==================== mitchell_log_encoder_flat
**config.mk**
```make
export PLATFORM = sky130hd
export DESIGN_NAME = mitchell_log_encoder_flat
export DESIGN_NICKNAME = d
export VERILOG_FILES = /design/src/rtl/mitchell_pkg.sv /design/src/rtl/mitchell_log_encoder_if.sv /design/src/rtl/lod_priority_enc.sv /design/src/rtl/mitchell_log_encoder.sv /design/src/flat_wrapper.sv
export SDC_FILE = /design/constraint.sdc
export NUM_CORES = 1
export LEC_CHECK = 0
export ABC_AREA = 1
export CELL_PAD_IN_SITES_DETAIL_PLACEMENT = 0
export CELL_PAD_IN_SITES_GLOBAL_PLACEMENT = 1
export CORE_ASPECT_RATIO = 1.75
export CORE_MARGIN = 2
export CORE_UTILIZATION = 31
export CTS_CLUSTER_DIAMETER = 30
export DETAILED_ROUTE_END_ITERATION = 12
export GPL_ROUTABILITY_DRIVEN = 0
export GPL_TIMING_DRIVEN = 0
export HOLD_SLACK_MARGIN = 0.12
export PLACE_DENSITY = 0.81
export SLEW_MARGIN = 20
export SYNTH_ARGS = -nofsm -noshare
export SYNTH_HDL_FRONTEND = slang
export SYNTH_SLANG_ARGS = --single-unit
```
**constraint.sdc**
```tcl
create_clock -name clk -period 0.8 [get_ports clk]
set_clock_uncertainty 0.1 [all_clocks]
set_input_delay 0.16 -clock clk [delete_from_list [all_inputs] [get_ports clk]]
set_output_delay 0.16 -clock clk [all_outputs]
set_load 0.05 [all_outputs]
```
**src/rtl/mitchell_pkg.sv**
```systemverilog
// Shared widths and the encoded-log type for the Mitchell multiplier datapath.
package mitchell_pkg;
  localparam int DATA_W = 8;
  localparam int K_W    = $clog2(DATA_W);
  localparam int FRAC_W = DATA_W - 1;

  typedef logic [K_W+FRAC_W-1:0] log_code_t;
endpackage

```
**src/rtl/mitchell_log_encoder_if.sv**
```systemverilog
// Operand-in / log-code-out bundle for one Mitchell encoder lane.
interface mitchell_log_encoder_if;
  import mitchell_pkg::*;

  logic              in_valid;
  logic [DATA_W-1:0] a;
  logic              out_valid;
  log_code_t         c;
  logic              zero;

  modport master (output in_valid, output a, input out_valid, input c, input zero);
  modport slave  (input in_valid, input a, output out_valid, output c, output zero);
endinterface

```
**src/rtl/lod_priority_enc.sv**
```systemverilog
// Leading-one detector: index of the most-significant set bit plus a nonzero flag.
module lod_priority_enc #(
  parameter int W  = 8,
  parameter int KW = $clog2(W)
) (
  input  logic [W-1:0]  a,
  output logic [KW-1:0] k,
  output logic          nonzero
);
  always_comb begin
    k       = '0;
    nonzero = |a;
    // Ascending scan: the last hit wins, giving the MSB index.
    for (int unsigned i = 0; i < W; i++) begin
      if (a[i]) k = KW'(i);
    end
  end
endmodule

```
**src/rtl/mitchell_log_encoder.sv**
```systemverilog
// Mitchell log2 encoder: registers c = {k, fraction} one cycle after in_valid.
module mitchell_log_encoder
  import mitchell_pkg::*;
(
  input  logic                   clk,
  input  logic                   rst,
  mitchell_log_encoder_if.slave  bus
);
  localparam logic [K_W-1:0] FRAC_SH = K_W'(FRAC_W);

  logic [K_W-1:0]    k;
  logic              nonzero;
  logic [FRAC_W-1:0] frac;
  log_code_t         c_next;

  lod_priority_enc #(.W(DATA_W), .KW(K_W)) u_lod (
    .a       (bus.a),
    .k       (k),
    .nonzero (nonzero)
  );

  // The leading one drops off the top; only bits below it survive into frac.
  always_comb begin
    frac   = bus.a[FRAC_W-1:0] << (FRAC_SH - k);
    c_next = {k, frac};
  end

  always_ff @(posedge clk or posedge rst) begin
    if (rst) begin
      bus.out_valid <= 1'b0;
      bus.c         <= '0;
      bus.zero      <= 1'b0;
    end else begin
      bus.out_valid <= bus.in_valid;
      if (bus.in_valid) begin
        bus.c    <= c_next;
        bus.zero <= ~nonzero;
      end
    end
  end
endmodule

```
**src/flat_wrapper.sv**
```systemverilog
// flat-port wrapper written by rule: the top's interface ports become plain ports
module mitchell_log_encoder_flat import mitchell_pkg::*;
  (clk, rst, bus_in_valid, bus_a, bus_out_valid, bus_c, bus_zero);
  mitchell_log_encoder_if bus_i ();
  input  logic clk;
  input  logic rst;
  input wire logic [$bits(bus_i.in_valid)-1:0] bus_in_valid;
  input wire logic [$bits(bus_i.a)-1:0] bus_a;
  output wire logic [$bits(bus_i.out_valid)-1:0] bus_out_valid;
  output wire logic [$bits(bus_i.c)-1:0] bus_c;
  output wire logic [$bits(bus_i.zero)-1:0] bus_zero;
  assign bus_i.in_valid = bus_in_valid;
  assign bus_i.a = bus_a;
  assign bus_out_valid = bus_i.out_valid;
  assign bus_c = bus_i.c;
  assign bus_zero = bus_i.zero;
  mitchell_log_encoder u_core (.clk(clk), .rst(rst), .bus(bus_i));
endmodule
```
==================== belt_sort_sequencer
File: src/rtl/sort_pkg.sv
// -----------------------------------------------------------------------------
// sort_pkg
// Shared definitions for the sorting conveyor sequencer: FSM state encoding,
// material/bin codes, fault codes and the material-to-bin mapping helper.
// -----------------------------------------------------------------------------
package sort_pkg;

    typedef enum logic [2:0] {
        ST_IDLE,
        ST_RUN,
        ST_SETTLE,
        ST_CLASSIFY,
        ST_SORT,
        ST_CLEAR,
        ST_FAULT
    } state_t;

    localparam logic [1:0] MAT_UNKNOWN = 2'd3;

    localparam logic [1:0] FC_NONE     = 2'd0;
    localparam logic [1:0] FC_CLEAR_TO = 2'd1;
    localparam logic [1:0] FC_SORT_TO  = 2'd2;

    // Known materials map 1:1 onto bins; an unknown material goes to the
    // default bin.
    function automatic logic [1:0] material_to_bin(input logic [1:0] mat,
                                                   input logic [1:0] dflt);
        return (mat == MAT_UNKNOWN) ? dflt : mat;
    endfunction

endpackage

File: src/rtl/sensor_debounce.sv
// -----------------------------------------------------------------------------
// sensor_debounce
// Synchronises the asynchronous item sensor through two flops, then accepts a
// new level only after it has been stable for DEBOUNCE_CYC consecutive clocks.
// Ports:
//   clk, rst_n  clock / asynchronous active-low reset
//   raw         raw sensor input (asynchronous)
//   level       debounced sensor level
//   rise, fall  one-cycle strobes, asserted in the cycle level changes
// -----------------------------------------------------------------------------
module sensor_debounce #(
    parameter logic [15:0] DEBOUNCE_CYC = 16'd50000
) (
    input  logic clk,
    input  logic rst_n,
    input  logic raw,
    output logic level,
    output logic rise,
    output logic fall
);

    logic        sync_p0;
    logic        sync_p1;
    logic [15:0] stable_cnt;

    always_ff @(posedge clk or negedge rst_n) begin
        if (!rst_n) begin
            sync_p0    <= 1'b0;
            sync_p1    <= 1'b0;
            stable_cnt <= 16'd0;
            level      <= 1'b0;
            rise       <= 1'b0;
            fall       <= 1'b0;
        end else begin
            // Synchroniser stage
            sync_p0 <= raw;
            sync_p1 <= sync_p0;
            // Debounce stage: count consecutive cycles the synchronised input
            // disagrees with the accepted level; any agreement restarts it.
            rise <= 1'b0;
            fall <= 1'b0;
            if (sync_p1 == level) begin
                stable_cnt <= 16'd0;
            end else if (stable_cnt == DEBOUNCE_CYC - 16'd1) begin
                stable_cnt <= 16'd0;
                level      <= sync_p1;
                rise       <= sync_p1;
                fall       <= ~sync_p1;
            end else begin
                stable_cnt <= stable_cnt + 16'd1;
            end
        end
    end

endmodule

File: src/rtl/belt_sort_sequencer.sv
// -----------------------------------------------------------------------------
// belt_sort_sequencer
// Top-level sequencer for the sorting conveyor. Runs the belt, stops it when a
// debounced item edge is seen, lets it settle, waits for a classification,
// requests the diverter for the chosen bin, then restarts the belt and waits
// for the item to clear the sensor.
// Ports:
//   clk, rst_n       clock / asynchronous active-low reset
//   start, stop      operator controls (stop has priority over everything)
//   item_present     raw item sensor, active high
//   material(_valid) classifier result and its one-cycle strobe
//   sort_done        diverter completion
//   belt_on/off      one-cycle pulses to the belt stepper
//   sort_req/bin     diverter request, held until sort_done, with bin code
//   busy             high outside IDLE and FAULT
//   fault/fault_code sticky timeout flag and its cause
//   item_count       items sorted, wrapping 16-bit count
// -----------------------------------------------------------------------------
module belt_sort_sequencer
    import sort_pkg::*;
#(
    parameter logic [15:0] DEBOUNCE_CYC = 16'd50000,
    parameter logic [31:0] SETTLE_CYC   = 32'd5000000,
    parameter logic [31:0] CLASSIFY_TO  = 32'd25000000,
    parameter logic [31:0] SORT_TO      = 32'd100000000,
    parameter logic [31:0] CLEAR_TO     = 32'd150000000,
    parameter logic [1:0]  DEFAULT_BIN  = 2'd3
) (
    input  logic        clk,
    input  logic        rst_n,
    input  logic        start,
    input  logic        stop,
    input  logic        item_present,
    input  logic [1:0]  material,
    input  logic        material_valid,
    input  logic        sort_done,
    output logic        belt_on,
    output logic        belt_off,
    output logic        sort_req,
    output logic [1:0]  sort_bin,
    output logic        busy,
    output logic        fault,
    output logic [1:0]  fault_code,
    output logic [15:0] item_count
);

    state_t      state;
    state_t      state_nxt;
    logic [31:0] timer;

    logic        db_level;
    logic        db_rise;
    logic        db_fall;

    logic        belt_on_nxt;
    logic        belt_off_nxt;
    logic        sort_req_nxt;
    logic [1:0]  sort_bin_nxt;
    logic        fault_nxt;
    logic [1:0]  fault_code_nxt;
    logic        count_inc;

    sensor_debounce #(
        .DEBOUNCE_CYC (DEBOUNCE_CYC)
    ) u_debounce (
        .clk   (clk),
        .rst_n (rst_n),
        .raw   (item_present),
        .level (db_level),
        .rise  (db_rise),
        .fall  (db_fall)
    );

    assign busy = (state != ST_IDLE) && (state != ST_FAULT);

    always_comb begin
        state_nxt      = state;
        belt_on_nxt    = 1'b0;
        belt_off_nxt   = 1'b0;
        sort_req_nxt   = 1'b0;
        sort_bin_nxt   = sort_bin;
        fault_nxt      = fault;
        fault_code_nxt = fault_code;
        count_inc      = 1'b0;

        if (stop) begin
            // The belt is only moving in RUN and CLEAR, so only those need an
            // explicit stop pulse.
            state_nxt      = ST_IDLE;
            belt_off_nxt   = (state == ST_RUN) || (state == ST_CLEAR);
            fault_nxt      = 1'b0;
            fault_code_nxt = FC_NONE;
        end else begin
            unique case (state)
                ST_IDLE: begin
                    if (start) begin
                        belt_on_nxt = 1'b1;
                        state_nxt   = ST_RUN;
                    end
                end
                ST_RUN: begin
                    // Edge-based: an item already under the sensor when the
                    // belt starts is not taken as a new arrival.
                    if (db_rise) begin
                        belt_off_nxt = 1'b1;
                        state_nxt    = ST_SETTLE;
                    end
                end
                ST_SETTLE: begin
                    if (timer == SETTLE_CYC - 32'd1) begin
                        state_nxt = ST_CLASSIFY;
                    end
                end
                ST_CLASSIFY: begin
                    if (material_valid) begin
                        sort_bin_nxt = material_to_bin(material, DEFAULT_BIN);
                        state_nxt    = ST_SORT;
                    end else if (timer == CLASSIFY_TO - 32'd1) begin
                        sort_bin_nxt = DEFAULT_BIN;
                        state_nxt    = ST_SORT;
                    end
                end
                ST_SORT: begin
                    if (sort_done) begin
                        count_inc   = 1'b1;
                        belt_on_nxt = 1'b1;
                        state_nxt   = ST_CLEAR;
                    end else if (timer == SORT_TO - 32'd1) begin
                        fault_nxt      = 1'b1;
                        fault_code_nxt = FC_SORT_TO;
                        state_nxt      = ST_FAULT;
                    end
                end
                ST_CLEAR: begin
                    // The level test covers an item that already left before
                    // CLEAR was entered, when no fall strobe will come.
                    if (db_fall || !db_level) begin
                        state_nxt = ST_RUN;
                    end else if (timer == CLEAR_TO - 32'd1) begin
                        belt_off_nxt   = 1'b1;
                        fault_nxt      = 1'b1;
                        fault_code_nxt = FC_CLEAR_TO;
                        state_nxt      = ST_FAULT;
                    end
                end
                ST_FAULT: begin
                    state_nxt = ST_FAULT;
                end
                default: begin
                    state_nxt = ST_IDLE;
                end
            endcase
        end

        // Request is asserted from the first SORT cycle and drops as soon as
        // SORT is left for any reason.
        sort_req_nxt = (state_nxt == ST_SORT);
    end

    always_ff @(posedge clk or negedge rst_n) begin
        if (!rst_n) begin
            state      <= ST_IDLE;
            timer      <= 32'd0;
            belt_on    <= 1'b0;
            belt_off   <= 1'b0;
            sort_req   <= 1'b0;
            sort_bin   <= 2'd0;
            fault      <= 1'b0;
            fault_code <= FC_NONE;
            item_count <= 16'd0;
        end else begin
            state      <= state_nxt;
            belt_on    <= belt_on_nxt;
            belt_off   <= belt_off_nxt;
            sort_req   <= sort_req_nxt;
            sort_bin   <= sort_bin_nxt;
            fault      <= fault_nxt;
            fault_code <= fault_code_nxt;
            // Single shared timer, restarted on every state entry and on stop.
            if (stop || (state_nxt != state)) begin
                timer <= 32'd0;
            end else begin
                timer <= timer + 32'd1;
            end
            if (count_inc) begin
                item_count <= item_count + 16'd1;
            end
        end
    end

endmodule

File: config.mk
export PLATFORM = sky130hd
export DESIGN_NAME = belt_sort_sequencer
export DESIGN_NICKNAME = d
export VERILOG_FILES = /design/src/rtl/sort_pkg.sv /design/src/rtl/sensor_debounce.sv /design/src/rtl/belt_sort_sequencer.sv
export SDC_FILE = /design/constraint.sdc
export NUM_CORES = 1
export LEC_CHECK = 0
export ABC_AREA = 1
export CORE_MARGIN = 4
export CORE_UTILIZATION = 50
export DETAILED_ROUTE_END_ITERATION = 12
export PLACE_DENSITY = 0.79
export SLEW_MARGIN = 30
export SYNTH_ARGS = -nofsm -noshare
export SYNTH_HDL_FRONTEND = slang
export SYNTH_SLANG_ARGS = --single-unit
File: constraint.sdc
create_clock -name clk -period 3.82 [get_ports clk]
set_input_delay 0.764 -clock clk [delete_from_list [all_inputs] [get_ports clk]]
set_output_delay 0.764 -clock clk [all_outputs]
set_load 0.02 [all_outputs]
==================== ncl_q4_injector
`config.mk`:
```
export PLATFORM = sky130hd
export DESIGN_NAME = ncl_q4_injector
export DESIGN_NICKNAME = d
export VERILOG_FILES = /design/src/rtl/ncl_q4_injector.sv
export SDC_FILE = /design/constraint.sdc
export NUM_CORES = 1
export LEC_CHECK = 0
export ABC_AREA = 0
export CAP_MARGIN = 20
export CORE_UTILIZATION = 55
export CTS_BUF_LIST = sky130_fd_sc_hd__clkbuf_2 sky130_fd_sc_hd__clkbuf_4 sky130_fd_sc_hd__clkbuf_8
export DETAILED_ROUTE_END_ITERATION = 7
export GPL_TIMING_DRIVEN = 1
export PLACE_DENSITY = 0.9
export SLEW_MARGIN = 5
export SYNTH_ARGS = -nofsm -noshare
export SYNTH_HDL_FRONTEND = slang
export SYNTH_SLANG_ARGS = --single-unit
```
`constraint.sdc`:
```
create_clock -name clk -period 1.8 [get_ports clk]
set_input_delay 0.36 -clock clk [delete_from_list [all_inputs] [get_ports clk]]
set_output_delay 0.36 -clock clk [all_outputs]
set_load 0.03 [all_outputs]
```
`src/rtl/ncl_q4_injector.sv`:
```
// Clocked-to-NCL boundary: buffers 2-bit values and injects them as quad-rail DATA/NULL wavefronts.
// Optional watchdog flag (wdog_err) is enabled by defining NCL_INJ_WDOG_EN.
module ncl_q4_injector #(
    parameter int unsigned DEPTH       = 4,
    parameter int unsigned SYNC_STAGES = 2,
    parameter int unsigned TIMEOUT     = 255
) (
    input  logic                         clk,
    input  logic                         init_n,
    input  logic [1:0]                   in_data,
    input  logic                         in_valid,
    output logic                         in_ready,
    output logic [3:0]                   Z,
    input  logic                         ZCOMP,
    output logic [$clog2(DEPTH):0]       level,
    output logic                         busy
`ifdef NCL_INJ_WDOG_EN
    ,
    output logic                         wdog_err
`endif
);

    localparam int unsigned AW = $clog2(DEPTH);
    localparam int unsigned LW = AW + 1;

    typedef enum logic [1:0] {
        IDLE      = 2'd0,
        DATA      = 2'd1,
        NULL_WAIT = 2'd2
    } state_t;

    // Reject configurations the FIFO pointers and synchronizer cannot support
    if (DEPTH < 2 || (DEPTH & (DEPTH - 1)) != 0 || SYNC_STAGES < 2 || TIMEOUT == 0) begin : g_bad_param
        $error("ncl_q4_injector: illegal parameter set");
    end

    state_t                 state_q;
    state_t                 state_nxt;
    logic [SYNC_STAGES-1:0] sync_q;
    logic                   zs;
    logic [1:0]             mem [DEPTH];
    logic [AW-1:0]          wr_ptr_q;
    logic [AW-1:0]          rd_ptr_q;
    logic [LW-1:0]          count_nxt;
    logic [1:0]             head;
    logic                   empty;
    logic                   push;
    logic                   pop;
    logic [3:0]             z_nxt;

    // ZCOMP synchronizer; only the last stage is observed by the FSM
    always_ff @(posedge clk or negedge init_n) begin
        if (!init_n) begin
            sync_q <= '0;
        end else begin
            sync_q <= {sync_q[SYNC_STAGES-2:0], ZCOMP};
        end
    end

    assign zs    = sync_q[SYNC_STAGES-1];
    assign empty = (level == LW'(0));
    assign head  = mem[rd_ptr_q];
    assign push  = in_valid && in_ready;

    always_ff @(posedge clk) begin
        if (push) begin
            mem[wr_ptr_q] <= in_data;
        end
    end

    always_comb begin
        count_nxt = level;
        if (push && !pop) begin
            count_nxt = level + LW'(1);
        end else if (!push && pop) begin
            count_nxt = level - LW'(1);
        end
    end

    // Pointers and occupancy; in_ready tracks the next occupancy so it is a plain flop
    always_ff @(posedge clk or negedge init_n) begin
        if (!init_n) begin
            wr_ptr_q <= '0;
            rd_ptr_q <= '0;
            level    <= '0;
            in_ready <= 1'b1;
        end else begin
            if (push) begin
                wr_ptr_q <= wr_ptr_q + AW'(1);
            end
            if (pop) begin
                rd_ptr_q <= rd_ptr_q + AW'(1);
            end
            level    <= count_nxt;
            in_ready <= (count_nxt != LW'(DEPTH));
        end
    end

    always_ff @(posedge clk or negedge init_n) begin
        if (!init_n) begin
            state_q <= IDLE;
        end else begin
            state_q <= state_nxt;
        end
    end

    always_comb begin
        state_nxt = state_q;
        case (state_q)
            IDLE:      if (!empty && !zs) state_nxt = DATA;
            DATA:      if (zs)            state_nxt = NULL_WAIT;
            NULL_WAIT: if (!zs)           state_nxt = IDLE;
            default:                      state_nxt = IDLE;
        endcase
    end

    // Output decode: only NULL->DATA from IDLE and DATA->NULL from DATA are reachable
    always_comb begin
        pop   = 1'b0;
        z_nxt = Z;
        case (state_q)
            IDLE: begin
                z_nxt = 4'b0000;
                if (!empty && !zs) begin
                    pop   = 1'b1;
                    z_nxt = 4'b0001 << head;
                end
            end
            DATA: begin
                if (zs) begin
                    z_nxt = 4'b0000;
                end
            end
            default: z_nxt = 4'b0000;
        endcase
    end

    always_ff @(posedge clk or negedge init_n) begin
        if (!init_n) begin
            Z    <= 4'b0000;
            busy <= 1'b0;
        end else begin
            Z    <= z_nxt;
            busy <= (state_nxt != IDLE);
        end
    end

`ifdef NCL_INJ_WDOG_EN
    localparam int unsigned CW = $clog2(TIMEOUT + 1);

    logic [CW-1:0] wd_cnt_q;

    // Dwell counter; the flag sets on the edge the count reaches TIMEOUT and is sticky
    always_ff @(posedge clk or negedge init_n) begin
        if (!init_n) begin
            wd_cnt_q <= '0;
            wdog_err <= 1'b0;
        end else begin
            if (state_nxt != state_q) begin
                wd_cnt_q <= '0;
            end else if (state_q != IDLE && wd_cnt_q != CW'(TIMEOUT)) begin
                wd_cnt_q <= wd_cnt_q + CW'(1);
            end
            if (state_nxt == state_q && state_q != IDLE && wd_cnt_q == CW'(TIMEOUT - 1)) begin
                wdog_err <= 1'b1;
            end
        end
    end
`endif

endmodule

```
mitchell_log_encoder_flat, clock nets:
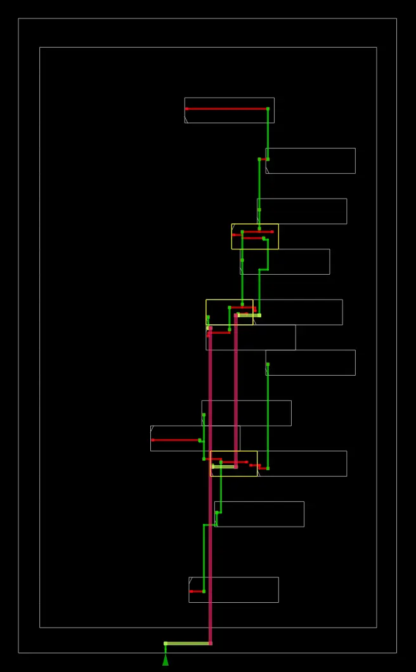
clk sinks: 12
power of the clock network: 0.000524 W
Flops: 12

mitchell_log_encoder_flat, signal wires on met2:
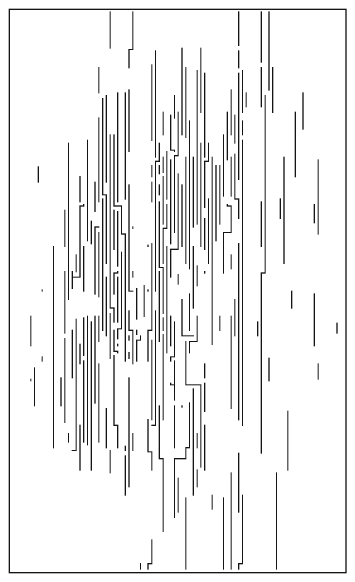
share of all routed wire = 60%
wire length on this layer = 1,380 um
main direction = vertical
nets with wire on the layer = 133

==> run notes, mitchell_log_encoder_flat <==
Flow results.

- The largest contributor to cell area by class is combinational gates.
- The achievable clock frequency is about 940 MHz.
- The initial detailed-routing violation count is 22.
- STA classifies the critical path startpoint as a flip-flop.
- The area of placed instances is approximately 1100 um^2.
- The first global-routing pass estimated 3540 um of wire.
- The final reports fail on negative setup slack.
- The tool flagged a number of max-cap violations equal to 0.
- The library cell with the highest instance count after synthesis is sky130_fd_sc_hd__nand2_1.
- The number of instances resized during post-cts repair is between 150 and 200.
- The area growth from synthesis to layout is 88.1%.
- The total setup violations reported at the end of the flow is 22.
- roughly 74 cells are multi-input combinational gates.
- Power attributed to combinational cells is roughly 0.00088 W.
- Once routing completed, OpenROAD measured the worst setup slack at -259 ps.
- The flow ran to the end, but the final reports show violations.
- The floorplan utilization is between 30% and 40%.
- The script logs the mean routed wire length per placed instance as 14.0 um.
- The clock passes through at most 2 buffers.
- The number of antenna violations at the first check in global routing is 0.
- The critical path is of the flip-flop to primary output type.
- The met1 track demand over resource in global routing is 18.8%.
- The routed design could run at a clock period as short as around 1100 ps.
- The number of standard-cell rows in the floorplan is 23.
- The worst slew margin relative to its limit is a little under three quarters.
- The library cell contributing the largest single delay on the critical path is sky130_fd_sc_hd__dfrtp_2.
- The final antenna diode tally reported by the flow is 0.
- Post-CTS timing repair inserted 10 buffers for setup.
- Combinational logic is responsible for 41.3% of the overall power.
- The internal power summed over all cells is around 0.0014 W.
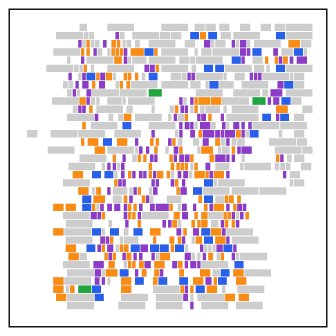
belt_sort_sequencer: logic cells by family
nand cells -> purple  # cells 171
xor and xnor cells -> blue  # cells 48
fa/ha/maj cells -> green  # cells 3
nor cells -> orange  # cells 160

==> run notes, belt_sort_sequencer <==
Flow results.

- The share of the core area taken by cells at floorplan is between 50% and 60%.
- The combinational power reported by the tool is 0.000101 W.
- The largest area contributor in the synthesized netlist is sky130_fd_sc_hd__dfrtp_1.
- Sorting the synthesized cells by how often they occur yields sky130_fd_sc_hd__nand2_1, sky130_fd_sc_hd__nor2_1, sky130_fd_sc_hd__dfrtp_1.
- The placer congestion estimate is between 0.9 and 1.
- The final layout reports a setup TNS of 0 ps.
- The layout clock buffer count is 10.
- For met3 alone, demand over resource in global routing was under 10%.
- The share of Yosys cell area claimed by the top area cell type is between 40% and 50%.
- The wire length of the first global-routing pass is between 15,000 and 20,000 um.
- According to the timing report, the data required time at the worst endpoint equals 4090 ps.
- The flow ran to the end, and the final reports show no timing, DRC or antenna violations.
- The clock insertion delay at the later pin of the skew report is between 300 and 400 ps.
- The kind of critical path is flip-flop to flip-flop.
- In the final layout, excluding clock inverters the inverter count is around 76.
- For this design, the CTS-stage hold fixing added 0 buffers.
- The distinct cell type count of the synthesized netlist is 35.
- The logic share of the area is ~44%.
- The placed wire-length estimate after detailed placement is 7660 um.
- Including well taps, the total number of placed cells is ~700.
- The design draws approximately 0.0016 W.
- STA classifies the critical path endpoint as a flip-flop.
- Global routing used between 10% and 20% of the available tracks.
- The script logs the ratio of routed vias to standard cells as 5.29.
- The yosys stat cell total is ~580.
- The length in cells of the worst reg-to-reg path is 12.
- The layout report lists the clock-cell share of area as between 3 and 4%.
ncl_q4_injector, logic cells by family:
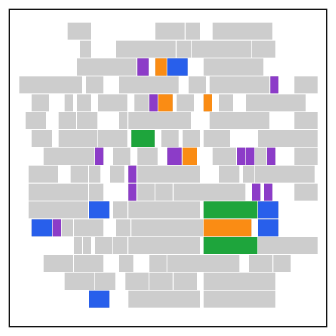
xor and xnor cells -> blue  # cells 6
nor cells -> orange  # cells 5
nand cells -> purple  # cells 13
mux cells -> green  # cells 3

ncl_q4_injector, cell classes on the final placement:
Bar = 10 um. Fill, decap, tap and diode cells in gray.
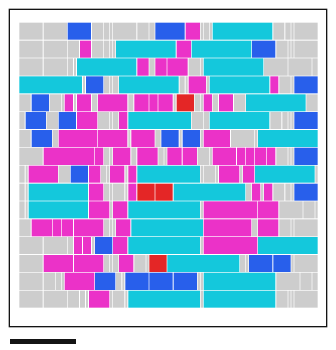
remaining buffers and delay cells -> blue  # cells 22
remaining logic cells -> magenta  # cells 63
registers -> cyan  # cells 25
clock drivers and dummy loads -> red  # cells 4

==> run notes, ncl_q4_injector <==
Flow results.

- The smallest clock period supported by the final layout is computed as between 1500 and 2000 ps.
- Per the layout report, the design carries 4 clock buffers.
- The leading register cell type out of synthesis is sky130_fd_sc_hd__dfrtp_1.
- Yosys printed 0 warnings.
- The total buffers and inverters traversed by the critical path is 1.
- The number of I/O port buffers is 14.
- The count of inserted antenna diode cells is 0.
- The area occupied by multi-input gates is between 400 and 500 um^2.
- The final layout report lists a non-clock buffer count of 22.
- The instance count of the mapped netlist is a little under 90.
- In this run the post-CTS setup repair buffer count came out at 0.
- The synthesis stats list as the most numerous cell sky130_fd_sc_hd__dfrtp_1.
- The run finished with clean final reports.
- The number of gates on the worst path with buffers counted is 1.
- By area the synthesized netlist is led by sky130_fd_sc_hd__dfrtp_1, sky130_fd_sc_hd__edfxtp_1, sky130_fd_sc_hd__ha_1, sky130_fd_sc_hd__mux4_2, sky130_fd_sc_hd__nand2_1.

==================== dyn_add_sequencer
dyn_add_sequencer, cell sizes after repair:
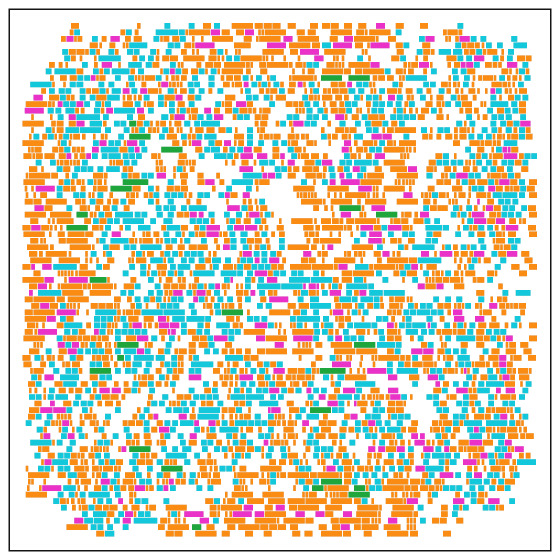

### src/rtl/dyn_add_pkg.sv
// Shared types and helpers for the dynamic adder front end.
// Optional build macro used by the top: DYN_ADD_CHECK_EN (adds the err output).
package dyn_add_pkg;

  typedef enum logic [1:0] {
    IDLE = 2'd0,
    WAIT = 2'd1,
    DONE = 2'd2
  } state_e;

  // Width able to hold any wait count up to 1 + N (the BPC = 1 worst case).
  function automatic int unsigned lw_of(input int unsigned n);
    return $clog2(n + 32'd2);
  endfunction

  // One launch cycle plus the cycles the longest propagate run needs to settle.
  function automatic int unsigned wait_cycles(input int unsigned l, input int unsigned bpc);
    return 32'd1 + (l + bpc - 32'd1) / bpc;
  endfunction

endpackage

### src/rtl/RCA.sv
// Combinational N-bit ripple-carry adder; P exposes the per-bit propagate terms.
module RCA #(
  parameter int N = 32
) (
  input  logic [N-1:0] A,
  input  logic [N-1:0] B,
  input  logic         Cin,
  output logic [N-1:0] S,
  output logic         Cout,
  output logic [N-1:0] P
);

  logic [N:0] carry_s;

  // Bit-serial carry chain.
  always_comb begin
    carry_s    = {(N+1){1'b0}};
    carry_s[0] = Cin;
    P          = A ^ B;
    S          = {N{1'b0}};
    for (int i = 0; i < N; i++) begin
      S[i]         = P[i] ^ carry_s[i];
      carry_s[i+1] = (A[i] & B[i]) | (P[i] & carry_s[i]);
    end
    Cout = carry_s[N];
  end

endmodule

### src/rtl/prop_run_len.sv
// Combinational length of the longest contiguous run of 1s in an N-bit vector.
module prop_run_len
  import dyn_add_pkg::*;
#(
  parameter  int N  = 32,
  localparam int LW = lw_of(N)
) (
  input  logic [N-1:0]  vec,
  output logic [LW-1:0] run_len
);

  logic [LW-1:0] cur_s;
  logic [LW-1:0] best_s;

  // Single scan from LSB: extend or restart the current run, keep the best.
  always_comb begin
    cur_s  = {LW{1'b0}};
    best_s = {LW{1'b0}};
    for (int i = 0; i < N; i++) begin
      if (vec[i]) begin
        cur_s = cur_s + LW'(1'b1);
      end else begin
        cur_s = {LW{1'b0}};
      end
      if (cur_s > best_s) begin
        best_s = cur_s;
      end else begin
        best_s = best_s;
      end
    end
    run_len = best_s;
  end

endmodule

### src/rtl/dyn_add_sequencer.sv
// Clocked front end of the dynamic adder: accepts operands, waits a run-length dependent
// number of cycles for the RCA to settle, then holds {Cout,S}. DYN_ADD_CHECK_EN adds err.
module dyn_add_sequencer
  import dyn_add_pkg::*;
#(
  parameter  int N   = 32,
  parameter  int BPC = 4,
  localparam int LW  = lw_of(N)
) (
  input  logic          clk,
  input  logic          rst_n,
  input  logic          in_valid,
  output logic          in_ready,
  input  logic [N-1:0]  in_a,
  input  logic [N-1:0]  in_b,
  input  logic          in_cin,
  output logic          out_valid,
  input  logic          out_ready,
  output logic [N:0]    out_sum,
  output logic [LW-1:0] out_lat
`ifdef DYN_ADD_CHECK_EN
  ,
  output logic          err
`endif
);

  state_e        state_r;
  logic [LW-1:0] cnt_r;
  logic [N-1:0]  a_r;
  logic [N-1:0]  b_r;
  logic          cin_r;

  logic [N-1:0]  rca_sum_s;
  logic          rca_cout_s;
  logic [N-1:0]  p_unused_s;
  logic [LW-1:0] run_len_s;
  logic [LW-1:0] wait_s;

  assign in_ready = (state_r == IDLE);

  // Wait length is taken from the incoming operands so it is ready on the accept edge.
  prop_run_len #(.N(N)) u_run (
    .vec     (in_a ^ in_b),
    .run_len (run_len_s)
  );

  assign wait_s = LW'(wait_cycles(32'(run_len_s), BPC));

  RCA #(.N(N)) u_rca (
    .A    (a_r),
    .B    (b_r),
    .Cin  (cin_r),
    .S    (rca_sum_s),
    .Cout (rca_cout_s),
    .P    (p_unused_s)
  );

`ifdef DYN_ADD_CHECK_EN
  logic [N:0] ref_sum_s;
  assign ref_sum_s = {1'b0, a_r} + {1'b0, b_r} + {{N{1'b0}}, cin_r};
`endif

  // Sequencer FSM with operand registers and registered result/latency outputs.
  always_ff @(posedge clk or negedge rst_n) begin
    if (!rst_n) begin
      state_r   <= IDLE;
      cnt_r     <= {LW{1'b0}};
      a_r       <= {N{1'b0}};
      b_r       <= {N{1'b0}};
      cin_r     <= 1'b0;
      out_valid <= 1'b0;
      out_sum   <= {(N+1){1'b0}};
      out_lat   <= {LW{1'b0}};
`ifdef DYN_ADD_CHECK_EN
      err       <= 1'b0;
`endif
    end else begin
      case (state_r)
        IDLE: begin
          if (in_valid) begin
            a_r     <= in_a;
            b_r     <= in_b;
            cin_r   <= in_cin;
            cnt_r   <= wait_s;
            out_lat <= wait_s;
            state_r <= WAIT;
          end
        end
        WAIT: begin
          cnt_r <= cnt_r - LW'(1'b1);
          if (cnt_r == LW'(1'b1)) begin
            out_sum   <= {rca_cout_s, rca_sum_s};
            out_valid <= 1'b1;
            state_r   <= DONE;
`ifdef DYN_ADD_CHECK_EN
            if ({rca_cout_s, rca_sum_s} != ref_sum_s) begin
              err <= 1'b1;
            end
`endif
          end
        end
        DONE: begin
          if (out_ready) begin
            out_valid <= 1'b0;
            state_r   <= IDLE;
          end
        end
        default: begin
          out_valid <= 1'b0;
          state_r   <= IDLE;
        end
      endcase
    end
  end

endmodule

### config.mk
export PLATFORM = sky130hd
export DESIGN_NAME = dyn_add_sequencer
export DESIGN_NICKNAME = d
export VERILOG_FILES = /design/src/rtl/dyn_add_pkg.sv /design/src/rtl/RCA.sv /design/src/rtl/prop_run_len.sv /design/src/rtl/dyn_add_sequencer.sv
export SDC_FILE = /design/constraint.sdc
export NUM_CORES = 1
export LEC_CHECK = 0
export CAP_MARGIN = 20
export CORE_MARGIN = 5
export CORE_UTILIZATION = 40
export CTS_CLUSTER_SIZE = 8
export DETAILED_ROUTE_END_ITERATION = 16
export MAX_ROUTING_LAYER = met4
export PLACE_DENSITY = 0.58
export SETUP_SLACK_MARGIN = 0.4
export SLEW_MARGIN = 20
export SYNTH_ARGS = -nofsm -noshare
export SYNTH_HDL_FRONTEND = slang
export SYNTH_SLANG_ARGS = --single-unit
export TNS_END_PERCENT = 5
### constraint.sdc
create_clock -name clk -period 13.5 [get_ports clk]
set_input_delay 4.05 -clock clk [delete_from_list [all_inputs] [get_ports clk]]
set_output_delay 4.05 -clock clk [all_outputs]
set_load 0.02 [all_outputs]
==================== ccc_handler
File: src/rtl/ccc_handler.sv
// HDR-DDR CCC engine: frames one broadcast or direct CCC descriptor, drives the
// TX/RX serializers, SCL staller and counters, and reports completion status.
module ccc_handler (
    input  logic        i_sys_clk,
    input  logic        i_sys_rst,
    input  logic        i_engine_en,
    input  logic [5:0]  i_bitcnt_number,
    input  logic        i_tx_mode_done,
    input  logic        i_rx_mode_done,
    input  logic        i_rx_first_pre,
    input  logic        i_rx_second_pre,
    input  logic        i_rx_error,
    input  logic        i_sclstall_stall_done,
    input  logic        i_frmcnt_last_frame,
    input  logic        i_regf_RnW,
    input  logic [2:0]  i_regf_CMD_ATTR,
    input  logic [7:0]  i_regf_CMD,
    input  logic [4:0]  i_regf_DEV_INDEX,
    input  logic        i_regf_TOC,
    input  logic        i_regf_WROC,
    input  logic [2:0]  i_regf_DTT,
    input  logic        i_regf_DBP,
    input  logic        i_regf_SRE,
    output logic        o_sclstall_en,
    output logic [3:0]  o_sclstall_code,
    output logic        o_tx_en,
    output logic [3:0]  o_tx_mode,
    output logic        o_rx_en,
    output logic [2:0]  o_rx_mode,
    output logic        o_bitcnt_en,
    output logic        o_bitcnt_err_rst,
    output logic        o_frmcnt_en,
    output logic        o_sdahand_pp_od,
    output logic        o_regf_wr_en,
    output logic        o_regf_rd_en,
    output logic [15:0] o_regf_addr,
    output logic        o_engine_done,
    output logic [7:0]  o_txrx_addr_ccc,
    output logic        o_engine_odd,
    output logic [3:0]  o_regf_ERR_STATUS
);

    typedef enum logic [4:0] {
        S_IDLE, S_PRE_CMD, S_RNW, S_RESERVED, S_ADDR, S_CMD_PAR,
        S_CCC_PRE, S_CCC_VAL, S_DEF_BYTE, S_CCC_PAR,
        S_PL_PRE, S_PL_DATA, S_PL_PAR,
        S_RX_PRE, S_RX_DATA, S_RX_CRC,
        S_CRC_PRE, S_CRC_TOKEN, S_CRC_VALUE,
        S_STALL, S_RESTART, S_EXIT, S_ERROR, S_DONE
    } state_t;

    state_t      state_q, state_d;
    logic [7:0]  cmd_q;
    logic [2:0]  attr_q;
    logic [2:0]  dtt_q;
    logic [4:0]  dev_q;
    logic        rnw_q, toc_q, wroc_q, dbp_q, sre_q, odd_q;
    logic        second_q, second_d;
    logic [3:0]  err_q, err_d;
    logic [15:0] idx_q, idx_d;
    logic        first_q;

    logic        direct;
    logic        skip_payload;
    logic [6:0]  dev_addr;
    logic [7:0]  addr_byte;
    state_t      after_header;

    assign direct       = cmd_q[7];
    assign skip_payload = (dtt_q == 3'd0) && (attr_q == 3'd1);
    // Target address is the device index; the low bit carries odd parity over it.
    assign dev_addr     = {2'b00, dev_q};
    assign addr_byte    = {dev_addr, ~^dev_addr};
    assign after_header = skip_payload ? S_CRC_PRE : S_PL_PRE;

    always_ff @(posedge i_sys_clk or negedge i_sys_rst) begin
        if (!i_sys_rst) begin
            state_q  <= S_IDLE;
            second_q <= 1'b0;
            err_q    <= 4'd0;
            idx_q    <= 16'd0;
            first_q  <= 1'b0;
            cmd_q    <= 8'd0;
            attr_q   <= 3'd0;
            dtt_q    <= 3'd0;
            dev_q    <= 5'd0;
            rnw_q    <= 1'b0;
            toc_q    <= 1'b0;
            wroc_q   <= 1'b0;
            dbp_q    <= 1'b0;
            sre_q    <= 1'b0;
            odd_q    <= 1'b0;
        end else begin
            state_q  <= state_d;
            second_q <= second_d;
            err_q    <= err_d;
            idx_q    <= idx_d;
            first_q  <= (state_d != state_q);
            if (state_q == S_IDLE && i_engine_en) begin
                cmd_q  <= i_regf_CMD;
                attr_q <= i_regf_CMD_ATTR;
                dtt_q  <= i_regf_DTT;
                dev_q  <= i_regf_DEV_INDEX;
                rnw_q  <= i_regf_RnW;
                toc_q  <= i_regf_TOC;
                wroc_q <= i_regf_WROC;
                dbp_q  <= i_regf_DBP;
                sre_q  <= i_regf_SRE;
                odd_q  <= i_regf_DTT[0];
            end
        end
    end

    always_comb begin
        state_d          = state_q;
        second_d         = second_q;
        err_d            = err_q;
        idx_d            = idx_q;
        o_sclstall_en    = 1'b0;
        o_sclstall_code  = 4'd0;
        o_tx_en          = 1'b0;
        o_tx_mode        = 4'd0;
        o_rx_en          = 1'b0;
        o_rx_mode        = 3'd0;
        o_bitcnt_err_rst = 1'b0;
        o_frmcnt_en      = 1'b0;
        o_regf_wr_en     = 1'b0;
        o_regf_rd_en     = 1'b0;
        o_engine_done    = 1'b0;
        o_txrx_addr_ccc  = 8'd0;
        o_bitcnt_en      = (state_q != S_IDLE);
        o_sdahand_pp_od  = (state_q != S_IDLE);

        case (state_q)
            S_IDLE: begin
                if (i_engine_en) begin
                    state_d  = S_PRE_CMD;
                    second_d = 1'b0;
                    err_d    = 4'd0;
                end
            end
            S_PRE_CMD: begin
                o_tx_en = 1'b1; o_tx_mode = 4'd0;
                if (i_tx_mode_done) state_d = S_RNW;
            end
            S_RNW: begin
                o_tx_en = 1'b1; o_tx_mode = 4'd1;
                o_txrx_addr_ccc = {7'd0, second_q & rnw_q};
                if (i_tx_mode_done) state_d = S_RESERVED;
            end
            S_RESERVED: begin
                o_tx_en = 1'b1; o_tx_mode = 4'd2;
                if (i_tx_mode_done) state_d = S_ADDR;
            end
            S_ADDR: begin
                o_tx_en = 1'b1; o_tx_mode = 4'd3;
                o_txrx_addr_ccc = second_q ? addr_byte : 8'h7E;
                if (i_tx_mode_done) state_d = S_CMD_PAR;
            end
            S_CMD_PAR: begin
                o_tx_en = 1'b1; o_tx_mode = 4'd4;
                if (i_tx_mode_done) begin
                    if (!second_q)  state_d = S_CCC_PRE;
                    else if (rnw_q) state_d = S_RX_PRE;
                    else            state_d = after_header;
                end
            end
            S_CCC_PRE: begin
                o_tx_en = 1'b1; o_tx_mode = 4'd5;
                if (i_tx_mode_done) state_d = S_CCC_VAL;
            end
            S_CCC_VAL: begin
                o_tx_en = 1'b1; o_tx_mode = 4'd3;
                o_txrx_addr_ccc = cmd_q;
                if (i_tx_mode_done) state_d = dbp_q ? S_DEF_BYTE : S_CCC_PAR;
            end
            S_DEF_BYTE: begin
                o_tx_en = 1'b1; o_tx_mode = 4'd6;
                if (i_tx_mode_done) state_d = S_CCC_PAR;
            end
            S_CCC_PAR: begin
                o_tx_en = 1'b1; o_tx_mode = 4'd4;
                if (i_tx_mode_done) state_d = direct ? S_STALL : after_header;
            end
            S_PL_PRE: begin
                o_tx_en = 1'b1; o_tx_mode = 4'd5; o_frmcnt_en = 1'b1;
                if (i_tx_mode_done) state_d = S_PL_DATA;
            end
            S_PL_DATA: begin
                o_tx_en = 1'b1; o_tx_mode = 4'd6; o_frmcnt_en = 1'b1;
                o_regf_rd_en = first_q;
                if (i_tx_mode_done) state_d = S_PL_PAR;
            end
            S_PL_PAR: begin
                o_tx_en = 1'b1; o_tx_mode = 4'd4; o_frmcnt_en = 1'b1;
                if (i_tx_mode_done) begin
                    idx_d   = idx_q + 16'd1;
                    state_d = i_frmcnt_last_frame ? S_CRC_PRE : S_PL_PRE;
                end
            end
            S_RX_PRE: begin
                o_rx_en = 1'b1; o_rx_mode = 3'd0;
                if (i_rx_error) begin
                    err_d = 4'd1; state_d = S_ERROR;
                end else if (i_rx_mode_done) begin
                    if (i_rx_first_pre) state_d = S_RX_DATA;
                    else begin
                        err_d = 4'd4; state_d = S_EXIT;
                    end
                end
            end
            S_RX_DATA: begin
                o_rx_en = 1'b1; o_rx_mode = 3'd1;
                if (i_rx_error) begin
                    err_d = 4'd1; state_d = S_ERROR;
                end else if (i_rx_mode_done) begin
                    o_regf_wr_en = 1'b1;
                    idx_d        = idx_q + 16'd1;
                    // A target ending the read before the last frame is a short read.
                    if (i_frmcnt_last_frame)  state_d = S_RX_CRC;
                    else if (i_rx_second_pre) state_d = S_RX_DATA;
                    else begin
                        if (sre_q) err_d = 4'd5;
                        state_d = S_RX_CRC;
                    end
                end
            end
            S_RX_CRC: begin
                o_rx_en = 1'b1; o_rx_mode = 3'd2;
                if (i_rx_error) begin
                    err_d = 4'd1; state_d = S_ERROR;
                end else if (i_rx_mode_done) state_d = S_STALL;
            end
            S_CRC_PRE: begin
                o_tx_en = 1'b1; o_tx_mode = 4'd7;
                if (i_tx_mode_done) state_d = S_CRC_TOKEN;
            end
            S_CRC_TOKEN: begin
                o_tx_en = 1'b1; o_tx_mode = 4'd8;
                if (i_tx_mode_done) state_d = S_CRC_VALUE;
            end
            S_CRC_VALUE: begin
                o_tx_en = 1'b1; o_tx_mode = 4'd9;
                if (i_tx_mode_done) state_d = S_STALL;
            end
            S_STALL: begin
                o_sclstall_en = 1'b1; o_sclstall_code = 4'd2;
                if (i_sclstall_stall_done) begin
                    if (direct && !second_q) state_d = S_RESTART;
                    else                     state_d = toc_q ? S_EXIT : S_RESTART;
                end
            end
            S_RESTART: begin
                o_tx_en = 1'b1; o_tx_mode = 4'd10;
                if (i_tx_mode_done) begin
                    // The mid-command restart leads into the addressed second word.
                    if (direct && !second_q) begin
                        second_d = 1'b1;
                        state_d  = S_PRE_CMD;
                    end else begin
                        state_d  = S_DONE;
                    end
                end
            end
            S_EXIT: begin
                o_tx_en = 1'b1; o_tx_mode = 4'd11;
                if (i_tx_mode_done) state_d = S_DONE;
            end
            S_ERROR: begin
                if (i_bitcnt_number == 6'd19) begin
                    o_bitcnt_err_rst = 1'b1;
                    state_d          = S_EXIT;
                end
            end
            S_DONE: begin
                o_engine_done = 1'b1;
                o_regf_wr_en  = wroc_q || (err_q != 4'd0);
                state_d       = S_IDLE;
            end
            default: state_d = S_IDLE;
        endcase

        if (state_q != S_IDLE && !i_engine_en) state_d = S_IDLE;
        if (state_d == S_IDLE) idx_d = 16'd0;
    end

    assign o_regf_addr       = idx_q;
    assign o_regf_ERR_STATUS = err_q;
    assign o_engine_odd      = odd_q;

endmodule

File: config.mk
export PLATFORM = sky130hd
export DESIGN_NAME = ccc_handler
export DESIGN_NICKNAME = d
export VERILOG_FILES = /design/src/rtl/ccc_handler.sv
export SDC_FILE = /design/constraint.sdc
export NUM_CORES = 1
export LEC_CHECK = 0
export ABC_AREA = 1
export CORE_MARGIN = 1
export CORE_UTILIZATION = 54
export CTS_CLUSTER_DIAMETER = 80
export DETAILED_ROUTE_END_ITERATION = 10
export GPL_TIMING_DRIVEN = 1
export HOLD_SLACK_MARGIN = 0.02
export PLACE_DENSITY_LB_ADDON = 0.3
export SLEW_MARGIN = 30
export SYNTH_ARGS = -nofsm -noshare
export SYNTH_HDL_FRONTEND = slang
export SYNTH_SLANG_ARGS = --single-unit
File: constraint.sdc
create_clock -name i_sys_clk -period 5.2 [get_ports i_sys_clk]
set_clock_uncertainty 0.15 [all_clocks]
set_input_delay 0.78 -clock i_sys_clk [delete_from_list [all_inputs] [get_ports i_sys_clk]]
set_output_delay 0.78 -clock i_sys_clk [all_outputs]
set_load 0.1 [all_outputs]
==================== nlfsr_prng_gen
===== src/rtl/nlfsr_prng_gen.sv =====
// Purpose: parametrised NLFSR pseudo-random word generator with seed handshake and lockup guard.
// Latency: STEPS+1 edges from enable sampled in IDLE to o_out_valid; one word per STEPS+1 cycles back-to-back.
// Backpressure: the word is held stable and the state is frozen until o_out_valid & i_out_ready or a new seed.
// Optional: define NLFSR_WHITEN_EN to fold the top OUT_W state bits into the output word.
module nlfsr_prng_gen #(
    parameter int                 WIDTH        = 128,
    parameter int                 OUT_W        = 64,
    parameter int                 STEPS        = 8,
    parameter logic [WIDTH-1:0]   TAP_MASK     = WIDTH'(8'hE1),
    parameter int                 AND_A        = WIDTH - 2,
    parameter int                 AND_B        = WIDTH - 3,
    parameter logic [WIDTH-1:0]   DEFAULT_SEED = WIDTH'(1)
) (
    input  logic              i_clk,
    input  logic              i_rst,
    input  logic              i_enable,
    input  logic              i_seed_valid,
    input  logic [WIDTH-1:0]  i_seed_data,
    output logic              o_seed_ready,
    output logic              o_out_valid,
    input  logic              i_out_ready,
    output logic [OUT_W-1:0]  o_out_data,
    output logic [31:0]       o_word_count,
    output logic              o_busy
);

    localparam int CNT_W = (STEPS > 1) ? $clog2(STEPS) : 1;
    localparam logic [CNT_W-1:0] LAST_STEP = CNT_W'(STEPS - 1);

    typedef enum logic [1:0] {
        ST_IDLE    = 2'd0,
        ST_STEP    = 2'd1,
        ST_PRESENT = 2'd2
    } fsm_t;

    fsm_t              r_fsm;
    logic [WIDTH-1:0]  r_state;
    logic [CNT_W-1:0]  r_step_cnt;
    logic              r_out_valid;
    logic [OUT_W-1:0]  r_out_data;
    logic [31:0]       r_word_count;
    logic              r_busy;
    logic              r_seed_ready;

    logic              w_fb;
    logic [WIDTH-1:0]  w_shifted;
    logic [WIDTH-1:0]  w_step_next;
    logic [WIDTH-1:0]  w_seed_val;
    logic [OUT_W-1:0]  w_word;
    logic              w_last;

    // Next-state datapath: one NLFSR shift, lockup recovery, seed sanitising and word extraction.
    always_comb begin
        w_fb        = (^(r_state & TAP_MASK)) ^ (r_state[AND_A] & r_state[AND_B]);
        w_shifted   = {r_state[WIDTH-2:0], w_fb};
        // An all-zero state can never leave zero by shifting, so re-seed instead of shifting.
        w_step_next = (r_state == '0) ? DEFAULT_SEED : w_shifted;
        // A zero seed would lock the register up, so it is replaced by the default seed.
        w_seed_val  = (i_seed_data == '0) ? DEFAULT_SEED : i_seed_data;
`ifdef NLFSR_WHITEN_EN
        w_word      = w_step_next[OUT_W-1:0] ^ w_step_next[WIDTH-1 -: OUT_W];
`else
        w_word      = w_step_next[OUT_W-1:0];
`endif
        w_last      = (r_step_cnt == LAST_STEP);
    end

    // Control FSM with registered outputs; seeds take priority over the output handshake.
    always_ff @(posedge i_clk) begin
        if (i_rst) begin
            r_fsm        <= ST_IDLE;
            r_state      <= DEFAULT_SEED;
            r_step_cnt   <= '0;
            r_out_valid  <= 1'b0;
            r_out_data   <= '0;
            r_word_count <= '0;
            r_busy       <= 1'b0;
            r_seed_ready <= 1'b1;
        end else begin
            case (r_fsm)
                ST_IDLE: begin
                    if (i_seed_valid) begin
                        // Seed wins over enable; enable is looked at again next cycle.
                        r_state <= w_seed_val;
                    end else if (i_enable) begin
                        r_fsm        <= ST_STEP;
                        r_step_cnt   <= '0;
                        r_busy       <= 1'b1;
                        r_seed_ready <= 1'b0;
                    end
                end

                ST_STEP: begin
                    // enable is ignored here: a started word always completes.
                    r_state    <= w_step_next;
                    r_step_cnt <= r_step_cnt + CNT_W'(1);
                    if (w_last) begin
                        r_out_data   <= w_word;
                        r_out_valid  <= 1'b1;
                        r_fsm        <= ST_PRESENT;
                        r_busy       <= 1'b0;
                        r_seed_ready <= 1'b1;
                    end
                end

                ST_PRESENT: begin
                    if (i_seed_valid) begin
                        // Reseed discards the pending word without counting it.
                        r_state      <= w_seed_val;
                        r_out_valid  <= 1'b0;
                        r_step_cnt   <= '0;
                        r_fsm        <= ST_STEP;
                        r_busy       <= 1'b1;
                        r_seed_ready <= 1'b0;
                    end else if (i_out_ready) begin
                        if (r_word_count != 32'hFFFF_FFFF) begin
                            r_word_count <= r_word_count + 32'd1;
                        end
                        r_out_valid <= 1'b0;
                        if (i_enable) begin
                            r_step_cnt   <= '0;
                            r_fsm        <= ST_STEP;
                            r_busy       <= 1'b1;
                            r_seed_ready <= 1'b0;
                        end else begin
                            r_fsm <= ST_IDLE;
                        end
                    end
                end

                default: begin
                    r_fsm        <= ST_IDLE;
                    r_busy       <= 1'b0;
                    r_seed_ready <= 1'b1;
                    r_out_valid  <= 1'b0;
                end
            endcase
        end
    end

    assign o_seed_ready = r_seed_ready;
    assign o_out_valid  = r_out_valid;
    assign o_out_data   = r_out_data;
    assign o_word_count = r_word_count;
    assign o_busy       = r_busy;

endmodule

===== config.mk =====
export PLATFORM = sky130hd
export DESIGN_NAME = nlfsr_prng_gen
export DESIGN_NICKNAME = d
export VERILOG_FILES = /design/src/rtl/nlfsr_prng_gen.sv
export SDC_FILE = /design/constraint.sdc
export NUM_CORES = 1
export LEC_CHECK = 0
export CELL_PAD_IN_SITES_DETAIL_PLACEMENT = 0
export CELL_PAD_IN_SITES_GLOBAL_PLACEMENT = 1
export CORE_ASPECT_RATIO = 0.75
export CORE_MARGIN = 10
export CORE_UTILIZATION = 40
export DETAILED_ROUTE_END_ITERATION = 16
export PLACE_DENSITY_LB_ADDON = 0.1
export SLEW_MARGIN = 20
export SYNTH_ARGS = -nofsm -noshare
export SYNTH_HDL_FRONTEND = slang
export SYNTH_SLANG_ARGS = --single-unit
export TNS_END_PERCENT = 20

===== constraint.sdc =====
create_clock -name i_clk -period 4.7 [get_ports i_clk]
set_input_delay 0.94 -clock i_clk [delete_from_list [all_inputs] [get_ports i_clk]]
set_output_delay 0.94 -clock i_clk [all_outputs]
set_load 0.01 [all_outputs]

==================== irq_ctrl
## src/rtl/irq_ctrl_pkg.sv

```systemverilog
// Shared types and helpers for the interrupt controller.
package irq_ctrl_pkg;

  // Largest number of interrupt sources the controller supports.
  localparam int MAX_SRC = 16;
  localparam int MAX_ID_W = $clog2(MAX_SRC);

  // Handshake state towards proc.
  typedef enum logic [0:0] {
    IDLE    = 1'b0,
    PRESENT = 1'b1
  } irq_state_e;

  // Convert a one-hot (or all-zero) vector into the index of its set bit.
  function automatic logic [MAX_ID_W-1:0] onehot_to_idx(input logic [MAX_SRC-1:0] oh);
    logic [MAX_ID_W-1:0] idx;
    idx = {MAX_ID_W{1'b0}};
    for (int i = 0; i < MAX_SRC; i++) begin
      idx = idx | (oh[i] ? MAX_ID_W'(i) : {MAX_ID_W{1'b0}});
    end
    return idx;
  endfunction

endpackage

```

## src/rtl/irq_prio_arb.sv

```systemverilog
// Combinational priority arbiter: the search starts at index `start` and
// wraps from NUM_SRC-1 back to 0. With start = 0 it is a plain
// lowest-index-wins priority encoder.
module irq_prio_arb
  import irq_ctrl_pkg::*;
#(
  parameter int NUM_SRC = 4,
  parameter int ID_W    = $clog2(NUM_SRC)
) (
  input  logic [NUM_SRC-1:0] req,
  input  logic [ID_W-1:0]    start,
  output logic               gnt_valid,
  output logic [ID_W-1:0]    gnt_id
);

  logic [NUM_SRC-1:0] gnt_oh_s;
  logic               found_s;
  logic               hit_s;

  // Two passes: indices at or above start first, then the wrapped-around low indices.
  always_comb begin
    gnt_oh_s = {NUM_SRC{1'b0}};
    found_s  = 1'b0;
    hit_s    = 1'b0;
    for (int i = 0; i < NUM_SRC; i++) begin
      hit_s       = req[i] & (i >= int'(start)) & ~found_s;
      gnt_oh_s[i] = gnt_oh_s[i] | hit_s;
      found_s     = found_s | hit_s;
    end
    for (int i = 0; i < NUM_SRC; i++) begin
      hit_s       = req[i] & (i < int'(start)) & ~found_s;
      gnt_oh_s[i] = gnt_oh_s[i] | hit_s;
      found_s     = found_s | hit_s;
    end
  end

  assign gnt_valid = found_s;
  assign gnt_id    = ID_W'(onehot_to_idx(MAX_SRC'(gnt_oh_s)));

endmodule

```

## src/rtl/irq_ctrl.sv

```systemverilog
// Interrupt controller: latches per-source events and payloads, masks them,
// arbitrates and presents one interrupt at a time to proc until acknowledged.
// Optional feature macro: IRQ_CTRL_RR_ARB_EN (round-robin arbitration);
// without it arbitration is fixed priority, lowest index wins.
module irq_ctrl
  import irq_ctrl_pkg::*;
#(
  parameter int NUM_SRC = 4,
  parameter int DATA_W  = 32
) (
  input  logic                        clk,
  input  logic                        rst_n,
  input  logic [NUM_SRC-1:0]          src_req,
  input  logic [NUM_SRC*DATA_W-1:0]   src_data,
  input  logic                        mask_we,
  input  logic [NUM_SRC-1:0]          mask_wdata,
  output logic                        irq,
  output logic [$clog2(NUM_SRC)-1:0]  irq_id,
  output logic [DATA_W-1:0]           irq_data,
  input  logic                        irq_ack,
  output logic [NUM_SRC-1:0]          pending,
  output logic [NUM_SRC-1:0]          overflow,
  input  logic                        ovf_clr
);

  localparam int ID_W = $clog2(NUM_SRC);

  irq_state_e          state_q, state_d;
  logic                irq_q, irq_d;
  logic [ID_W-1:0]     irq_id_q, irq_id_d;
  logic [DATA_W-1:0]   irq_data_q, irq_data_d;
  logic [NUM_SRC-1:0]  pending_q, pending_d;
  logic [NUM_SRC-1:0]  overflow_q, overflow_d;
  logic [NUM_SRC-1:0]  mask_q, mask_d;
  logic [DATA_W-1:0]   data_q [NUM_SRC];
  logic [DATA_W-1:0]   data_d [NUM_SRC];

  logic                ack_fire_s;
  logic [NUM_SRC-1:0]  ack_vec_s;
  logic [NUM_SRC-1:0]  ovf_set_s;
  logic                cap_s;
  logic [ID_W-1:0]     start_s;
  logic                gnt_valid_s;
  logic [ID_W-1:0]     gnt_id_s;

  // An ack only counts while an interrupt is actually presented.
  assign ack_fire_s = (state_q == PRESENT) & irq_ack;
  assign ack_vec_s  = ack_fire_s ? ({{(NUM_SRC-1){1'b0}}, 1'b1} << irq_id_q)
                                 : {NUM_SRC{1'b0}};

`ifdef IRQ_CTRL_RR_ARB_EN
  logic [ID_W-1:0] ptr_q, ptr_d;

  // Pointer remembers the last acknowledged id; search begins just after it.
  assign ptr_d   = ack_fire_s ? irq_id_q : ptr_q;
  assign start_s = (ptr_q == ID_W'(NUM_SRC-1)) ? {ID_W{1'b0}} : ptr_q + 1'b1;

  // Round-robin pointer register.
  always_ff @(posedge clk) begin
    if (!rst_n) begin
      ptr_q <= ID_W'(NUM_SRC-1);
    end else begin
      ptr_q <= ptr_d;
    end
  end
`else
  assign start_s = {ID_W{1'b0}};
`endif

  irq_prio_arb #(
    .NUM_SRC (NUM_SRC),
    .ID_W    (ID_W)
  ) u_arb (
    .req       (pending_q & mask_q),
    .start     (start_s),
    .gnt_valid (gnt_valid_s),
    .gnt_id    (gnt_id_s)
  );

  // Event capture, overflow tracking and mask update per source.
  always_comb begin
    mask_d    = mask_we ? mask_wdata : mask_q;
    pending_d = pending_q;
    ovf_set_s = {NUM_SRC{1'b0}};
    cap_s     = 1'b0;
    for (int i = 0; i < NUM_SRC; i++) begin
      // A request is accepted when the slot is free or being freed by this ack.
      cap_s        = src_req[i] & (~pending_q[i] | ack_vec_s[i]);
      pending_d[i] = cap_s | (pending_q[i] & ~ack_vec_s[i]);
      data_d[i]    = cap_s ? src_data[i*DATA_W +: DATA_W] : data_q[i];
      ovf_set_s[i] = src_req[i] & pending_q[i] & ~ack_vec_s[i];
    end
    // A fresh overflow beats a simultaneous clear.
    overflow_d = (ovf_clr ? {NUM_SRC{1'b0}} : overflow_q) | ovf_set_s;
  end

  // Presentation FSM: pick a winner in IDLE, hold it stable until acked.
  always_comb begin
    state_d    = state_q;
    irq_d      = irq_q;
    irq_id_d   = irq_id_q;
    irq_data_d = irq_data_q;
    case (state_q)
      IDLE: begin
        if (gnt_valid_s) begin
          irq_d      = 1'b1;
          irq_id_d   = gnt_id_s;
          irq_data_d = data_q[gnt_id_s];
          state_d    = PRESENT;
        end else begin
          state_d    = IDLE;
        end
      end
      PRESENT: begin
        if (irq_ack) begin
          irq_d   = 1'b0;
          state_d = IDLE;
        end else begin
          state_d = PRESENT;
        end
      end
      default: begin
        irq_d   = 1'b0;
        state_d = IDLE;
      end
    endcase
  end

  // State registers; reset drops any presented interrupt without an ack.
  always_ff @(posedge clk) begin
    if (!rst_n) begin
      state_q    <= IDLE;
      irq_q      <= 1'b0;
      irq_id_q   <= {ID_W{1'b0}};
      irq_data_q <= {DATA_W{1'b0}};
      pending_q  <= {NUM_SRC{1'b0}};
      overflow_q <= {NUM_SRC{1'b0}};
      mask_q     <= {NUM_SRC{1'b1}};
      for (int i = 0; i < NUM_SRC; i++) begin
        data_q[i] <= {DATA_W{1'b0}};
      end
    end else begin
      state_q    <= state_d;
      irq_q      <= irq_d;
      irq_id_q   <= irq_id_d;
      irq_data_q <= irq_data_d;
      pending_q  <= pending_d;
      overflow_q <= overflow_d;
      mask_q     <= mask_d;
      for (int i = 0; i < NUM_SRC; i++) begin
        data_q[i] <= data_d[i];
      end
    end
  end

  assign irq      = irq_q;
  assign irq_id   = irq_id_q;
  assign irq_data = irq_data_q;
  assign pending  = pending_q;
  assign overflow = overflow_q;

endmodule

```

## config.mk

```make
export PLATFORM = sky130hd
export DESIGN_NAME = irq_ctrl
export DESIGN_NICKNAME = d
export VERILOG_FILES = /design/src/rtl/irq_ctrl_pkg.sv /design/src/rtl/irq_prio_arb.sv /design/src/rtl/irq_ctrl.sv
export SDC_FILE = /design/constraint.sdc
export NUM_CORES = 1
export LEC_CHECK = 0
export ABC_AREA = 1
export CORE_UTILIZATION = 55
export CTS_CLUSTER_DIAMETER = 200
export DETAILED_ROUTE_END_ITERATION = 7
export PLACE_DENSITY = 0.91
export SYNTH_ARGS = -nofsm -noshare
export SYNTH_HDL_FRONTEND = slang
export SYNTH_SLANG_ARGS = --single-unit
export TNS_END_PERCENT = 10
```

## constraint.sdc

```tcl
create_clock -name clk -period 8.03 [get_ports clk]
set_input_delay 1.606 -clock clk [delete_from_list [all_inputs] [get_ports clk]]
set_output_delay 1.606 -clock clk [all_outputs]
set_load 0.01 [all_outputs]
```

irq_ctrl, logic cells by family:
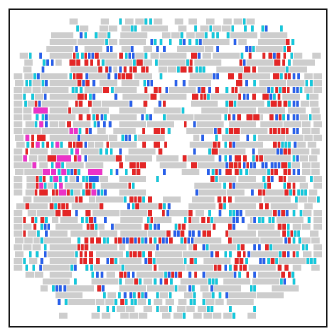
inv cells -> cyan  # cells 275, where all over the die
aoi and oai cells -> magenta  # cells 22, where west
nor cells -> blue  # cells 195, where all over the die
nand cells -> red  # cells 290, where all over the die

==> run notes, irq_ctrl <==
Flow results.

- The flow ran to the end, but the final reports show violations.
- The final reports fail on design-rule violations.
- The main area contributors are sky130_fd_sc_hd__edfxtp_1, sky130_fd_sc_hd__inv_1, sky130_fd_sc_hd__dfxtp_1, sky130_fd_sc_hd__nor2_1, sky130_fd_sc_hd__nand3_1.
- The non-clock inverter instance count of the final layout is 275.
- The count of multi-input combinational gates is slightly above 500.
- The logic share of the area is about a fifth.
- The endpoint kind of the worst setup timing path is a flip-flop.
- Among cell families on the critical path, the largest total delay comes from simple AND/OR/NAND/NOR gates.
- The overall die size recorded for this design is roughly 16,000 um^2.
- The minimum clock period after layout is approximately 3500 ps.
- According to the timing report, the critical path is launched from rst_n.
- The register with the most flip-flops in the layout has about 130 of them.
- The largest net degree at the start of global routing is ~67.
- The number of cells on the worst reg-to-reg path is 9.
- Listed in order, past its start point the critical path passes clkdlybuf4s50_1 -> nand3_2 -> nor2_1.
- The total number of yosys warnings is 0.
- The number of iterations in the first detailed-routing pass is 8.
- The remaining routing DRC violations is 13.
- The post-detailed-routing wire length is 21,700 um.
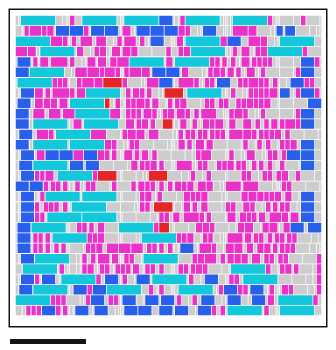
ccc_handler: cell classes on the final placement
Bar = 20 um. Fill, decap, tap and diode cells in gray.
clock drivers and dummy loads -> red  # cells 8
remaining logic cells -> magenta  # cells 466
remaining buffers and delay cells -> blue  # cells 85
registers -> cyan  # cells 49

==> run notes, ccc_handler <==
Flow results.

- The flow ran to the end, and the final reports show no timing, DRC or antenna violations.
- The synthesized netlist handed to floorplanning was reported with a cell count of approximately 530.
- Sequential cells placed in the final layout were counted as between 40 and 50.
- STA lists the startpoint of the worst register-to-register path as state_q[4].
- The proportion of register bits with asynchronous set or reset after synthesis is 100%.
- The layout clock buffer count is 6.
- The portion of the post-synthesis area used by sequential elements is between 30% and 40%.
- The global-route track usage on met3 is roughly 4.4%.
- The highest layer touched by signal routing is met4.
- The ratio of routed vias to standard cells is 5.53.
- The final antenna diode tally reported by the flow is 0.
- The synthesis-to-finish area growth is 25.5%.
- The kind of critical path is flip-flop to primary output.
- The total buffers and inverters traversed by the critical path is 3.
- The wire length of the first global-routing pass is approximately 17,000 um.
- The largest net degree at the start of global routing is roughly 50.
- The simple logic cell fraction of the synthesized area is roughly 44%.
- The core area is roughly 6300 um^2.
- The worst hold path endpoint is cmd_q[2].
- For reference, the top logic cell family by area is simple AND/OR/NAND/NOR gates.
- The total number of vias is about 3,800.
- The maximum buffer depth of the clock tree is 2.
- Leaving out fill and tap cells, the most frequent cell in the layout is sky130_fd_sc_hd__nand2_1.
- The most used routing layer is met2.
- The number of I/O port buffers is 83.
- After routing the design area is 4450 um^2.
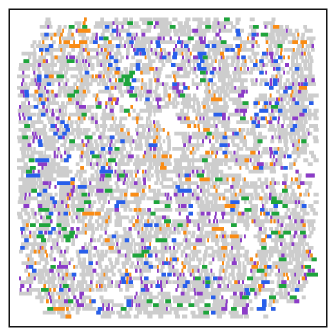
dyn_add_sequencer: logic cells by family
nor cells -> orange  # cells 299, where all over the die
mux cells -> green  # cells 119, where all over the die
nand cells -> purple  # cells 583, where all over the die
xor and xnor cells -> blue  # cells 212, where all over the die

About 'cell sizes after repair' of dyn_add_sequencer:
x6 and larger -> green  # cells 26
x3 and x4 -> cyan  # cells 1,162
x2 -> magenta  # cells 268
x1 and smaller -> orange  # cells 2,091

==> run notes, dyn_add_sequencer <==
Flow results.

- The flow ran to the end, but the final reports show violations.
- The checks that failed: negative setup slack.
- Clock latency on the worst-skew pair, taken at its later pin, is approximately 470 ps.
- The fraction of final layout cells sized beyond drive strength 1 is between 40% and 50%.
- The length of routed met2 wiring is 32,900 um.
- The floorplan die width is 226 um.
- The largest area contributor in the synthesized netlist is sky130_fd_sc_hd__dfrtp_1.
- The startpoint of the lowest-slack register-to-register path is a_r[0].
- The via count of the first global-routing pass is between 20,000 and 25,000.
- The total setup violations reported at the end of the flow is 10.
- The number of hold-slack violations in the final timing report is 0.
- The arrival time of data at the critical path endpoint is roughly 47,000 ps.
- The mean instance size in the synthesized netlist is approximately 7.6 um^2.
- After synthesis, the share of flip-flops with an asynchronous set or reset is 100%.
- STA reports the tightest min-delay check as being of type flip-flop to flip-flop.
- The area fraction of the largest cell type after synthesis is roughly 15%.
- Routed signal wires occupy layers up through met4.
- The total negative slack is -333,610 ps.
- The area of placed instances is ~28,000 um^2.
- The final critical-path setup slack is -33,550 ps.
- The largest registers in the layout are out_sum (33), a_r (32), b_r (32).
- The fraction of final cell area spent on non-clock buffers in this run is between 20% and 30%.
- The post-synthesis sequential element count is roughly 110.
nlfsr_prng_gen, cell classes on the final placement:
Bar = 50 um. Fill, decap, tap and diode cells in gray.
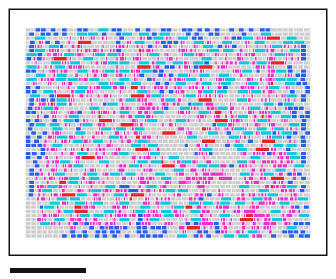
remaining buffers and delay cells -> blue  # cells 243
registers -> cyan  # cells 232
clock drivers and dummy loads -> red  # cells 43
remaining logic cells -> magenta  # cells 999

==> run notes, nlfsr_prng_gen <==
Flow results.

- The number of cells on the worst hold path is listed as 2.
- Per the synthesis report, the adder-cell share of the synthesized area is 0.939%.
- The number of sequential cells is 232.
- Once layout is done, the placed cells without fillers occupy 13,800 um^2.
- The number of iterations in the first detailed-routing pass is 5.
- The synthesized netlist devotes approximately 25% of its cell area to simple gates.
- The number of cells on the worst reg-to-reg path is 7.
- Global routing used 29.8% of the available met2 tracks.
- For this run, combinational gates with multiple inputs come to 989.
- The clock network area share is roughly 5.5%.
- In the final layout, excluding clock buffers the buffer count is 243.
- The final layout report lists a clock buffer count of 40.
- The worst-case reg-to-reg setup slack stands at 1620 ps.
- After Yosys synthesis, XOR and XNOR cells account for less than 1% of the synthesized area.
- Yosys instantiated no cell more often than sky130_fd_sc_hd__nand2_1.
- The number of nets handed over by synthesis was ~1,500.
- Cells fill a little over half of the core in the end.
- The final net count is 1,642.
- The flow ran to the end, and the final reports show no timing, DRC or antenna violations.
- The worst path uses 65.6% of the clock period.
- Per the layout area report, the combinational gate area comes to 5500 um^2.
- CTS added clock buffers totalling 25.
- Hold analysis lists the worst path endpoint as o_out_data[44].

==> screenshots <==
Signal wires on met2.
image #1
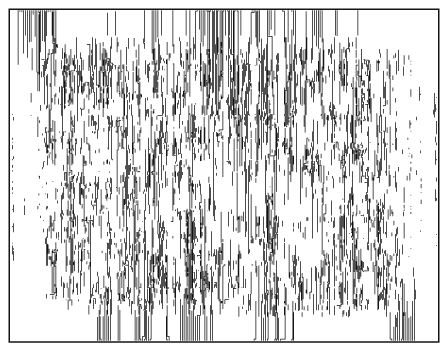
image #2
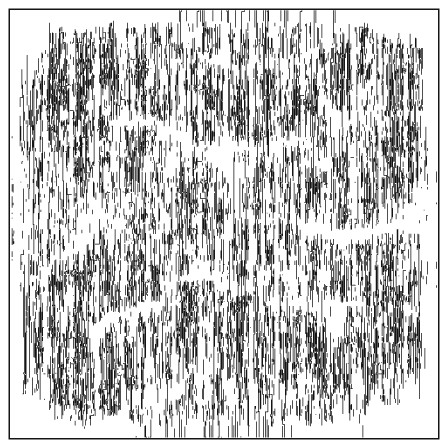
image #3
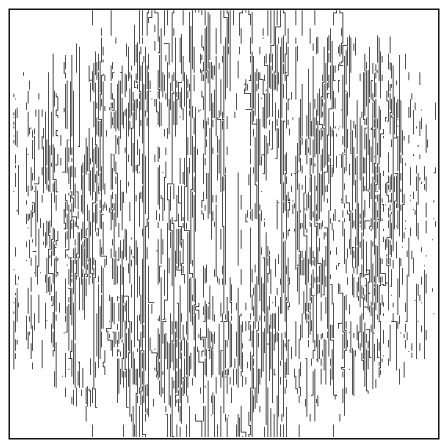
image #4
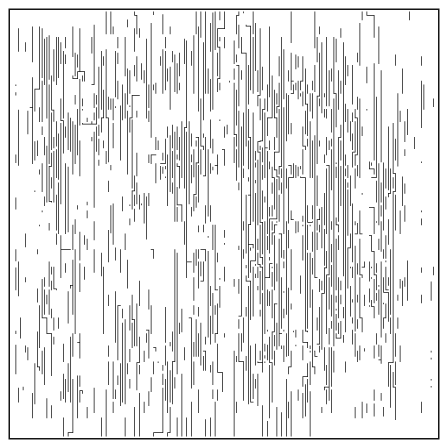
For nlfsr_prng_gen, see image #1.
For ccc_handler, see image #4.
For irq_ctrl, see image #3.
For dyn_add_sequencer, see image #2.

Key to image #3:
nets with wire on the layer = 1,075
wire length on this layer = 11,300 um
main direction = vertical
share of all routed wire = 52%
longest straight run = 72.2 um


==================== seq_mult_hs_flat
**src/rtl/seq_mult_hs_if.sv**
```systemverilog
// seq_mult_hs_if: operand/product handshake bundle for seq_mult_hs.
// Revision: 1.0. The sgn signal exists only when SEQ_MULT_SIGNED_EN is defined.
`default_nettype none

interface seq_mult_hs_if #(
  parameter int WIDTH = 4
);
  logic                 in_valid;
  logic                 in_ready;
  logic [WIDTH-1:0]     a;
  logic [WIDTH-1:0]     b;
`ifdef SEQ_MULT_SIGNED_EN
  logic                 sgn;
`endif
  logic                 out_valid;
  logic                 out_ready;
  logic [2*WIDTH-1:0]   p;
  logic                 busy;

  modport master (
    output in_valid, a, b,
`ifdef SEQ_MULT_SIGNED_EN
    output sgn,
`endif
    input  in_ready, out_valid, p, busy,
    output out_ready
  );

  modport slave (
    input  in_valid, a, b,
`ifdef SEQ_MULT_SIGNED_EN
    input  sgn,
`endif
    output in_ready, out_valid, p, busy,
    input  out_ready
  );
endinterface

`default_nettype wire

```
**src/rtl/seq_mult_hs.sv**
```systemverilog
// seq_mult_hs: shift-add multiplier, WIDTH x WIDTH -> 2*WIDTH, valid/ready in and out.
// Revision: 1.0. Define SEQ_MULT_SIGNED_EN to add the sgn port (two's complement operands).
`default_nettype none

module seq_mult_hs #(
  parameter int WIDTH = 4
) (
  input  wire logic      clk,
  input  wire logic      rst,
  seq_mult_hs_if.slave   bus
);
  localparam int CNT_W = $clog2(WIDTH + 1);

  localparam logic [1:0] S_IDLE = 2'd0;
  localparam logic [1:0] S_BUSY = 2'd1;
  localparam logic [1:0] S_DONE = 2'd2;

  logic [1:0]         r_state;
  logic [CNT_W-1:0]   r_cnt;
  logic [WIDTH:0]     r_mcand;
  logic [WIDTH-1:0]   r_mplr;
  logic [WIDTH-1:0]   r_acc;
  logic [2*WIDTH-1:0] r_p;

  logic [WIDTH-1:0]   w_opa;
  logic [WIDTH-1:0]   w_opb;
  logic [WIDTH:0]     w_sum;
  logic [2*WIDTH-1:0] w_prod;

`ifdef SEQ_MULT_SIGNED_EN
  logic r_neg;
  logic w_neg;

  // Magnitudes fit in WIDTH unsigned bits, including -2^(WIDTH-1).
  always_comb begin
    w_neg = 1'b0;
    w_opa = bus.a;
    w_opb = bus.b;
    if (bus.sgn) begin
      w_neg = bus.a[WIDTH-1] ^ bus.b[WIDTH-1];
      if (bus.a[WIDTH-1]) w_opa = -bus.a;
      if (bus.b[WIDTH-1]) w_opb = -bus.b;
    end
  end
`else
  assign w_opa = bus.a;
  assign w_opb = bus.b;
`endif

  assign w_sum  = {1'b0, r_acc} + (r_mplr[0] ? r_mcand : {(WIDTH+1){1'b0}});
  assign w_prod = {w_sum, r_mplr[WIDTH-1:1]};

  always_ff @(posedge clk) begin
    if (rst) begin
      r_state <= S_IDLE;
      r_cnt   <= '0;
      r_mcand <= '0;
      r_mplr  <= '0;
      r_acc   <= '0;
      r_p     <= '0;
`ifdef SEQ_MULT_SIGNED_EN
      r_neg   <= 1'b0;
`endif
    end else begin
      case (r_state)
        S_IDLE: begin
          if (bus.in_valid) begin
            r_mcand <= {1'b0, w_opa};
            r_mplr  <= w_opb;
            r_acc   <= '0;
            r_cnt   <= '0;
`ifdef SEQ_MULT_SIGNED_EN
            r_neg   <= w_neg;
`endif
            r_state <= S_BUSY;
          end
        end
        S_BUSY: begin
          r_acc  <= w_sum[WIDTH:1];
          r_mplr <= {w_sum[0], r_mplr[WIDTH-1:1]};
          r_cnt  <= r_cnt + CNT_W'(1);
          if (r_cnt == CNT_W'(WIDTH - 1)) begin
`ifdef SEQ_MULT_SIGNED_EN
            r_p <= r_neg ? -w_prod : w_prod;
`else
            r_p <= w_prod;
`endif
            r_state <= S_DONE;
          end
        end
        S_DONE: begin
          if (bus.out_ready) r_state <= S_IDLE;
        end
        default: r_state <= S_IDLE;
      endcase
    end
  end

  assign bus.in_ready  = (r_state == S_IDLE);
  assign bus.busy      = (r_state == S_BUSY);
  assign bus.out_valid = (r_state == S_DONE);
  assign bus.p         = r_p;

endmodule

`default_nettype wire

```
**src/flat_wrapper.sv**
```systemverilog
// flat-port wrapper written by rule: the top's interface ports become plain ports
module seq_mult_hs_flat 
#(
  parameter int WIDTH = 4
)
  (clk, rst, bus_in_valid, bus_a, bus_b, bus_in_ready, bus_out_valid, bus_p, bus_busy, bus_out_ready);
  seq_mult_hs_if #(.WIDTH(WIDTH)) bus_i ();
  input  wire logic clk;
  input  wire logic rst;
  input wire logic [$bits(bus_i.in_valid)-1:0] bus_in_valid;
  input wire logic [$bits(bus_i.a)-1:0] bus_a;
  input wire logic [$bits(bus_i.b)-1:0] bus_b;
  output wire logic [$bits(bus_i.in_ready)-1:0] bus_in_ready;
  output wire logic [$bits(bus_i.out_valid)-1:0] bus_out_valid;
  output wire logic [$bits(bus_i.p)-1:0] bus_p;
  output wire logic [$bits(bus_i.busy)-1:0] bus_busy;
  input wire logic [$bits(bus_i.out_ready)-1:0] bus_out_ready;
  assign bus_i.in_valid = bus_in_valid;
  assign bus_i.a = bus_a;
  assign bus_i.b = bus_b;
  assign bus_in_ready = bus_i.in_ready;
  assign bus_out_valid = bus_i.out_valid;
  assign bus_p = bus_i.p;
  assign bus_busy = bus_i.busy;
  assign bus_i.out_ready = bus_out_ready;
  seq_mult_hs #(.WIDTH(WIDTH)) u_core (.clk(clk), .rst(rst), .bus(bus_i));
endmodule
```
**config.mk**
```make
export PLATFORM = sky130hd
export DESIGN_NAME = seq_mult_hs_flat
export DESIGN_NICKNAME = d
export VERILOG_FILES = /design/src/rtl/seq_mult_hs_if.sv /design/src/rtl/seq_mult_hs.sv /design/src/flat_wrapper.sv
export SDC_FILE = /design/constraint.sdc
export NUM_CORES = 1
export LEC_CHECK = 0
export ABC_CLOCK_PERIOD_IN_PS = 2100
export CORE_ASPECT_RATIO = 1.25
export CORE_UTILIZATION = 25
export DETAILED_ROUTE_END_ITERATION = 6
export GPL_ROUTABILITY_DRIVEN = 0
export PLACE_DENSITY = 0.53
export REMOVE_ABC_BUFFERS = 1
export SETUP_SLACK_MARGIN = 0.3
export SYNTH_ARGS = -nofsm -noshare
export SYNTH_HDL_FRONTEND = slang
export SYNTH_SLANG_ARGS = --single-unit
```
**constraint.sdc**
```tcl
create_clock -name clk -period 2.1 [get_ports clk]
set_clock_uncertainty 0.2 [all_clocks]
set_input_delay 0.315 -clock clk [delete_from_list [all_inputs] [get_ports clk]]
set_output_delay 0.315 -clock clk [all_outputs]
set_load 0.01 [all_outputs]
```
==================== bht_controller
[src/rtl/bht_controller_pkg.sv]
// Shared constants and FSM encoding for the
// branch history table controller.
package bht_controller_pkg;

  typedef enum logic {
    S_INIT = 1'b0,
    S_RUN  = 1'b1
  } state_t;

  localparam logic [5:0] OP_BEQ    = 6'b000100;
  localparam logic [1:0] CNT_INIT  = 2'b01;
  localparam logic [1:0] CNT_TAKEN = 2'b10;

endpackage

[src/rtl/bht_controller_sat_counter2.sv]
// Two-bit saturating counter next-value logic.
// Ports: counter/taken in, next_counter out.
module sat_counter2 (
  input  logic [1:0] counter,
  input  logic       taken,
  output logic [1:0] next_counter
);

  always_comb begin
    next_counter = counter;
    unique case (1'b1)
      (taken && counter != 2'b11):
        next_counter = counter + 2'd1;
      (!taken && counter != 2'b00):
        next_counter = counter - 2'd1;
      default:
        next_counter = counter;
    endcase
  end

endmodule

[src/rtl/bht_controller.sv]
// Branch history table: 2-bit counters, init walk,
// lookup/predict, update, mispredict pulse/count.
// Ports: clk, rst_n, clr; lookup_pc/ins -> predict,
// pred_state; upd_* -> mispredict, miss_cnt; ready.
module bht_controller
  import bht_controller_pkg::*;
#(
  parameter int ENTRIES = 16,
  parameter int IDX_W   = 4
) (
  input  logic        clk,
  input  logic        rst_n,
  input  logic        clr,
  input  logic [31:0] lookup_pc,
  input  logic [31:0] lookup_ins,
  output logic        predict,
  output logic [1:0]  pred_state,
  input  logic        upd_valid,
  input  logic [31:0] upd_pc,
  input  logic        upd_taken,
  input  logic        upd_predicted,
  output logic        mispredict,
  output logic        ready,
  output logic [15:0] miss_cnt
);

  state_t             state;
  logic [IDX_W-1:0]   init_idx;
  logic [1:0]         tbl [ENTRIES];
  logic [IDX_W-1:0]   lk_idx;
  logic [IDX_W-1:0]   up_idx;
  logic [1:0]         rd;
  logic [1:0]         up_nxt;
  logic               run;
  logic               accept;
  logic               wrong;
  logic               unused_ok;

  assign lk_idx = lookup_pc[IDX_W+1:2];
  assign up_idx = upd_pc[IDX_W+1:2];
  assign run    = (state == S_RUN);
  // clr in RUN takes priority and drops the update
  assign accept = run && upd_valid && !clr;
  assign wrong  = (upd_taken != upd_predicted);
  assign rd     = tbl[lk_idx];

  assign unused_ok = ^{lookup_pc[31:IDX_W+2],
                       lookup_pc[1:0],
                       upd_pc[31:IDX_W+2],
                       upd_pc[1:0],
                       lookup_ins[25:0]};

  assign ready      = run;
  assign pred_state = run ? rd : 2'b00;
  assign predict    = run &&
                      (lookup_ins[31:26] == OP_BEQ) &&
                      (rd >= CNT_TAKEN);

  sat_counter2 u_sat (
    .counter      (tbl[up_idx]),
    .taken        (upd_taken),
    .next_counter (up_nxt)
  );

  // Table has no reset; the INIT walk defines it.
  always_ff @(posedge clk) begin
    if (!run)
      tbl[init_idx] <= CNT_INIT;
    else if (accept)
      tbl[up_idx] <= up_nxt;
  end

  always_ff @(posedge clk or negedge rst_n) begin
    if (!rst_n) begin
      state      <= S_INIT;
      init_idx   <= '0;
      mispredict <= 1'b0;
      miss_cnt   <= '0;
    end else begin
      mispredict <= accept && wrong;
      unique case (state)
        S_INIT: begin
          if (clr) begin
            init_idx <= '0;
          end else if (init_idx ==
                       IDX_W'(ENTRIES - 1)) begin
            init_idx <= '0;
            state    <= S_RUN;
          end else begin
            init_idx <= init_idx + 1'b1;
          end
        end
        S_RUN: begin
          if (clr) begin
            state    <= S_INIT;
            init_idx <= '0;
            miss_cnt <= '0;
          end else if (accept && wrong &&
                       miss_cnt != 16'hFFFF) begin
            miss_cnt <= miss_cnt + 16'd1;
          end
        end
        default: state <= S_INIT;
      endcase
    end
  end

endmodule

[config.mk]
export PLATFORM = sky130hd
export DESIGN_NAME = bht_controller
export DESIGN_NICKNAME = d
export VERILOG_FILES = /design/src/rtl/bht_controller_pkg.sv /design/src/rtl/bht_controller_sat_counter2.sv /design/src/rtl/bht_controller.sv
export SDC_FILE = /design/constraint.sdc
export NUM_CORES = 1
export LEC_CHECK = 0
export CORE_ASPECT_RATIO = 1.1
export CORE_MARGIN = 2
export CORE_UTILIZATION = 46
export CTS_CLUSTER_DIAMETER = 200
export CTS_CLUSTER_SIZE = 16
export DETAILED_ROUTE_END_ITERATION = 6
export PLACE_DENSITY = 0.85
export SLEW_MARGIN = 15
export SYNTH_ARGS = -nofsm -noshare
export SYNTH_HDL_FRONTEND = slang
export SYNTH_SLANG_ARGS = --single-unit
[constraint.sdc]
create_clock -name clk -period 4.7 [get_ports clk]
set_input_delay 0.47 -clock clk [delete_from_list [all_inputs] [get_ports clk]]
set_output_delay 0.47 -clock clk [all_outputs]
set_load 0.05 [all_outputs]
seq_mult_hs_flat, clock nets:
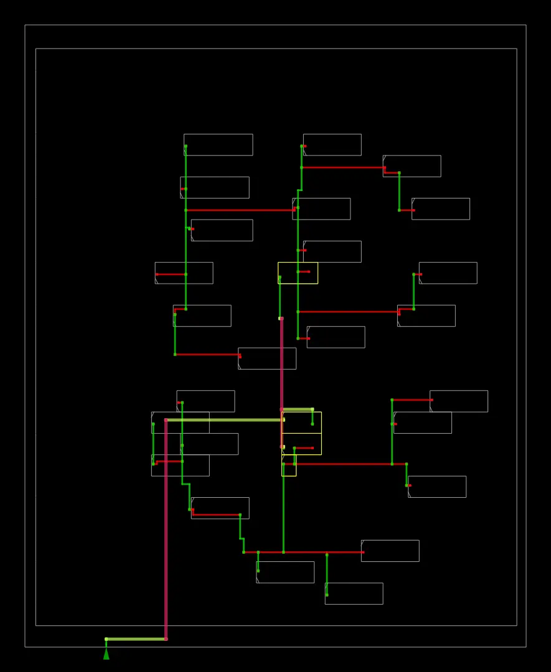
clock buffer count: 3
total CTS buffers: 3
clk sinks: 25
power of the clock network: 0.000286 W
worst-skew pair later-pin latency: 270 ps

seq_mult_hs_flat, logic cells by family:
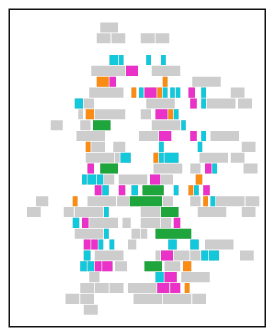
nand cells -> cyan  # cells 41
fa/ha/maj cells -> green  # cells 7
nor cells -> orange  # cells 14
aoi and oai cells -> magenta  # cells 24

==> run notes, seq_mult_hs_flat <==
Flow results.

- The run finished with clean final reports.
- Per the detailed-route log, wirelength across all metal layers totals 2710 um.
- The number of antenna violations at the first check in global routing is 0.
- The proportion of register bits with asynchronous set or reset after synthesis is 0%.
- The number of flops mapped to enable cells by yosys is 0.
- The global routing met2 resource utilization is a little over a fifth.
- For the pin with the worst max-slew slack, the measured transition is 425 ps.
- In the setup report, the worst path falls into the class flip-flop to flip-flop.
- The worst slew margin relative to its limit is 71.6%.
- The area occupied by multi-input gates is roughly 630 um^2.
- The floorplan utilization is 26.5%.
- In this run the register-to-register setup slack is around 340 ps.
- The library cell contributing the largest single delay on the critical path is sky130_fd_sc_hd__dfxtp_4.
- Per the layout area report, the register area comes to between 500 and 600 um^2.
- For the worst min-delay path, the startpoint reported by OpenROAD is u_core.bus.p[3].
- The distinct cell type count of the synthesized netlist is 34.
- Looking at the power breakdown, combinational cells take 12.6% of the total.
- The final instance area is 1580 um^2.
- The share of total power dissipated in sequential elements is 55.8%.
- The timing report attributes the biggest portion of critical-path delay to adder cells.
- Per the CTS log, the root buffer master is sky130_fd_sc_hd__clkbuf_8.
- Yosys reports a chip area of between 1000 and 1500 um^2.
- The detailed router finished its first iteration with 34 violations.
bht_controller, cell classes on the final placement:
Bar = 20 um. Fill, decap, tap and diode cells in gray.
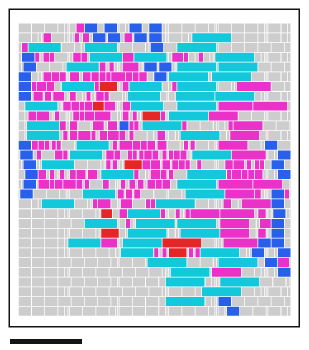
remaining logic cells -> magenta  # cells 188
clock drivers and dummy loads -> red  # cells 8
registers -> cyan  # cells 54
remaining buffers and delay cells -> blue  # cells 41

bht_controller, clock nets:
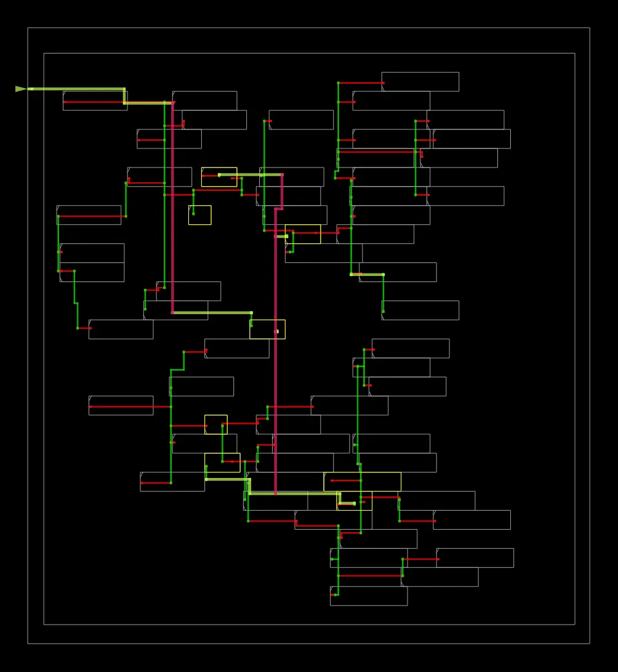
clk sinks: 54
power of the clock network: 0.000315 W

==> run notes, bht_controller <==
Flow results.

- The run finished with clean final reports.
- The largest total area in the synthesized netlist belongs to sky130_fd_sc_hd__edfxtp_1.
- Across all hold checks on the routed design, the worst slack comes to around 550 ps.
- The most numerous cell type found on the critical path is sky130_fd_sc_hd__clkdlybuf4s50_1.
- In the final layout, clock buffers and inverters account for between 3 and 4% of the cell area.
- After Yosys synthesis, AND-OR and OR-AND compound gates account for under 10% of the synthesized area.
- Counting I/O delays and the setup requirement, the final critical path takes 3800 ps.
- STA classifies the critical path endpoint as a primary output.
- STA shows the worst min-delay path finishing at miss_cnt[13].
- Once detail routing completed, the nets flagged for antenna violations numbered 0.
- Setup repair after global routing left no endpoint under its margin.
- The number of multi-input combinational cells in the layout is approximately 180.
- The number of buffers and inverters on the critical path is 2.
- In this run the VDD rail shows a maximum IR drop of around 0.00019 V.
- The leakage power total is between 1 and 1.5 nW.
- Broken down by cell family, the worst path's largest delay share belongs to buffers and inverters.
- The library cell with the highest instance count after synthesis is sky130_fd_sc_hd__nor2_1.

==> notes/layouts.md <==
Pictures saved along the way, in no particular order.

Cell sizes after repair.
picture 1
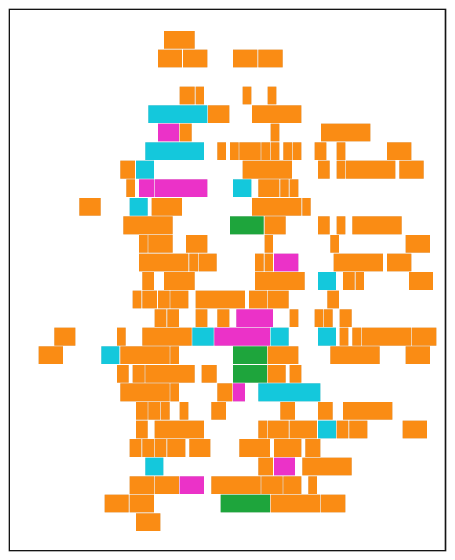
picture 2
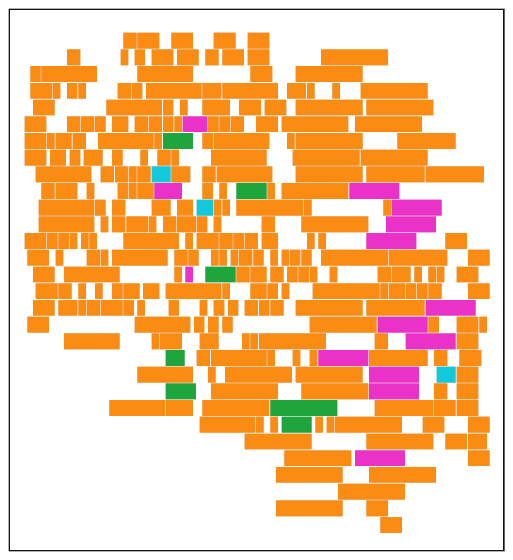
picture 1 -> seq_mult_hs_flat
picture 2 -> bht_controller
Of these, most cells: picture 2

Key to picture 2:
x1 and smaller -> orange  # cells 267
x3 and x4 -> cyan  # cells 3
x2 -> magenta  # cells 14
x6 and larger -> green  # cells 7


==================== logic_unit_arbiter_flat
logic_unit_arbiter_flat, cell classes on the final placement:
Bar = 20 um. Fill, decap, tap and diode cells in gray.
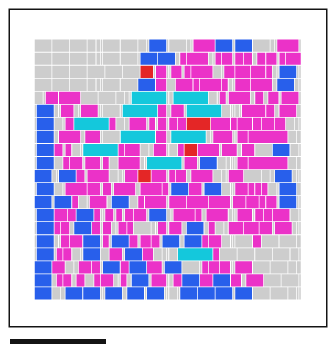

## src/rtl/logic_unit_arbiter_if.sv

```systemverilog
`default_nettype none
// ============================================================================
// Module   : logic_unit_arbiter_if
// Brief    : Request/result bundle between clients and the shared logic unit.
// Revision : 1.0 - initial release
// ============================================================================
interface logic_unit_arbiter_if #(
    parameter int WIDTH = 4,
    parameter int NREQ  = 4
);
    localparam int IDW = $clog2(NREQ);

    logic [NREQ-1:0]       req;
    logic [2*NREQ-1:0]     op_i;
    logic [WIDTH*NREQ-1:0] a_i;
    logic [WIDTH*NREQ-1:0] b_i;
    logic [NREQ-1:0]       gnt;
    logic                  res_valid;
    logic                  res_ready;
    logic [WIDTH-1:0]      res_data;
    logic [IDW-1:0]        res_id;
    logic                  res_err;

    modport master (
        output req, op_i, a_i, b_i, res_ready,
        input  gnt, res_valid, res_data, res_id, res_err
    );

    modport slave (
        input  req, op_i, a_i, b_i, res_ready,
        output gnt, res_valid, res_data, res_id, res_err
    );
endinterface
`default_nettype wire

```

## src/rtl/logic_unit_arbiter.sv

```systemverilog
`default_nettype none
// ============================================================================
// Module   : logic_unit_arbiter
// Brief    : Round-robin shared AND/OR/XOR unit with a one-entry result slot.
// Revision : 1.0 - initial release
// ============================================================================
module logic_unit_arbiter #(
    parameter int WIDTH = 4,
    parameter int NREQ  = 4
) (
    input  logic                  clk,
    input  logic                  rst,
    logic_unit_arbiter_if.slave   bus
);
    localparam int IDW = $clog2(NREQ);

    typedef enum logic [0:0] {
        EMPTY = 1'b0,
        FULL  = 1'b1
    } state_t;

    state_t           r_state;
    state_t           w_state_next;
    logic [IDW-1:0]   r_ptr;
    logic [IDW-1:0]   r_id;
    logic [WIDTH-1:0] r_data;
    logic             r_err;

    logic             w_open;
    logic             w_accept;
    logic [IDW-1:0]   w_idx;
    logic [IDW-1:0]   w_ptr_next;
    logic [NREQ-1:0]  w_gnt;
    logic [WIDTH-1:0] w_a;
    logic [WIDTH-1:0] w_b;
    logic [1:0]       w_op;
    logic [WIDTH-1:0] w_data;
    logic             w_err;

    // Rotating priority search; reset masks the grant entirely.
    always_comb begin : p_arb
        logic [IDW-1:0] v_cand;
        v_cand   = '0;
        w_gnt    = '0;
        w_accept = 1'b0;
        w_idx    = '0;
        w_open   = (r_state == EMPTY) || bus.res_ready;
        if (!rst && w_open) begin
            for (int o = 0; o < NREQ; o++) begin
                v_cand = IDW'((int'(r_ptr) + o) % NREQ);
                if (!w_accept && bus.req[v_cand]) begin
                    w_accept      = 1'b1;
                    w_idx         = v_cand;
                    w_gnt[v_cand] = 1'b1;
                end
            end
        end
    end

    always_comb begin : p_operands
        w_a  = '0;
        w_b  = '0;
        w_op = 2'b00;
        for (int i = 0; i < NREQ; i++) begin
            if (w_idx == IDW'(i)) begin
                w_a  = bus.a_i[WIDTH*i +: WIDTH];
                w_b  = bus.b_i[WIDTH*i +: WIDTH];
                w_op = bus.op_i[2*i +: 2];
            end
        end
    end

    always_comb begin : p_alu
        w_data = '0;
        w_err  = 1'b0;
        case (w_op)
            2'b00:   w_data = w_a & w_b;
            2'b01:   w_data = w_a | w_b;
            2'b10:   w_data = w_a ^ w_b;
            default: w_err  = 1'b1;
        endcase
    end

    assign w_ptr_next = (int'(w_idx) == NREQ - 1) ? '0 : w_idx + 1'b1;

    always_comb begin : p_fsm_next
        w_state_next = r_state;
        case (r_state)
            EMPTY:   if (w_accept) w_state_next = FULL;
            FULL:    if (w_accept) w_state_next = FULL;
                     else if (bus.res_ready) w_state_next = EMPTY;
            default: w_state_next = EMPTY;
        endcase
    end

    always_ff @(posedge clk) begin : p_regs
        if (rst) begin
            r_state <= EMPTY;
            r_ptr   <= '0;
            r_id    <= '0;
            r_data  <= '0;
            r_err   <= 1'b0;
        end else begin
            r_state <= w_state_next;
            if (w_accept) begin
                r_ptr  <= w_ptr_next;
                r_id   <= w_idx;
                r_data <= w_data;
                r_err  <= w_err;
            end
        end
    end

    assign bus.gnt       = w_gnt;
    assign bus.res_valid = (r_state == FULL);
    assign bus.res_data  = r_data;
    assign bus.res_id    = r_id;
    assign bus.res_err   = r_err;
endmodule
`default_nettype wire

```

## src/flat_wrapper.sv

```systemverilog
// flat-port wrapper written by rule: the top's interface ports become plain ports
module logic_unit_arbiter_flat 
#(
    parameter int WIDTH = 4,
    parameter int NREQ  = 4
)
  (clk, rst, bus_req, bus_op_i, bus_a_i, bus_b_i, bus_res_ready, bus_gnt, bus_res_valid, bus_res_data, bus_res_id, bus_res_err);
  logic_unit_arbiter_if #(.WIDTH(WIDTH), .NREQ(NREQ)) bus_i ();
  input  logic clk;
  input  logic rst;
  input wire logic [$bits(bus_i.req)-1:0] bus_req;
  input wire logic [$bits(bus_i.op_i)-1:0] bus_op_i;
  input wire logic [$bits(bus_i.a_i)-1:0] bus_a_i;
  input wire logic [$bits(bus_i.b_i)-1:0] bus_b_i;
  input wire logic [$bits(bus_i.res_ready)-1:0] bus_res_ready;
  output wire logic [$bits(bus_i.gnt)-1:0] bus_gnt;
  output wire logic [$bits(bus_i.res_valid)-1:0] bus_res_valid;
  output wire logic [$bits(bus_i.res_data)-1:0] bus_res_data;
  output wire logic [$bits(bus_i.res_id)-1:0] bus_res_id;
  output wire logic [$bits(bus_i.res_err)-1:0] bus_res_err;
  assign bus_i.req = bus_req;
  assign bus_i.op_i = bus_op_i;
  assign bus_i.a_i = bus_a_i;
  assign bus_i.b_i = bus_b_i;
  assign bus_i.res_ready = bus_res_ready;
  assign bus_gnt = bus_i.gnt;
  assign bus_res_valid = bus_i.res_valid;
  assign bus_res_data = bus_i.res_data;
  assign bus_res_id = bus_i.res_id;
  assign bus_res_err = bus_i.res_err;
  logic_unit_arbiter #(.WIDTH(WIDTH), .NREQ(NREQ)) u_core (.clk(clk), .rst(rst), .bus(bus_i));
endmodule
```

## config.mk

```make
export PLATFORM = sky130hd
export DESIGN_NAME = logic_unit_arbiter_flat
export DESIGN_NICKNAME = d
export VERILOG_FILES = /design/src/rtl/logic_unit_arbiter_if.sv /design/src/rtl/logic_unit_arbiter.sv /design/src/flat_wrapper.sv
export SDC_FILE = /design/constraint.sdc
export NUM_CORES = 1
export LEC_CHECK = 0
export CAP_MARGIN = 20
export CORE_MARGIN = 5
export CORE_UTILIZATION = 47
export CTS_CLUSTER_SIZE = 10
export DETAILED_ROUTE_END_ITERATION = 7
export PLACE_DENSITY = 0.91
export SETUP_SLACK_MARGIN = 0.02
export SLEW_MARGIN = 20
export SYNTH_ARGS = -nofsm -noshare
export SYNTH_HDL_FRONTEND = slang
export SYNTH_SLANG_ARGS = --single-unit
```

## constraint.sdc

```tcl
create_clock -name clk -period 11.9 [get_ports clk]
set_input_delay 3.57 -clock clk [delete_from_list [all_inputs] [get_ports clk]]
set_output_delay 3.57 -clock clk [all_outputs]
set_load 0.02 [all_outputs]
```

==================== pixel_decimator
**src/rtl/video_pkg.sv**
```systemverilog
// rtl/video_pkg.sv - shared video-path types and resolution constants
package video_pkg;

    localparam int NTSC_RES_H    = 720;
    localparam int VGA_RES_H_ACT = 640;

    typedef enum logic [1:0] {
        ST_IDLE   = 2'd0,
        ST_ACTIVE = 2'd1,
        ST_DRAIN  = 2'd2
    } dec_state_t;

    typedef struct packed {
        logic [4:0] red;
        logic [5:0] green;
        logic [4:0] blue;
    } rgb565_t;

endpackage

```
**src/rtl/pixel_out_reg.sv**
```systemverilog
// rtl/pixel_out_reg.sv - one-entry valid/ready output register for kept pixels
module pixel_out_reg #(
    parameter int DATA_W = 16,
    parameter int CNT_W  = 11
) (
    input  logic              clk,
    input  logic              reset,
    input  logic              load,
    input  logic [DATA_W-1:0] load_data,
    input  logic [CNT_W-1:0]  load_x,
    input  logic [CNT_W-1:0]  load_y,
    input  logic              load_field,
    input  logic              load_eol,
    input  logic              out_ready,
    output logic              ready,
    output logic              out_valid,
    output logic [DATA_W-1:0] out_data,
    output logic [CNT_W-1:0]  out_x,
    output logic [CNT_W-1:0]  out_y,
    output logic              out_field,
    output logic              out_eol
);

    // The slot is free when empty or when its occupant leaves this cycle.
    assign ready = ~out_valid | out_ready;

    always_ff @(posedge clk) begin
        if (reset) begin
            out_valid <= 1'b0;
            out_data  <= '0;
            out_x     <= '0;
            out_y     <= '0;
            out_field <= 1'b0;
            out_eol   <= 1'b0;
        end else if (load) begin
            out_valid <= 1'b1;
            out_data  <= load_data;
            out_x     <= load_x;
            out_y     <= load_y;
            out_field <= load_field;
            out_eol   <= load_eol;
        end else if (out_ready) begin
            out_valid <= 1'b0;
        end
    end

endmodule

```
**src/rtl/pixel_decimator.sv**
```systemverilog
// rtl/pixel_decimator.sv - Bresenham horizontal decimator; PIXEL_DECIMATOR_STATS_EN adds line stats
module pixel_decimator
    import video_pkg::*;
#(
    parameter int DATA_W = $bits(rgb565_t),
    parameter int IN_H   = NTSC_RES_H,
    parameter int OUT_H  = VGA_RES_H_ACT,
    parameter int CNT_W  = 11
) (
    input  logic              clk,
    input  logic              reset,
    input  logic              in_valid,
    output logic              in_ready,
    input  logic [DATA_W-1:0] in_data,
    input  logic              in_sol,
    input  logic              in_sof,
    input  logic              in_field,
    output logic              out_valid,
    input  logic              out_ready,
    output logic [DATA_W-1:0] out_data,
    output logic [CNT_W-1:0]  out_x,
    output logic [CNT_W-1:0]  out_y,
    output logic              out_field,
`ifdef PIXEL_DECIMATOR_STATS_EN
    output logic [7:0]        short_lines,
    output logic [7:0]        long_lines,
    input  logic              stats_clr,
`endif
    output logic              out_eol
);

    localparam logic [CNT_W:0]   IN_H_V    = (CNT_W+1)'(IN_H);
    localparam logic [CNT_W:0]   OUT_H_V   = (CNT_W+1)'(OUT_H);
    localparam logic [CNT_W:0]   START_ACC = IN_H_V - OUT_H_V;
    localparam logic [CNT_W-1:0] LAST_X    = CNT_W'(OUT_H - 1);

    dec_state_t       state, state_next;
    logic [CNT_W:0]   acc, acc_next, acc_base, sum;
    logic [CNT_W-1:0] x, x_next, x_base;
    logic [CNT_W-1:0] y, y_next;
    logic             field, field_next;
    logic             first_line, first_next;
    logic             accept, process, keep;

    assign accept = in_valid & in_ready;

    always_comb begin
        state_next = state;
        acc_next   = acc;
        x_next     = x;
        y_next     = y;
        field_next = field;
        first_next = first_line;
        acc_base   = acc;
        x_base     = x;
        sum        = '0;
        process    = 1'b0;
        keep       = 1'b0;

        if (accept) begin
            if (in_sol) begin
                // A line start restarts the accumulator and is itself a candidate pixel.
                state_next = ST_ACTIVE;
                acc_base   = START_ACC;
                x_base     = '0;
                field_next = in_field;
                y_next     = (in_sof | first_line) ? '0 : y + CNT_W'(1);
                first_next = 1'b0;
                process    = 1'b1;
            end else if (state == ST_ACTIVE) begin
                process = 1'b1;
            end
        end

        if (process) begin
            sum = acc_base + OUT_H_V;
            if (sum >= IN_H_V) begin
                keep     = 1'b1;
                acc_next = sum - IN_H_V;
                x_next   = x_base + CNT_W'(1);
                if (x_base == LAST_X) begin
                    state_next = ST_DRAIN;
                end
            end else begin
                acc_next = sum;
            end
        end
    end

    always_ff @(posedge clk) begin
        if (reset) begin
            state      <= ST_IDLE;
            acc        <= '0;
            x          <= '0;
            y          <= '0;
            field      <= 1'b0;
            first_line <= 1'b1;
        end else begin
            state      <= state_next;
            acc        <= acc_next;
            x          <= x_next;
            y          <= y_next;
            field      <= field_next;
            first_line <= first_next;
        end
    end

    pixel_out_reg #(
        .DATA_W (DATA_W),
        .CNT_W  (CNT_W)
    ) u_out_reg (
        .clk        (clk),
        .reset      (reset),
        .load       (keep),
        .load_data  (in_data),
        .load_x     (x_base),
        .load_y     (y_next),
        .load_field (field_next),
        .load_eol   (x_base == LAST_X),
        .out_ready  (out_ready),
        .ready      (in_ready),
        .out_valid  (out_valid),
        .out_data   (out_data),
        .out_x      (out_x),
        .out_y      (out_y),
        .out_field  (out_field),
        .out_eol    (out_eol)
    );

`ifdef PIXEL_DECIMATOR_STATS_EN
    logic long_seen;
    logic short_inc, long_inc;

    assign short_inc = accept & in_sol & (state == ST_ACTIVE);
    // A long line is counted once, on its first beat seen in DRAIN.
    assign long_inc  = accept & ~in_sol & (state == ST_DRAIN) & ~long_seen;

    always_ff @(posedge clk) begin
        if (reset) begin
            long_seen   <= 1'b0;
            short_lines <= '0;
            long_lines  <= '0;
        end else begin
            if (accept & in_sol) begin
                long_seen <= 1'b0;
            end else if (long_inc) begin
                long_seen <= 1'b1;
            end

            if (stats_clr) begin
                short_lines <= '0;
            end else if (short_inc && short_lines != 8'hff) begin
                short_lines <= short_lines + 8'd1;
            end

            if (stats_clr) begin
                long_lines <= '0;
            end else if (long_inc && long_lines != 8'hff) begin
                long_lines <= long_lines + 8'd1;
            end
        end
    end
`endif

endmodule

```
**config.mk**
```make
export PLATFORM = sky130hd
export DESIGN_NAME = pixel_decimator
export DESIGN_NICKNAME = d
export VERILOG_FILES = /design/src/rtl/video_pkg.sv /design/src/rtl/pixel_out_reg.sv /design/src/rtl/pixel_decimator.sv
export SDC_FILE = /design/constraint.sdc
export NUM_CORES = 1
export LEC_CHECK = 0
export CAP_MARGIN = 20
export CORE_AREA = 2 2 86 88
export CTS_BUF_LIST = sky130_fd_sc_hd__clkbuf_8
export DETAILED_ROUTE_END_ITERATION = 12
export DIE_AREA = 0 0 88 90
export GPL_ROUTABILITY_DRIVEN = 0
export PLACE_DENSITY = 0.9
export SYNTH_ARGS = -nofsm -noshare
export SYNTH_HDL_FRONTEND = slang
export SYNTH_HIERARCHICAL = 1
export SYNTH_SLANG_ARGS = --single-unit
```
**constraint.sdc**
```tcl
create_clock -name clk -period 4.8 [get_ports clk]
set_input_delay 0.96 -clock clk [delete_from_list [all_inputs] [get_ports clk]]
set_output_delay 0.96 -clock clk [all_outputs]
set_load 0.01 [all_outputs]
```
==================== m_bp_tracker
## src/rtl/m_bp_tracker_pkg.sv

```systemverilog
// Shared widths and the in-flight branch record used by the tracker and its FIFO.
package m_bp_tracker_pkg;

  localparam int PHT_IW = 5;
  localparam int XLEN   = 32;

  typedef struct packed {
    logic [PHT_IW-1:0] idx;
    logic              pred;
  } bp_rec_t;

endpackage

```

## src/rtl/m_bp_tracker_fifo.sv

```systemverilog
// Generic circular-buffer FIFO with push/pop/clear; a push is accepted when full if a pop happens in the same cycle.
module m_bp_fifo #(
  parameter int DEPTH = 4,
  parameter int AW    = 2,
  parameter int W     = 6
) (
  input  logic         clk,
  input  logic         rst,
  input  logic         push,
  input  logic [W-1:0] din,
  input  logic         pop,
  input  logic         clr,
  output logic [W-1:0] dout,
  output logic         full,
  output logic         empty
);

  localparam int CW = AW + 1;
  localparam logic [AW:0] FULL_CNT = CW'(DEPTH);

  logic [W-1:0]  mem [DEPTH];
  logic [AW-1:0] rd_ptr;
  logic [AW-1:0] wr_ptr;
  logic [AW:0]   count;
  logic          do_push;
  logic          do_pop;

  assign full    = (count == FULL_CNT);
  assign empty   = (count == '0);
  assign do_pop  = pop & ~empty;
  assign do_push = push & (~full | do_pop);
  assign dout    = mem[rd_ptr];

  // Pointers are AW bits wide, so DEPTH being a power of two gives the modulo wrap for free.
  always_ff @(posedge clk or posedge rst) begin
    if (rst) begin
      rd_ptr <= '0;
      wr_ptr <= '0;
      count  <= '0;
    end else if (clr) begin
      rd_ptr <= '0;
      wr_ptr <= '0;
      count  <= '0;
    end else begin
      if (do_push) wr_ptr <= wr_ptr + 1'b1;
      if (do_pop)  rd_ptr <= rd_ptr + 1'b1;
      case ({do_push, do_pop})
        2'b10:   count <= count + 1'b1;
        2'b01:   count <= count - 1'b1;
        default: count <= count;
      endcase
    end
  end

  always_ff @(posedge clk) begin
    if (do_push && !clr) mem[wr_ptr] <= din;
  end

endmodule

```

## src/rtl/m_bp_tracker.sv

```systemverilog
// In-flight conditional-branch tracker: resolves branches in order, drives gshare updates,
// raises a one-cycle redirect on mispredict and counts hits/misses.
module m_bp_tracker
  import m_bp_tracker_pkg::*;
#(
  parameter int DEPTH = 4,
  parameter int AW    = 2
) (
  input  logic              w_clk,
  input  logic              w_rst,
  input  logic              w_push,
  input  logic [PHT_IW-1:0] w_push_idx,
  input  logic              w_push_pred,
  input  logic              w_res,
  input  logic              w_res_tkn,
  input  logic [XLEN-1:0]   w_res_pc,
  input  logic              w_flush,
  output logic              w_full,
  output logic              w_empty,
  output logic              w_we,
  output logic [PHT_IW-1:0] w_wadr,
  output logic              w_tkn,
  output logic              w_miss,
  output logic [XLEN-1:0]   w_miss_pc,
  output logic [31:0]       w_hit_cnt,
  output logic [31:0]       w_miss_cnt
);

  localparam int RW = $bits(bp_rec_t);

  bp_rec_t       push_rec;
  bp_rec_t       head;
  logic [RW-1:0] head_bits;
  logic          res_v;
  logic          mispred;
  logic          clr;

  assign push_rec = '{idx: w_push_idx, pred: w_push_pred};
  assign head     = bp_rec_t'(head_bits);
  assign res_v    = w_res & ~w_empty;
  assign mispred  = res_v & (head.pred != w_res_tkn);
  // A mispredict or external flush empties the buffer; a same-cycle push is younger and dropped.
  assign clr      = w_flush | mispred;

  m_bp_fifo #(
    .DEPTH(DEPTH),
    .AW   (AW),
    .W    (RW)
  ) u_fifo (
    .clk  (w_clk),
    .rst  (w_rst),
    .push (w_push & ~clr),
    .din  (push_rec),
    .pop  (res_v),
    .clr  (clr),
    .dout (head_bits),
    .full (w_full),
    .empty(w_empty)
  );

  always_ff @(posedge w_clk or posedge w_rst) begin
    if (w_rst) begin
      w_we       <= 1'b0;
      w_wadr     <= '0;
      w_tkn      <= 1'b0;
      w_miss     <= 1'b0;
      w_miss_pc  <= '0;
      w_hit_cnt  <= '0;
      w_miss_cnt <= '0;
    end else begin
      w_we   <= res_v;
      w_tkn  <= res_v & w_res_tkn;
      w_miss <= mispred;
      if (res_v) w_wadr <= head.idx;
      if (mispred) begin
        w_miss_pc  <= w_res_pc;
        w_miss_cnt <= w_miss_cnt + 1'b1;
      end else if (res_v) begin
        w_hit_cnt <= w_hit_cnt + 1'b1;
      end
    end
  end

endmodule
```

## config.mk

```make
export PLATFORM = sky130hd
export DESIGN_NAME = m_bp_tracker
export DESIGN_NICKNAME = d
export VERILOG_FILES = /design/src/rtl/m_bp_tracker_pkg.sv /design/src/rtl/m_bp_tracker_fifo.sv /design/src/rtl/m_bp_tracker.sv
export SDC_FILE = /design/constraint.sdc
export NUM_CORES = 1
export LEC_CHECK = 0
export CAP_MARGIN = 20
export CORE_ASPECT_RATIO = 0.6
export CORE_MARGIN = 4
export CORE_UTILIZATION = 49
export CTS_BUF_LIST = sky130_fd_sc_hd__clkbuf_8 sky130_fd_sc_hd__clkbuf_16
export DETAILED_ROUTE_END_ITERATION = 8
export PLACE_DENSITY = 0.86
export SYNTH_ARGS = -nofsm -noshare
export SYNTH_HDL_FRONTEND = slang
export SYNTH_HIERARCHICAL = 1
export SYNTH_SLANG_ARGS = --single-unit
```

## constraint.sdc

```tcl
create_clock -name w_clk -period 5 [get_ports w_clk]
set_input_delay 1 -clock w_clk [delete_from_list [all_inputs] [get_ports w_clk]]
set_output_delay 1 -clock w_clk [all_outputs]
set_load 0.005 [all_outputs]
```

==================== pulse_monitor
`src/rtl/glitch_pkg.sv`:
```
// Shared definitions for the glitch generator / pulse monitor pair:
// measurement FSM states, report framing and flag bit positions.
package glitch_pkg;

   typedef enum logic [2:0] {
      ST_IDLE,
      ST_ARMED,
      ST_DELAY,
      ST_HIGH,
      ST_LOW,
      ST_REPORT
   } state_t;

   localparam logic [7:0] REPORT_HDR   = 8'hA5;
   localparam int         REPORT_LEN   = 9;
   localparam int         FLAG_TIMEOUT = 0;
   localparam int         FLAG_SAT     = 1;

endpackage

```
`src/rtl/report_serializer.sv`:
```
// Sends a report record one byte per accepted valid/ready transfer, header first.
// The record is captured in parallel on start so the measurement can move on.
module report_serializer
   import glitch_pkg::*;
(
   input  logic                      clk,
   input  logic                      rst_n,
   input  logic                      start,
   input  logic                      abort,
   input  logic [8*REPORT_LEN-1:0]   record,
   output logic [7:0]                tx_data,
   output logic                      tx_valid,
   input  logic                      tx_ready,
   output logic                      done
);

   localparam logic [3:0] LAST_IDX = 4'(REPORT_LEN - 1);

   logic [7:0] byte_p0 [REPORT_LEN];
   logic [3:0] idx;
   logic       vld;

   always_ff @(posedge clk or negedge rst_n) begin
      if (!rst_n) begin
         for (int i = 0; i < REPORT_LEN; i++) byte_p0[i] <= '0;
         idx <= '0;
         vld <= 1'b0;
      end else if (abort) begin
         idx <= '0;
         vld <= 1'b0;
      end else if (start) begin
         for (int i = 0; i < REPORT_LEN; i++) byte_p0[i] <= record[8*(REPORT_LEN-1-i) +: 8];
         idx <= '0;
         vld <= 1'b1;
      end else if (vld && tx_ready) begin
         if (idx == LAST_IDX) begin
            idx <= '0;
            vld <= 1'b0;
         end else begin
            idx <= idx + 4'd1;
         end
      end
   end

   assign tx_data  = byte_p0[idx];
   assign tx_valid = vld;
   assign done     = vld & tx_ready & (idx == LAST_IDX) & ~abort;

endmodule

```
`src/rtl/pulse_monitor.sv`:
```
// Measures trigger->first-pulse delay, first width, first spacing and pulse count
// of a looped-back glitch train, then emits a 9-byte report on a byte stream.
module pulse_monitor
   import glitch_pkg::*;
#(
   parameter int CNT_W      = 16,
   parameter int TIMEOUT    = 65535,
   parameter int GAP_CYCLES = 1024
) (
   input  logic       clk,
   input  logic       rst_n,
   input  logic       arm_i,
   input  logic       abort_i,
   input  logic       trigger_i,
   input  logic       pulse_i,
   output logic [7:0] tx_data_o,
   output logic       tx_valid_o,
   input  logic       tx_ready_i,
   output logic       armed_o,
   output logic       busy_o
);

   localparam logic [CNT_W-1:0] CNT_MAX   = '1;
   localparam logic [CNT_W-1:0] CNT_ONE   = CNT_W'(1);
   localparam logic [CNT_W-1:0] TIMEOUT_C = CNT_W'(TIMEOUT);
   localparam logic [CNT_W-1:0] GAP_C     = CNT_W'(GAP_CYCLES);

   function automatic logic [CNT_W-1:0] sat_inc(input logic [CNT_W-1:0] v);
      return (v == CNT_MAX) ? v : v + 1'b1;
   endfunction

   function automatic logic [7:0] sat_inc8(input logic [7:0] v);
      return (v == 8'hFF) ? v : v + 8'd1;
   endfunction

   // Synchroniser stages: _p0/_p1 resynchronise, _p2 holds the previous sample
   logic trig_p0, trig_p1, trig_p2;
   logic pulse_p0, pulse_p1, pulse_p2;
   logic trig_rise, pulse_rise, pulse_fall;

   always_ff @(posedge clk or negedge rst_n) begin
      if (!rst_n) begin
         trig_p0  <= 1'b0;
         trig_p1  <= 1'b0;
         trig_p2  <= 1'b0;
         pulse_p0 <= 1'b0;
         pulse_p1 <= 1'b0;
         pulse_p2 <= 1'b0;
      end else begin
         trig_p0  <= trigger_i;
         trig_p1  <= trig_p0;
         trig_p2  <= trig_p1;
         pulse_p0 <= pulse_i;
         pulse_p1 <= pulse_p0;
         pulse_p2 <= pulse_p1;
      end
   end

   assign trig_rise  = trig_p1 & ~trig_p2;
   assign pulse_rise = pulse_p1 & ~pulse_p2;
   assign pulse_fall = ~pulse_p1 & pulse_p2;

   state_t           state, state_n;
   logic [CNT_W-1:0] cnt, cnt_n, delay, delay_n, width, width_n, spacing, spacing_n;
   logic [7:0]       count, count_n;
   logic             sat, sat_n, tmo, tmo_n;
   logic             ser_start, ser_done;
   logic [7:0]       flags;
   logic [8*REPORT_LEN-1:0] record;

   always_ff @(posedge clk or negedge rst_n) begin
      if (!rst_n) begin
         state   <= ST_IDLE;
         cnt     <= '0;
         delay   <= '0;
         width   <= '0;
         spacing <= '0;
         count   <= '0;
         sat     <= 1'b0;
         tmo     <= 1'b0;
      end else begin
         state   <= state_n;
         cnt     <= cnt_n;
         delay   <= delay_n;
         width   <= width_n;
         spacing <= spacing_n;
         count   <= count_n;
         sat     <= sat_n;
         tmo     <= tmo_n;
      end
   end

   // cnt holds cycles elapsed since the last edge, so it is loaded with 1 on each
   // edge and a captured value equals the exact edge-to-edge distance.
   always_comb begin
      state_n   = state;
      cnt_n     = cnt;
      delay_n   = delay;
      width_n   = width;
      spacing_n = spacing;
      count_n   = count;
      sat_n     = sat;
      tmo_n     = tmo;
      ser_start = 1'b0;
      if (abort_i) begin
         state_n = ST_IDLE;
      end else begin
         case (state)
            ST_IDLE: begin
               if (arm_i) begin
                  state_n   = ST_ARMED;
                  cnt_n     = '0;
                  delay_n   = '0;
                  width_n   = '0;
                  spacing_n = '0;
                  count_n   = '0;
                  sat_n     = 1'b0;
                  tmo_n     = 1'b0;
               end
            end
            ST_ARMED: begin
               if (trig_rise) begin
                  cnt_n = CNT_ONE;
                  if (pulse_rise) begin
                     delay_n = '0;
                     count_n = 8'd1;
                     state_n = ST_HIGH;
                  end else begin
                     state_n = ST_DELAY;
                  end
               end
            end
            ST_DELAY: begin
               if (pulse_rise) begin
                  delay_n = cnt;
                  count_n = 8'd1;
                  cnt_n   = CNT_ONE;
                  state_n = ST_HIGH;
               end else if (cnt == TIMEOUT_C) begin
                  delay_n = cnt;
                  tmo_n   = 1'b1;
                  count_n = '0;
                  state_n = ST_REPORT;
               end else begin
                  sat_n = sat | (cnt == CNT_MAX);
                  cnt_n = sat_inc(cnt);
               end
            end
            ST_HIGH: begin
               if (pulse_fall) begin
                  if (count == 8'd1) width_n = cnt;
                  cnt_n   = CNT_ONE;
                  state_n = ST_LOW;
               end else begin
                  sat_n = sat | (cnt == CNT_MAX);
                  cnt_n = sat_inc(cnt);
               end
            end
            ST_LOW: begin
               if (pulse_rise) begin
                  if (count == 8'd1) spacing_n = cnt;
                  sat_n   = sat | (count == 8'hFF);
                  count_n = sat_inc8(count);
                  cnt_n   = CNT_ONE;
                  state_n = ST_HIGH;
               end else if (cnt == GAP_C) begin
                  state_n = ST_REPORT;
               end else begin
                  sat_n = sat | (cnt == CNT_MAX);
                  cnt_n = sat_inc(cnt);
               end
            end
            ST_REPORT: begin
               ser_start = ~tx_valid_o;
               if (ser_done) state_n = ST_IDLE;
            end
            default: state_n = ST_IDLE;
         endcase
      end
   end

   always_comb begin
      flags               = '0;
      flags[FLAG_SAT]     = sat;
      flags[FLAG_TIMEOUT] = tmo;
      record = {REPORT_HDR, 16'(delay), 16'(width), 16'(spacing), count, flags};
   end

   report_serializer u_ser (
      .clk      (clk),
      .rst_n    (rst_n),
      .start    (ser_start),
      .abort    (abort_i),
      .record   (record),
      .tx_data  (tx_data_o),
      .tx_valid (tx_valid_o),
      .tx_ready (tx_ready_i),
      .done     (ser_done)
   );

   assign armed_o = (state == ST_ARMED);
   assign busy_o  = (state != ST_IDLE);

endmodule

```
`config.mk`:
```
export PLATFORM = sky130hd
export DESIGN_NAME = pulse_monitor
export DESIGN_NICKNAME = d
export VERILOG_FILES = /design/src/rtl/glitch_pkg.sv /design/src/rtl/report_serializer.sv /design/src/rtl/pulse_monitor.sv
export SDC_FILE = /design/constraint.sdc
export NUM_CORES = 1
export LEC_CHECK = 0
export CORE_MARGIN = 4
export CORE_UTILIZATION = 63
export CTS_CLUSTER_DIAMETER = 40
export DETAILED_ROUTE_END_ITERATION = 7
export GPL_TIMING_DRIVEN = 1
export PLACE_DENSITY = 0.81
export SYNTH_ARGS = -nofsm -noshare
export SYNTH_HDL_FRONTEND = slang
export SYNTH_HIERARCHICAL = 1
export SYNTH_SLANG_ARGS = --single-unit
```
`constraint.sdc`:
```
create_clock -name clk -period 3 [get_ports clk]
set_input_delay 0.45 -clock clk [delete_from_list [all_inputs] [get_ports clk]]
set_output_delay 0.45 -clock clk [all_outputs]
set_load 0.03 [all_outputs]
```
pulse_monitor, cell sizes after repair:
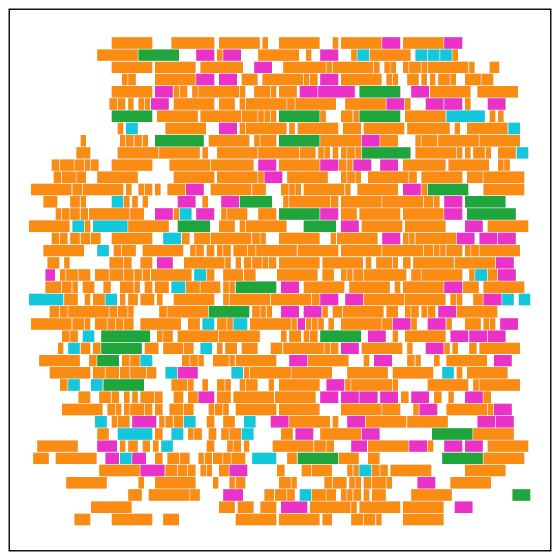
x2 -> magenta  # cells 96
x3 and x4 -> cyan  # cells 43
x1 and smaller -> orange  # cells 599
x6 and larger -> green  # cells 26

pulse_monitor, clock nets:
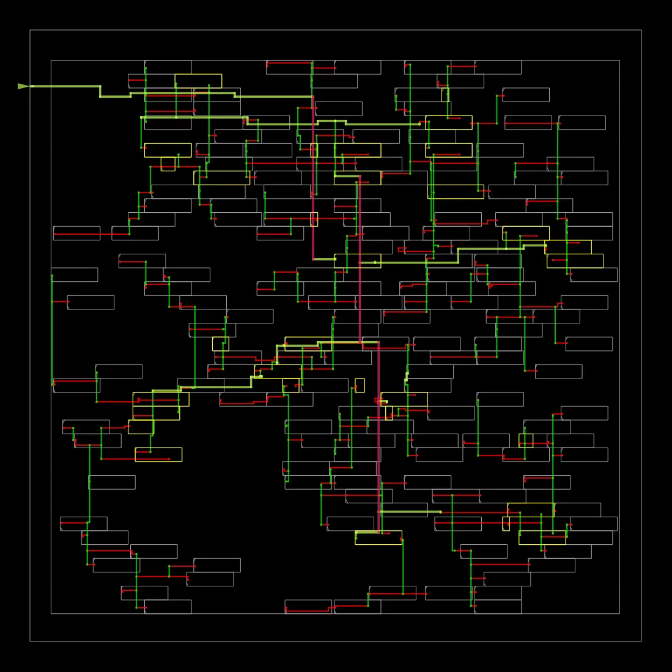
total CTS buffers: 17
power of the clock network: 0.00226 W
skew final: 8.82 ps

==> run notes, pulse_monitor <==
Flow results.

- The power in sequential cells is around 0.0024 W.
- The clock tree from TritonCTS is built.
- The final hold violation count recorded for this run is 0.
- The initial detailed-routing violation count is between 500 and 600.
- The simple logic cell fraction of the synthesized area is roughly 14%.
- In the layout the commonest cells are sky130_fd_sc_hd__dfrtp_1, sky130_fd_sc_hd__nand2_1, sky130_fd_sc_hd__mux2_2, sky130_fd_sc_hd__o21ai_0, sky130_fd_sc_hd__nor2_1.
- By count the netlist is led by sky130_fd_sc_hd__dfrtp_1, sky130_fd_sc_hd__nand2_1, sky130_fd_sc_hd__mux2_2.
- The flow ran to the end, and the final reports show no timing, DRC or antenna violations.
- Registers take 4000 um^2.
- The placed instances occupy a cell area of 8310 um^2.
- The overall die area is between 10,000 and 15,000 um^2.
- Entering global routing, the biggest net connects about 73 pins.
- In this run the number of cells on the critical path is 4.
- Dividing the final minimum period by the clock period gives between 90% and 100%.
- The count of buffers added on input and output ports is 17.
- Ranked by total cell area, the synthesized netlist is headed by sky130_fd_sc_hd__dfrtp_1, sky130_fd_sc_hd__mux2_2, sky130_fd_sc_hd__nand2_1, sky130_fd_sc_hd__o21ai_0, sky130_fd_sc_hd__mux4_1.
- The library cell contributing the largest single delay on the critical path is sky130_fd_sc_hd__dfrtp_1.
- The total setup violations reported at the end of the flow is 0.
- The vertical extent of the die is 120 um.
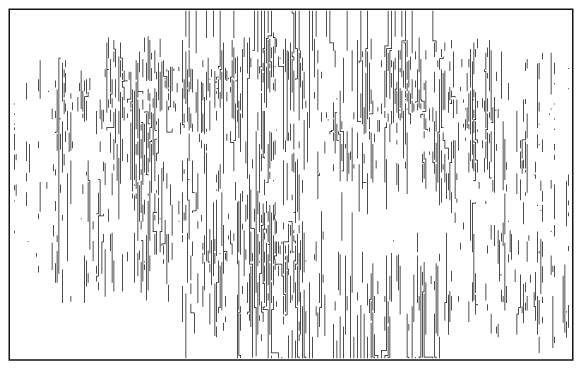
m_bp_tracker: signal wires on met2
nets with wire on the layer = 599
share of all routed wire = 47%
longest straight run = 57.8 um

==> run notes, m_bp_tracker <==
Flow results.

- Looking at the gate-level netlist, the highest instance count belongs to sky130_fd_sc_hd__dfrtp_1.
- For reference, the final report shows the max-slew violation count at 0.
- The number of flops mapped to enable cells by yosys is 24.
- The area of placed instances is approximately 7600 um^2.
- The flow ran to the end, and the final reports show no timing, DRC or antenna violations.
- Overall power consumption after layout is estimated at 0.00347 W.
- The summed standard-cell area reported by yosys is approximately 6000 um^2.
- Headroom to the max-slew limit came out at between 30% and 40%.
- The number of antenna violations at the first check in global routing was 0.
- The core area is approximately 12,000 um^2.
- The report shows a maximum critical-path fanout of 10.
- The post-synthesis sequential element count is roughly 140.
- The ratio of routed vias to standard cells is between 5 and 6.
- Counting every net in the synthesized netlist gives roughly 500.
- Per the skew report, the later register of the worst-skew pair sees a clock latency of 410 ps.
- The distinct cell type count of the synthesized netlist is between 50 and 60.
- The initial detailed-routing violation count is approximately 230.
logic_unit_arbiter_flat, signal wires on met2:
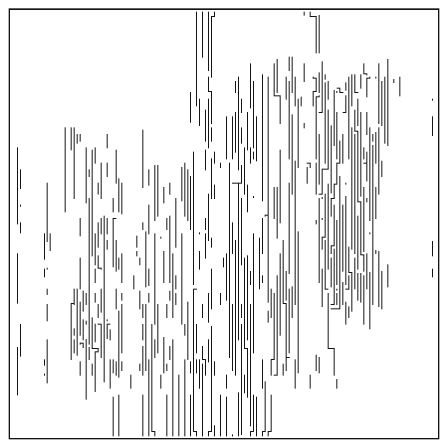
wire length on this layer = 2,150 um
longest straight run = 34.7 um
nets with wire on the layer = 248
main direction = vertical

logic_unit_arbiter_flat, clock nets:
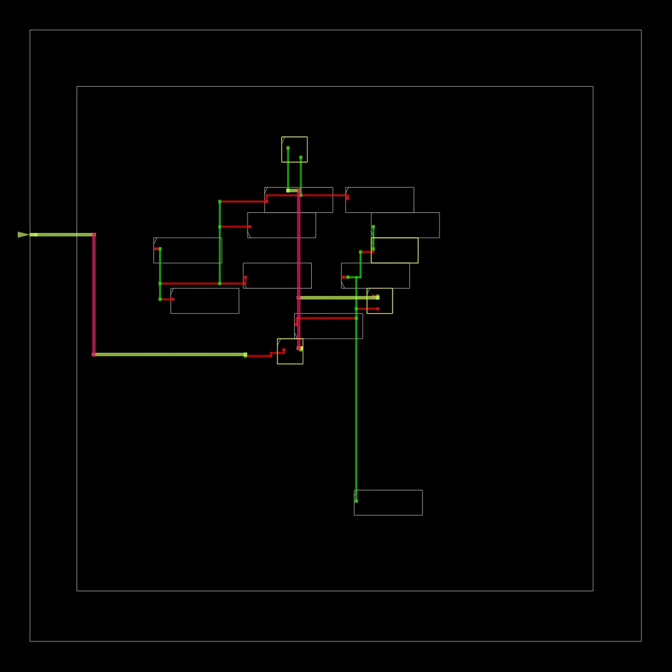
Flops: 10
skew final: 0.441 ps
clk sinks: 10
clock buffer count: 4

## Picture notes: 'cell classes on the final placement' of logic_unit_arbiter_flat
remaining buffers and delay cells -> blue  # cells 58
clock drivers and dummy loads -> red  # cells 4
registers -> cyan  # cells 10
remaining logic cells -> magenta  # cells 168

==> run notes, logic_unit_arbiter_flat <==
Flow results.

- The cell total after placement is ~280.
- The horizontal die dimension reported for this design is 65.9 um.
- The flow ran to the end, and the final reports show no timing, DRC or antenna violations.
- The library cell with the highest instance count after synthesis is sky130_fd_sc_hd__a21oi_1.
- The clock network fraction of total power is a little under an eighth.
- The startpoint of the lowest-slack register-to-register path is u_core.r_ptr[0].
- According to the floorplan report, the total die area is approximately 4300 um^2.
- The met1 track demand over resource in global routing is between 10% and 20%.
- The pre-CTS worst setup slack is around 2400 ps.
- Cell internal power was estimated by the tool at 0.000149 W.
- The total number of yosys warnings is 0.
- The total buffers and inverters traversed by the critical path is 2.
- Per the synthesis report, the AND-OR/OR-AND share of the synthesized area is approximately 30%.
- Summed over its instances, the top area cell type makes up 17.0% of the synthesized netlist area.
- The number of setup buffers added after CTS is 0.
- Per the OpenROAD floorplan log, the height of the die is 65.9 um.
- The power density over the cells is between 100 and 150 nW/um^2.
- The mean instance size in the synthesized netlist is just under 8 um^2.
pixel_decimator, signal wires on met2:
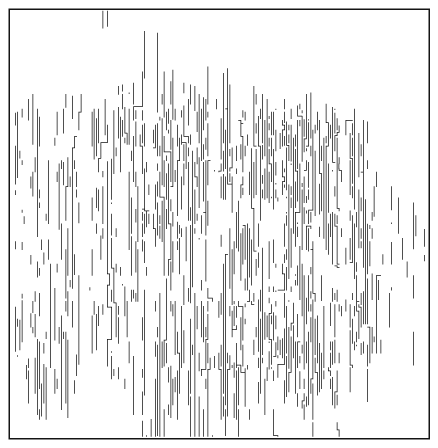
longest straight run = 31.6 um
wire length on this layer = 4,020 um

==> run notes, pixel_decimator <==
Flow results.

- The run finished with clean final reports.
- The flow measured a signed area growth from synthesis to layout of 23.9%.
- On the critical path the largest part of the delay comes from buffers and inverters.
- The floorplan die width is approximately 90 um.
- The instance count of the mapped netlist is ~400.
- The total design power is 0.00163 W.
- The met1 track demand over resource in global routing is ~27%.
- Of the available clock period, the critical path in the final layout requires 84.5%.
- The switching power of the nets is between 0.0004 and 0.0005 W.
- The final core utilization is ~64%.
- The number of iterations in the first detailed-routing pass is 7.
- The wire length of the first global-routing pass is around 14,000 um.
- In the final layout, flip-flops and latches occupy 1580 um^2.
- Before placement the cells fill approximately 52% of the core.
- Setup repair after global routing left no endpoint under its margin.
- Non-clock inverters in the final layout number 4.
- The endpoint kind of the worst setup timing path is a flip-flop.
- The count of plain and timing-repair buffers is around 70.
- According to the timing report, the critical path is launched from out_ready.
- The global routing met2 resource utilization is roughly a third.
- The maximum buffer depth of the clock tree is 2.
- The most used routing layer is met2.
- The final instance area is between 4000 and 5000 um^2.
- The registers of the reported paths see a clock transition of 80 ps.
- Yosys reports a chip area of between 3000 and 4000 um^2.

==> layout pictures side by side <==
Logic cells by family.
shot_01.png
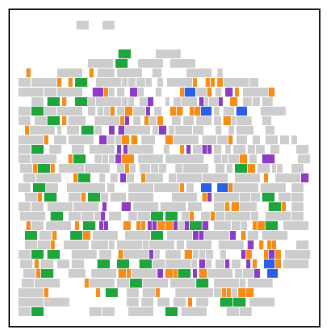
shot_02.png
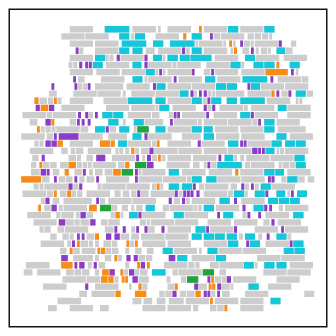
shot_03.png
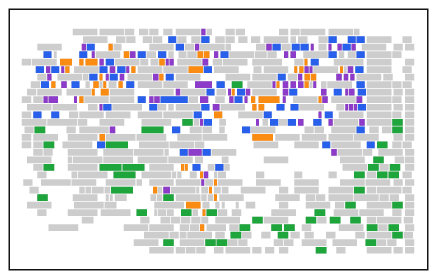
shot_04.png
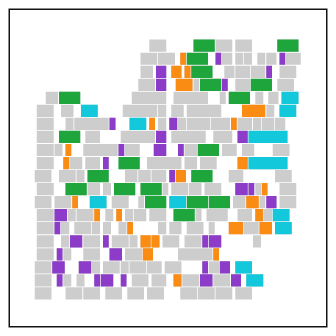
Of these, fewest cells: shot_04.png
For pixel_decimator, see shot_01.png.
For pulse_monitor, see shot_02.png.
For logic_unit_arbiter_flat, see shot_04.png.
For m_bp_tracker, see shot_03.png.

Key to shot_02.png:
fa/ha/maj cells -> green  # cells 6
nor cells -> orange  # cells 58
mux cells -> cyan  # cells 114
nand cells -> purple  # cells 143, where all over the die


==================== dmem_access_ctrl_flat
dmem_access_ctrl_flat, signal wires on met2:
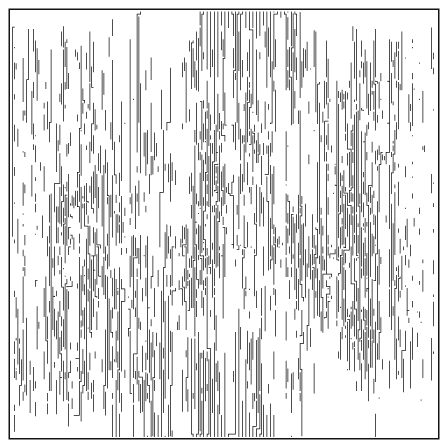

$ cat src/rtl/dmem_access_ctrl_pkg.sv
// Shared encodings for the data-memory access sequencer: access sizes, response
// error codes, FSM states and the byte-enable / alignment helpers.
package dmem_access_ctrl_pkg;

    localparam logic [1:0] BE_SB = 2'b00;
    localparam logic [1:0] BE_SH = 2'b01;
    localparam logic [1:0] BE_SW = 2'b10;

    localparam logic [1:0] ERR_OK      = 2'b00;
    localparam logic [1:0] ERR_ALIGN   = 2'b01;
    localparam logic [1:0] ERR_TIMEOUT = 2'b10;
    localparam logic [1:0] ERR_BUS     = 2'b11;

    typedef enum logic [1:0] {
        ST_IDLE = 2'd0,
        ST_REQ  = 2'd1,
        ST_DONE = 2'd2
    } state_t;

    function automatic logic [3:0] becalc(input logic [1:0] op, input logic [1:0] a);
        logic [3:0] be;
        case (op)
            BE_SW:   be = 4'b1111;
            BE_SH:   be = a[1] ? 4'b1100 : 4'b0011;
            BE_SB:   be = 4'b0001 << a;
            default: be = 4'b0000;
        endcase
        return be;
    endfunction

    // Reserved size codes are reported the same way as a misaligned access.
    function automatic logic access_fault(input logic [1:0] op, input logic [1:0] a);
        logic f;
        case (op)
            BE_SW:   f = (a != 2'b00);
            BE_SH:   f = a[0];
            BE_SB:   f = 1'b0;
            default: f = 1'b1;
        endcase
        return f;
    endfunction

endpackage

$ cat src/rtl/dmem_access_ctrl_if.sv
// Word-wide data bus between the access sequencer (master) and memory (slave).
interface dmem_access_ctrl_if;
    logic        bus_req;
    logic        bus_we;
    logic [31:0] bus_addr;
    logic [3:0]  bus_be;
    logic [31:0] bus_wdata;
    logic        bus_ack;
    logic        bus_err;
    logic [31:0] bus_rdata;

    // bus_req is held until the cycle in which bus_ack or bus_err is seen;
    // bus_rdata is only meaningful in that same cycle.
    modport master (
        output bus_req, bus_we, bus_addr, bus_be, bus_wdata,
        input  bus_ack, bus_err, bus_rdata
    );
    modport slave (
        input  bus_req, bus_we, bus_addr, bus_be, bus_wdata,
        output bus_ack, bus_err, bus_rdata
    );
endinterface

$ cat src/rtl/dmem_access_ctrl_lane_align.sv
// Lane steering: store data replication across the word, and load lane
// extraction with sign/zero extension.
module dmem_access_ctrl_lane_align
    import dmem_access_ctrl_pkg::*;
(
    input  logic [1:0]  st_op,
    input  logic [31:0] st_wdata,
    output logic [31:0] st_wrep,
    input  logic [1:0]  ld_op,
    input  logic        ld_uns,
    input  logic [1:0]  ld_alo,
    input  logic [31:0] ld_word,
    output logic [31:0] ld_data
);

    logic [7:0]  ld_byte;
    logic [15:0] ld_half;

    always_comb begin
        st_wrep = st_wdata;
        case (st_op)
            BE_SB:   st_wrep = {4{st_wdata[7:0]}};
            BE_SH:   st_wrep = {2{st_wdata[15:0]}};
            default: st_wrep = st_wdata;
        endcase
    end

    always_comb begin
        ld_byte = ld_word[{ld_alo, 3'b000} +: 8];
        ld_half = ld_alo[1] ? ld_word[31:16] : ld_word[15:0];
        ld_data = ld_word;
        case (ld_op)
            BE_SB:   ld_data = ld_uns ? {24'd0, ld_byte} : {{24{ld_byte[7]}}, ld_byte};
            BE_SH:   ld_data = ld_uns ? {16'd0, ld_half} : {{16{ld_half[15]}}, ld_half};
            default: ld_data = ld_word;
        endcase
    end

endmodule

$ cat src/rtl/dmem_access_ctrl.sv
// Multi-cycle load/store sequencer between the MEM stage and the data bus:
// IDLE -> REQ -> DONE -> IDLE, with IDLE -> DONE on an alignment fault.
module dmem_access_ctrl
    import dmem_access_ctrl_pkg::*;
#(
    parameter int TIMEOUT = 15,
    parameter int TO_W    = 8
) (
    input  logic                clk,
    input  logic                rst,
    input  logic                req_valid,
    input  logic                req_we,
    input  logic [1:0]          req_op,
    input  logic                req_uns,
    input  logic [31:0]         req_addr,
    input  logic [31:0]         req_wdata,
    output logic                stall,
    output logic                resp_valid,
    output logic [31:0]         resp_rdata,
    output logic [1:0]          resp_err,
    dmem_access_ctrl_if.master  dbus,
    output state_t              dbg_state
);

    state_t          state;
    logic [TO_W-1:0] to_cnt;
    logic            ld_we;
    logic [1:0]      ld_op;
    logic            ld_uns;
    logic [1:0]      ld_alo;
    logic [31:0]     st_wrep;
    logic [31:0]     ld_data;

    dmem_access_ctrl_lane_align u_lane_align (
        .st_op    (req_op),
        .st_wdata (req_wdata),
        .st_wrep  (st_wrep),
        .ld_op    (ld_op),
        .ld_uns   (ld_uns),
        .ld_alo   (ld_alo),
        .ld_word  (dbus.bus_rdata),
        .ld_data  (ld_data)
    );

    // Gated by rst so a reset taken while a request is pending releases the pipeline at once.
    assign stall     = (state == ST_REQ) || (state == ST_IDLE && req_valid && !rst);
    assign dbg_state = state;

    always_ff @(posedge clk or posedge rst) begin
        if (rst) begin
            state          <= ST_IDLE;
            to_cnt         <= '0;
            ld_we          <= 1'b0;
            ld_op          <= 2'b00;
            ld_uns         <= 1'b0;
            ld_alo         <= 2'b00;
            resp_valid     <= 1'b0;
            resp_rdata     <= 32'd0;
            resp_err       <= ERR_OK;
            dbus.bus_req   <= 1'b0;
            dbus.bus_we    <= 1'b0;
            dbus.bus_addr  <= 32'd0;
            dbus.bus_be    <= 4'd0;
            dbus.bus_wdata <= 32'd0;
        end else begin
            case (state)
                ST_IDLE: begin
                    if (req_valid) begin
                        ld_we  <= req_we;
                        ld_op  <= req_op;
                        ld_uns <= req_uns;
                        ld_alo <= req_addr[1:0];
                        to_cnt <= '0;
                        if (access_fault(req_op, req_addr[1:0])) begin
                            state      <= ST_DONE;
                            resp_valid <= 1'b1;
                            resp_err   <= ERR_ALIGN;
                            resp_rdata <= 32'd0;
                        end else begin
                            state          <= ST_REQ;
                            dbus.bus_req   <= 1'b1;
                            dbus.bus_we    <= req_we;
                            dbus.bus_addr  <= {req_addr[31:2], 2'b00};
                            dbus.bus_be    <= becalc(req_op, req_addr[1:0]);
                            dbus.bus_wdata <= st_wrep;
                        end
                    end
                end
                ST_REQ: begin
                    if (dbus.bus_err) begin
                        state        <= ST_DONE;
                        dbus.bus_req <= 1'b0;
                        resp_valid   <= 1'b1;
                        resp_err     <= ERR_BUS;
                        resp_rdata   <= 32'd0;
                    end else if (dbus.bus_ack) begin
                        state        <= ST_DONE;
                        dbus.bus_req <= 1'b0;
                        resp_valid   <= 1'b1;
                        resp_err     <= ERR_OK;
                        resp_rdata   <= ld_we ? 32'd0 : ld_data;
                    end else if (to_cnt == TO_W'(TIMEOUT - 1)) begin
                        // Bus has been requested for TIMEOUT cycles without an answer.
                        state        <= ST_DONE;
                        dbus.bus_req <= 1'b0;
                        resp_valid   <= 1'b1;
                        resp_err     <= ERR_TIMEOUT;
                        resp_rdata   <= 32'd0;
                    end else begin
                        to_cnt <= to_cnt + 1'b1;
                    end
                end
                ST_DONE: begin
                    state      <= ST_IDLE;
                    resp_valid <= 1'b0;
                end
                default: state <= ST_IDLE;
            endcase
        end
    end

endmodule
$ cat src/flat_wrapper.sv
// flat-port wrapper written by rule: the top's interface ports become plain ports
module dmem_access_ctrl_flat import dmem_access_ctrl_pkg::*;
#(
    parameter int TIMEOUT = 15,
    parameter int TO_W    = 8
)
  (clk, rst, req_valid, req_we, req_op, req_uns, req_addr, req_wdata, stall, resp_valid, resp_rdata, resp_err, dbg_state, dbus_bus_req, dbus_bus_we, dbus_bus_addr, dbus_bus_be, dbus_bus_wdata, dbus_bus_ack, dbus_bus_err, dbus_bus_rdata);
  dmem_access_ctrl_if dbus_i ();
  input  logic clk;
  input  logic rst;
  input  logic req_valid;
  input  logic req_we;
  input  logic [1:0] req_op;
  input  logic req_uns;
  input  logic [31:0] req_addr;
  input  logic [31:0] req_wdata;
  output logic stall;
  output logic resp_valid;
  output logic [31:0] resp_rdata;
  output logic [1:0] resp_err;
  output state_t dbg_state;
  output wire logic [$bits(dbus_i.bus_req)-1:0] dbus_bus_req;
  output wire logic [$bits(dbus_i.bus_we)-1:0] dbus_bus_we;
  output wire logic [$bits(dbus_i.bus_addr)-1:0] dbus_bus_addr;
  output wire logic [$bits(dbus_i.bus_be)-1:0] dbus_bus_be;
  output wire logic [$bits(dbus_i.bus_wdata)-1:0] dbus_bus_wdata;
  input wire logic [$bits(dbus_i.bus_ack)-1:0] dbus_bus_ack;
  input wire logic [$bits(dbus_i.bus_err)-1:0] dbus_bus_err;
  input wire logic [$bits(dbus_i.bus_rdata)-1:0] dbus_bus_rdata;
  assign dbus_bus_req = dbus_i.bus_req;
  assign dbus_bus_we = dbus_i.bus_we;
  assign dbus_bus_addr = dbus_i.bus_addr;
  assign dbus_bus_be = dbus_i.bus_be;
  assign dbus_bus_wdata = dbus_i.bus_wdata;
  assign dbus_i.bus_ack = dbus_bus_ack;
  assign dbus_i.bus_err = dbus_bus_err;
  assign dbus_i.bus_rdata = dbus_bus_rdata;
  dmem_access_ctrl #(.TIMEOUT(TIMEOUT), .TO_W(TO_W)) u_core (.clk(clk), .rst(rst), .req_valid(req_valid), .req_we(req_we), .req_op(req_op), .req_uns(req_uns), .req_addr(req_addr), .req_wdata(req_wdata), .stall(stall), .resp_valid(resp_valid), .resp_rdata(resp_rdata), .resp_err(resp_err), .dbus(dbus_i), .dbg_state(dbg_state));
endmodule
$ cat config.mk
export PLATFORM = sky130hd
export DESIGN_NAME = dmem_access_ctrl_flat
export DESIGN_NICKNAME = d
export VERILOG_FILES = /design/src/rtl/dmem_access_ctrl_pkg.sv /design/src/rtl/dmem_access_ctrl_if.sv /design/src/rtl/dmem_access_ctrl_lane_align.sv /design/src/rtl/dmem_access_ctrl.sv /design/src/flat_wrapper.sv
export SDC_FILE = /design/constraint.sdc
export NUM_CORES = 1
export LEC_CHECK = 0
export CAP_MARGIN = 25
export CORE_MARGIN = 3
export CORE_UTILIZATION = 49
export CTS_BUF_LIST = sky130_fd_sc_hd__clkbuf_4
export CTS_CLUSTER_DIAMETER = 150
export CTS_CLUSTER_SIZE = 8
export DETAILED_ROUTE_END_ITERATION = 10
export GPL_TIMING_DRIVEN = 0
export PLACE_DENSITY = 0.9
export SYNTH_ARGS = -nofsm -noshare
export SYNTH_HDL_FRONTEND = slang
export SYNTH_SLANG_ARGS = --single-unit
$ cat constraint.sdc
create_clock -name clk -period 10.4 [get_ports clk]
set_input_delay 2.08 -clock clk [delete_from_list [all_inputs] [get_ports clk]]
set_output_delay 2.08 -clock clk [all_outputs]
set_load 0.005 [all_outputs]
==================== first_zero_len_pipe_flat
File: src/rtl/first_zero_len_pipe_if.sv
// Beat-in / result-out bundle for first_zero_len_pipe.
// The slave modport is the reducer; master is the byte-compare side plus the match selector.
interface first_zero_len_pipe_if #(
    parameter int VEC   = 16,
    parameter int IDX_W = $clog2(VEC) + 1,
    parameter int LEN_W = 9
);
    logic             in_valid;
    logic [VEC-1:0]   in_match;
    logic             in_first;
    logic             in_last;
    logic             beat_valid;
    logic [IDX_W-1:0] beat_min_i;
    logic             len_valid;
    logic [LEN_W-1:0] len_out;
    logic             seq_err;
    logic [31:0]      dbg_done_cnt;

    modport master (
        output in_valid, in_match, in_first, in_last,
        input  beat_valid, beat_min_i, len_valid, len_out, seq_err, dbg_done_cnt
    );

    modport slave (
        input  in_valid, in_match, in_first, in_last,
        output beat_valid, beat_min_i, len_valid, len_out, seq_err, dbg_done_cnt
    );
endinterface

File: src/rtl/first_zero_len_pipe.sv
// Pipelined first-zero lane reducer with Deflate match-length accumulation (cap MAX_LEN).
// Optional completed-candidate counter on dbg_done_cnt, enabled by defining FZL_DONE_CNT_EN.

module fzl_node #(
    parameter int IDX_W = 5
) (
    input  logic [IDX_W-1:0] a,
    input  logic [IDX_W-1:0] b,
    output logic [IDX_W-1:0] y
);
    // a always covers the lower lanes and "no zero" is the largest code, so min picks the winner
    assign y = (a <= b) ? a : b;
endmodule

module first_zero_len_pipe #(
    parameter int VEC     = 16,
    parameter int LOG2V   = $clog2(VEC),
    parameter int IDX_W   = LOG2V + 1,
    parameter int MAX_LEN = 258,
    parameter int LEN_W   = 9
) (
    input  logic                 clk,
    input  logic                 rst_n,
    first_zero_len_pipe_if.slave bus
);
    localparam logic [IDX_W-1:0] NONE = IDX_W'(VEC);
    localparam logic [LEN_W-1:0] CAP  = LEN_W'(MAX_LEN);

    typedef enum logic [1:0] {IDLE, RUN, SKIP} state_t;

    logic [LOG2V:0]            vld_pipe, fst_pipe, lst_pipe;
    logic [VEC-1:0]            match_q;
    logic [VEC-1:0][IDX_W-1:0] leaf;
    // Heap layout: node j has children 2j (lower lanes) and 2j+1; indices >= VEC are leaves.
    logic [VEC-1:1][IDX_W-1:0] heap_q, heap_d;

    always_ff @(posedge clk) begin
        if (!rst_n) begin
            vld_pipe <= '0;
            fst_pipe <= '0;
            lst_pipe <= '0;
            match_q  <= '0;
            heap_q   <= '0;
        end else begin
            vld_pipe <= {vld_pipe[LOG2V-1:0], bus.in_valid};
            fst_pipe <= {fst_pipe[LOG2V-1:0], bus.in_first};
            lst_pipe <= {lst_pipe[LOG2V-1:0], bus.in_last};
            match_q  <= bus.in_match;
            heap_q   <= heap_d;
        end
    end

    for (genvar i = 0; i < VEC; i++) begin : g_leaf
        assign leaf[i] = match_q[i] ? NONE : IDX_W'(i);
    end

    for (genvar j = 1; j < VEC; j++) begin : g_node
        logic [IDX_W-1:0] lo, hi;
        if (2 * j >= VEC) begin : g_from_leaf
            assign lo = leaf[2*j-VEC];
            assign hi = leaf[2*j+1-VEC];
        end else begin : g_from_node
            assign lo = heap_q[2*j];
            assign hi = heap_q[2*j+1];
        end
        fzl_node #(.IDX_W(IDX_W)) u_node (.a(lo), .b(hi), .y(heap_d[j]));
    end

    logic             b_valid, b_first, b_last;
    logic [IDX_W-1:0] m;

    assign b_valid = vld_pipe[LOG2V];
    assign b_first = fst_pipe[LOG2V];
    assign b_last  = lst_pipe[LOG2V];
    assign m       = heap_q[1];

    state_t           state, state_n;
    logic [LEN_W-1:0] acc, acc_n, base, sum, len_q, len_n;
    logic             fire, err_set, len_vld_q, err_q;

    always_comb begin
        state_n = state;
        acc_n   = acc;
        len_n   = len_q;
        fire    = 1'b0;
        err_set = 1'b0;
        base    = b_first ? '0 : acc;
        sum     = base + LEN_W'(m);
        if (b_valid) begin
            if (!b_first && state == IDLE) begin
                err_set = 1'b1;
            end else if (b_first || state == RUN) begin
                if (m != NONE || b_last) begin
                    fire    = 1'b1;
                    len_n   = (sum > CAP) ? CAP : sum;
                    acc_n   = '0;
                    state_n = b_last ? IDLE : SKIP;
                end else if (sum >= CAP) begin
                    fire    = 1'b1;
                    len_n   = CAP;
                    acc_n   = '0;
                    state_n = SKIP;
                end else begin
                    acc_n   = sum;
                    state_n = RUN;
                end
            end
        end
    end

    always_ff @(posedge clk) begin
        if (!rst_n) begin
            state     <= IDLE;
            acc       <= '0;
            len_vld_q <= 1'b0;
            len_q     <= '0;
            err_q     <= 1'b0;
        end else begin
            state     <= state_n;
            acc       <= acc_n;
            len_vld_q <= fire;
            len_q     <= len_n;
            err_q     <= err_q | err_set;
        end
    end

`ifdef FZL_DONE_CNT_EN
    logic [31:0] done_cnt;
    // Counts on the same edge that raises len_valid, so both move together
    always_ff @(posedge clk) begin
        if (!rst_n)    done_cnt <= '0;
        else if (fire) done_cnt <= done_cnt + 32'd1;
    end
    assign bus.dbg_done_cnt = done_cnt;
`else
    assign bus.dbg_done_cnt = '0;
`endif

    assign bus.beat_valid = b_valid;
    assign bus.beat_min_i = m;
    assign bus.len_valid  = len_vld_q;
    assign bus.len_out    = len_q;
    assign bus.seq_err    = err_q;
endmodule
File: src/flat_wrapper.sv
// flat-port wrapper written by rule: the top's interface ports become plain ports
module first_zero_len_pipe_flat 
#(
    parameter int VEC     = 16,
    parameter int LOG2V   = $clog2(VEC),
    parameter int IDX_W   = LOG2V + 1,
    parameter int MAX_LEN = 258,
    parameter int LEN_W   = 9
)
  (clk, rst_n, bus_in_valid, bus_in_match, bus_in_first, bus_in_last, bus_beat_valid, bus_beat_min_i, bus_len_valid, bus_len_out, bus_seq_err, bus_dbg_done_cnt);
  first_zero_len_pipe_if #(.VEC(VEC), .IDX_W(IDX_W), .LEN_W(LEN_W)) bus_i ();
  input  logic clk;
  input  logic rst_n;
  input wire logic [$bits(bus_i.in_valid)-1:0] bus_in_valid;
  input wire logic [$bits(bus_i.in_match)-1:0] bus_in_match;
  input wire logic [$bits(bus_i.in_first)-1:0] bus_in_first;
  input wire logic [$bits(bus_i.in_last)-1:0] bus_in_last;
  output wire logic [$bits(bus_i.beat_valid)-1:0] bus_beat_valid;
  output wire logic [$bits(bus_i.beat_min_i)-1:0] bus_beat_min_i;
  output wire logic [$bits(bus_i.len_valid)-1:0] bus_len_valid;
  output wire logic [$bits(bus_i.len_out)-1:0] bus_len_out;
  output wire logic [$bits(bus_i.seq_err)-1:0] bus_seq_err;
  output wire logic [$bits(bus_i.dbg_done_cnt)-1:0] bus_dbg_done_cnt;
  assign bus_i.in_valid = bus_in_valid;
  assign bus_i.in_match = bus_in_match;
  assign bus_i.in_first = bus_in_first;
  assign bus_i.in_last = bus_in_last;
  assign bus_beat_valid = bus_i.beat_valid;
  assign bus_beat_min_i = bus_i.beat_min_i;
  assign bus_len_valid = bus_i.len_valid;
  assign bus_len_out = bus_i.len_out;
  assign bus_seq_err = bus_i.seq_err;
  assign bus_dbg_done_cnt = bus_i.dbg_done_cnt;
  first_zero_len_pipe #(.VEC(VEC), .LOG2V(LOG2V), .IDX_W(IDX_W), .MAX_LEN(MAX_LEN), .LEN_W(LEN_W)) u_core (.clk(clk), .rst_n(rst_n), .bus(bus_i));
endmodule
File: config.mk
export PLATFORM = sky130hd
export DESIGN_NAME = first_zero_len_pipe_flat
export DESIGN_NICKNAME = d
export VERILOG_FILES = /design/src/rtl/first_zero_len_pipe_if.sv /design/src/rtl/first_zero_len_pipe.sv /design/src/flat_wrapper.sv
export SDC_FILE = /design/constraint.sdc
export NUM_CORES = 1
export LEC_CHECK = 0
export CORE_ASPECT_RATIO = 0.75
export CORE_MARGIN = 3
export CORE_UTILIZATION = 34
export CTS_CLUSTER_SIZE = 30
export DETAILED_ROUTE_END_ITERATION = 16
export SYNTH_ARGS = -nofsm -noshare
export SYNTH_HDL_FRONTEND = slang
export SYNTH_SLANG_ARGS = --single-unit
export TNS_END_PERCENT = 100
File: constraint.sdc
create_clock -name clk -period 3 [get_ports clk]
set_input_delay 0.45 -clock clk [delete_from_list [all_inputs] [get_ports clk]]
set_output_delay 0.45 -clock clk [all_outputs]
set_load 0.005 [all_outputs]
==================== bmd_64_wdma_engine
**src/rtl/bmd_64_wdma_engine.sv**
```systemverilog
// Frame-level write-DMA executor: latches a frame request and issues one MWr
// request per TLP to the 64-bit TX engine, raising done once all are accepted.
module bmd_64_wdma_engine (
    input  logic        clk,
    input  logic        rst_n,
    input  logic        init_rst_i,
    input  logic        wdma_start_i,
    input  logic [39:0] wdma_addr_i,
    input  logic [9:0]  mwr_len_i,
    input  logic [15:0] mwr_count_i,
    output logic        wdma_done_o,
    output logic        tlp_req_o,
    output logic [39:0] tlp_addr_o,
    output logic [9:0]  tlp_len_o,
    output logic        tlp_4dw_o,
    input  logic        tlp_ack_i,
    output logic [15:0] tlp_sent_o,
    output logic [31:0] dma_cycles_o
);

    typedef enum logic [3:0] {
        S_IDLE = 4'b0001,
        S_REQ  = 4'b0010,
        S_GAP  = 4'b0100,
        S_DONE = 4'b1000
    } state_t;

    state_t      r_state;
    logic        r_done;
    logic        r_req;
    logic [39:0] r_addr;
    logic [9:0]  r_len;
    logic        r_4dw;
    logic [15:0] r_count;
    logic [15:0] r_sent;
    logic [31:0] r_cycles;

    logic [10:0] w_len_eff;
    logic [39:0] w_step;
    logic [39:0] w_next_addr;
    logic [15:0] w_next_sent;
    logic        w_cnt_en;
    logic [31:0] w_cycles_next;

    // A zero length field encodes a full 1024-DW payload.
    assign w_len_eff     = (r_len == 10'd0) ? 11'd1024 : {1'b0, r_len};
    assign w_step        = {27'd0, w_len_eff, 2'b00};
    assign w_next_addr   = r_addr + w_step;
    assign w_next_sent   = r_sent + 16'd1;
    // Cycle counter runs through REQ/GAP and the single DONE cycle before done shows.
    assign w_cnt_en      = (r_state == S_REQ) || (r_state == S_GAP) ||
                           ((r_state == S_DONE) && !r_done);
    assign w_cycles_next = (r_cycles == 32'hFFFF_FFFF) ? r_cycles : (r_cycles + 32'd1);

    // Frame sequencer with all outputs held in registers.
    always_ff @(posedge clk) begin
        if (!rst_n || init_rst_i) begin
            r_state  <= S_IDLE;
            r_done   <= 1'b0;
            r_req    <= 1'b0;
            r_addr   <= 40'd0;
            r_len    <= 10'd0;
            r_4dw    <= 1'b0;
            r_count  <= 16'd0;
            r_sent   <= 16'd0;
            r_cycles <= 32'd0;
        end else begin
            if (w_cnt_en) begin
                r_cycles <= w_cycles_next;
            end
            case (r_state)
                S_IDLE: begin
                    if (wdma_start_i) begin
                        r_addr   <= wdma_addr_i;
                        r_4dw    <= |wdma_addr_i[39:32];
                        r_len    <= mwr_len_i;
                        r_count  <= mwr_count_i;
                        r_sent   <= 16'd0;
                        r_cycles <= 32'd0;
                        r_done   <= 1'b0;
                        r_state  <= (mwr_count_i == 16'd0) ? S_DONE : S_REQ;
                    end
                end
                S_REQ: begin
                    // An ack only counts while our request is actually visible.
                    if (r_req && tlp_ack_i) begin
                        r_req   <= 1'b0;
                        r_addr  <= w_next_addr;
                        r_4dw   <= |w_next_addr[39:32];
                        r_sent  <= w_next_sent;
                        r_state <= (w_next_sent == r_count) ? S_DONE : S_GAP;
                    end else begin
                        r_req <= 1'b1;
                    end
                end
                S_GAP: begin
                    r_state <= S_REQ;
                end
                S_DONE: begin
                    if (!r_done) begin
                        r_done <= 1'b1;
                    end else if (!wdma_start_i) begin
                        r_done  <= 1'b0;
                        r_state <= S_IDLE;
                    end
                end
                default: begin
                    r_state <= S_IDLE;
                    r_req   <= 1'b0;
                    r_done  <= 1'b0;
                end
            endcase
        end
    end

    assign wdma_done_o  = r_done;
    assign tlp_req_o    = r_req;
    assign tlp_addr_o   = r_addr;
    assign tlp_len_o    = r_len;
    assign tlp_4dw_o    = r_4dw;
    assign tlp_sent_o   = r_sent;
    assign dma_cycles_o = r_cycles;

endmodule

```
**config.mk**
```make
export PLATFORM = sky130hd
export DESIGN_NAME = bmd_64_wdma_engine
export DESIGN_NICKNAME = d
export VERILOG_FILES = /design/src/rtl/bmd_64_wdma_engine.sv
export SDC_FILE = /design/constraint.sdc
export NUM_CORES = 1
export LEC_CHECK = 0
export CAP_MARGIN = 5
export CORE_UTILIZATION = 40
export CTS_BUF_LIST = sky130_fd_sc_hd__clkbuf_4
export DETAILED_ROUTE_END_ITERATION = 8
export GPL_TIMING_DRIVEN = 0
export PLACE_DENSITY = 0.67
export SLEW_MARGIN = 40
export SYNTH_ARGS = -nofsm -noshare
export SYNTH_HDL_FRONTEND = slang
export SYNTH_SLANG_ARGS = --single-unit
export TNS_END_PERCENT = 10
```
**constraint.sdc**
```tcl
create_clock -name clk -period 4.64 [get_ports clk]
set_input_delay 0.464 -clock clk [delete_from_list [all_inputs] [get_ports clk]]
set_output_delay 0.464 -clock clk [all_outputs]
set_load 0.1 [all_outputs]
```
==================== fifo_level
--- config.mk ---
export PLATFORM = sky130hd
export DESIGN_NAME = fifo_level
export DESIGN_NICKNAME = d
export VERILOG_FILES = /design/src/rtl/fifo_level.sv
export SDC_FILE = /design/constraint.sdc
export NUM_CORES = 2
export LEC_CHECK = 0
export ABC_CLOCK_PERIOD_IN_PS = 4019
export CAP_MARGIN = 20
export CORE_MARGIN = 2
export CORE_UTILIZATION = 65
export CTS_BUF_LIST = sky130_fd_sc_hd__clkbuf_4
export CTS_CLUSTER_DIAMETER = 150
export CTS_CLUSTER_SIZE = 24
export DETAILED_ROUTE_END_ITERATION = 8
export PLACE_DENSITY = 0.84
export SYNTH_ARGS = -nofsm -noshare
export SYNTH_HDL_FRONTEND = slang
export SYNTH_SLANG_ARGS = --single-unit
--- constraint.sdc ---
create_clock -name clk -period 4.02 [get_ports clk]
set_input_delay 0.603 -clock clk [delete_from_list [all_inputs] [get_ports clk]]
set_output_delay 0.603 -clock clk [all_outputs]
set_load 0.005 [all_outputs]
--- src/rtl/fifo_level.sv ---
// Single-clock first-word-fall-through FIFO with occupancy count, programmable
// almost-full/almost-empty thresholds and sticky overflow/underflow flags.
module fifo_level #(
    parameter int WIDTH  = 8,
    parameter int NUM    = 256,
    parameter int BITS   = $clog2(NUM),
    parameter int AFULL  = NUM - 4,
    parameter int AEMPTY = 4
) (
    input  logic             clk,
    input  logic             reset,
    input  logic [WIDTH-1:0] write_data,
    input  logic             write_strobe,
    input  logic             read_strobe,
    output logic [WIDTH-1:0] read_data,
    output logic             data_available,
    output logic             space_available,
    output logic [BITS:0]    count,
    output logic             almost_full,
    output logic             almost_empty,
    output logic             werror,
    output logic             rerror
);

    logic [WIDTH-1:0] mem [NUM];

    logic [BITS-1:0]  wr_ptr_q, wr_ptr_d;
    logic [BITS-1:0]  rd_ptr_q, rd_ptr_d;
    logic [BITS-1:0]  rd_next;
    logic [BITS:0]    count_q, count_d;
    logic [WIDTH-1:0] read_data_q, read_data_d;
    logic             data_available_q, space_available_q;
    logic             almost_full_q, almost_empty_q;
    logic             werror_q, werror_d;
    logic             rerror_q, rerror_d;
    logic             acc_write, acc_read;

    // A write into a full FIFO is only legal when a read frees the slot this cycle.
    assign acc_read  = read_strobe & data_available_q;
    assign acc_write = write_strobe & (space_available_q | acc_read);
    assign rd_next   = rd_ptr_q + BITS'(1);

    always_comb begin
        wr_ptr_d    = wr_ptr_q + BITS'(acc_write);
        rd_ptr_d    = rd_ptr_q + BITS'(acc_read);
        count_d     = count_q + (BITS+1)'(acc_write) - (BITS+1)'(acc_read);
        werror_d    = werror_q | (write_strobe & ~acc_write);
        rerror_d    = rerror_q | (read_strobe & ~data_available_q);
        read_data_d = read_data_q;
        // Head register: bypass incoming data when it becomes the only word.
        if (acc_read) begin
            if (count_q > (BITS+1)'(1))
                read_data_d = mem[rd_next];
            else if (acc_write)
                read_data_d = write_data;
        end else if (acc_write && count_q == '0) begin
            read_data_d = write_data;
        end
    end

    always_ff @(posedge clk) begin
        if (acc_write)
            mem[wr_ptr_q] <= write_data;
    end

    always_ff @(posedge clk) begin
        if (reset) begin
            wr_ptr_q          <= '0;
            rd_ptr_q          <= '0;
            count_q           <= '0;
            read_data_q       <= '0;
            data_available_q  <= 1'b0;
            space_available_q <= 1'b1;
            almost_full_q     <= 1'b0;
            almost_empty_q    <= 1'b1;
            werror_q          <= 1'b0;
            rerror_q          <= 1'b0;
        end else begin
            wr_ptr_q          <= wr_ptr_d;
            rd_ptr_q          <= rd_ptr_d;
            count_q           <= count_d;
            read_data_q       <= read_data_d;
            data_available_q  <= (count_d != '0);
            space_available_q <= (count_d != (BITS+1)'(NUM));
            almost_full_q     <= (count_d >= (BITS+1)'(AFULL));
            almost_empty_q    <= (count_d <= (BITS+1)'(AEMPTY));
            werror_q          <= werror_d;
            rerror_q          <= rerror_d;
        end
    end

    assign read_data       = read_data_q;
    assign data_available  = data_available_q;
    assign space_available = space_available_q;
    assign count           = count_q;
    assign almost_full     = almost_full_q;
    assign almost_empty    = almost_empty_q;
    assign werror          = werror_q;
    assign rerror          = rerror_q;

endmodule

==> screenshots <==
Cell sizes after repair.
panel A
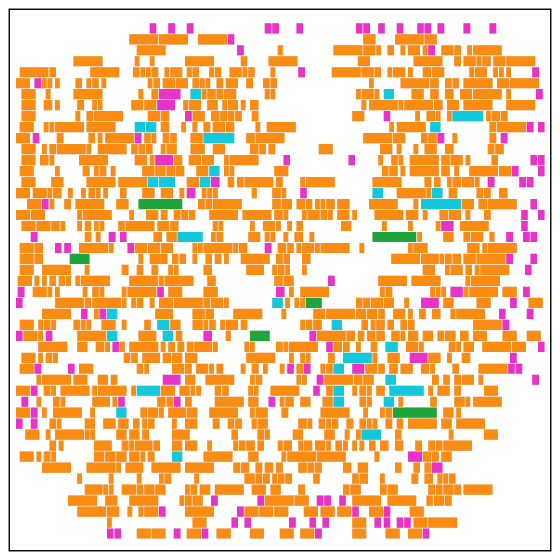
panel B
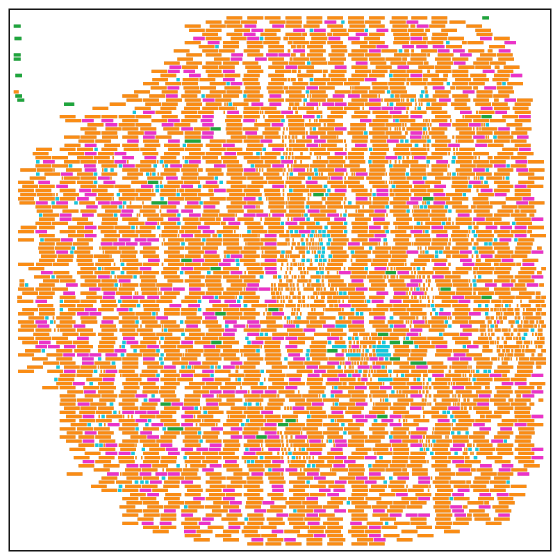
panel C
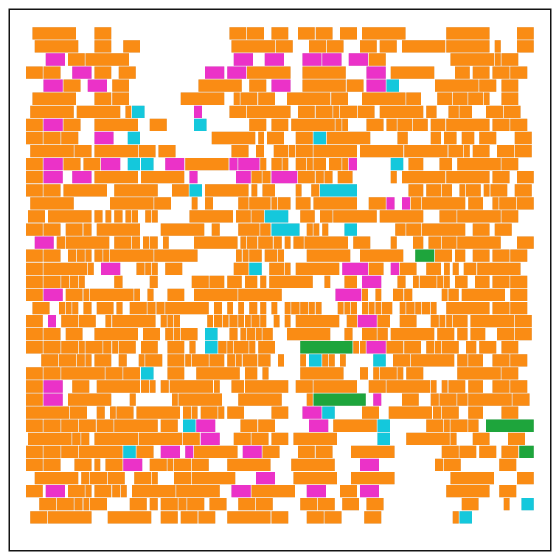
panel D
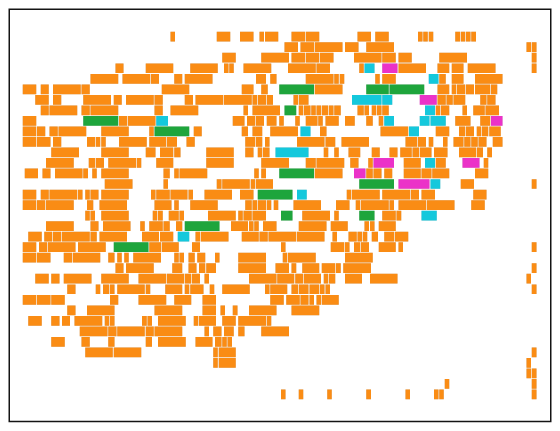
first_zero_len_pipe_flat -> panel D
fifo_level -> panel B
dmem_access_ctrl_flat -> panel C
bmd_64_wdma_engine -> panel A

Key to panel B:
x6 and larger -> green  # cells 36
x1 and smaller -> orange  # cells 3,022
x3 and x4 -> cyan  # cells 398
x2 -> magenta  # cells 587

fifo_level, cell classes on the final placement:
Bar = 100 um. Fill, decap, tap and diode cells in gray.
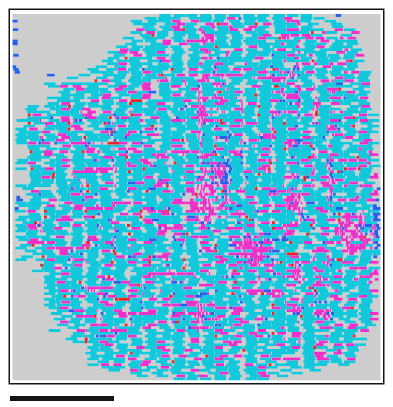
remaining logic cells -> magenta  # cells 1,500
remaining buffers and delay cells -> blue  # cells 311
clock drivers and dummy loads -> red  # cells 145
registers -> cyan  # cells 2,087

fifo_level, signal wires on met2:
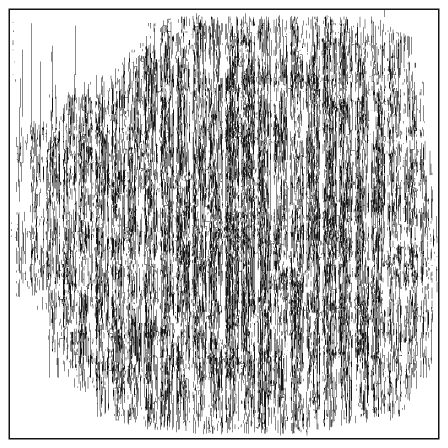
wire length on this layer = 90.1 mm
longest straight run = 155 um

==> run notes, fifo_level <==
Flow results.

- The number of max-cap violations is 0.
- Entering global routing, the biggest net connects about 130 pins.
- After synthesis, the largest area contributor takes up between 70% and 80% of total cell area.
- The flow reports that combinational logic draws approximately 11% of the design power.
- The minimum clock period after layout is 3700 ps.
- After Yosys synthesis, full adders, half adders and majority gates account for 0.364% of the synthesized area.
- The initial detailed-routing violation count is around 5,800.
- The total negative slack is 0 ps.
- The number of antenna violations at the first check in global routing came to 6.
- The number of I/O port buffers is 34.
- The power report attributes to the clock group a share of a little over a fifth.
- In the post-route analysis, the smallest setup slack over all paths is 322 ps.
- For reference, the critical path is launched at rd_ptr_q[0].
- The switching power of the nets is 0.00792 W.
- The report lists the cells along the critical path as ha_4 -> buf_12 -> buf_4 -> mux4_2 -> mux2i_1 -> o22ai_1 -> nor4_1 -> nor3_1 -> a211oi_1 -> a31oi_1.
- The flow ran to the end, and the final reports show no timing, DRC or antenna violations.
- The clock-pin slew on the worst setup and hold paths is approximately 230 ps.
- The arrival time of data at the critical path endpoint is about 4700 ps.
- The class of the tightest hold or removal check is input port to flip-flop.
- The proportion of register bits with asynchronous set or reset after synthesis is 0%.
- The placement stage leaves a total instance area of around 85,000 um^2.
- The commonest cells after synthesis are sky130_fd_sc_hd__edfxtp_1, sky130_fd_sc_hd__mux4_2, sky130_fd_sc_hd__nor2_1.
- The clock arrives with 76.7 ps of skew.
- The fraction of power spent switching nets is ~22%.
- The worst slew margin relative to its limit is between 20% and 30%.
- The mean instance size in the synthesized netlist is roughly 21 um^2.
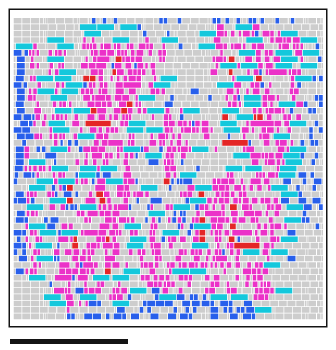
bmd_64_wdma_engine: cell classes on the final placement
Bar = 50 um. Fill, decap, tap and diode cells in gray.
clock drivers and dummy loads -> red  # cells 32
remaining logic cells -> magenta  # cells 724
remaining buffers and delay cells -> blue  # cells 231
registers -> cyan  # cells 121

bmd_64_wdma_engine, clock nets:
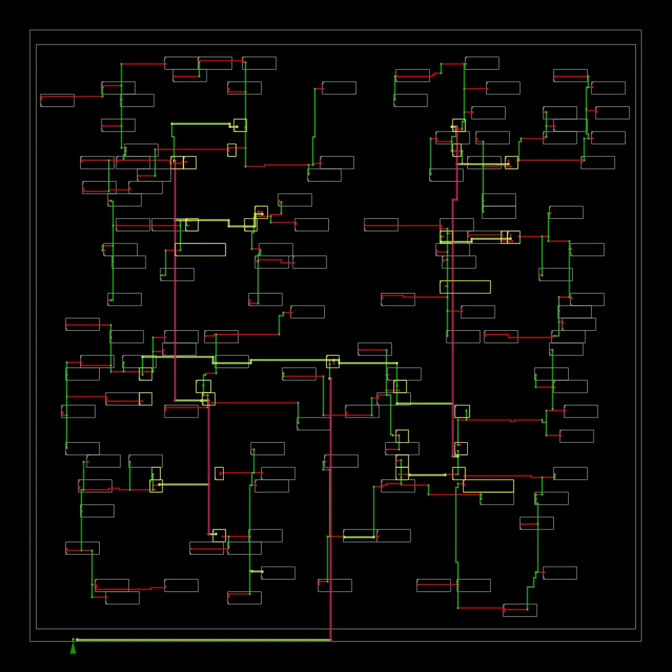
clock buffer count: 19
worst-skew pair later-pin latency: 560 ps

==> run notes, bmd_64_wdma_engine <==
Flow results.

- The flow ran to the end, and the final reports show no timing, DRC or antenna violations.
- Excluding fillers, the count of instances in the completed layout stands at 1,329.
- The average instance in the mapped netlist occupies between 7 and 8 um^2.
- Yosys reports the multiplexer fraction of the synthesized area as 0.288%.
- The number of I/O port buffers is between 150 and 200.
- Data on the critical path is required at its endpoint by just over 5000 ps.
- The largest individual stage delay along the critical path comes from the cell sky130_fd_sc_hd__or4_1.
- Derived from the worst setup path, the maximum achievable clock frequency is approximately 290 MHz.
- Per the post-route antenna check, the number of violating nets is 0.
- For reference, the top logic cell family by area is simple AND/OR/NAND/NOR gates.
- Yosys attributes the largest share of cell area to sky130_fd_sc_hd__dfxtp_1, sky130_fd_sc_hd__nand2_1, sky130_fd_sc_hd__a21oi_1, sky130_fd_sc_hd__nor2_1, sky130_fd_sc_hd__xnor2_1.
- Listed in order, past its start point the critical path passes or4_1 -> nor4_1 -> ha_1 -> and3_1 -> a221o_1 -> a21oi_4 -> nor3_1 -> xnor2_1 -> o211ai_2 -> o31ai_2 -> a21oi_2.
- The ratio of final minimum period to clock period is around 75%.
- The group with the largest share of power is registers.
- The final timing report lists a max-slew violation count of 0.
- The power of the combinational group is 0.000418 W.
- In the synthesized netlist, the cells that appear most often are sky130_fd_sc_hd__nand2_1, sky130_fd_sc_hd__dfxtp_1, sky130_fd_sc_hd__nor2_1.
- The total global-route track usage is between 20% and 30%.
- The synthesized netlist devotes between 2 and 3% of its cell area to adder and majority cells.
- Per the synthesis report, the XOR/XNOR share of the synthesized area is roughly 7.8%.
- The endpoint kind of the worst setup timing path is a flip-flop.
- The initial detailed-routing violation count is 539.
- The leading register cell type out of synthesis is sky130_fd_sc_hd__dfxtp_1.
- Across all setup checks in the final design, the least slack found is approximately 1200 ps.
- For this run, the detailed router's first-pass iteration total came to 5.
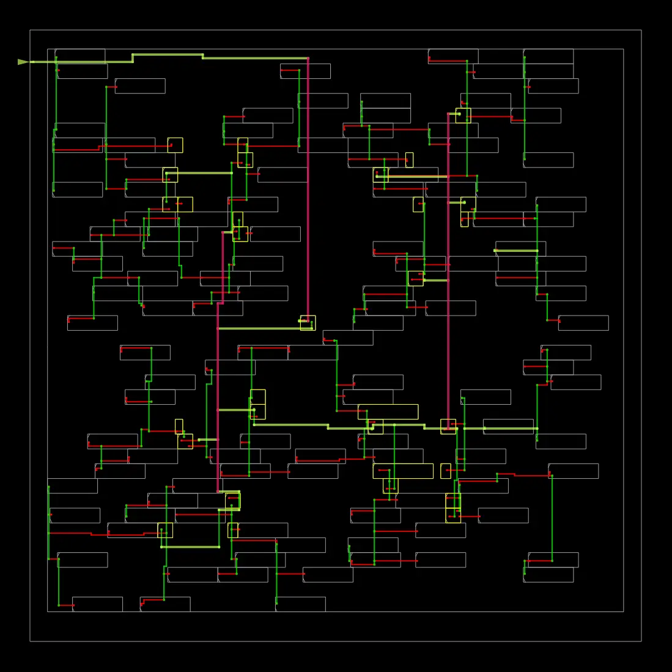
dmem_access_ctrl_flat: clock nets
clock buffer count: 19
total CTS buffers: 17
skew final: 16.0 ps
Flops: 119
worst-skew pair later-pin latency: 520 ps

dmem_access_ctrl_flat, logic cells by family:
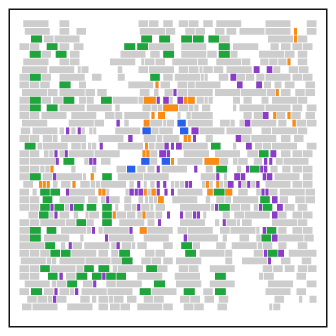
xor and xnor cells -> blue  # cells 6, where center
mux cells -> green  # cells 75
nand cells -> purple  # cells 95
nor cells -> orange  # cells 40

## Picture notes: 'signal wires on met2' of dmem_access_ctrl_flat
nets with wire on the layer = 770
main direction = vertical
share of all routed wire = 49%
wire length on this layer = 7,990 um
longest straight run = 54.9 um

==> run notes, dmem_access_ctrl_flat <==
Flow results.

- The run finished with clean final reports.
- The instance count of the mapped netlist is between 500 and 600.
- The critical path crosses 6 cells after its start point.
- In the synthesis report, Yosys lists the chip area as 5540 um^2.
- In this run, synthesis inferred 0 flip-flops with an integrated enable.
- The end point of the critical path is stall.
- The most used routing layer is met2.
- The final critical-path setup slack is about 4300 ps.
- The fraction of final cell area spent on clock buffers and inverters in this run is 3.14%.
- The count of plain and timing-repair buffers is between 200 and 250.
- The worst hold path begins at u_core.dbus.bus_wdata[16].
- The cell class contributing the biggest share of worst-path delay is buffers and inverters.
- The proportion of final cell area spent on non-clock buffers is ~28%.
- The synthesis-to-finish area growth is 46.0%.
- The power in sequential cells is 0.000646 W.
- The ratio of final minimum period to clock period is about three fifths.
- For this configuration, the core starts out at a cell density of between 50 and 60%.
- The report counts max-capacitance violations totalling 0.
- Among all stages on the critical path, the maximum delay recorded is around 510 ps.
first_zero_len_pipe_flat, logic cells by family:
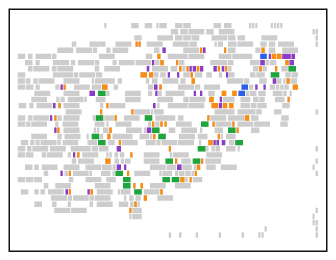
nor cells -> orange  # cells 75
xor and xnor cells -> blue  # cells 3
mux cells -> green  # cells 21, where center
nand cells -> purple  # cells 44

==> run notes, first_zero_len_pipe_flat <==
Flow results.

- The report counts max-capacitance violations totalling 0.
- Per the TritonCTS log, the buffer count is 9.
- The leading register cell type out of synthesis is sky130_fd_sc_hd__dfxtp_1.
- The final report gives the standard cell area, fillers excluded, as approximately 5300 um^2.
- The clock drives roughly 110 sinks.
- The final net count is 577.
- The finished layout reports a core utilization of 42.2%.
- The startpoint of the lowest-slack register-to-register path is u_core.fst_pipe[4].
- Of the total synthesized cell area, the portion taken by AND, OR, NAND and NOR gates is 19.1%.
- Yosys reports that the most numerous cell types are sky130_fd_sc_hd__dfxtp_1, sky130_fd_sc_hd__nor2_1, sky130_fd_sc_hd__buf_4.
- Per the OpenROAD timing report, the critical path contains 9 cells.
- For the final database, setup skew stands at about 6.3 ps.
- The floorplan has 35 rows.
- The number of I/O port buffers is 37.
- The largest stage delay on the critical path is between 400 and 500 ps.
- The total negative slack is 0 ps.
- The register with the most flip-flops in the layout has 25 of them.
- The total met3 wirelength after detailed routing is between 500 and 600 um.
- The switching power of the nets is 0.000665 W.
- STA classifies the critical path endpoint as a flip-flop.
- The worst slack on hold paths is roughly 410 ps.
- The die is 106 um tall.
- The end of the worst register-to-register path is u_core.bus.len_out[2].
- For reference, the top cells by area after synthesis are sky130_fd_sc_hd__dfxtp_1, sky130_fd_sc_hd__ha_1, sky130_fd_sc_hd__buf_4, sky130_fd_sc_hd__and2_1, sky130_fd_sc_hd__mux2i_1.
- The run finished with clean final reports.
- The top-level port count is ~70.
- STA on the placed design reports a worst setup slack of -91.6 ps.
- For this run the detailed placement stage logged an HPWL of a little over 6000 um.


==> gallery <==
Cell classes on the final placement.
Plate I
Bar = 20 um. Fill, decap, tap and diode cells in gray.
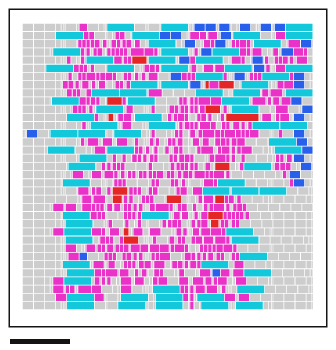
Plate II
Bar = 20 um. Fill, decap, tap and diode cells in gray.
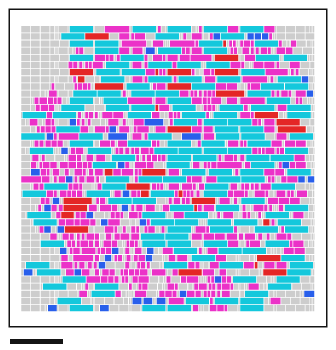
Plate III
Bar = 50 um. Fill, decap, tap and diode cells in gray.
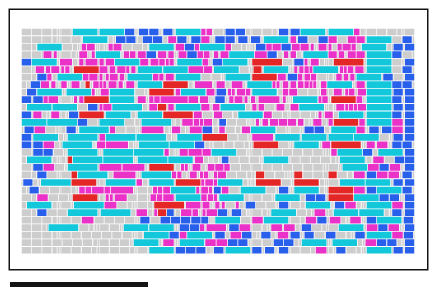
Plate IV
Bar = 20 um. Fill, decap, tap and diode cells in gray.
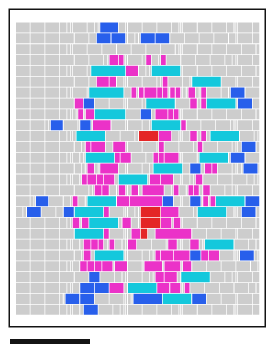
Plate V
Bar = 50 um. Fill, decap, tap and diode cells in gray.
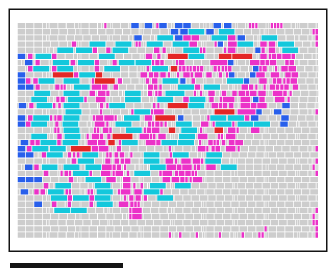
Plate VI
Bar = 20 um. Fill, decap, tap and diode cells in gray.
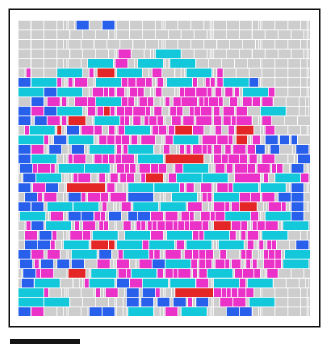
seq_mult_hs_flat -> Plate IV
pulse_monitor -> Plate II
belt_sort_sequencer -> Plate I
first_zero_len_pipe_flat -> Plate V
pixel_decimator -> Plate VI
m_bp_tracker -> Plate III

Key to Plate VI:
registers -> cyan  # cells 79
remaining buffers and delay cells -> blue  # cells 70
remaining logic cells -> magenta  # cells 302
clock drivers and dummy loads -> red  # cells 16


## Gallery

Logic cells by family.
(a)
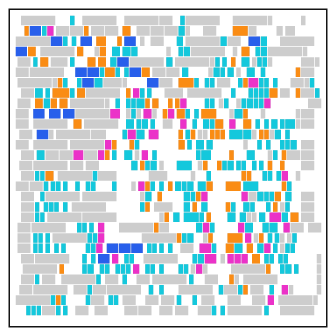
(b)
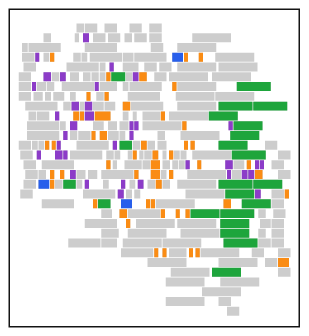
(c)
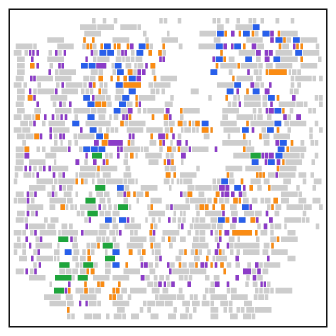
(d)
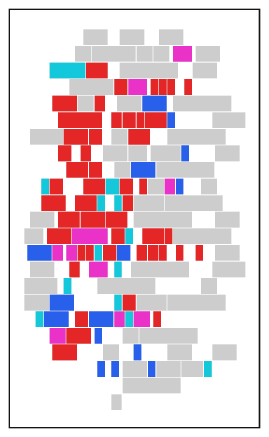
(e)
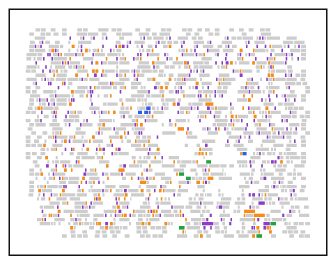
(b) comes from bht_controller.
(a) comes from ccc_handler.
(d) comes from mitchell_log_encoder_flat.
(e) comes from nlfsr_prng_gen.
(c) comes from bmd_64_wdma_engine.

No activity file was given, so power comes from the tool's default toggle rates.
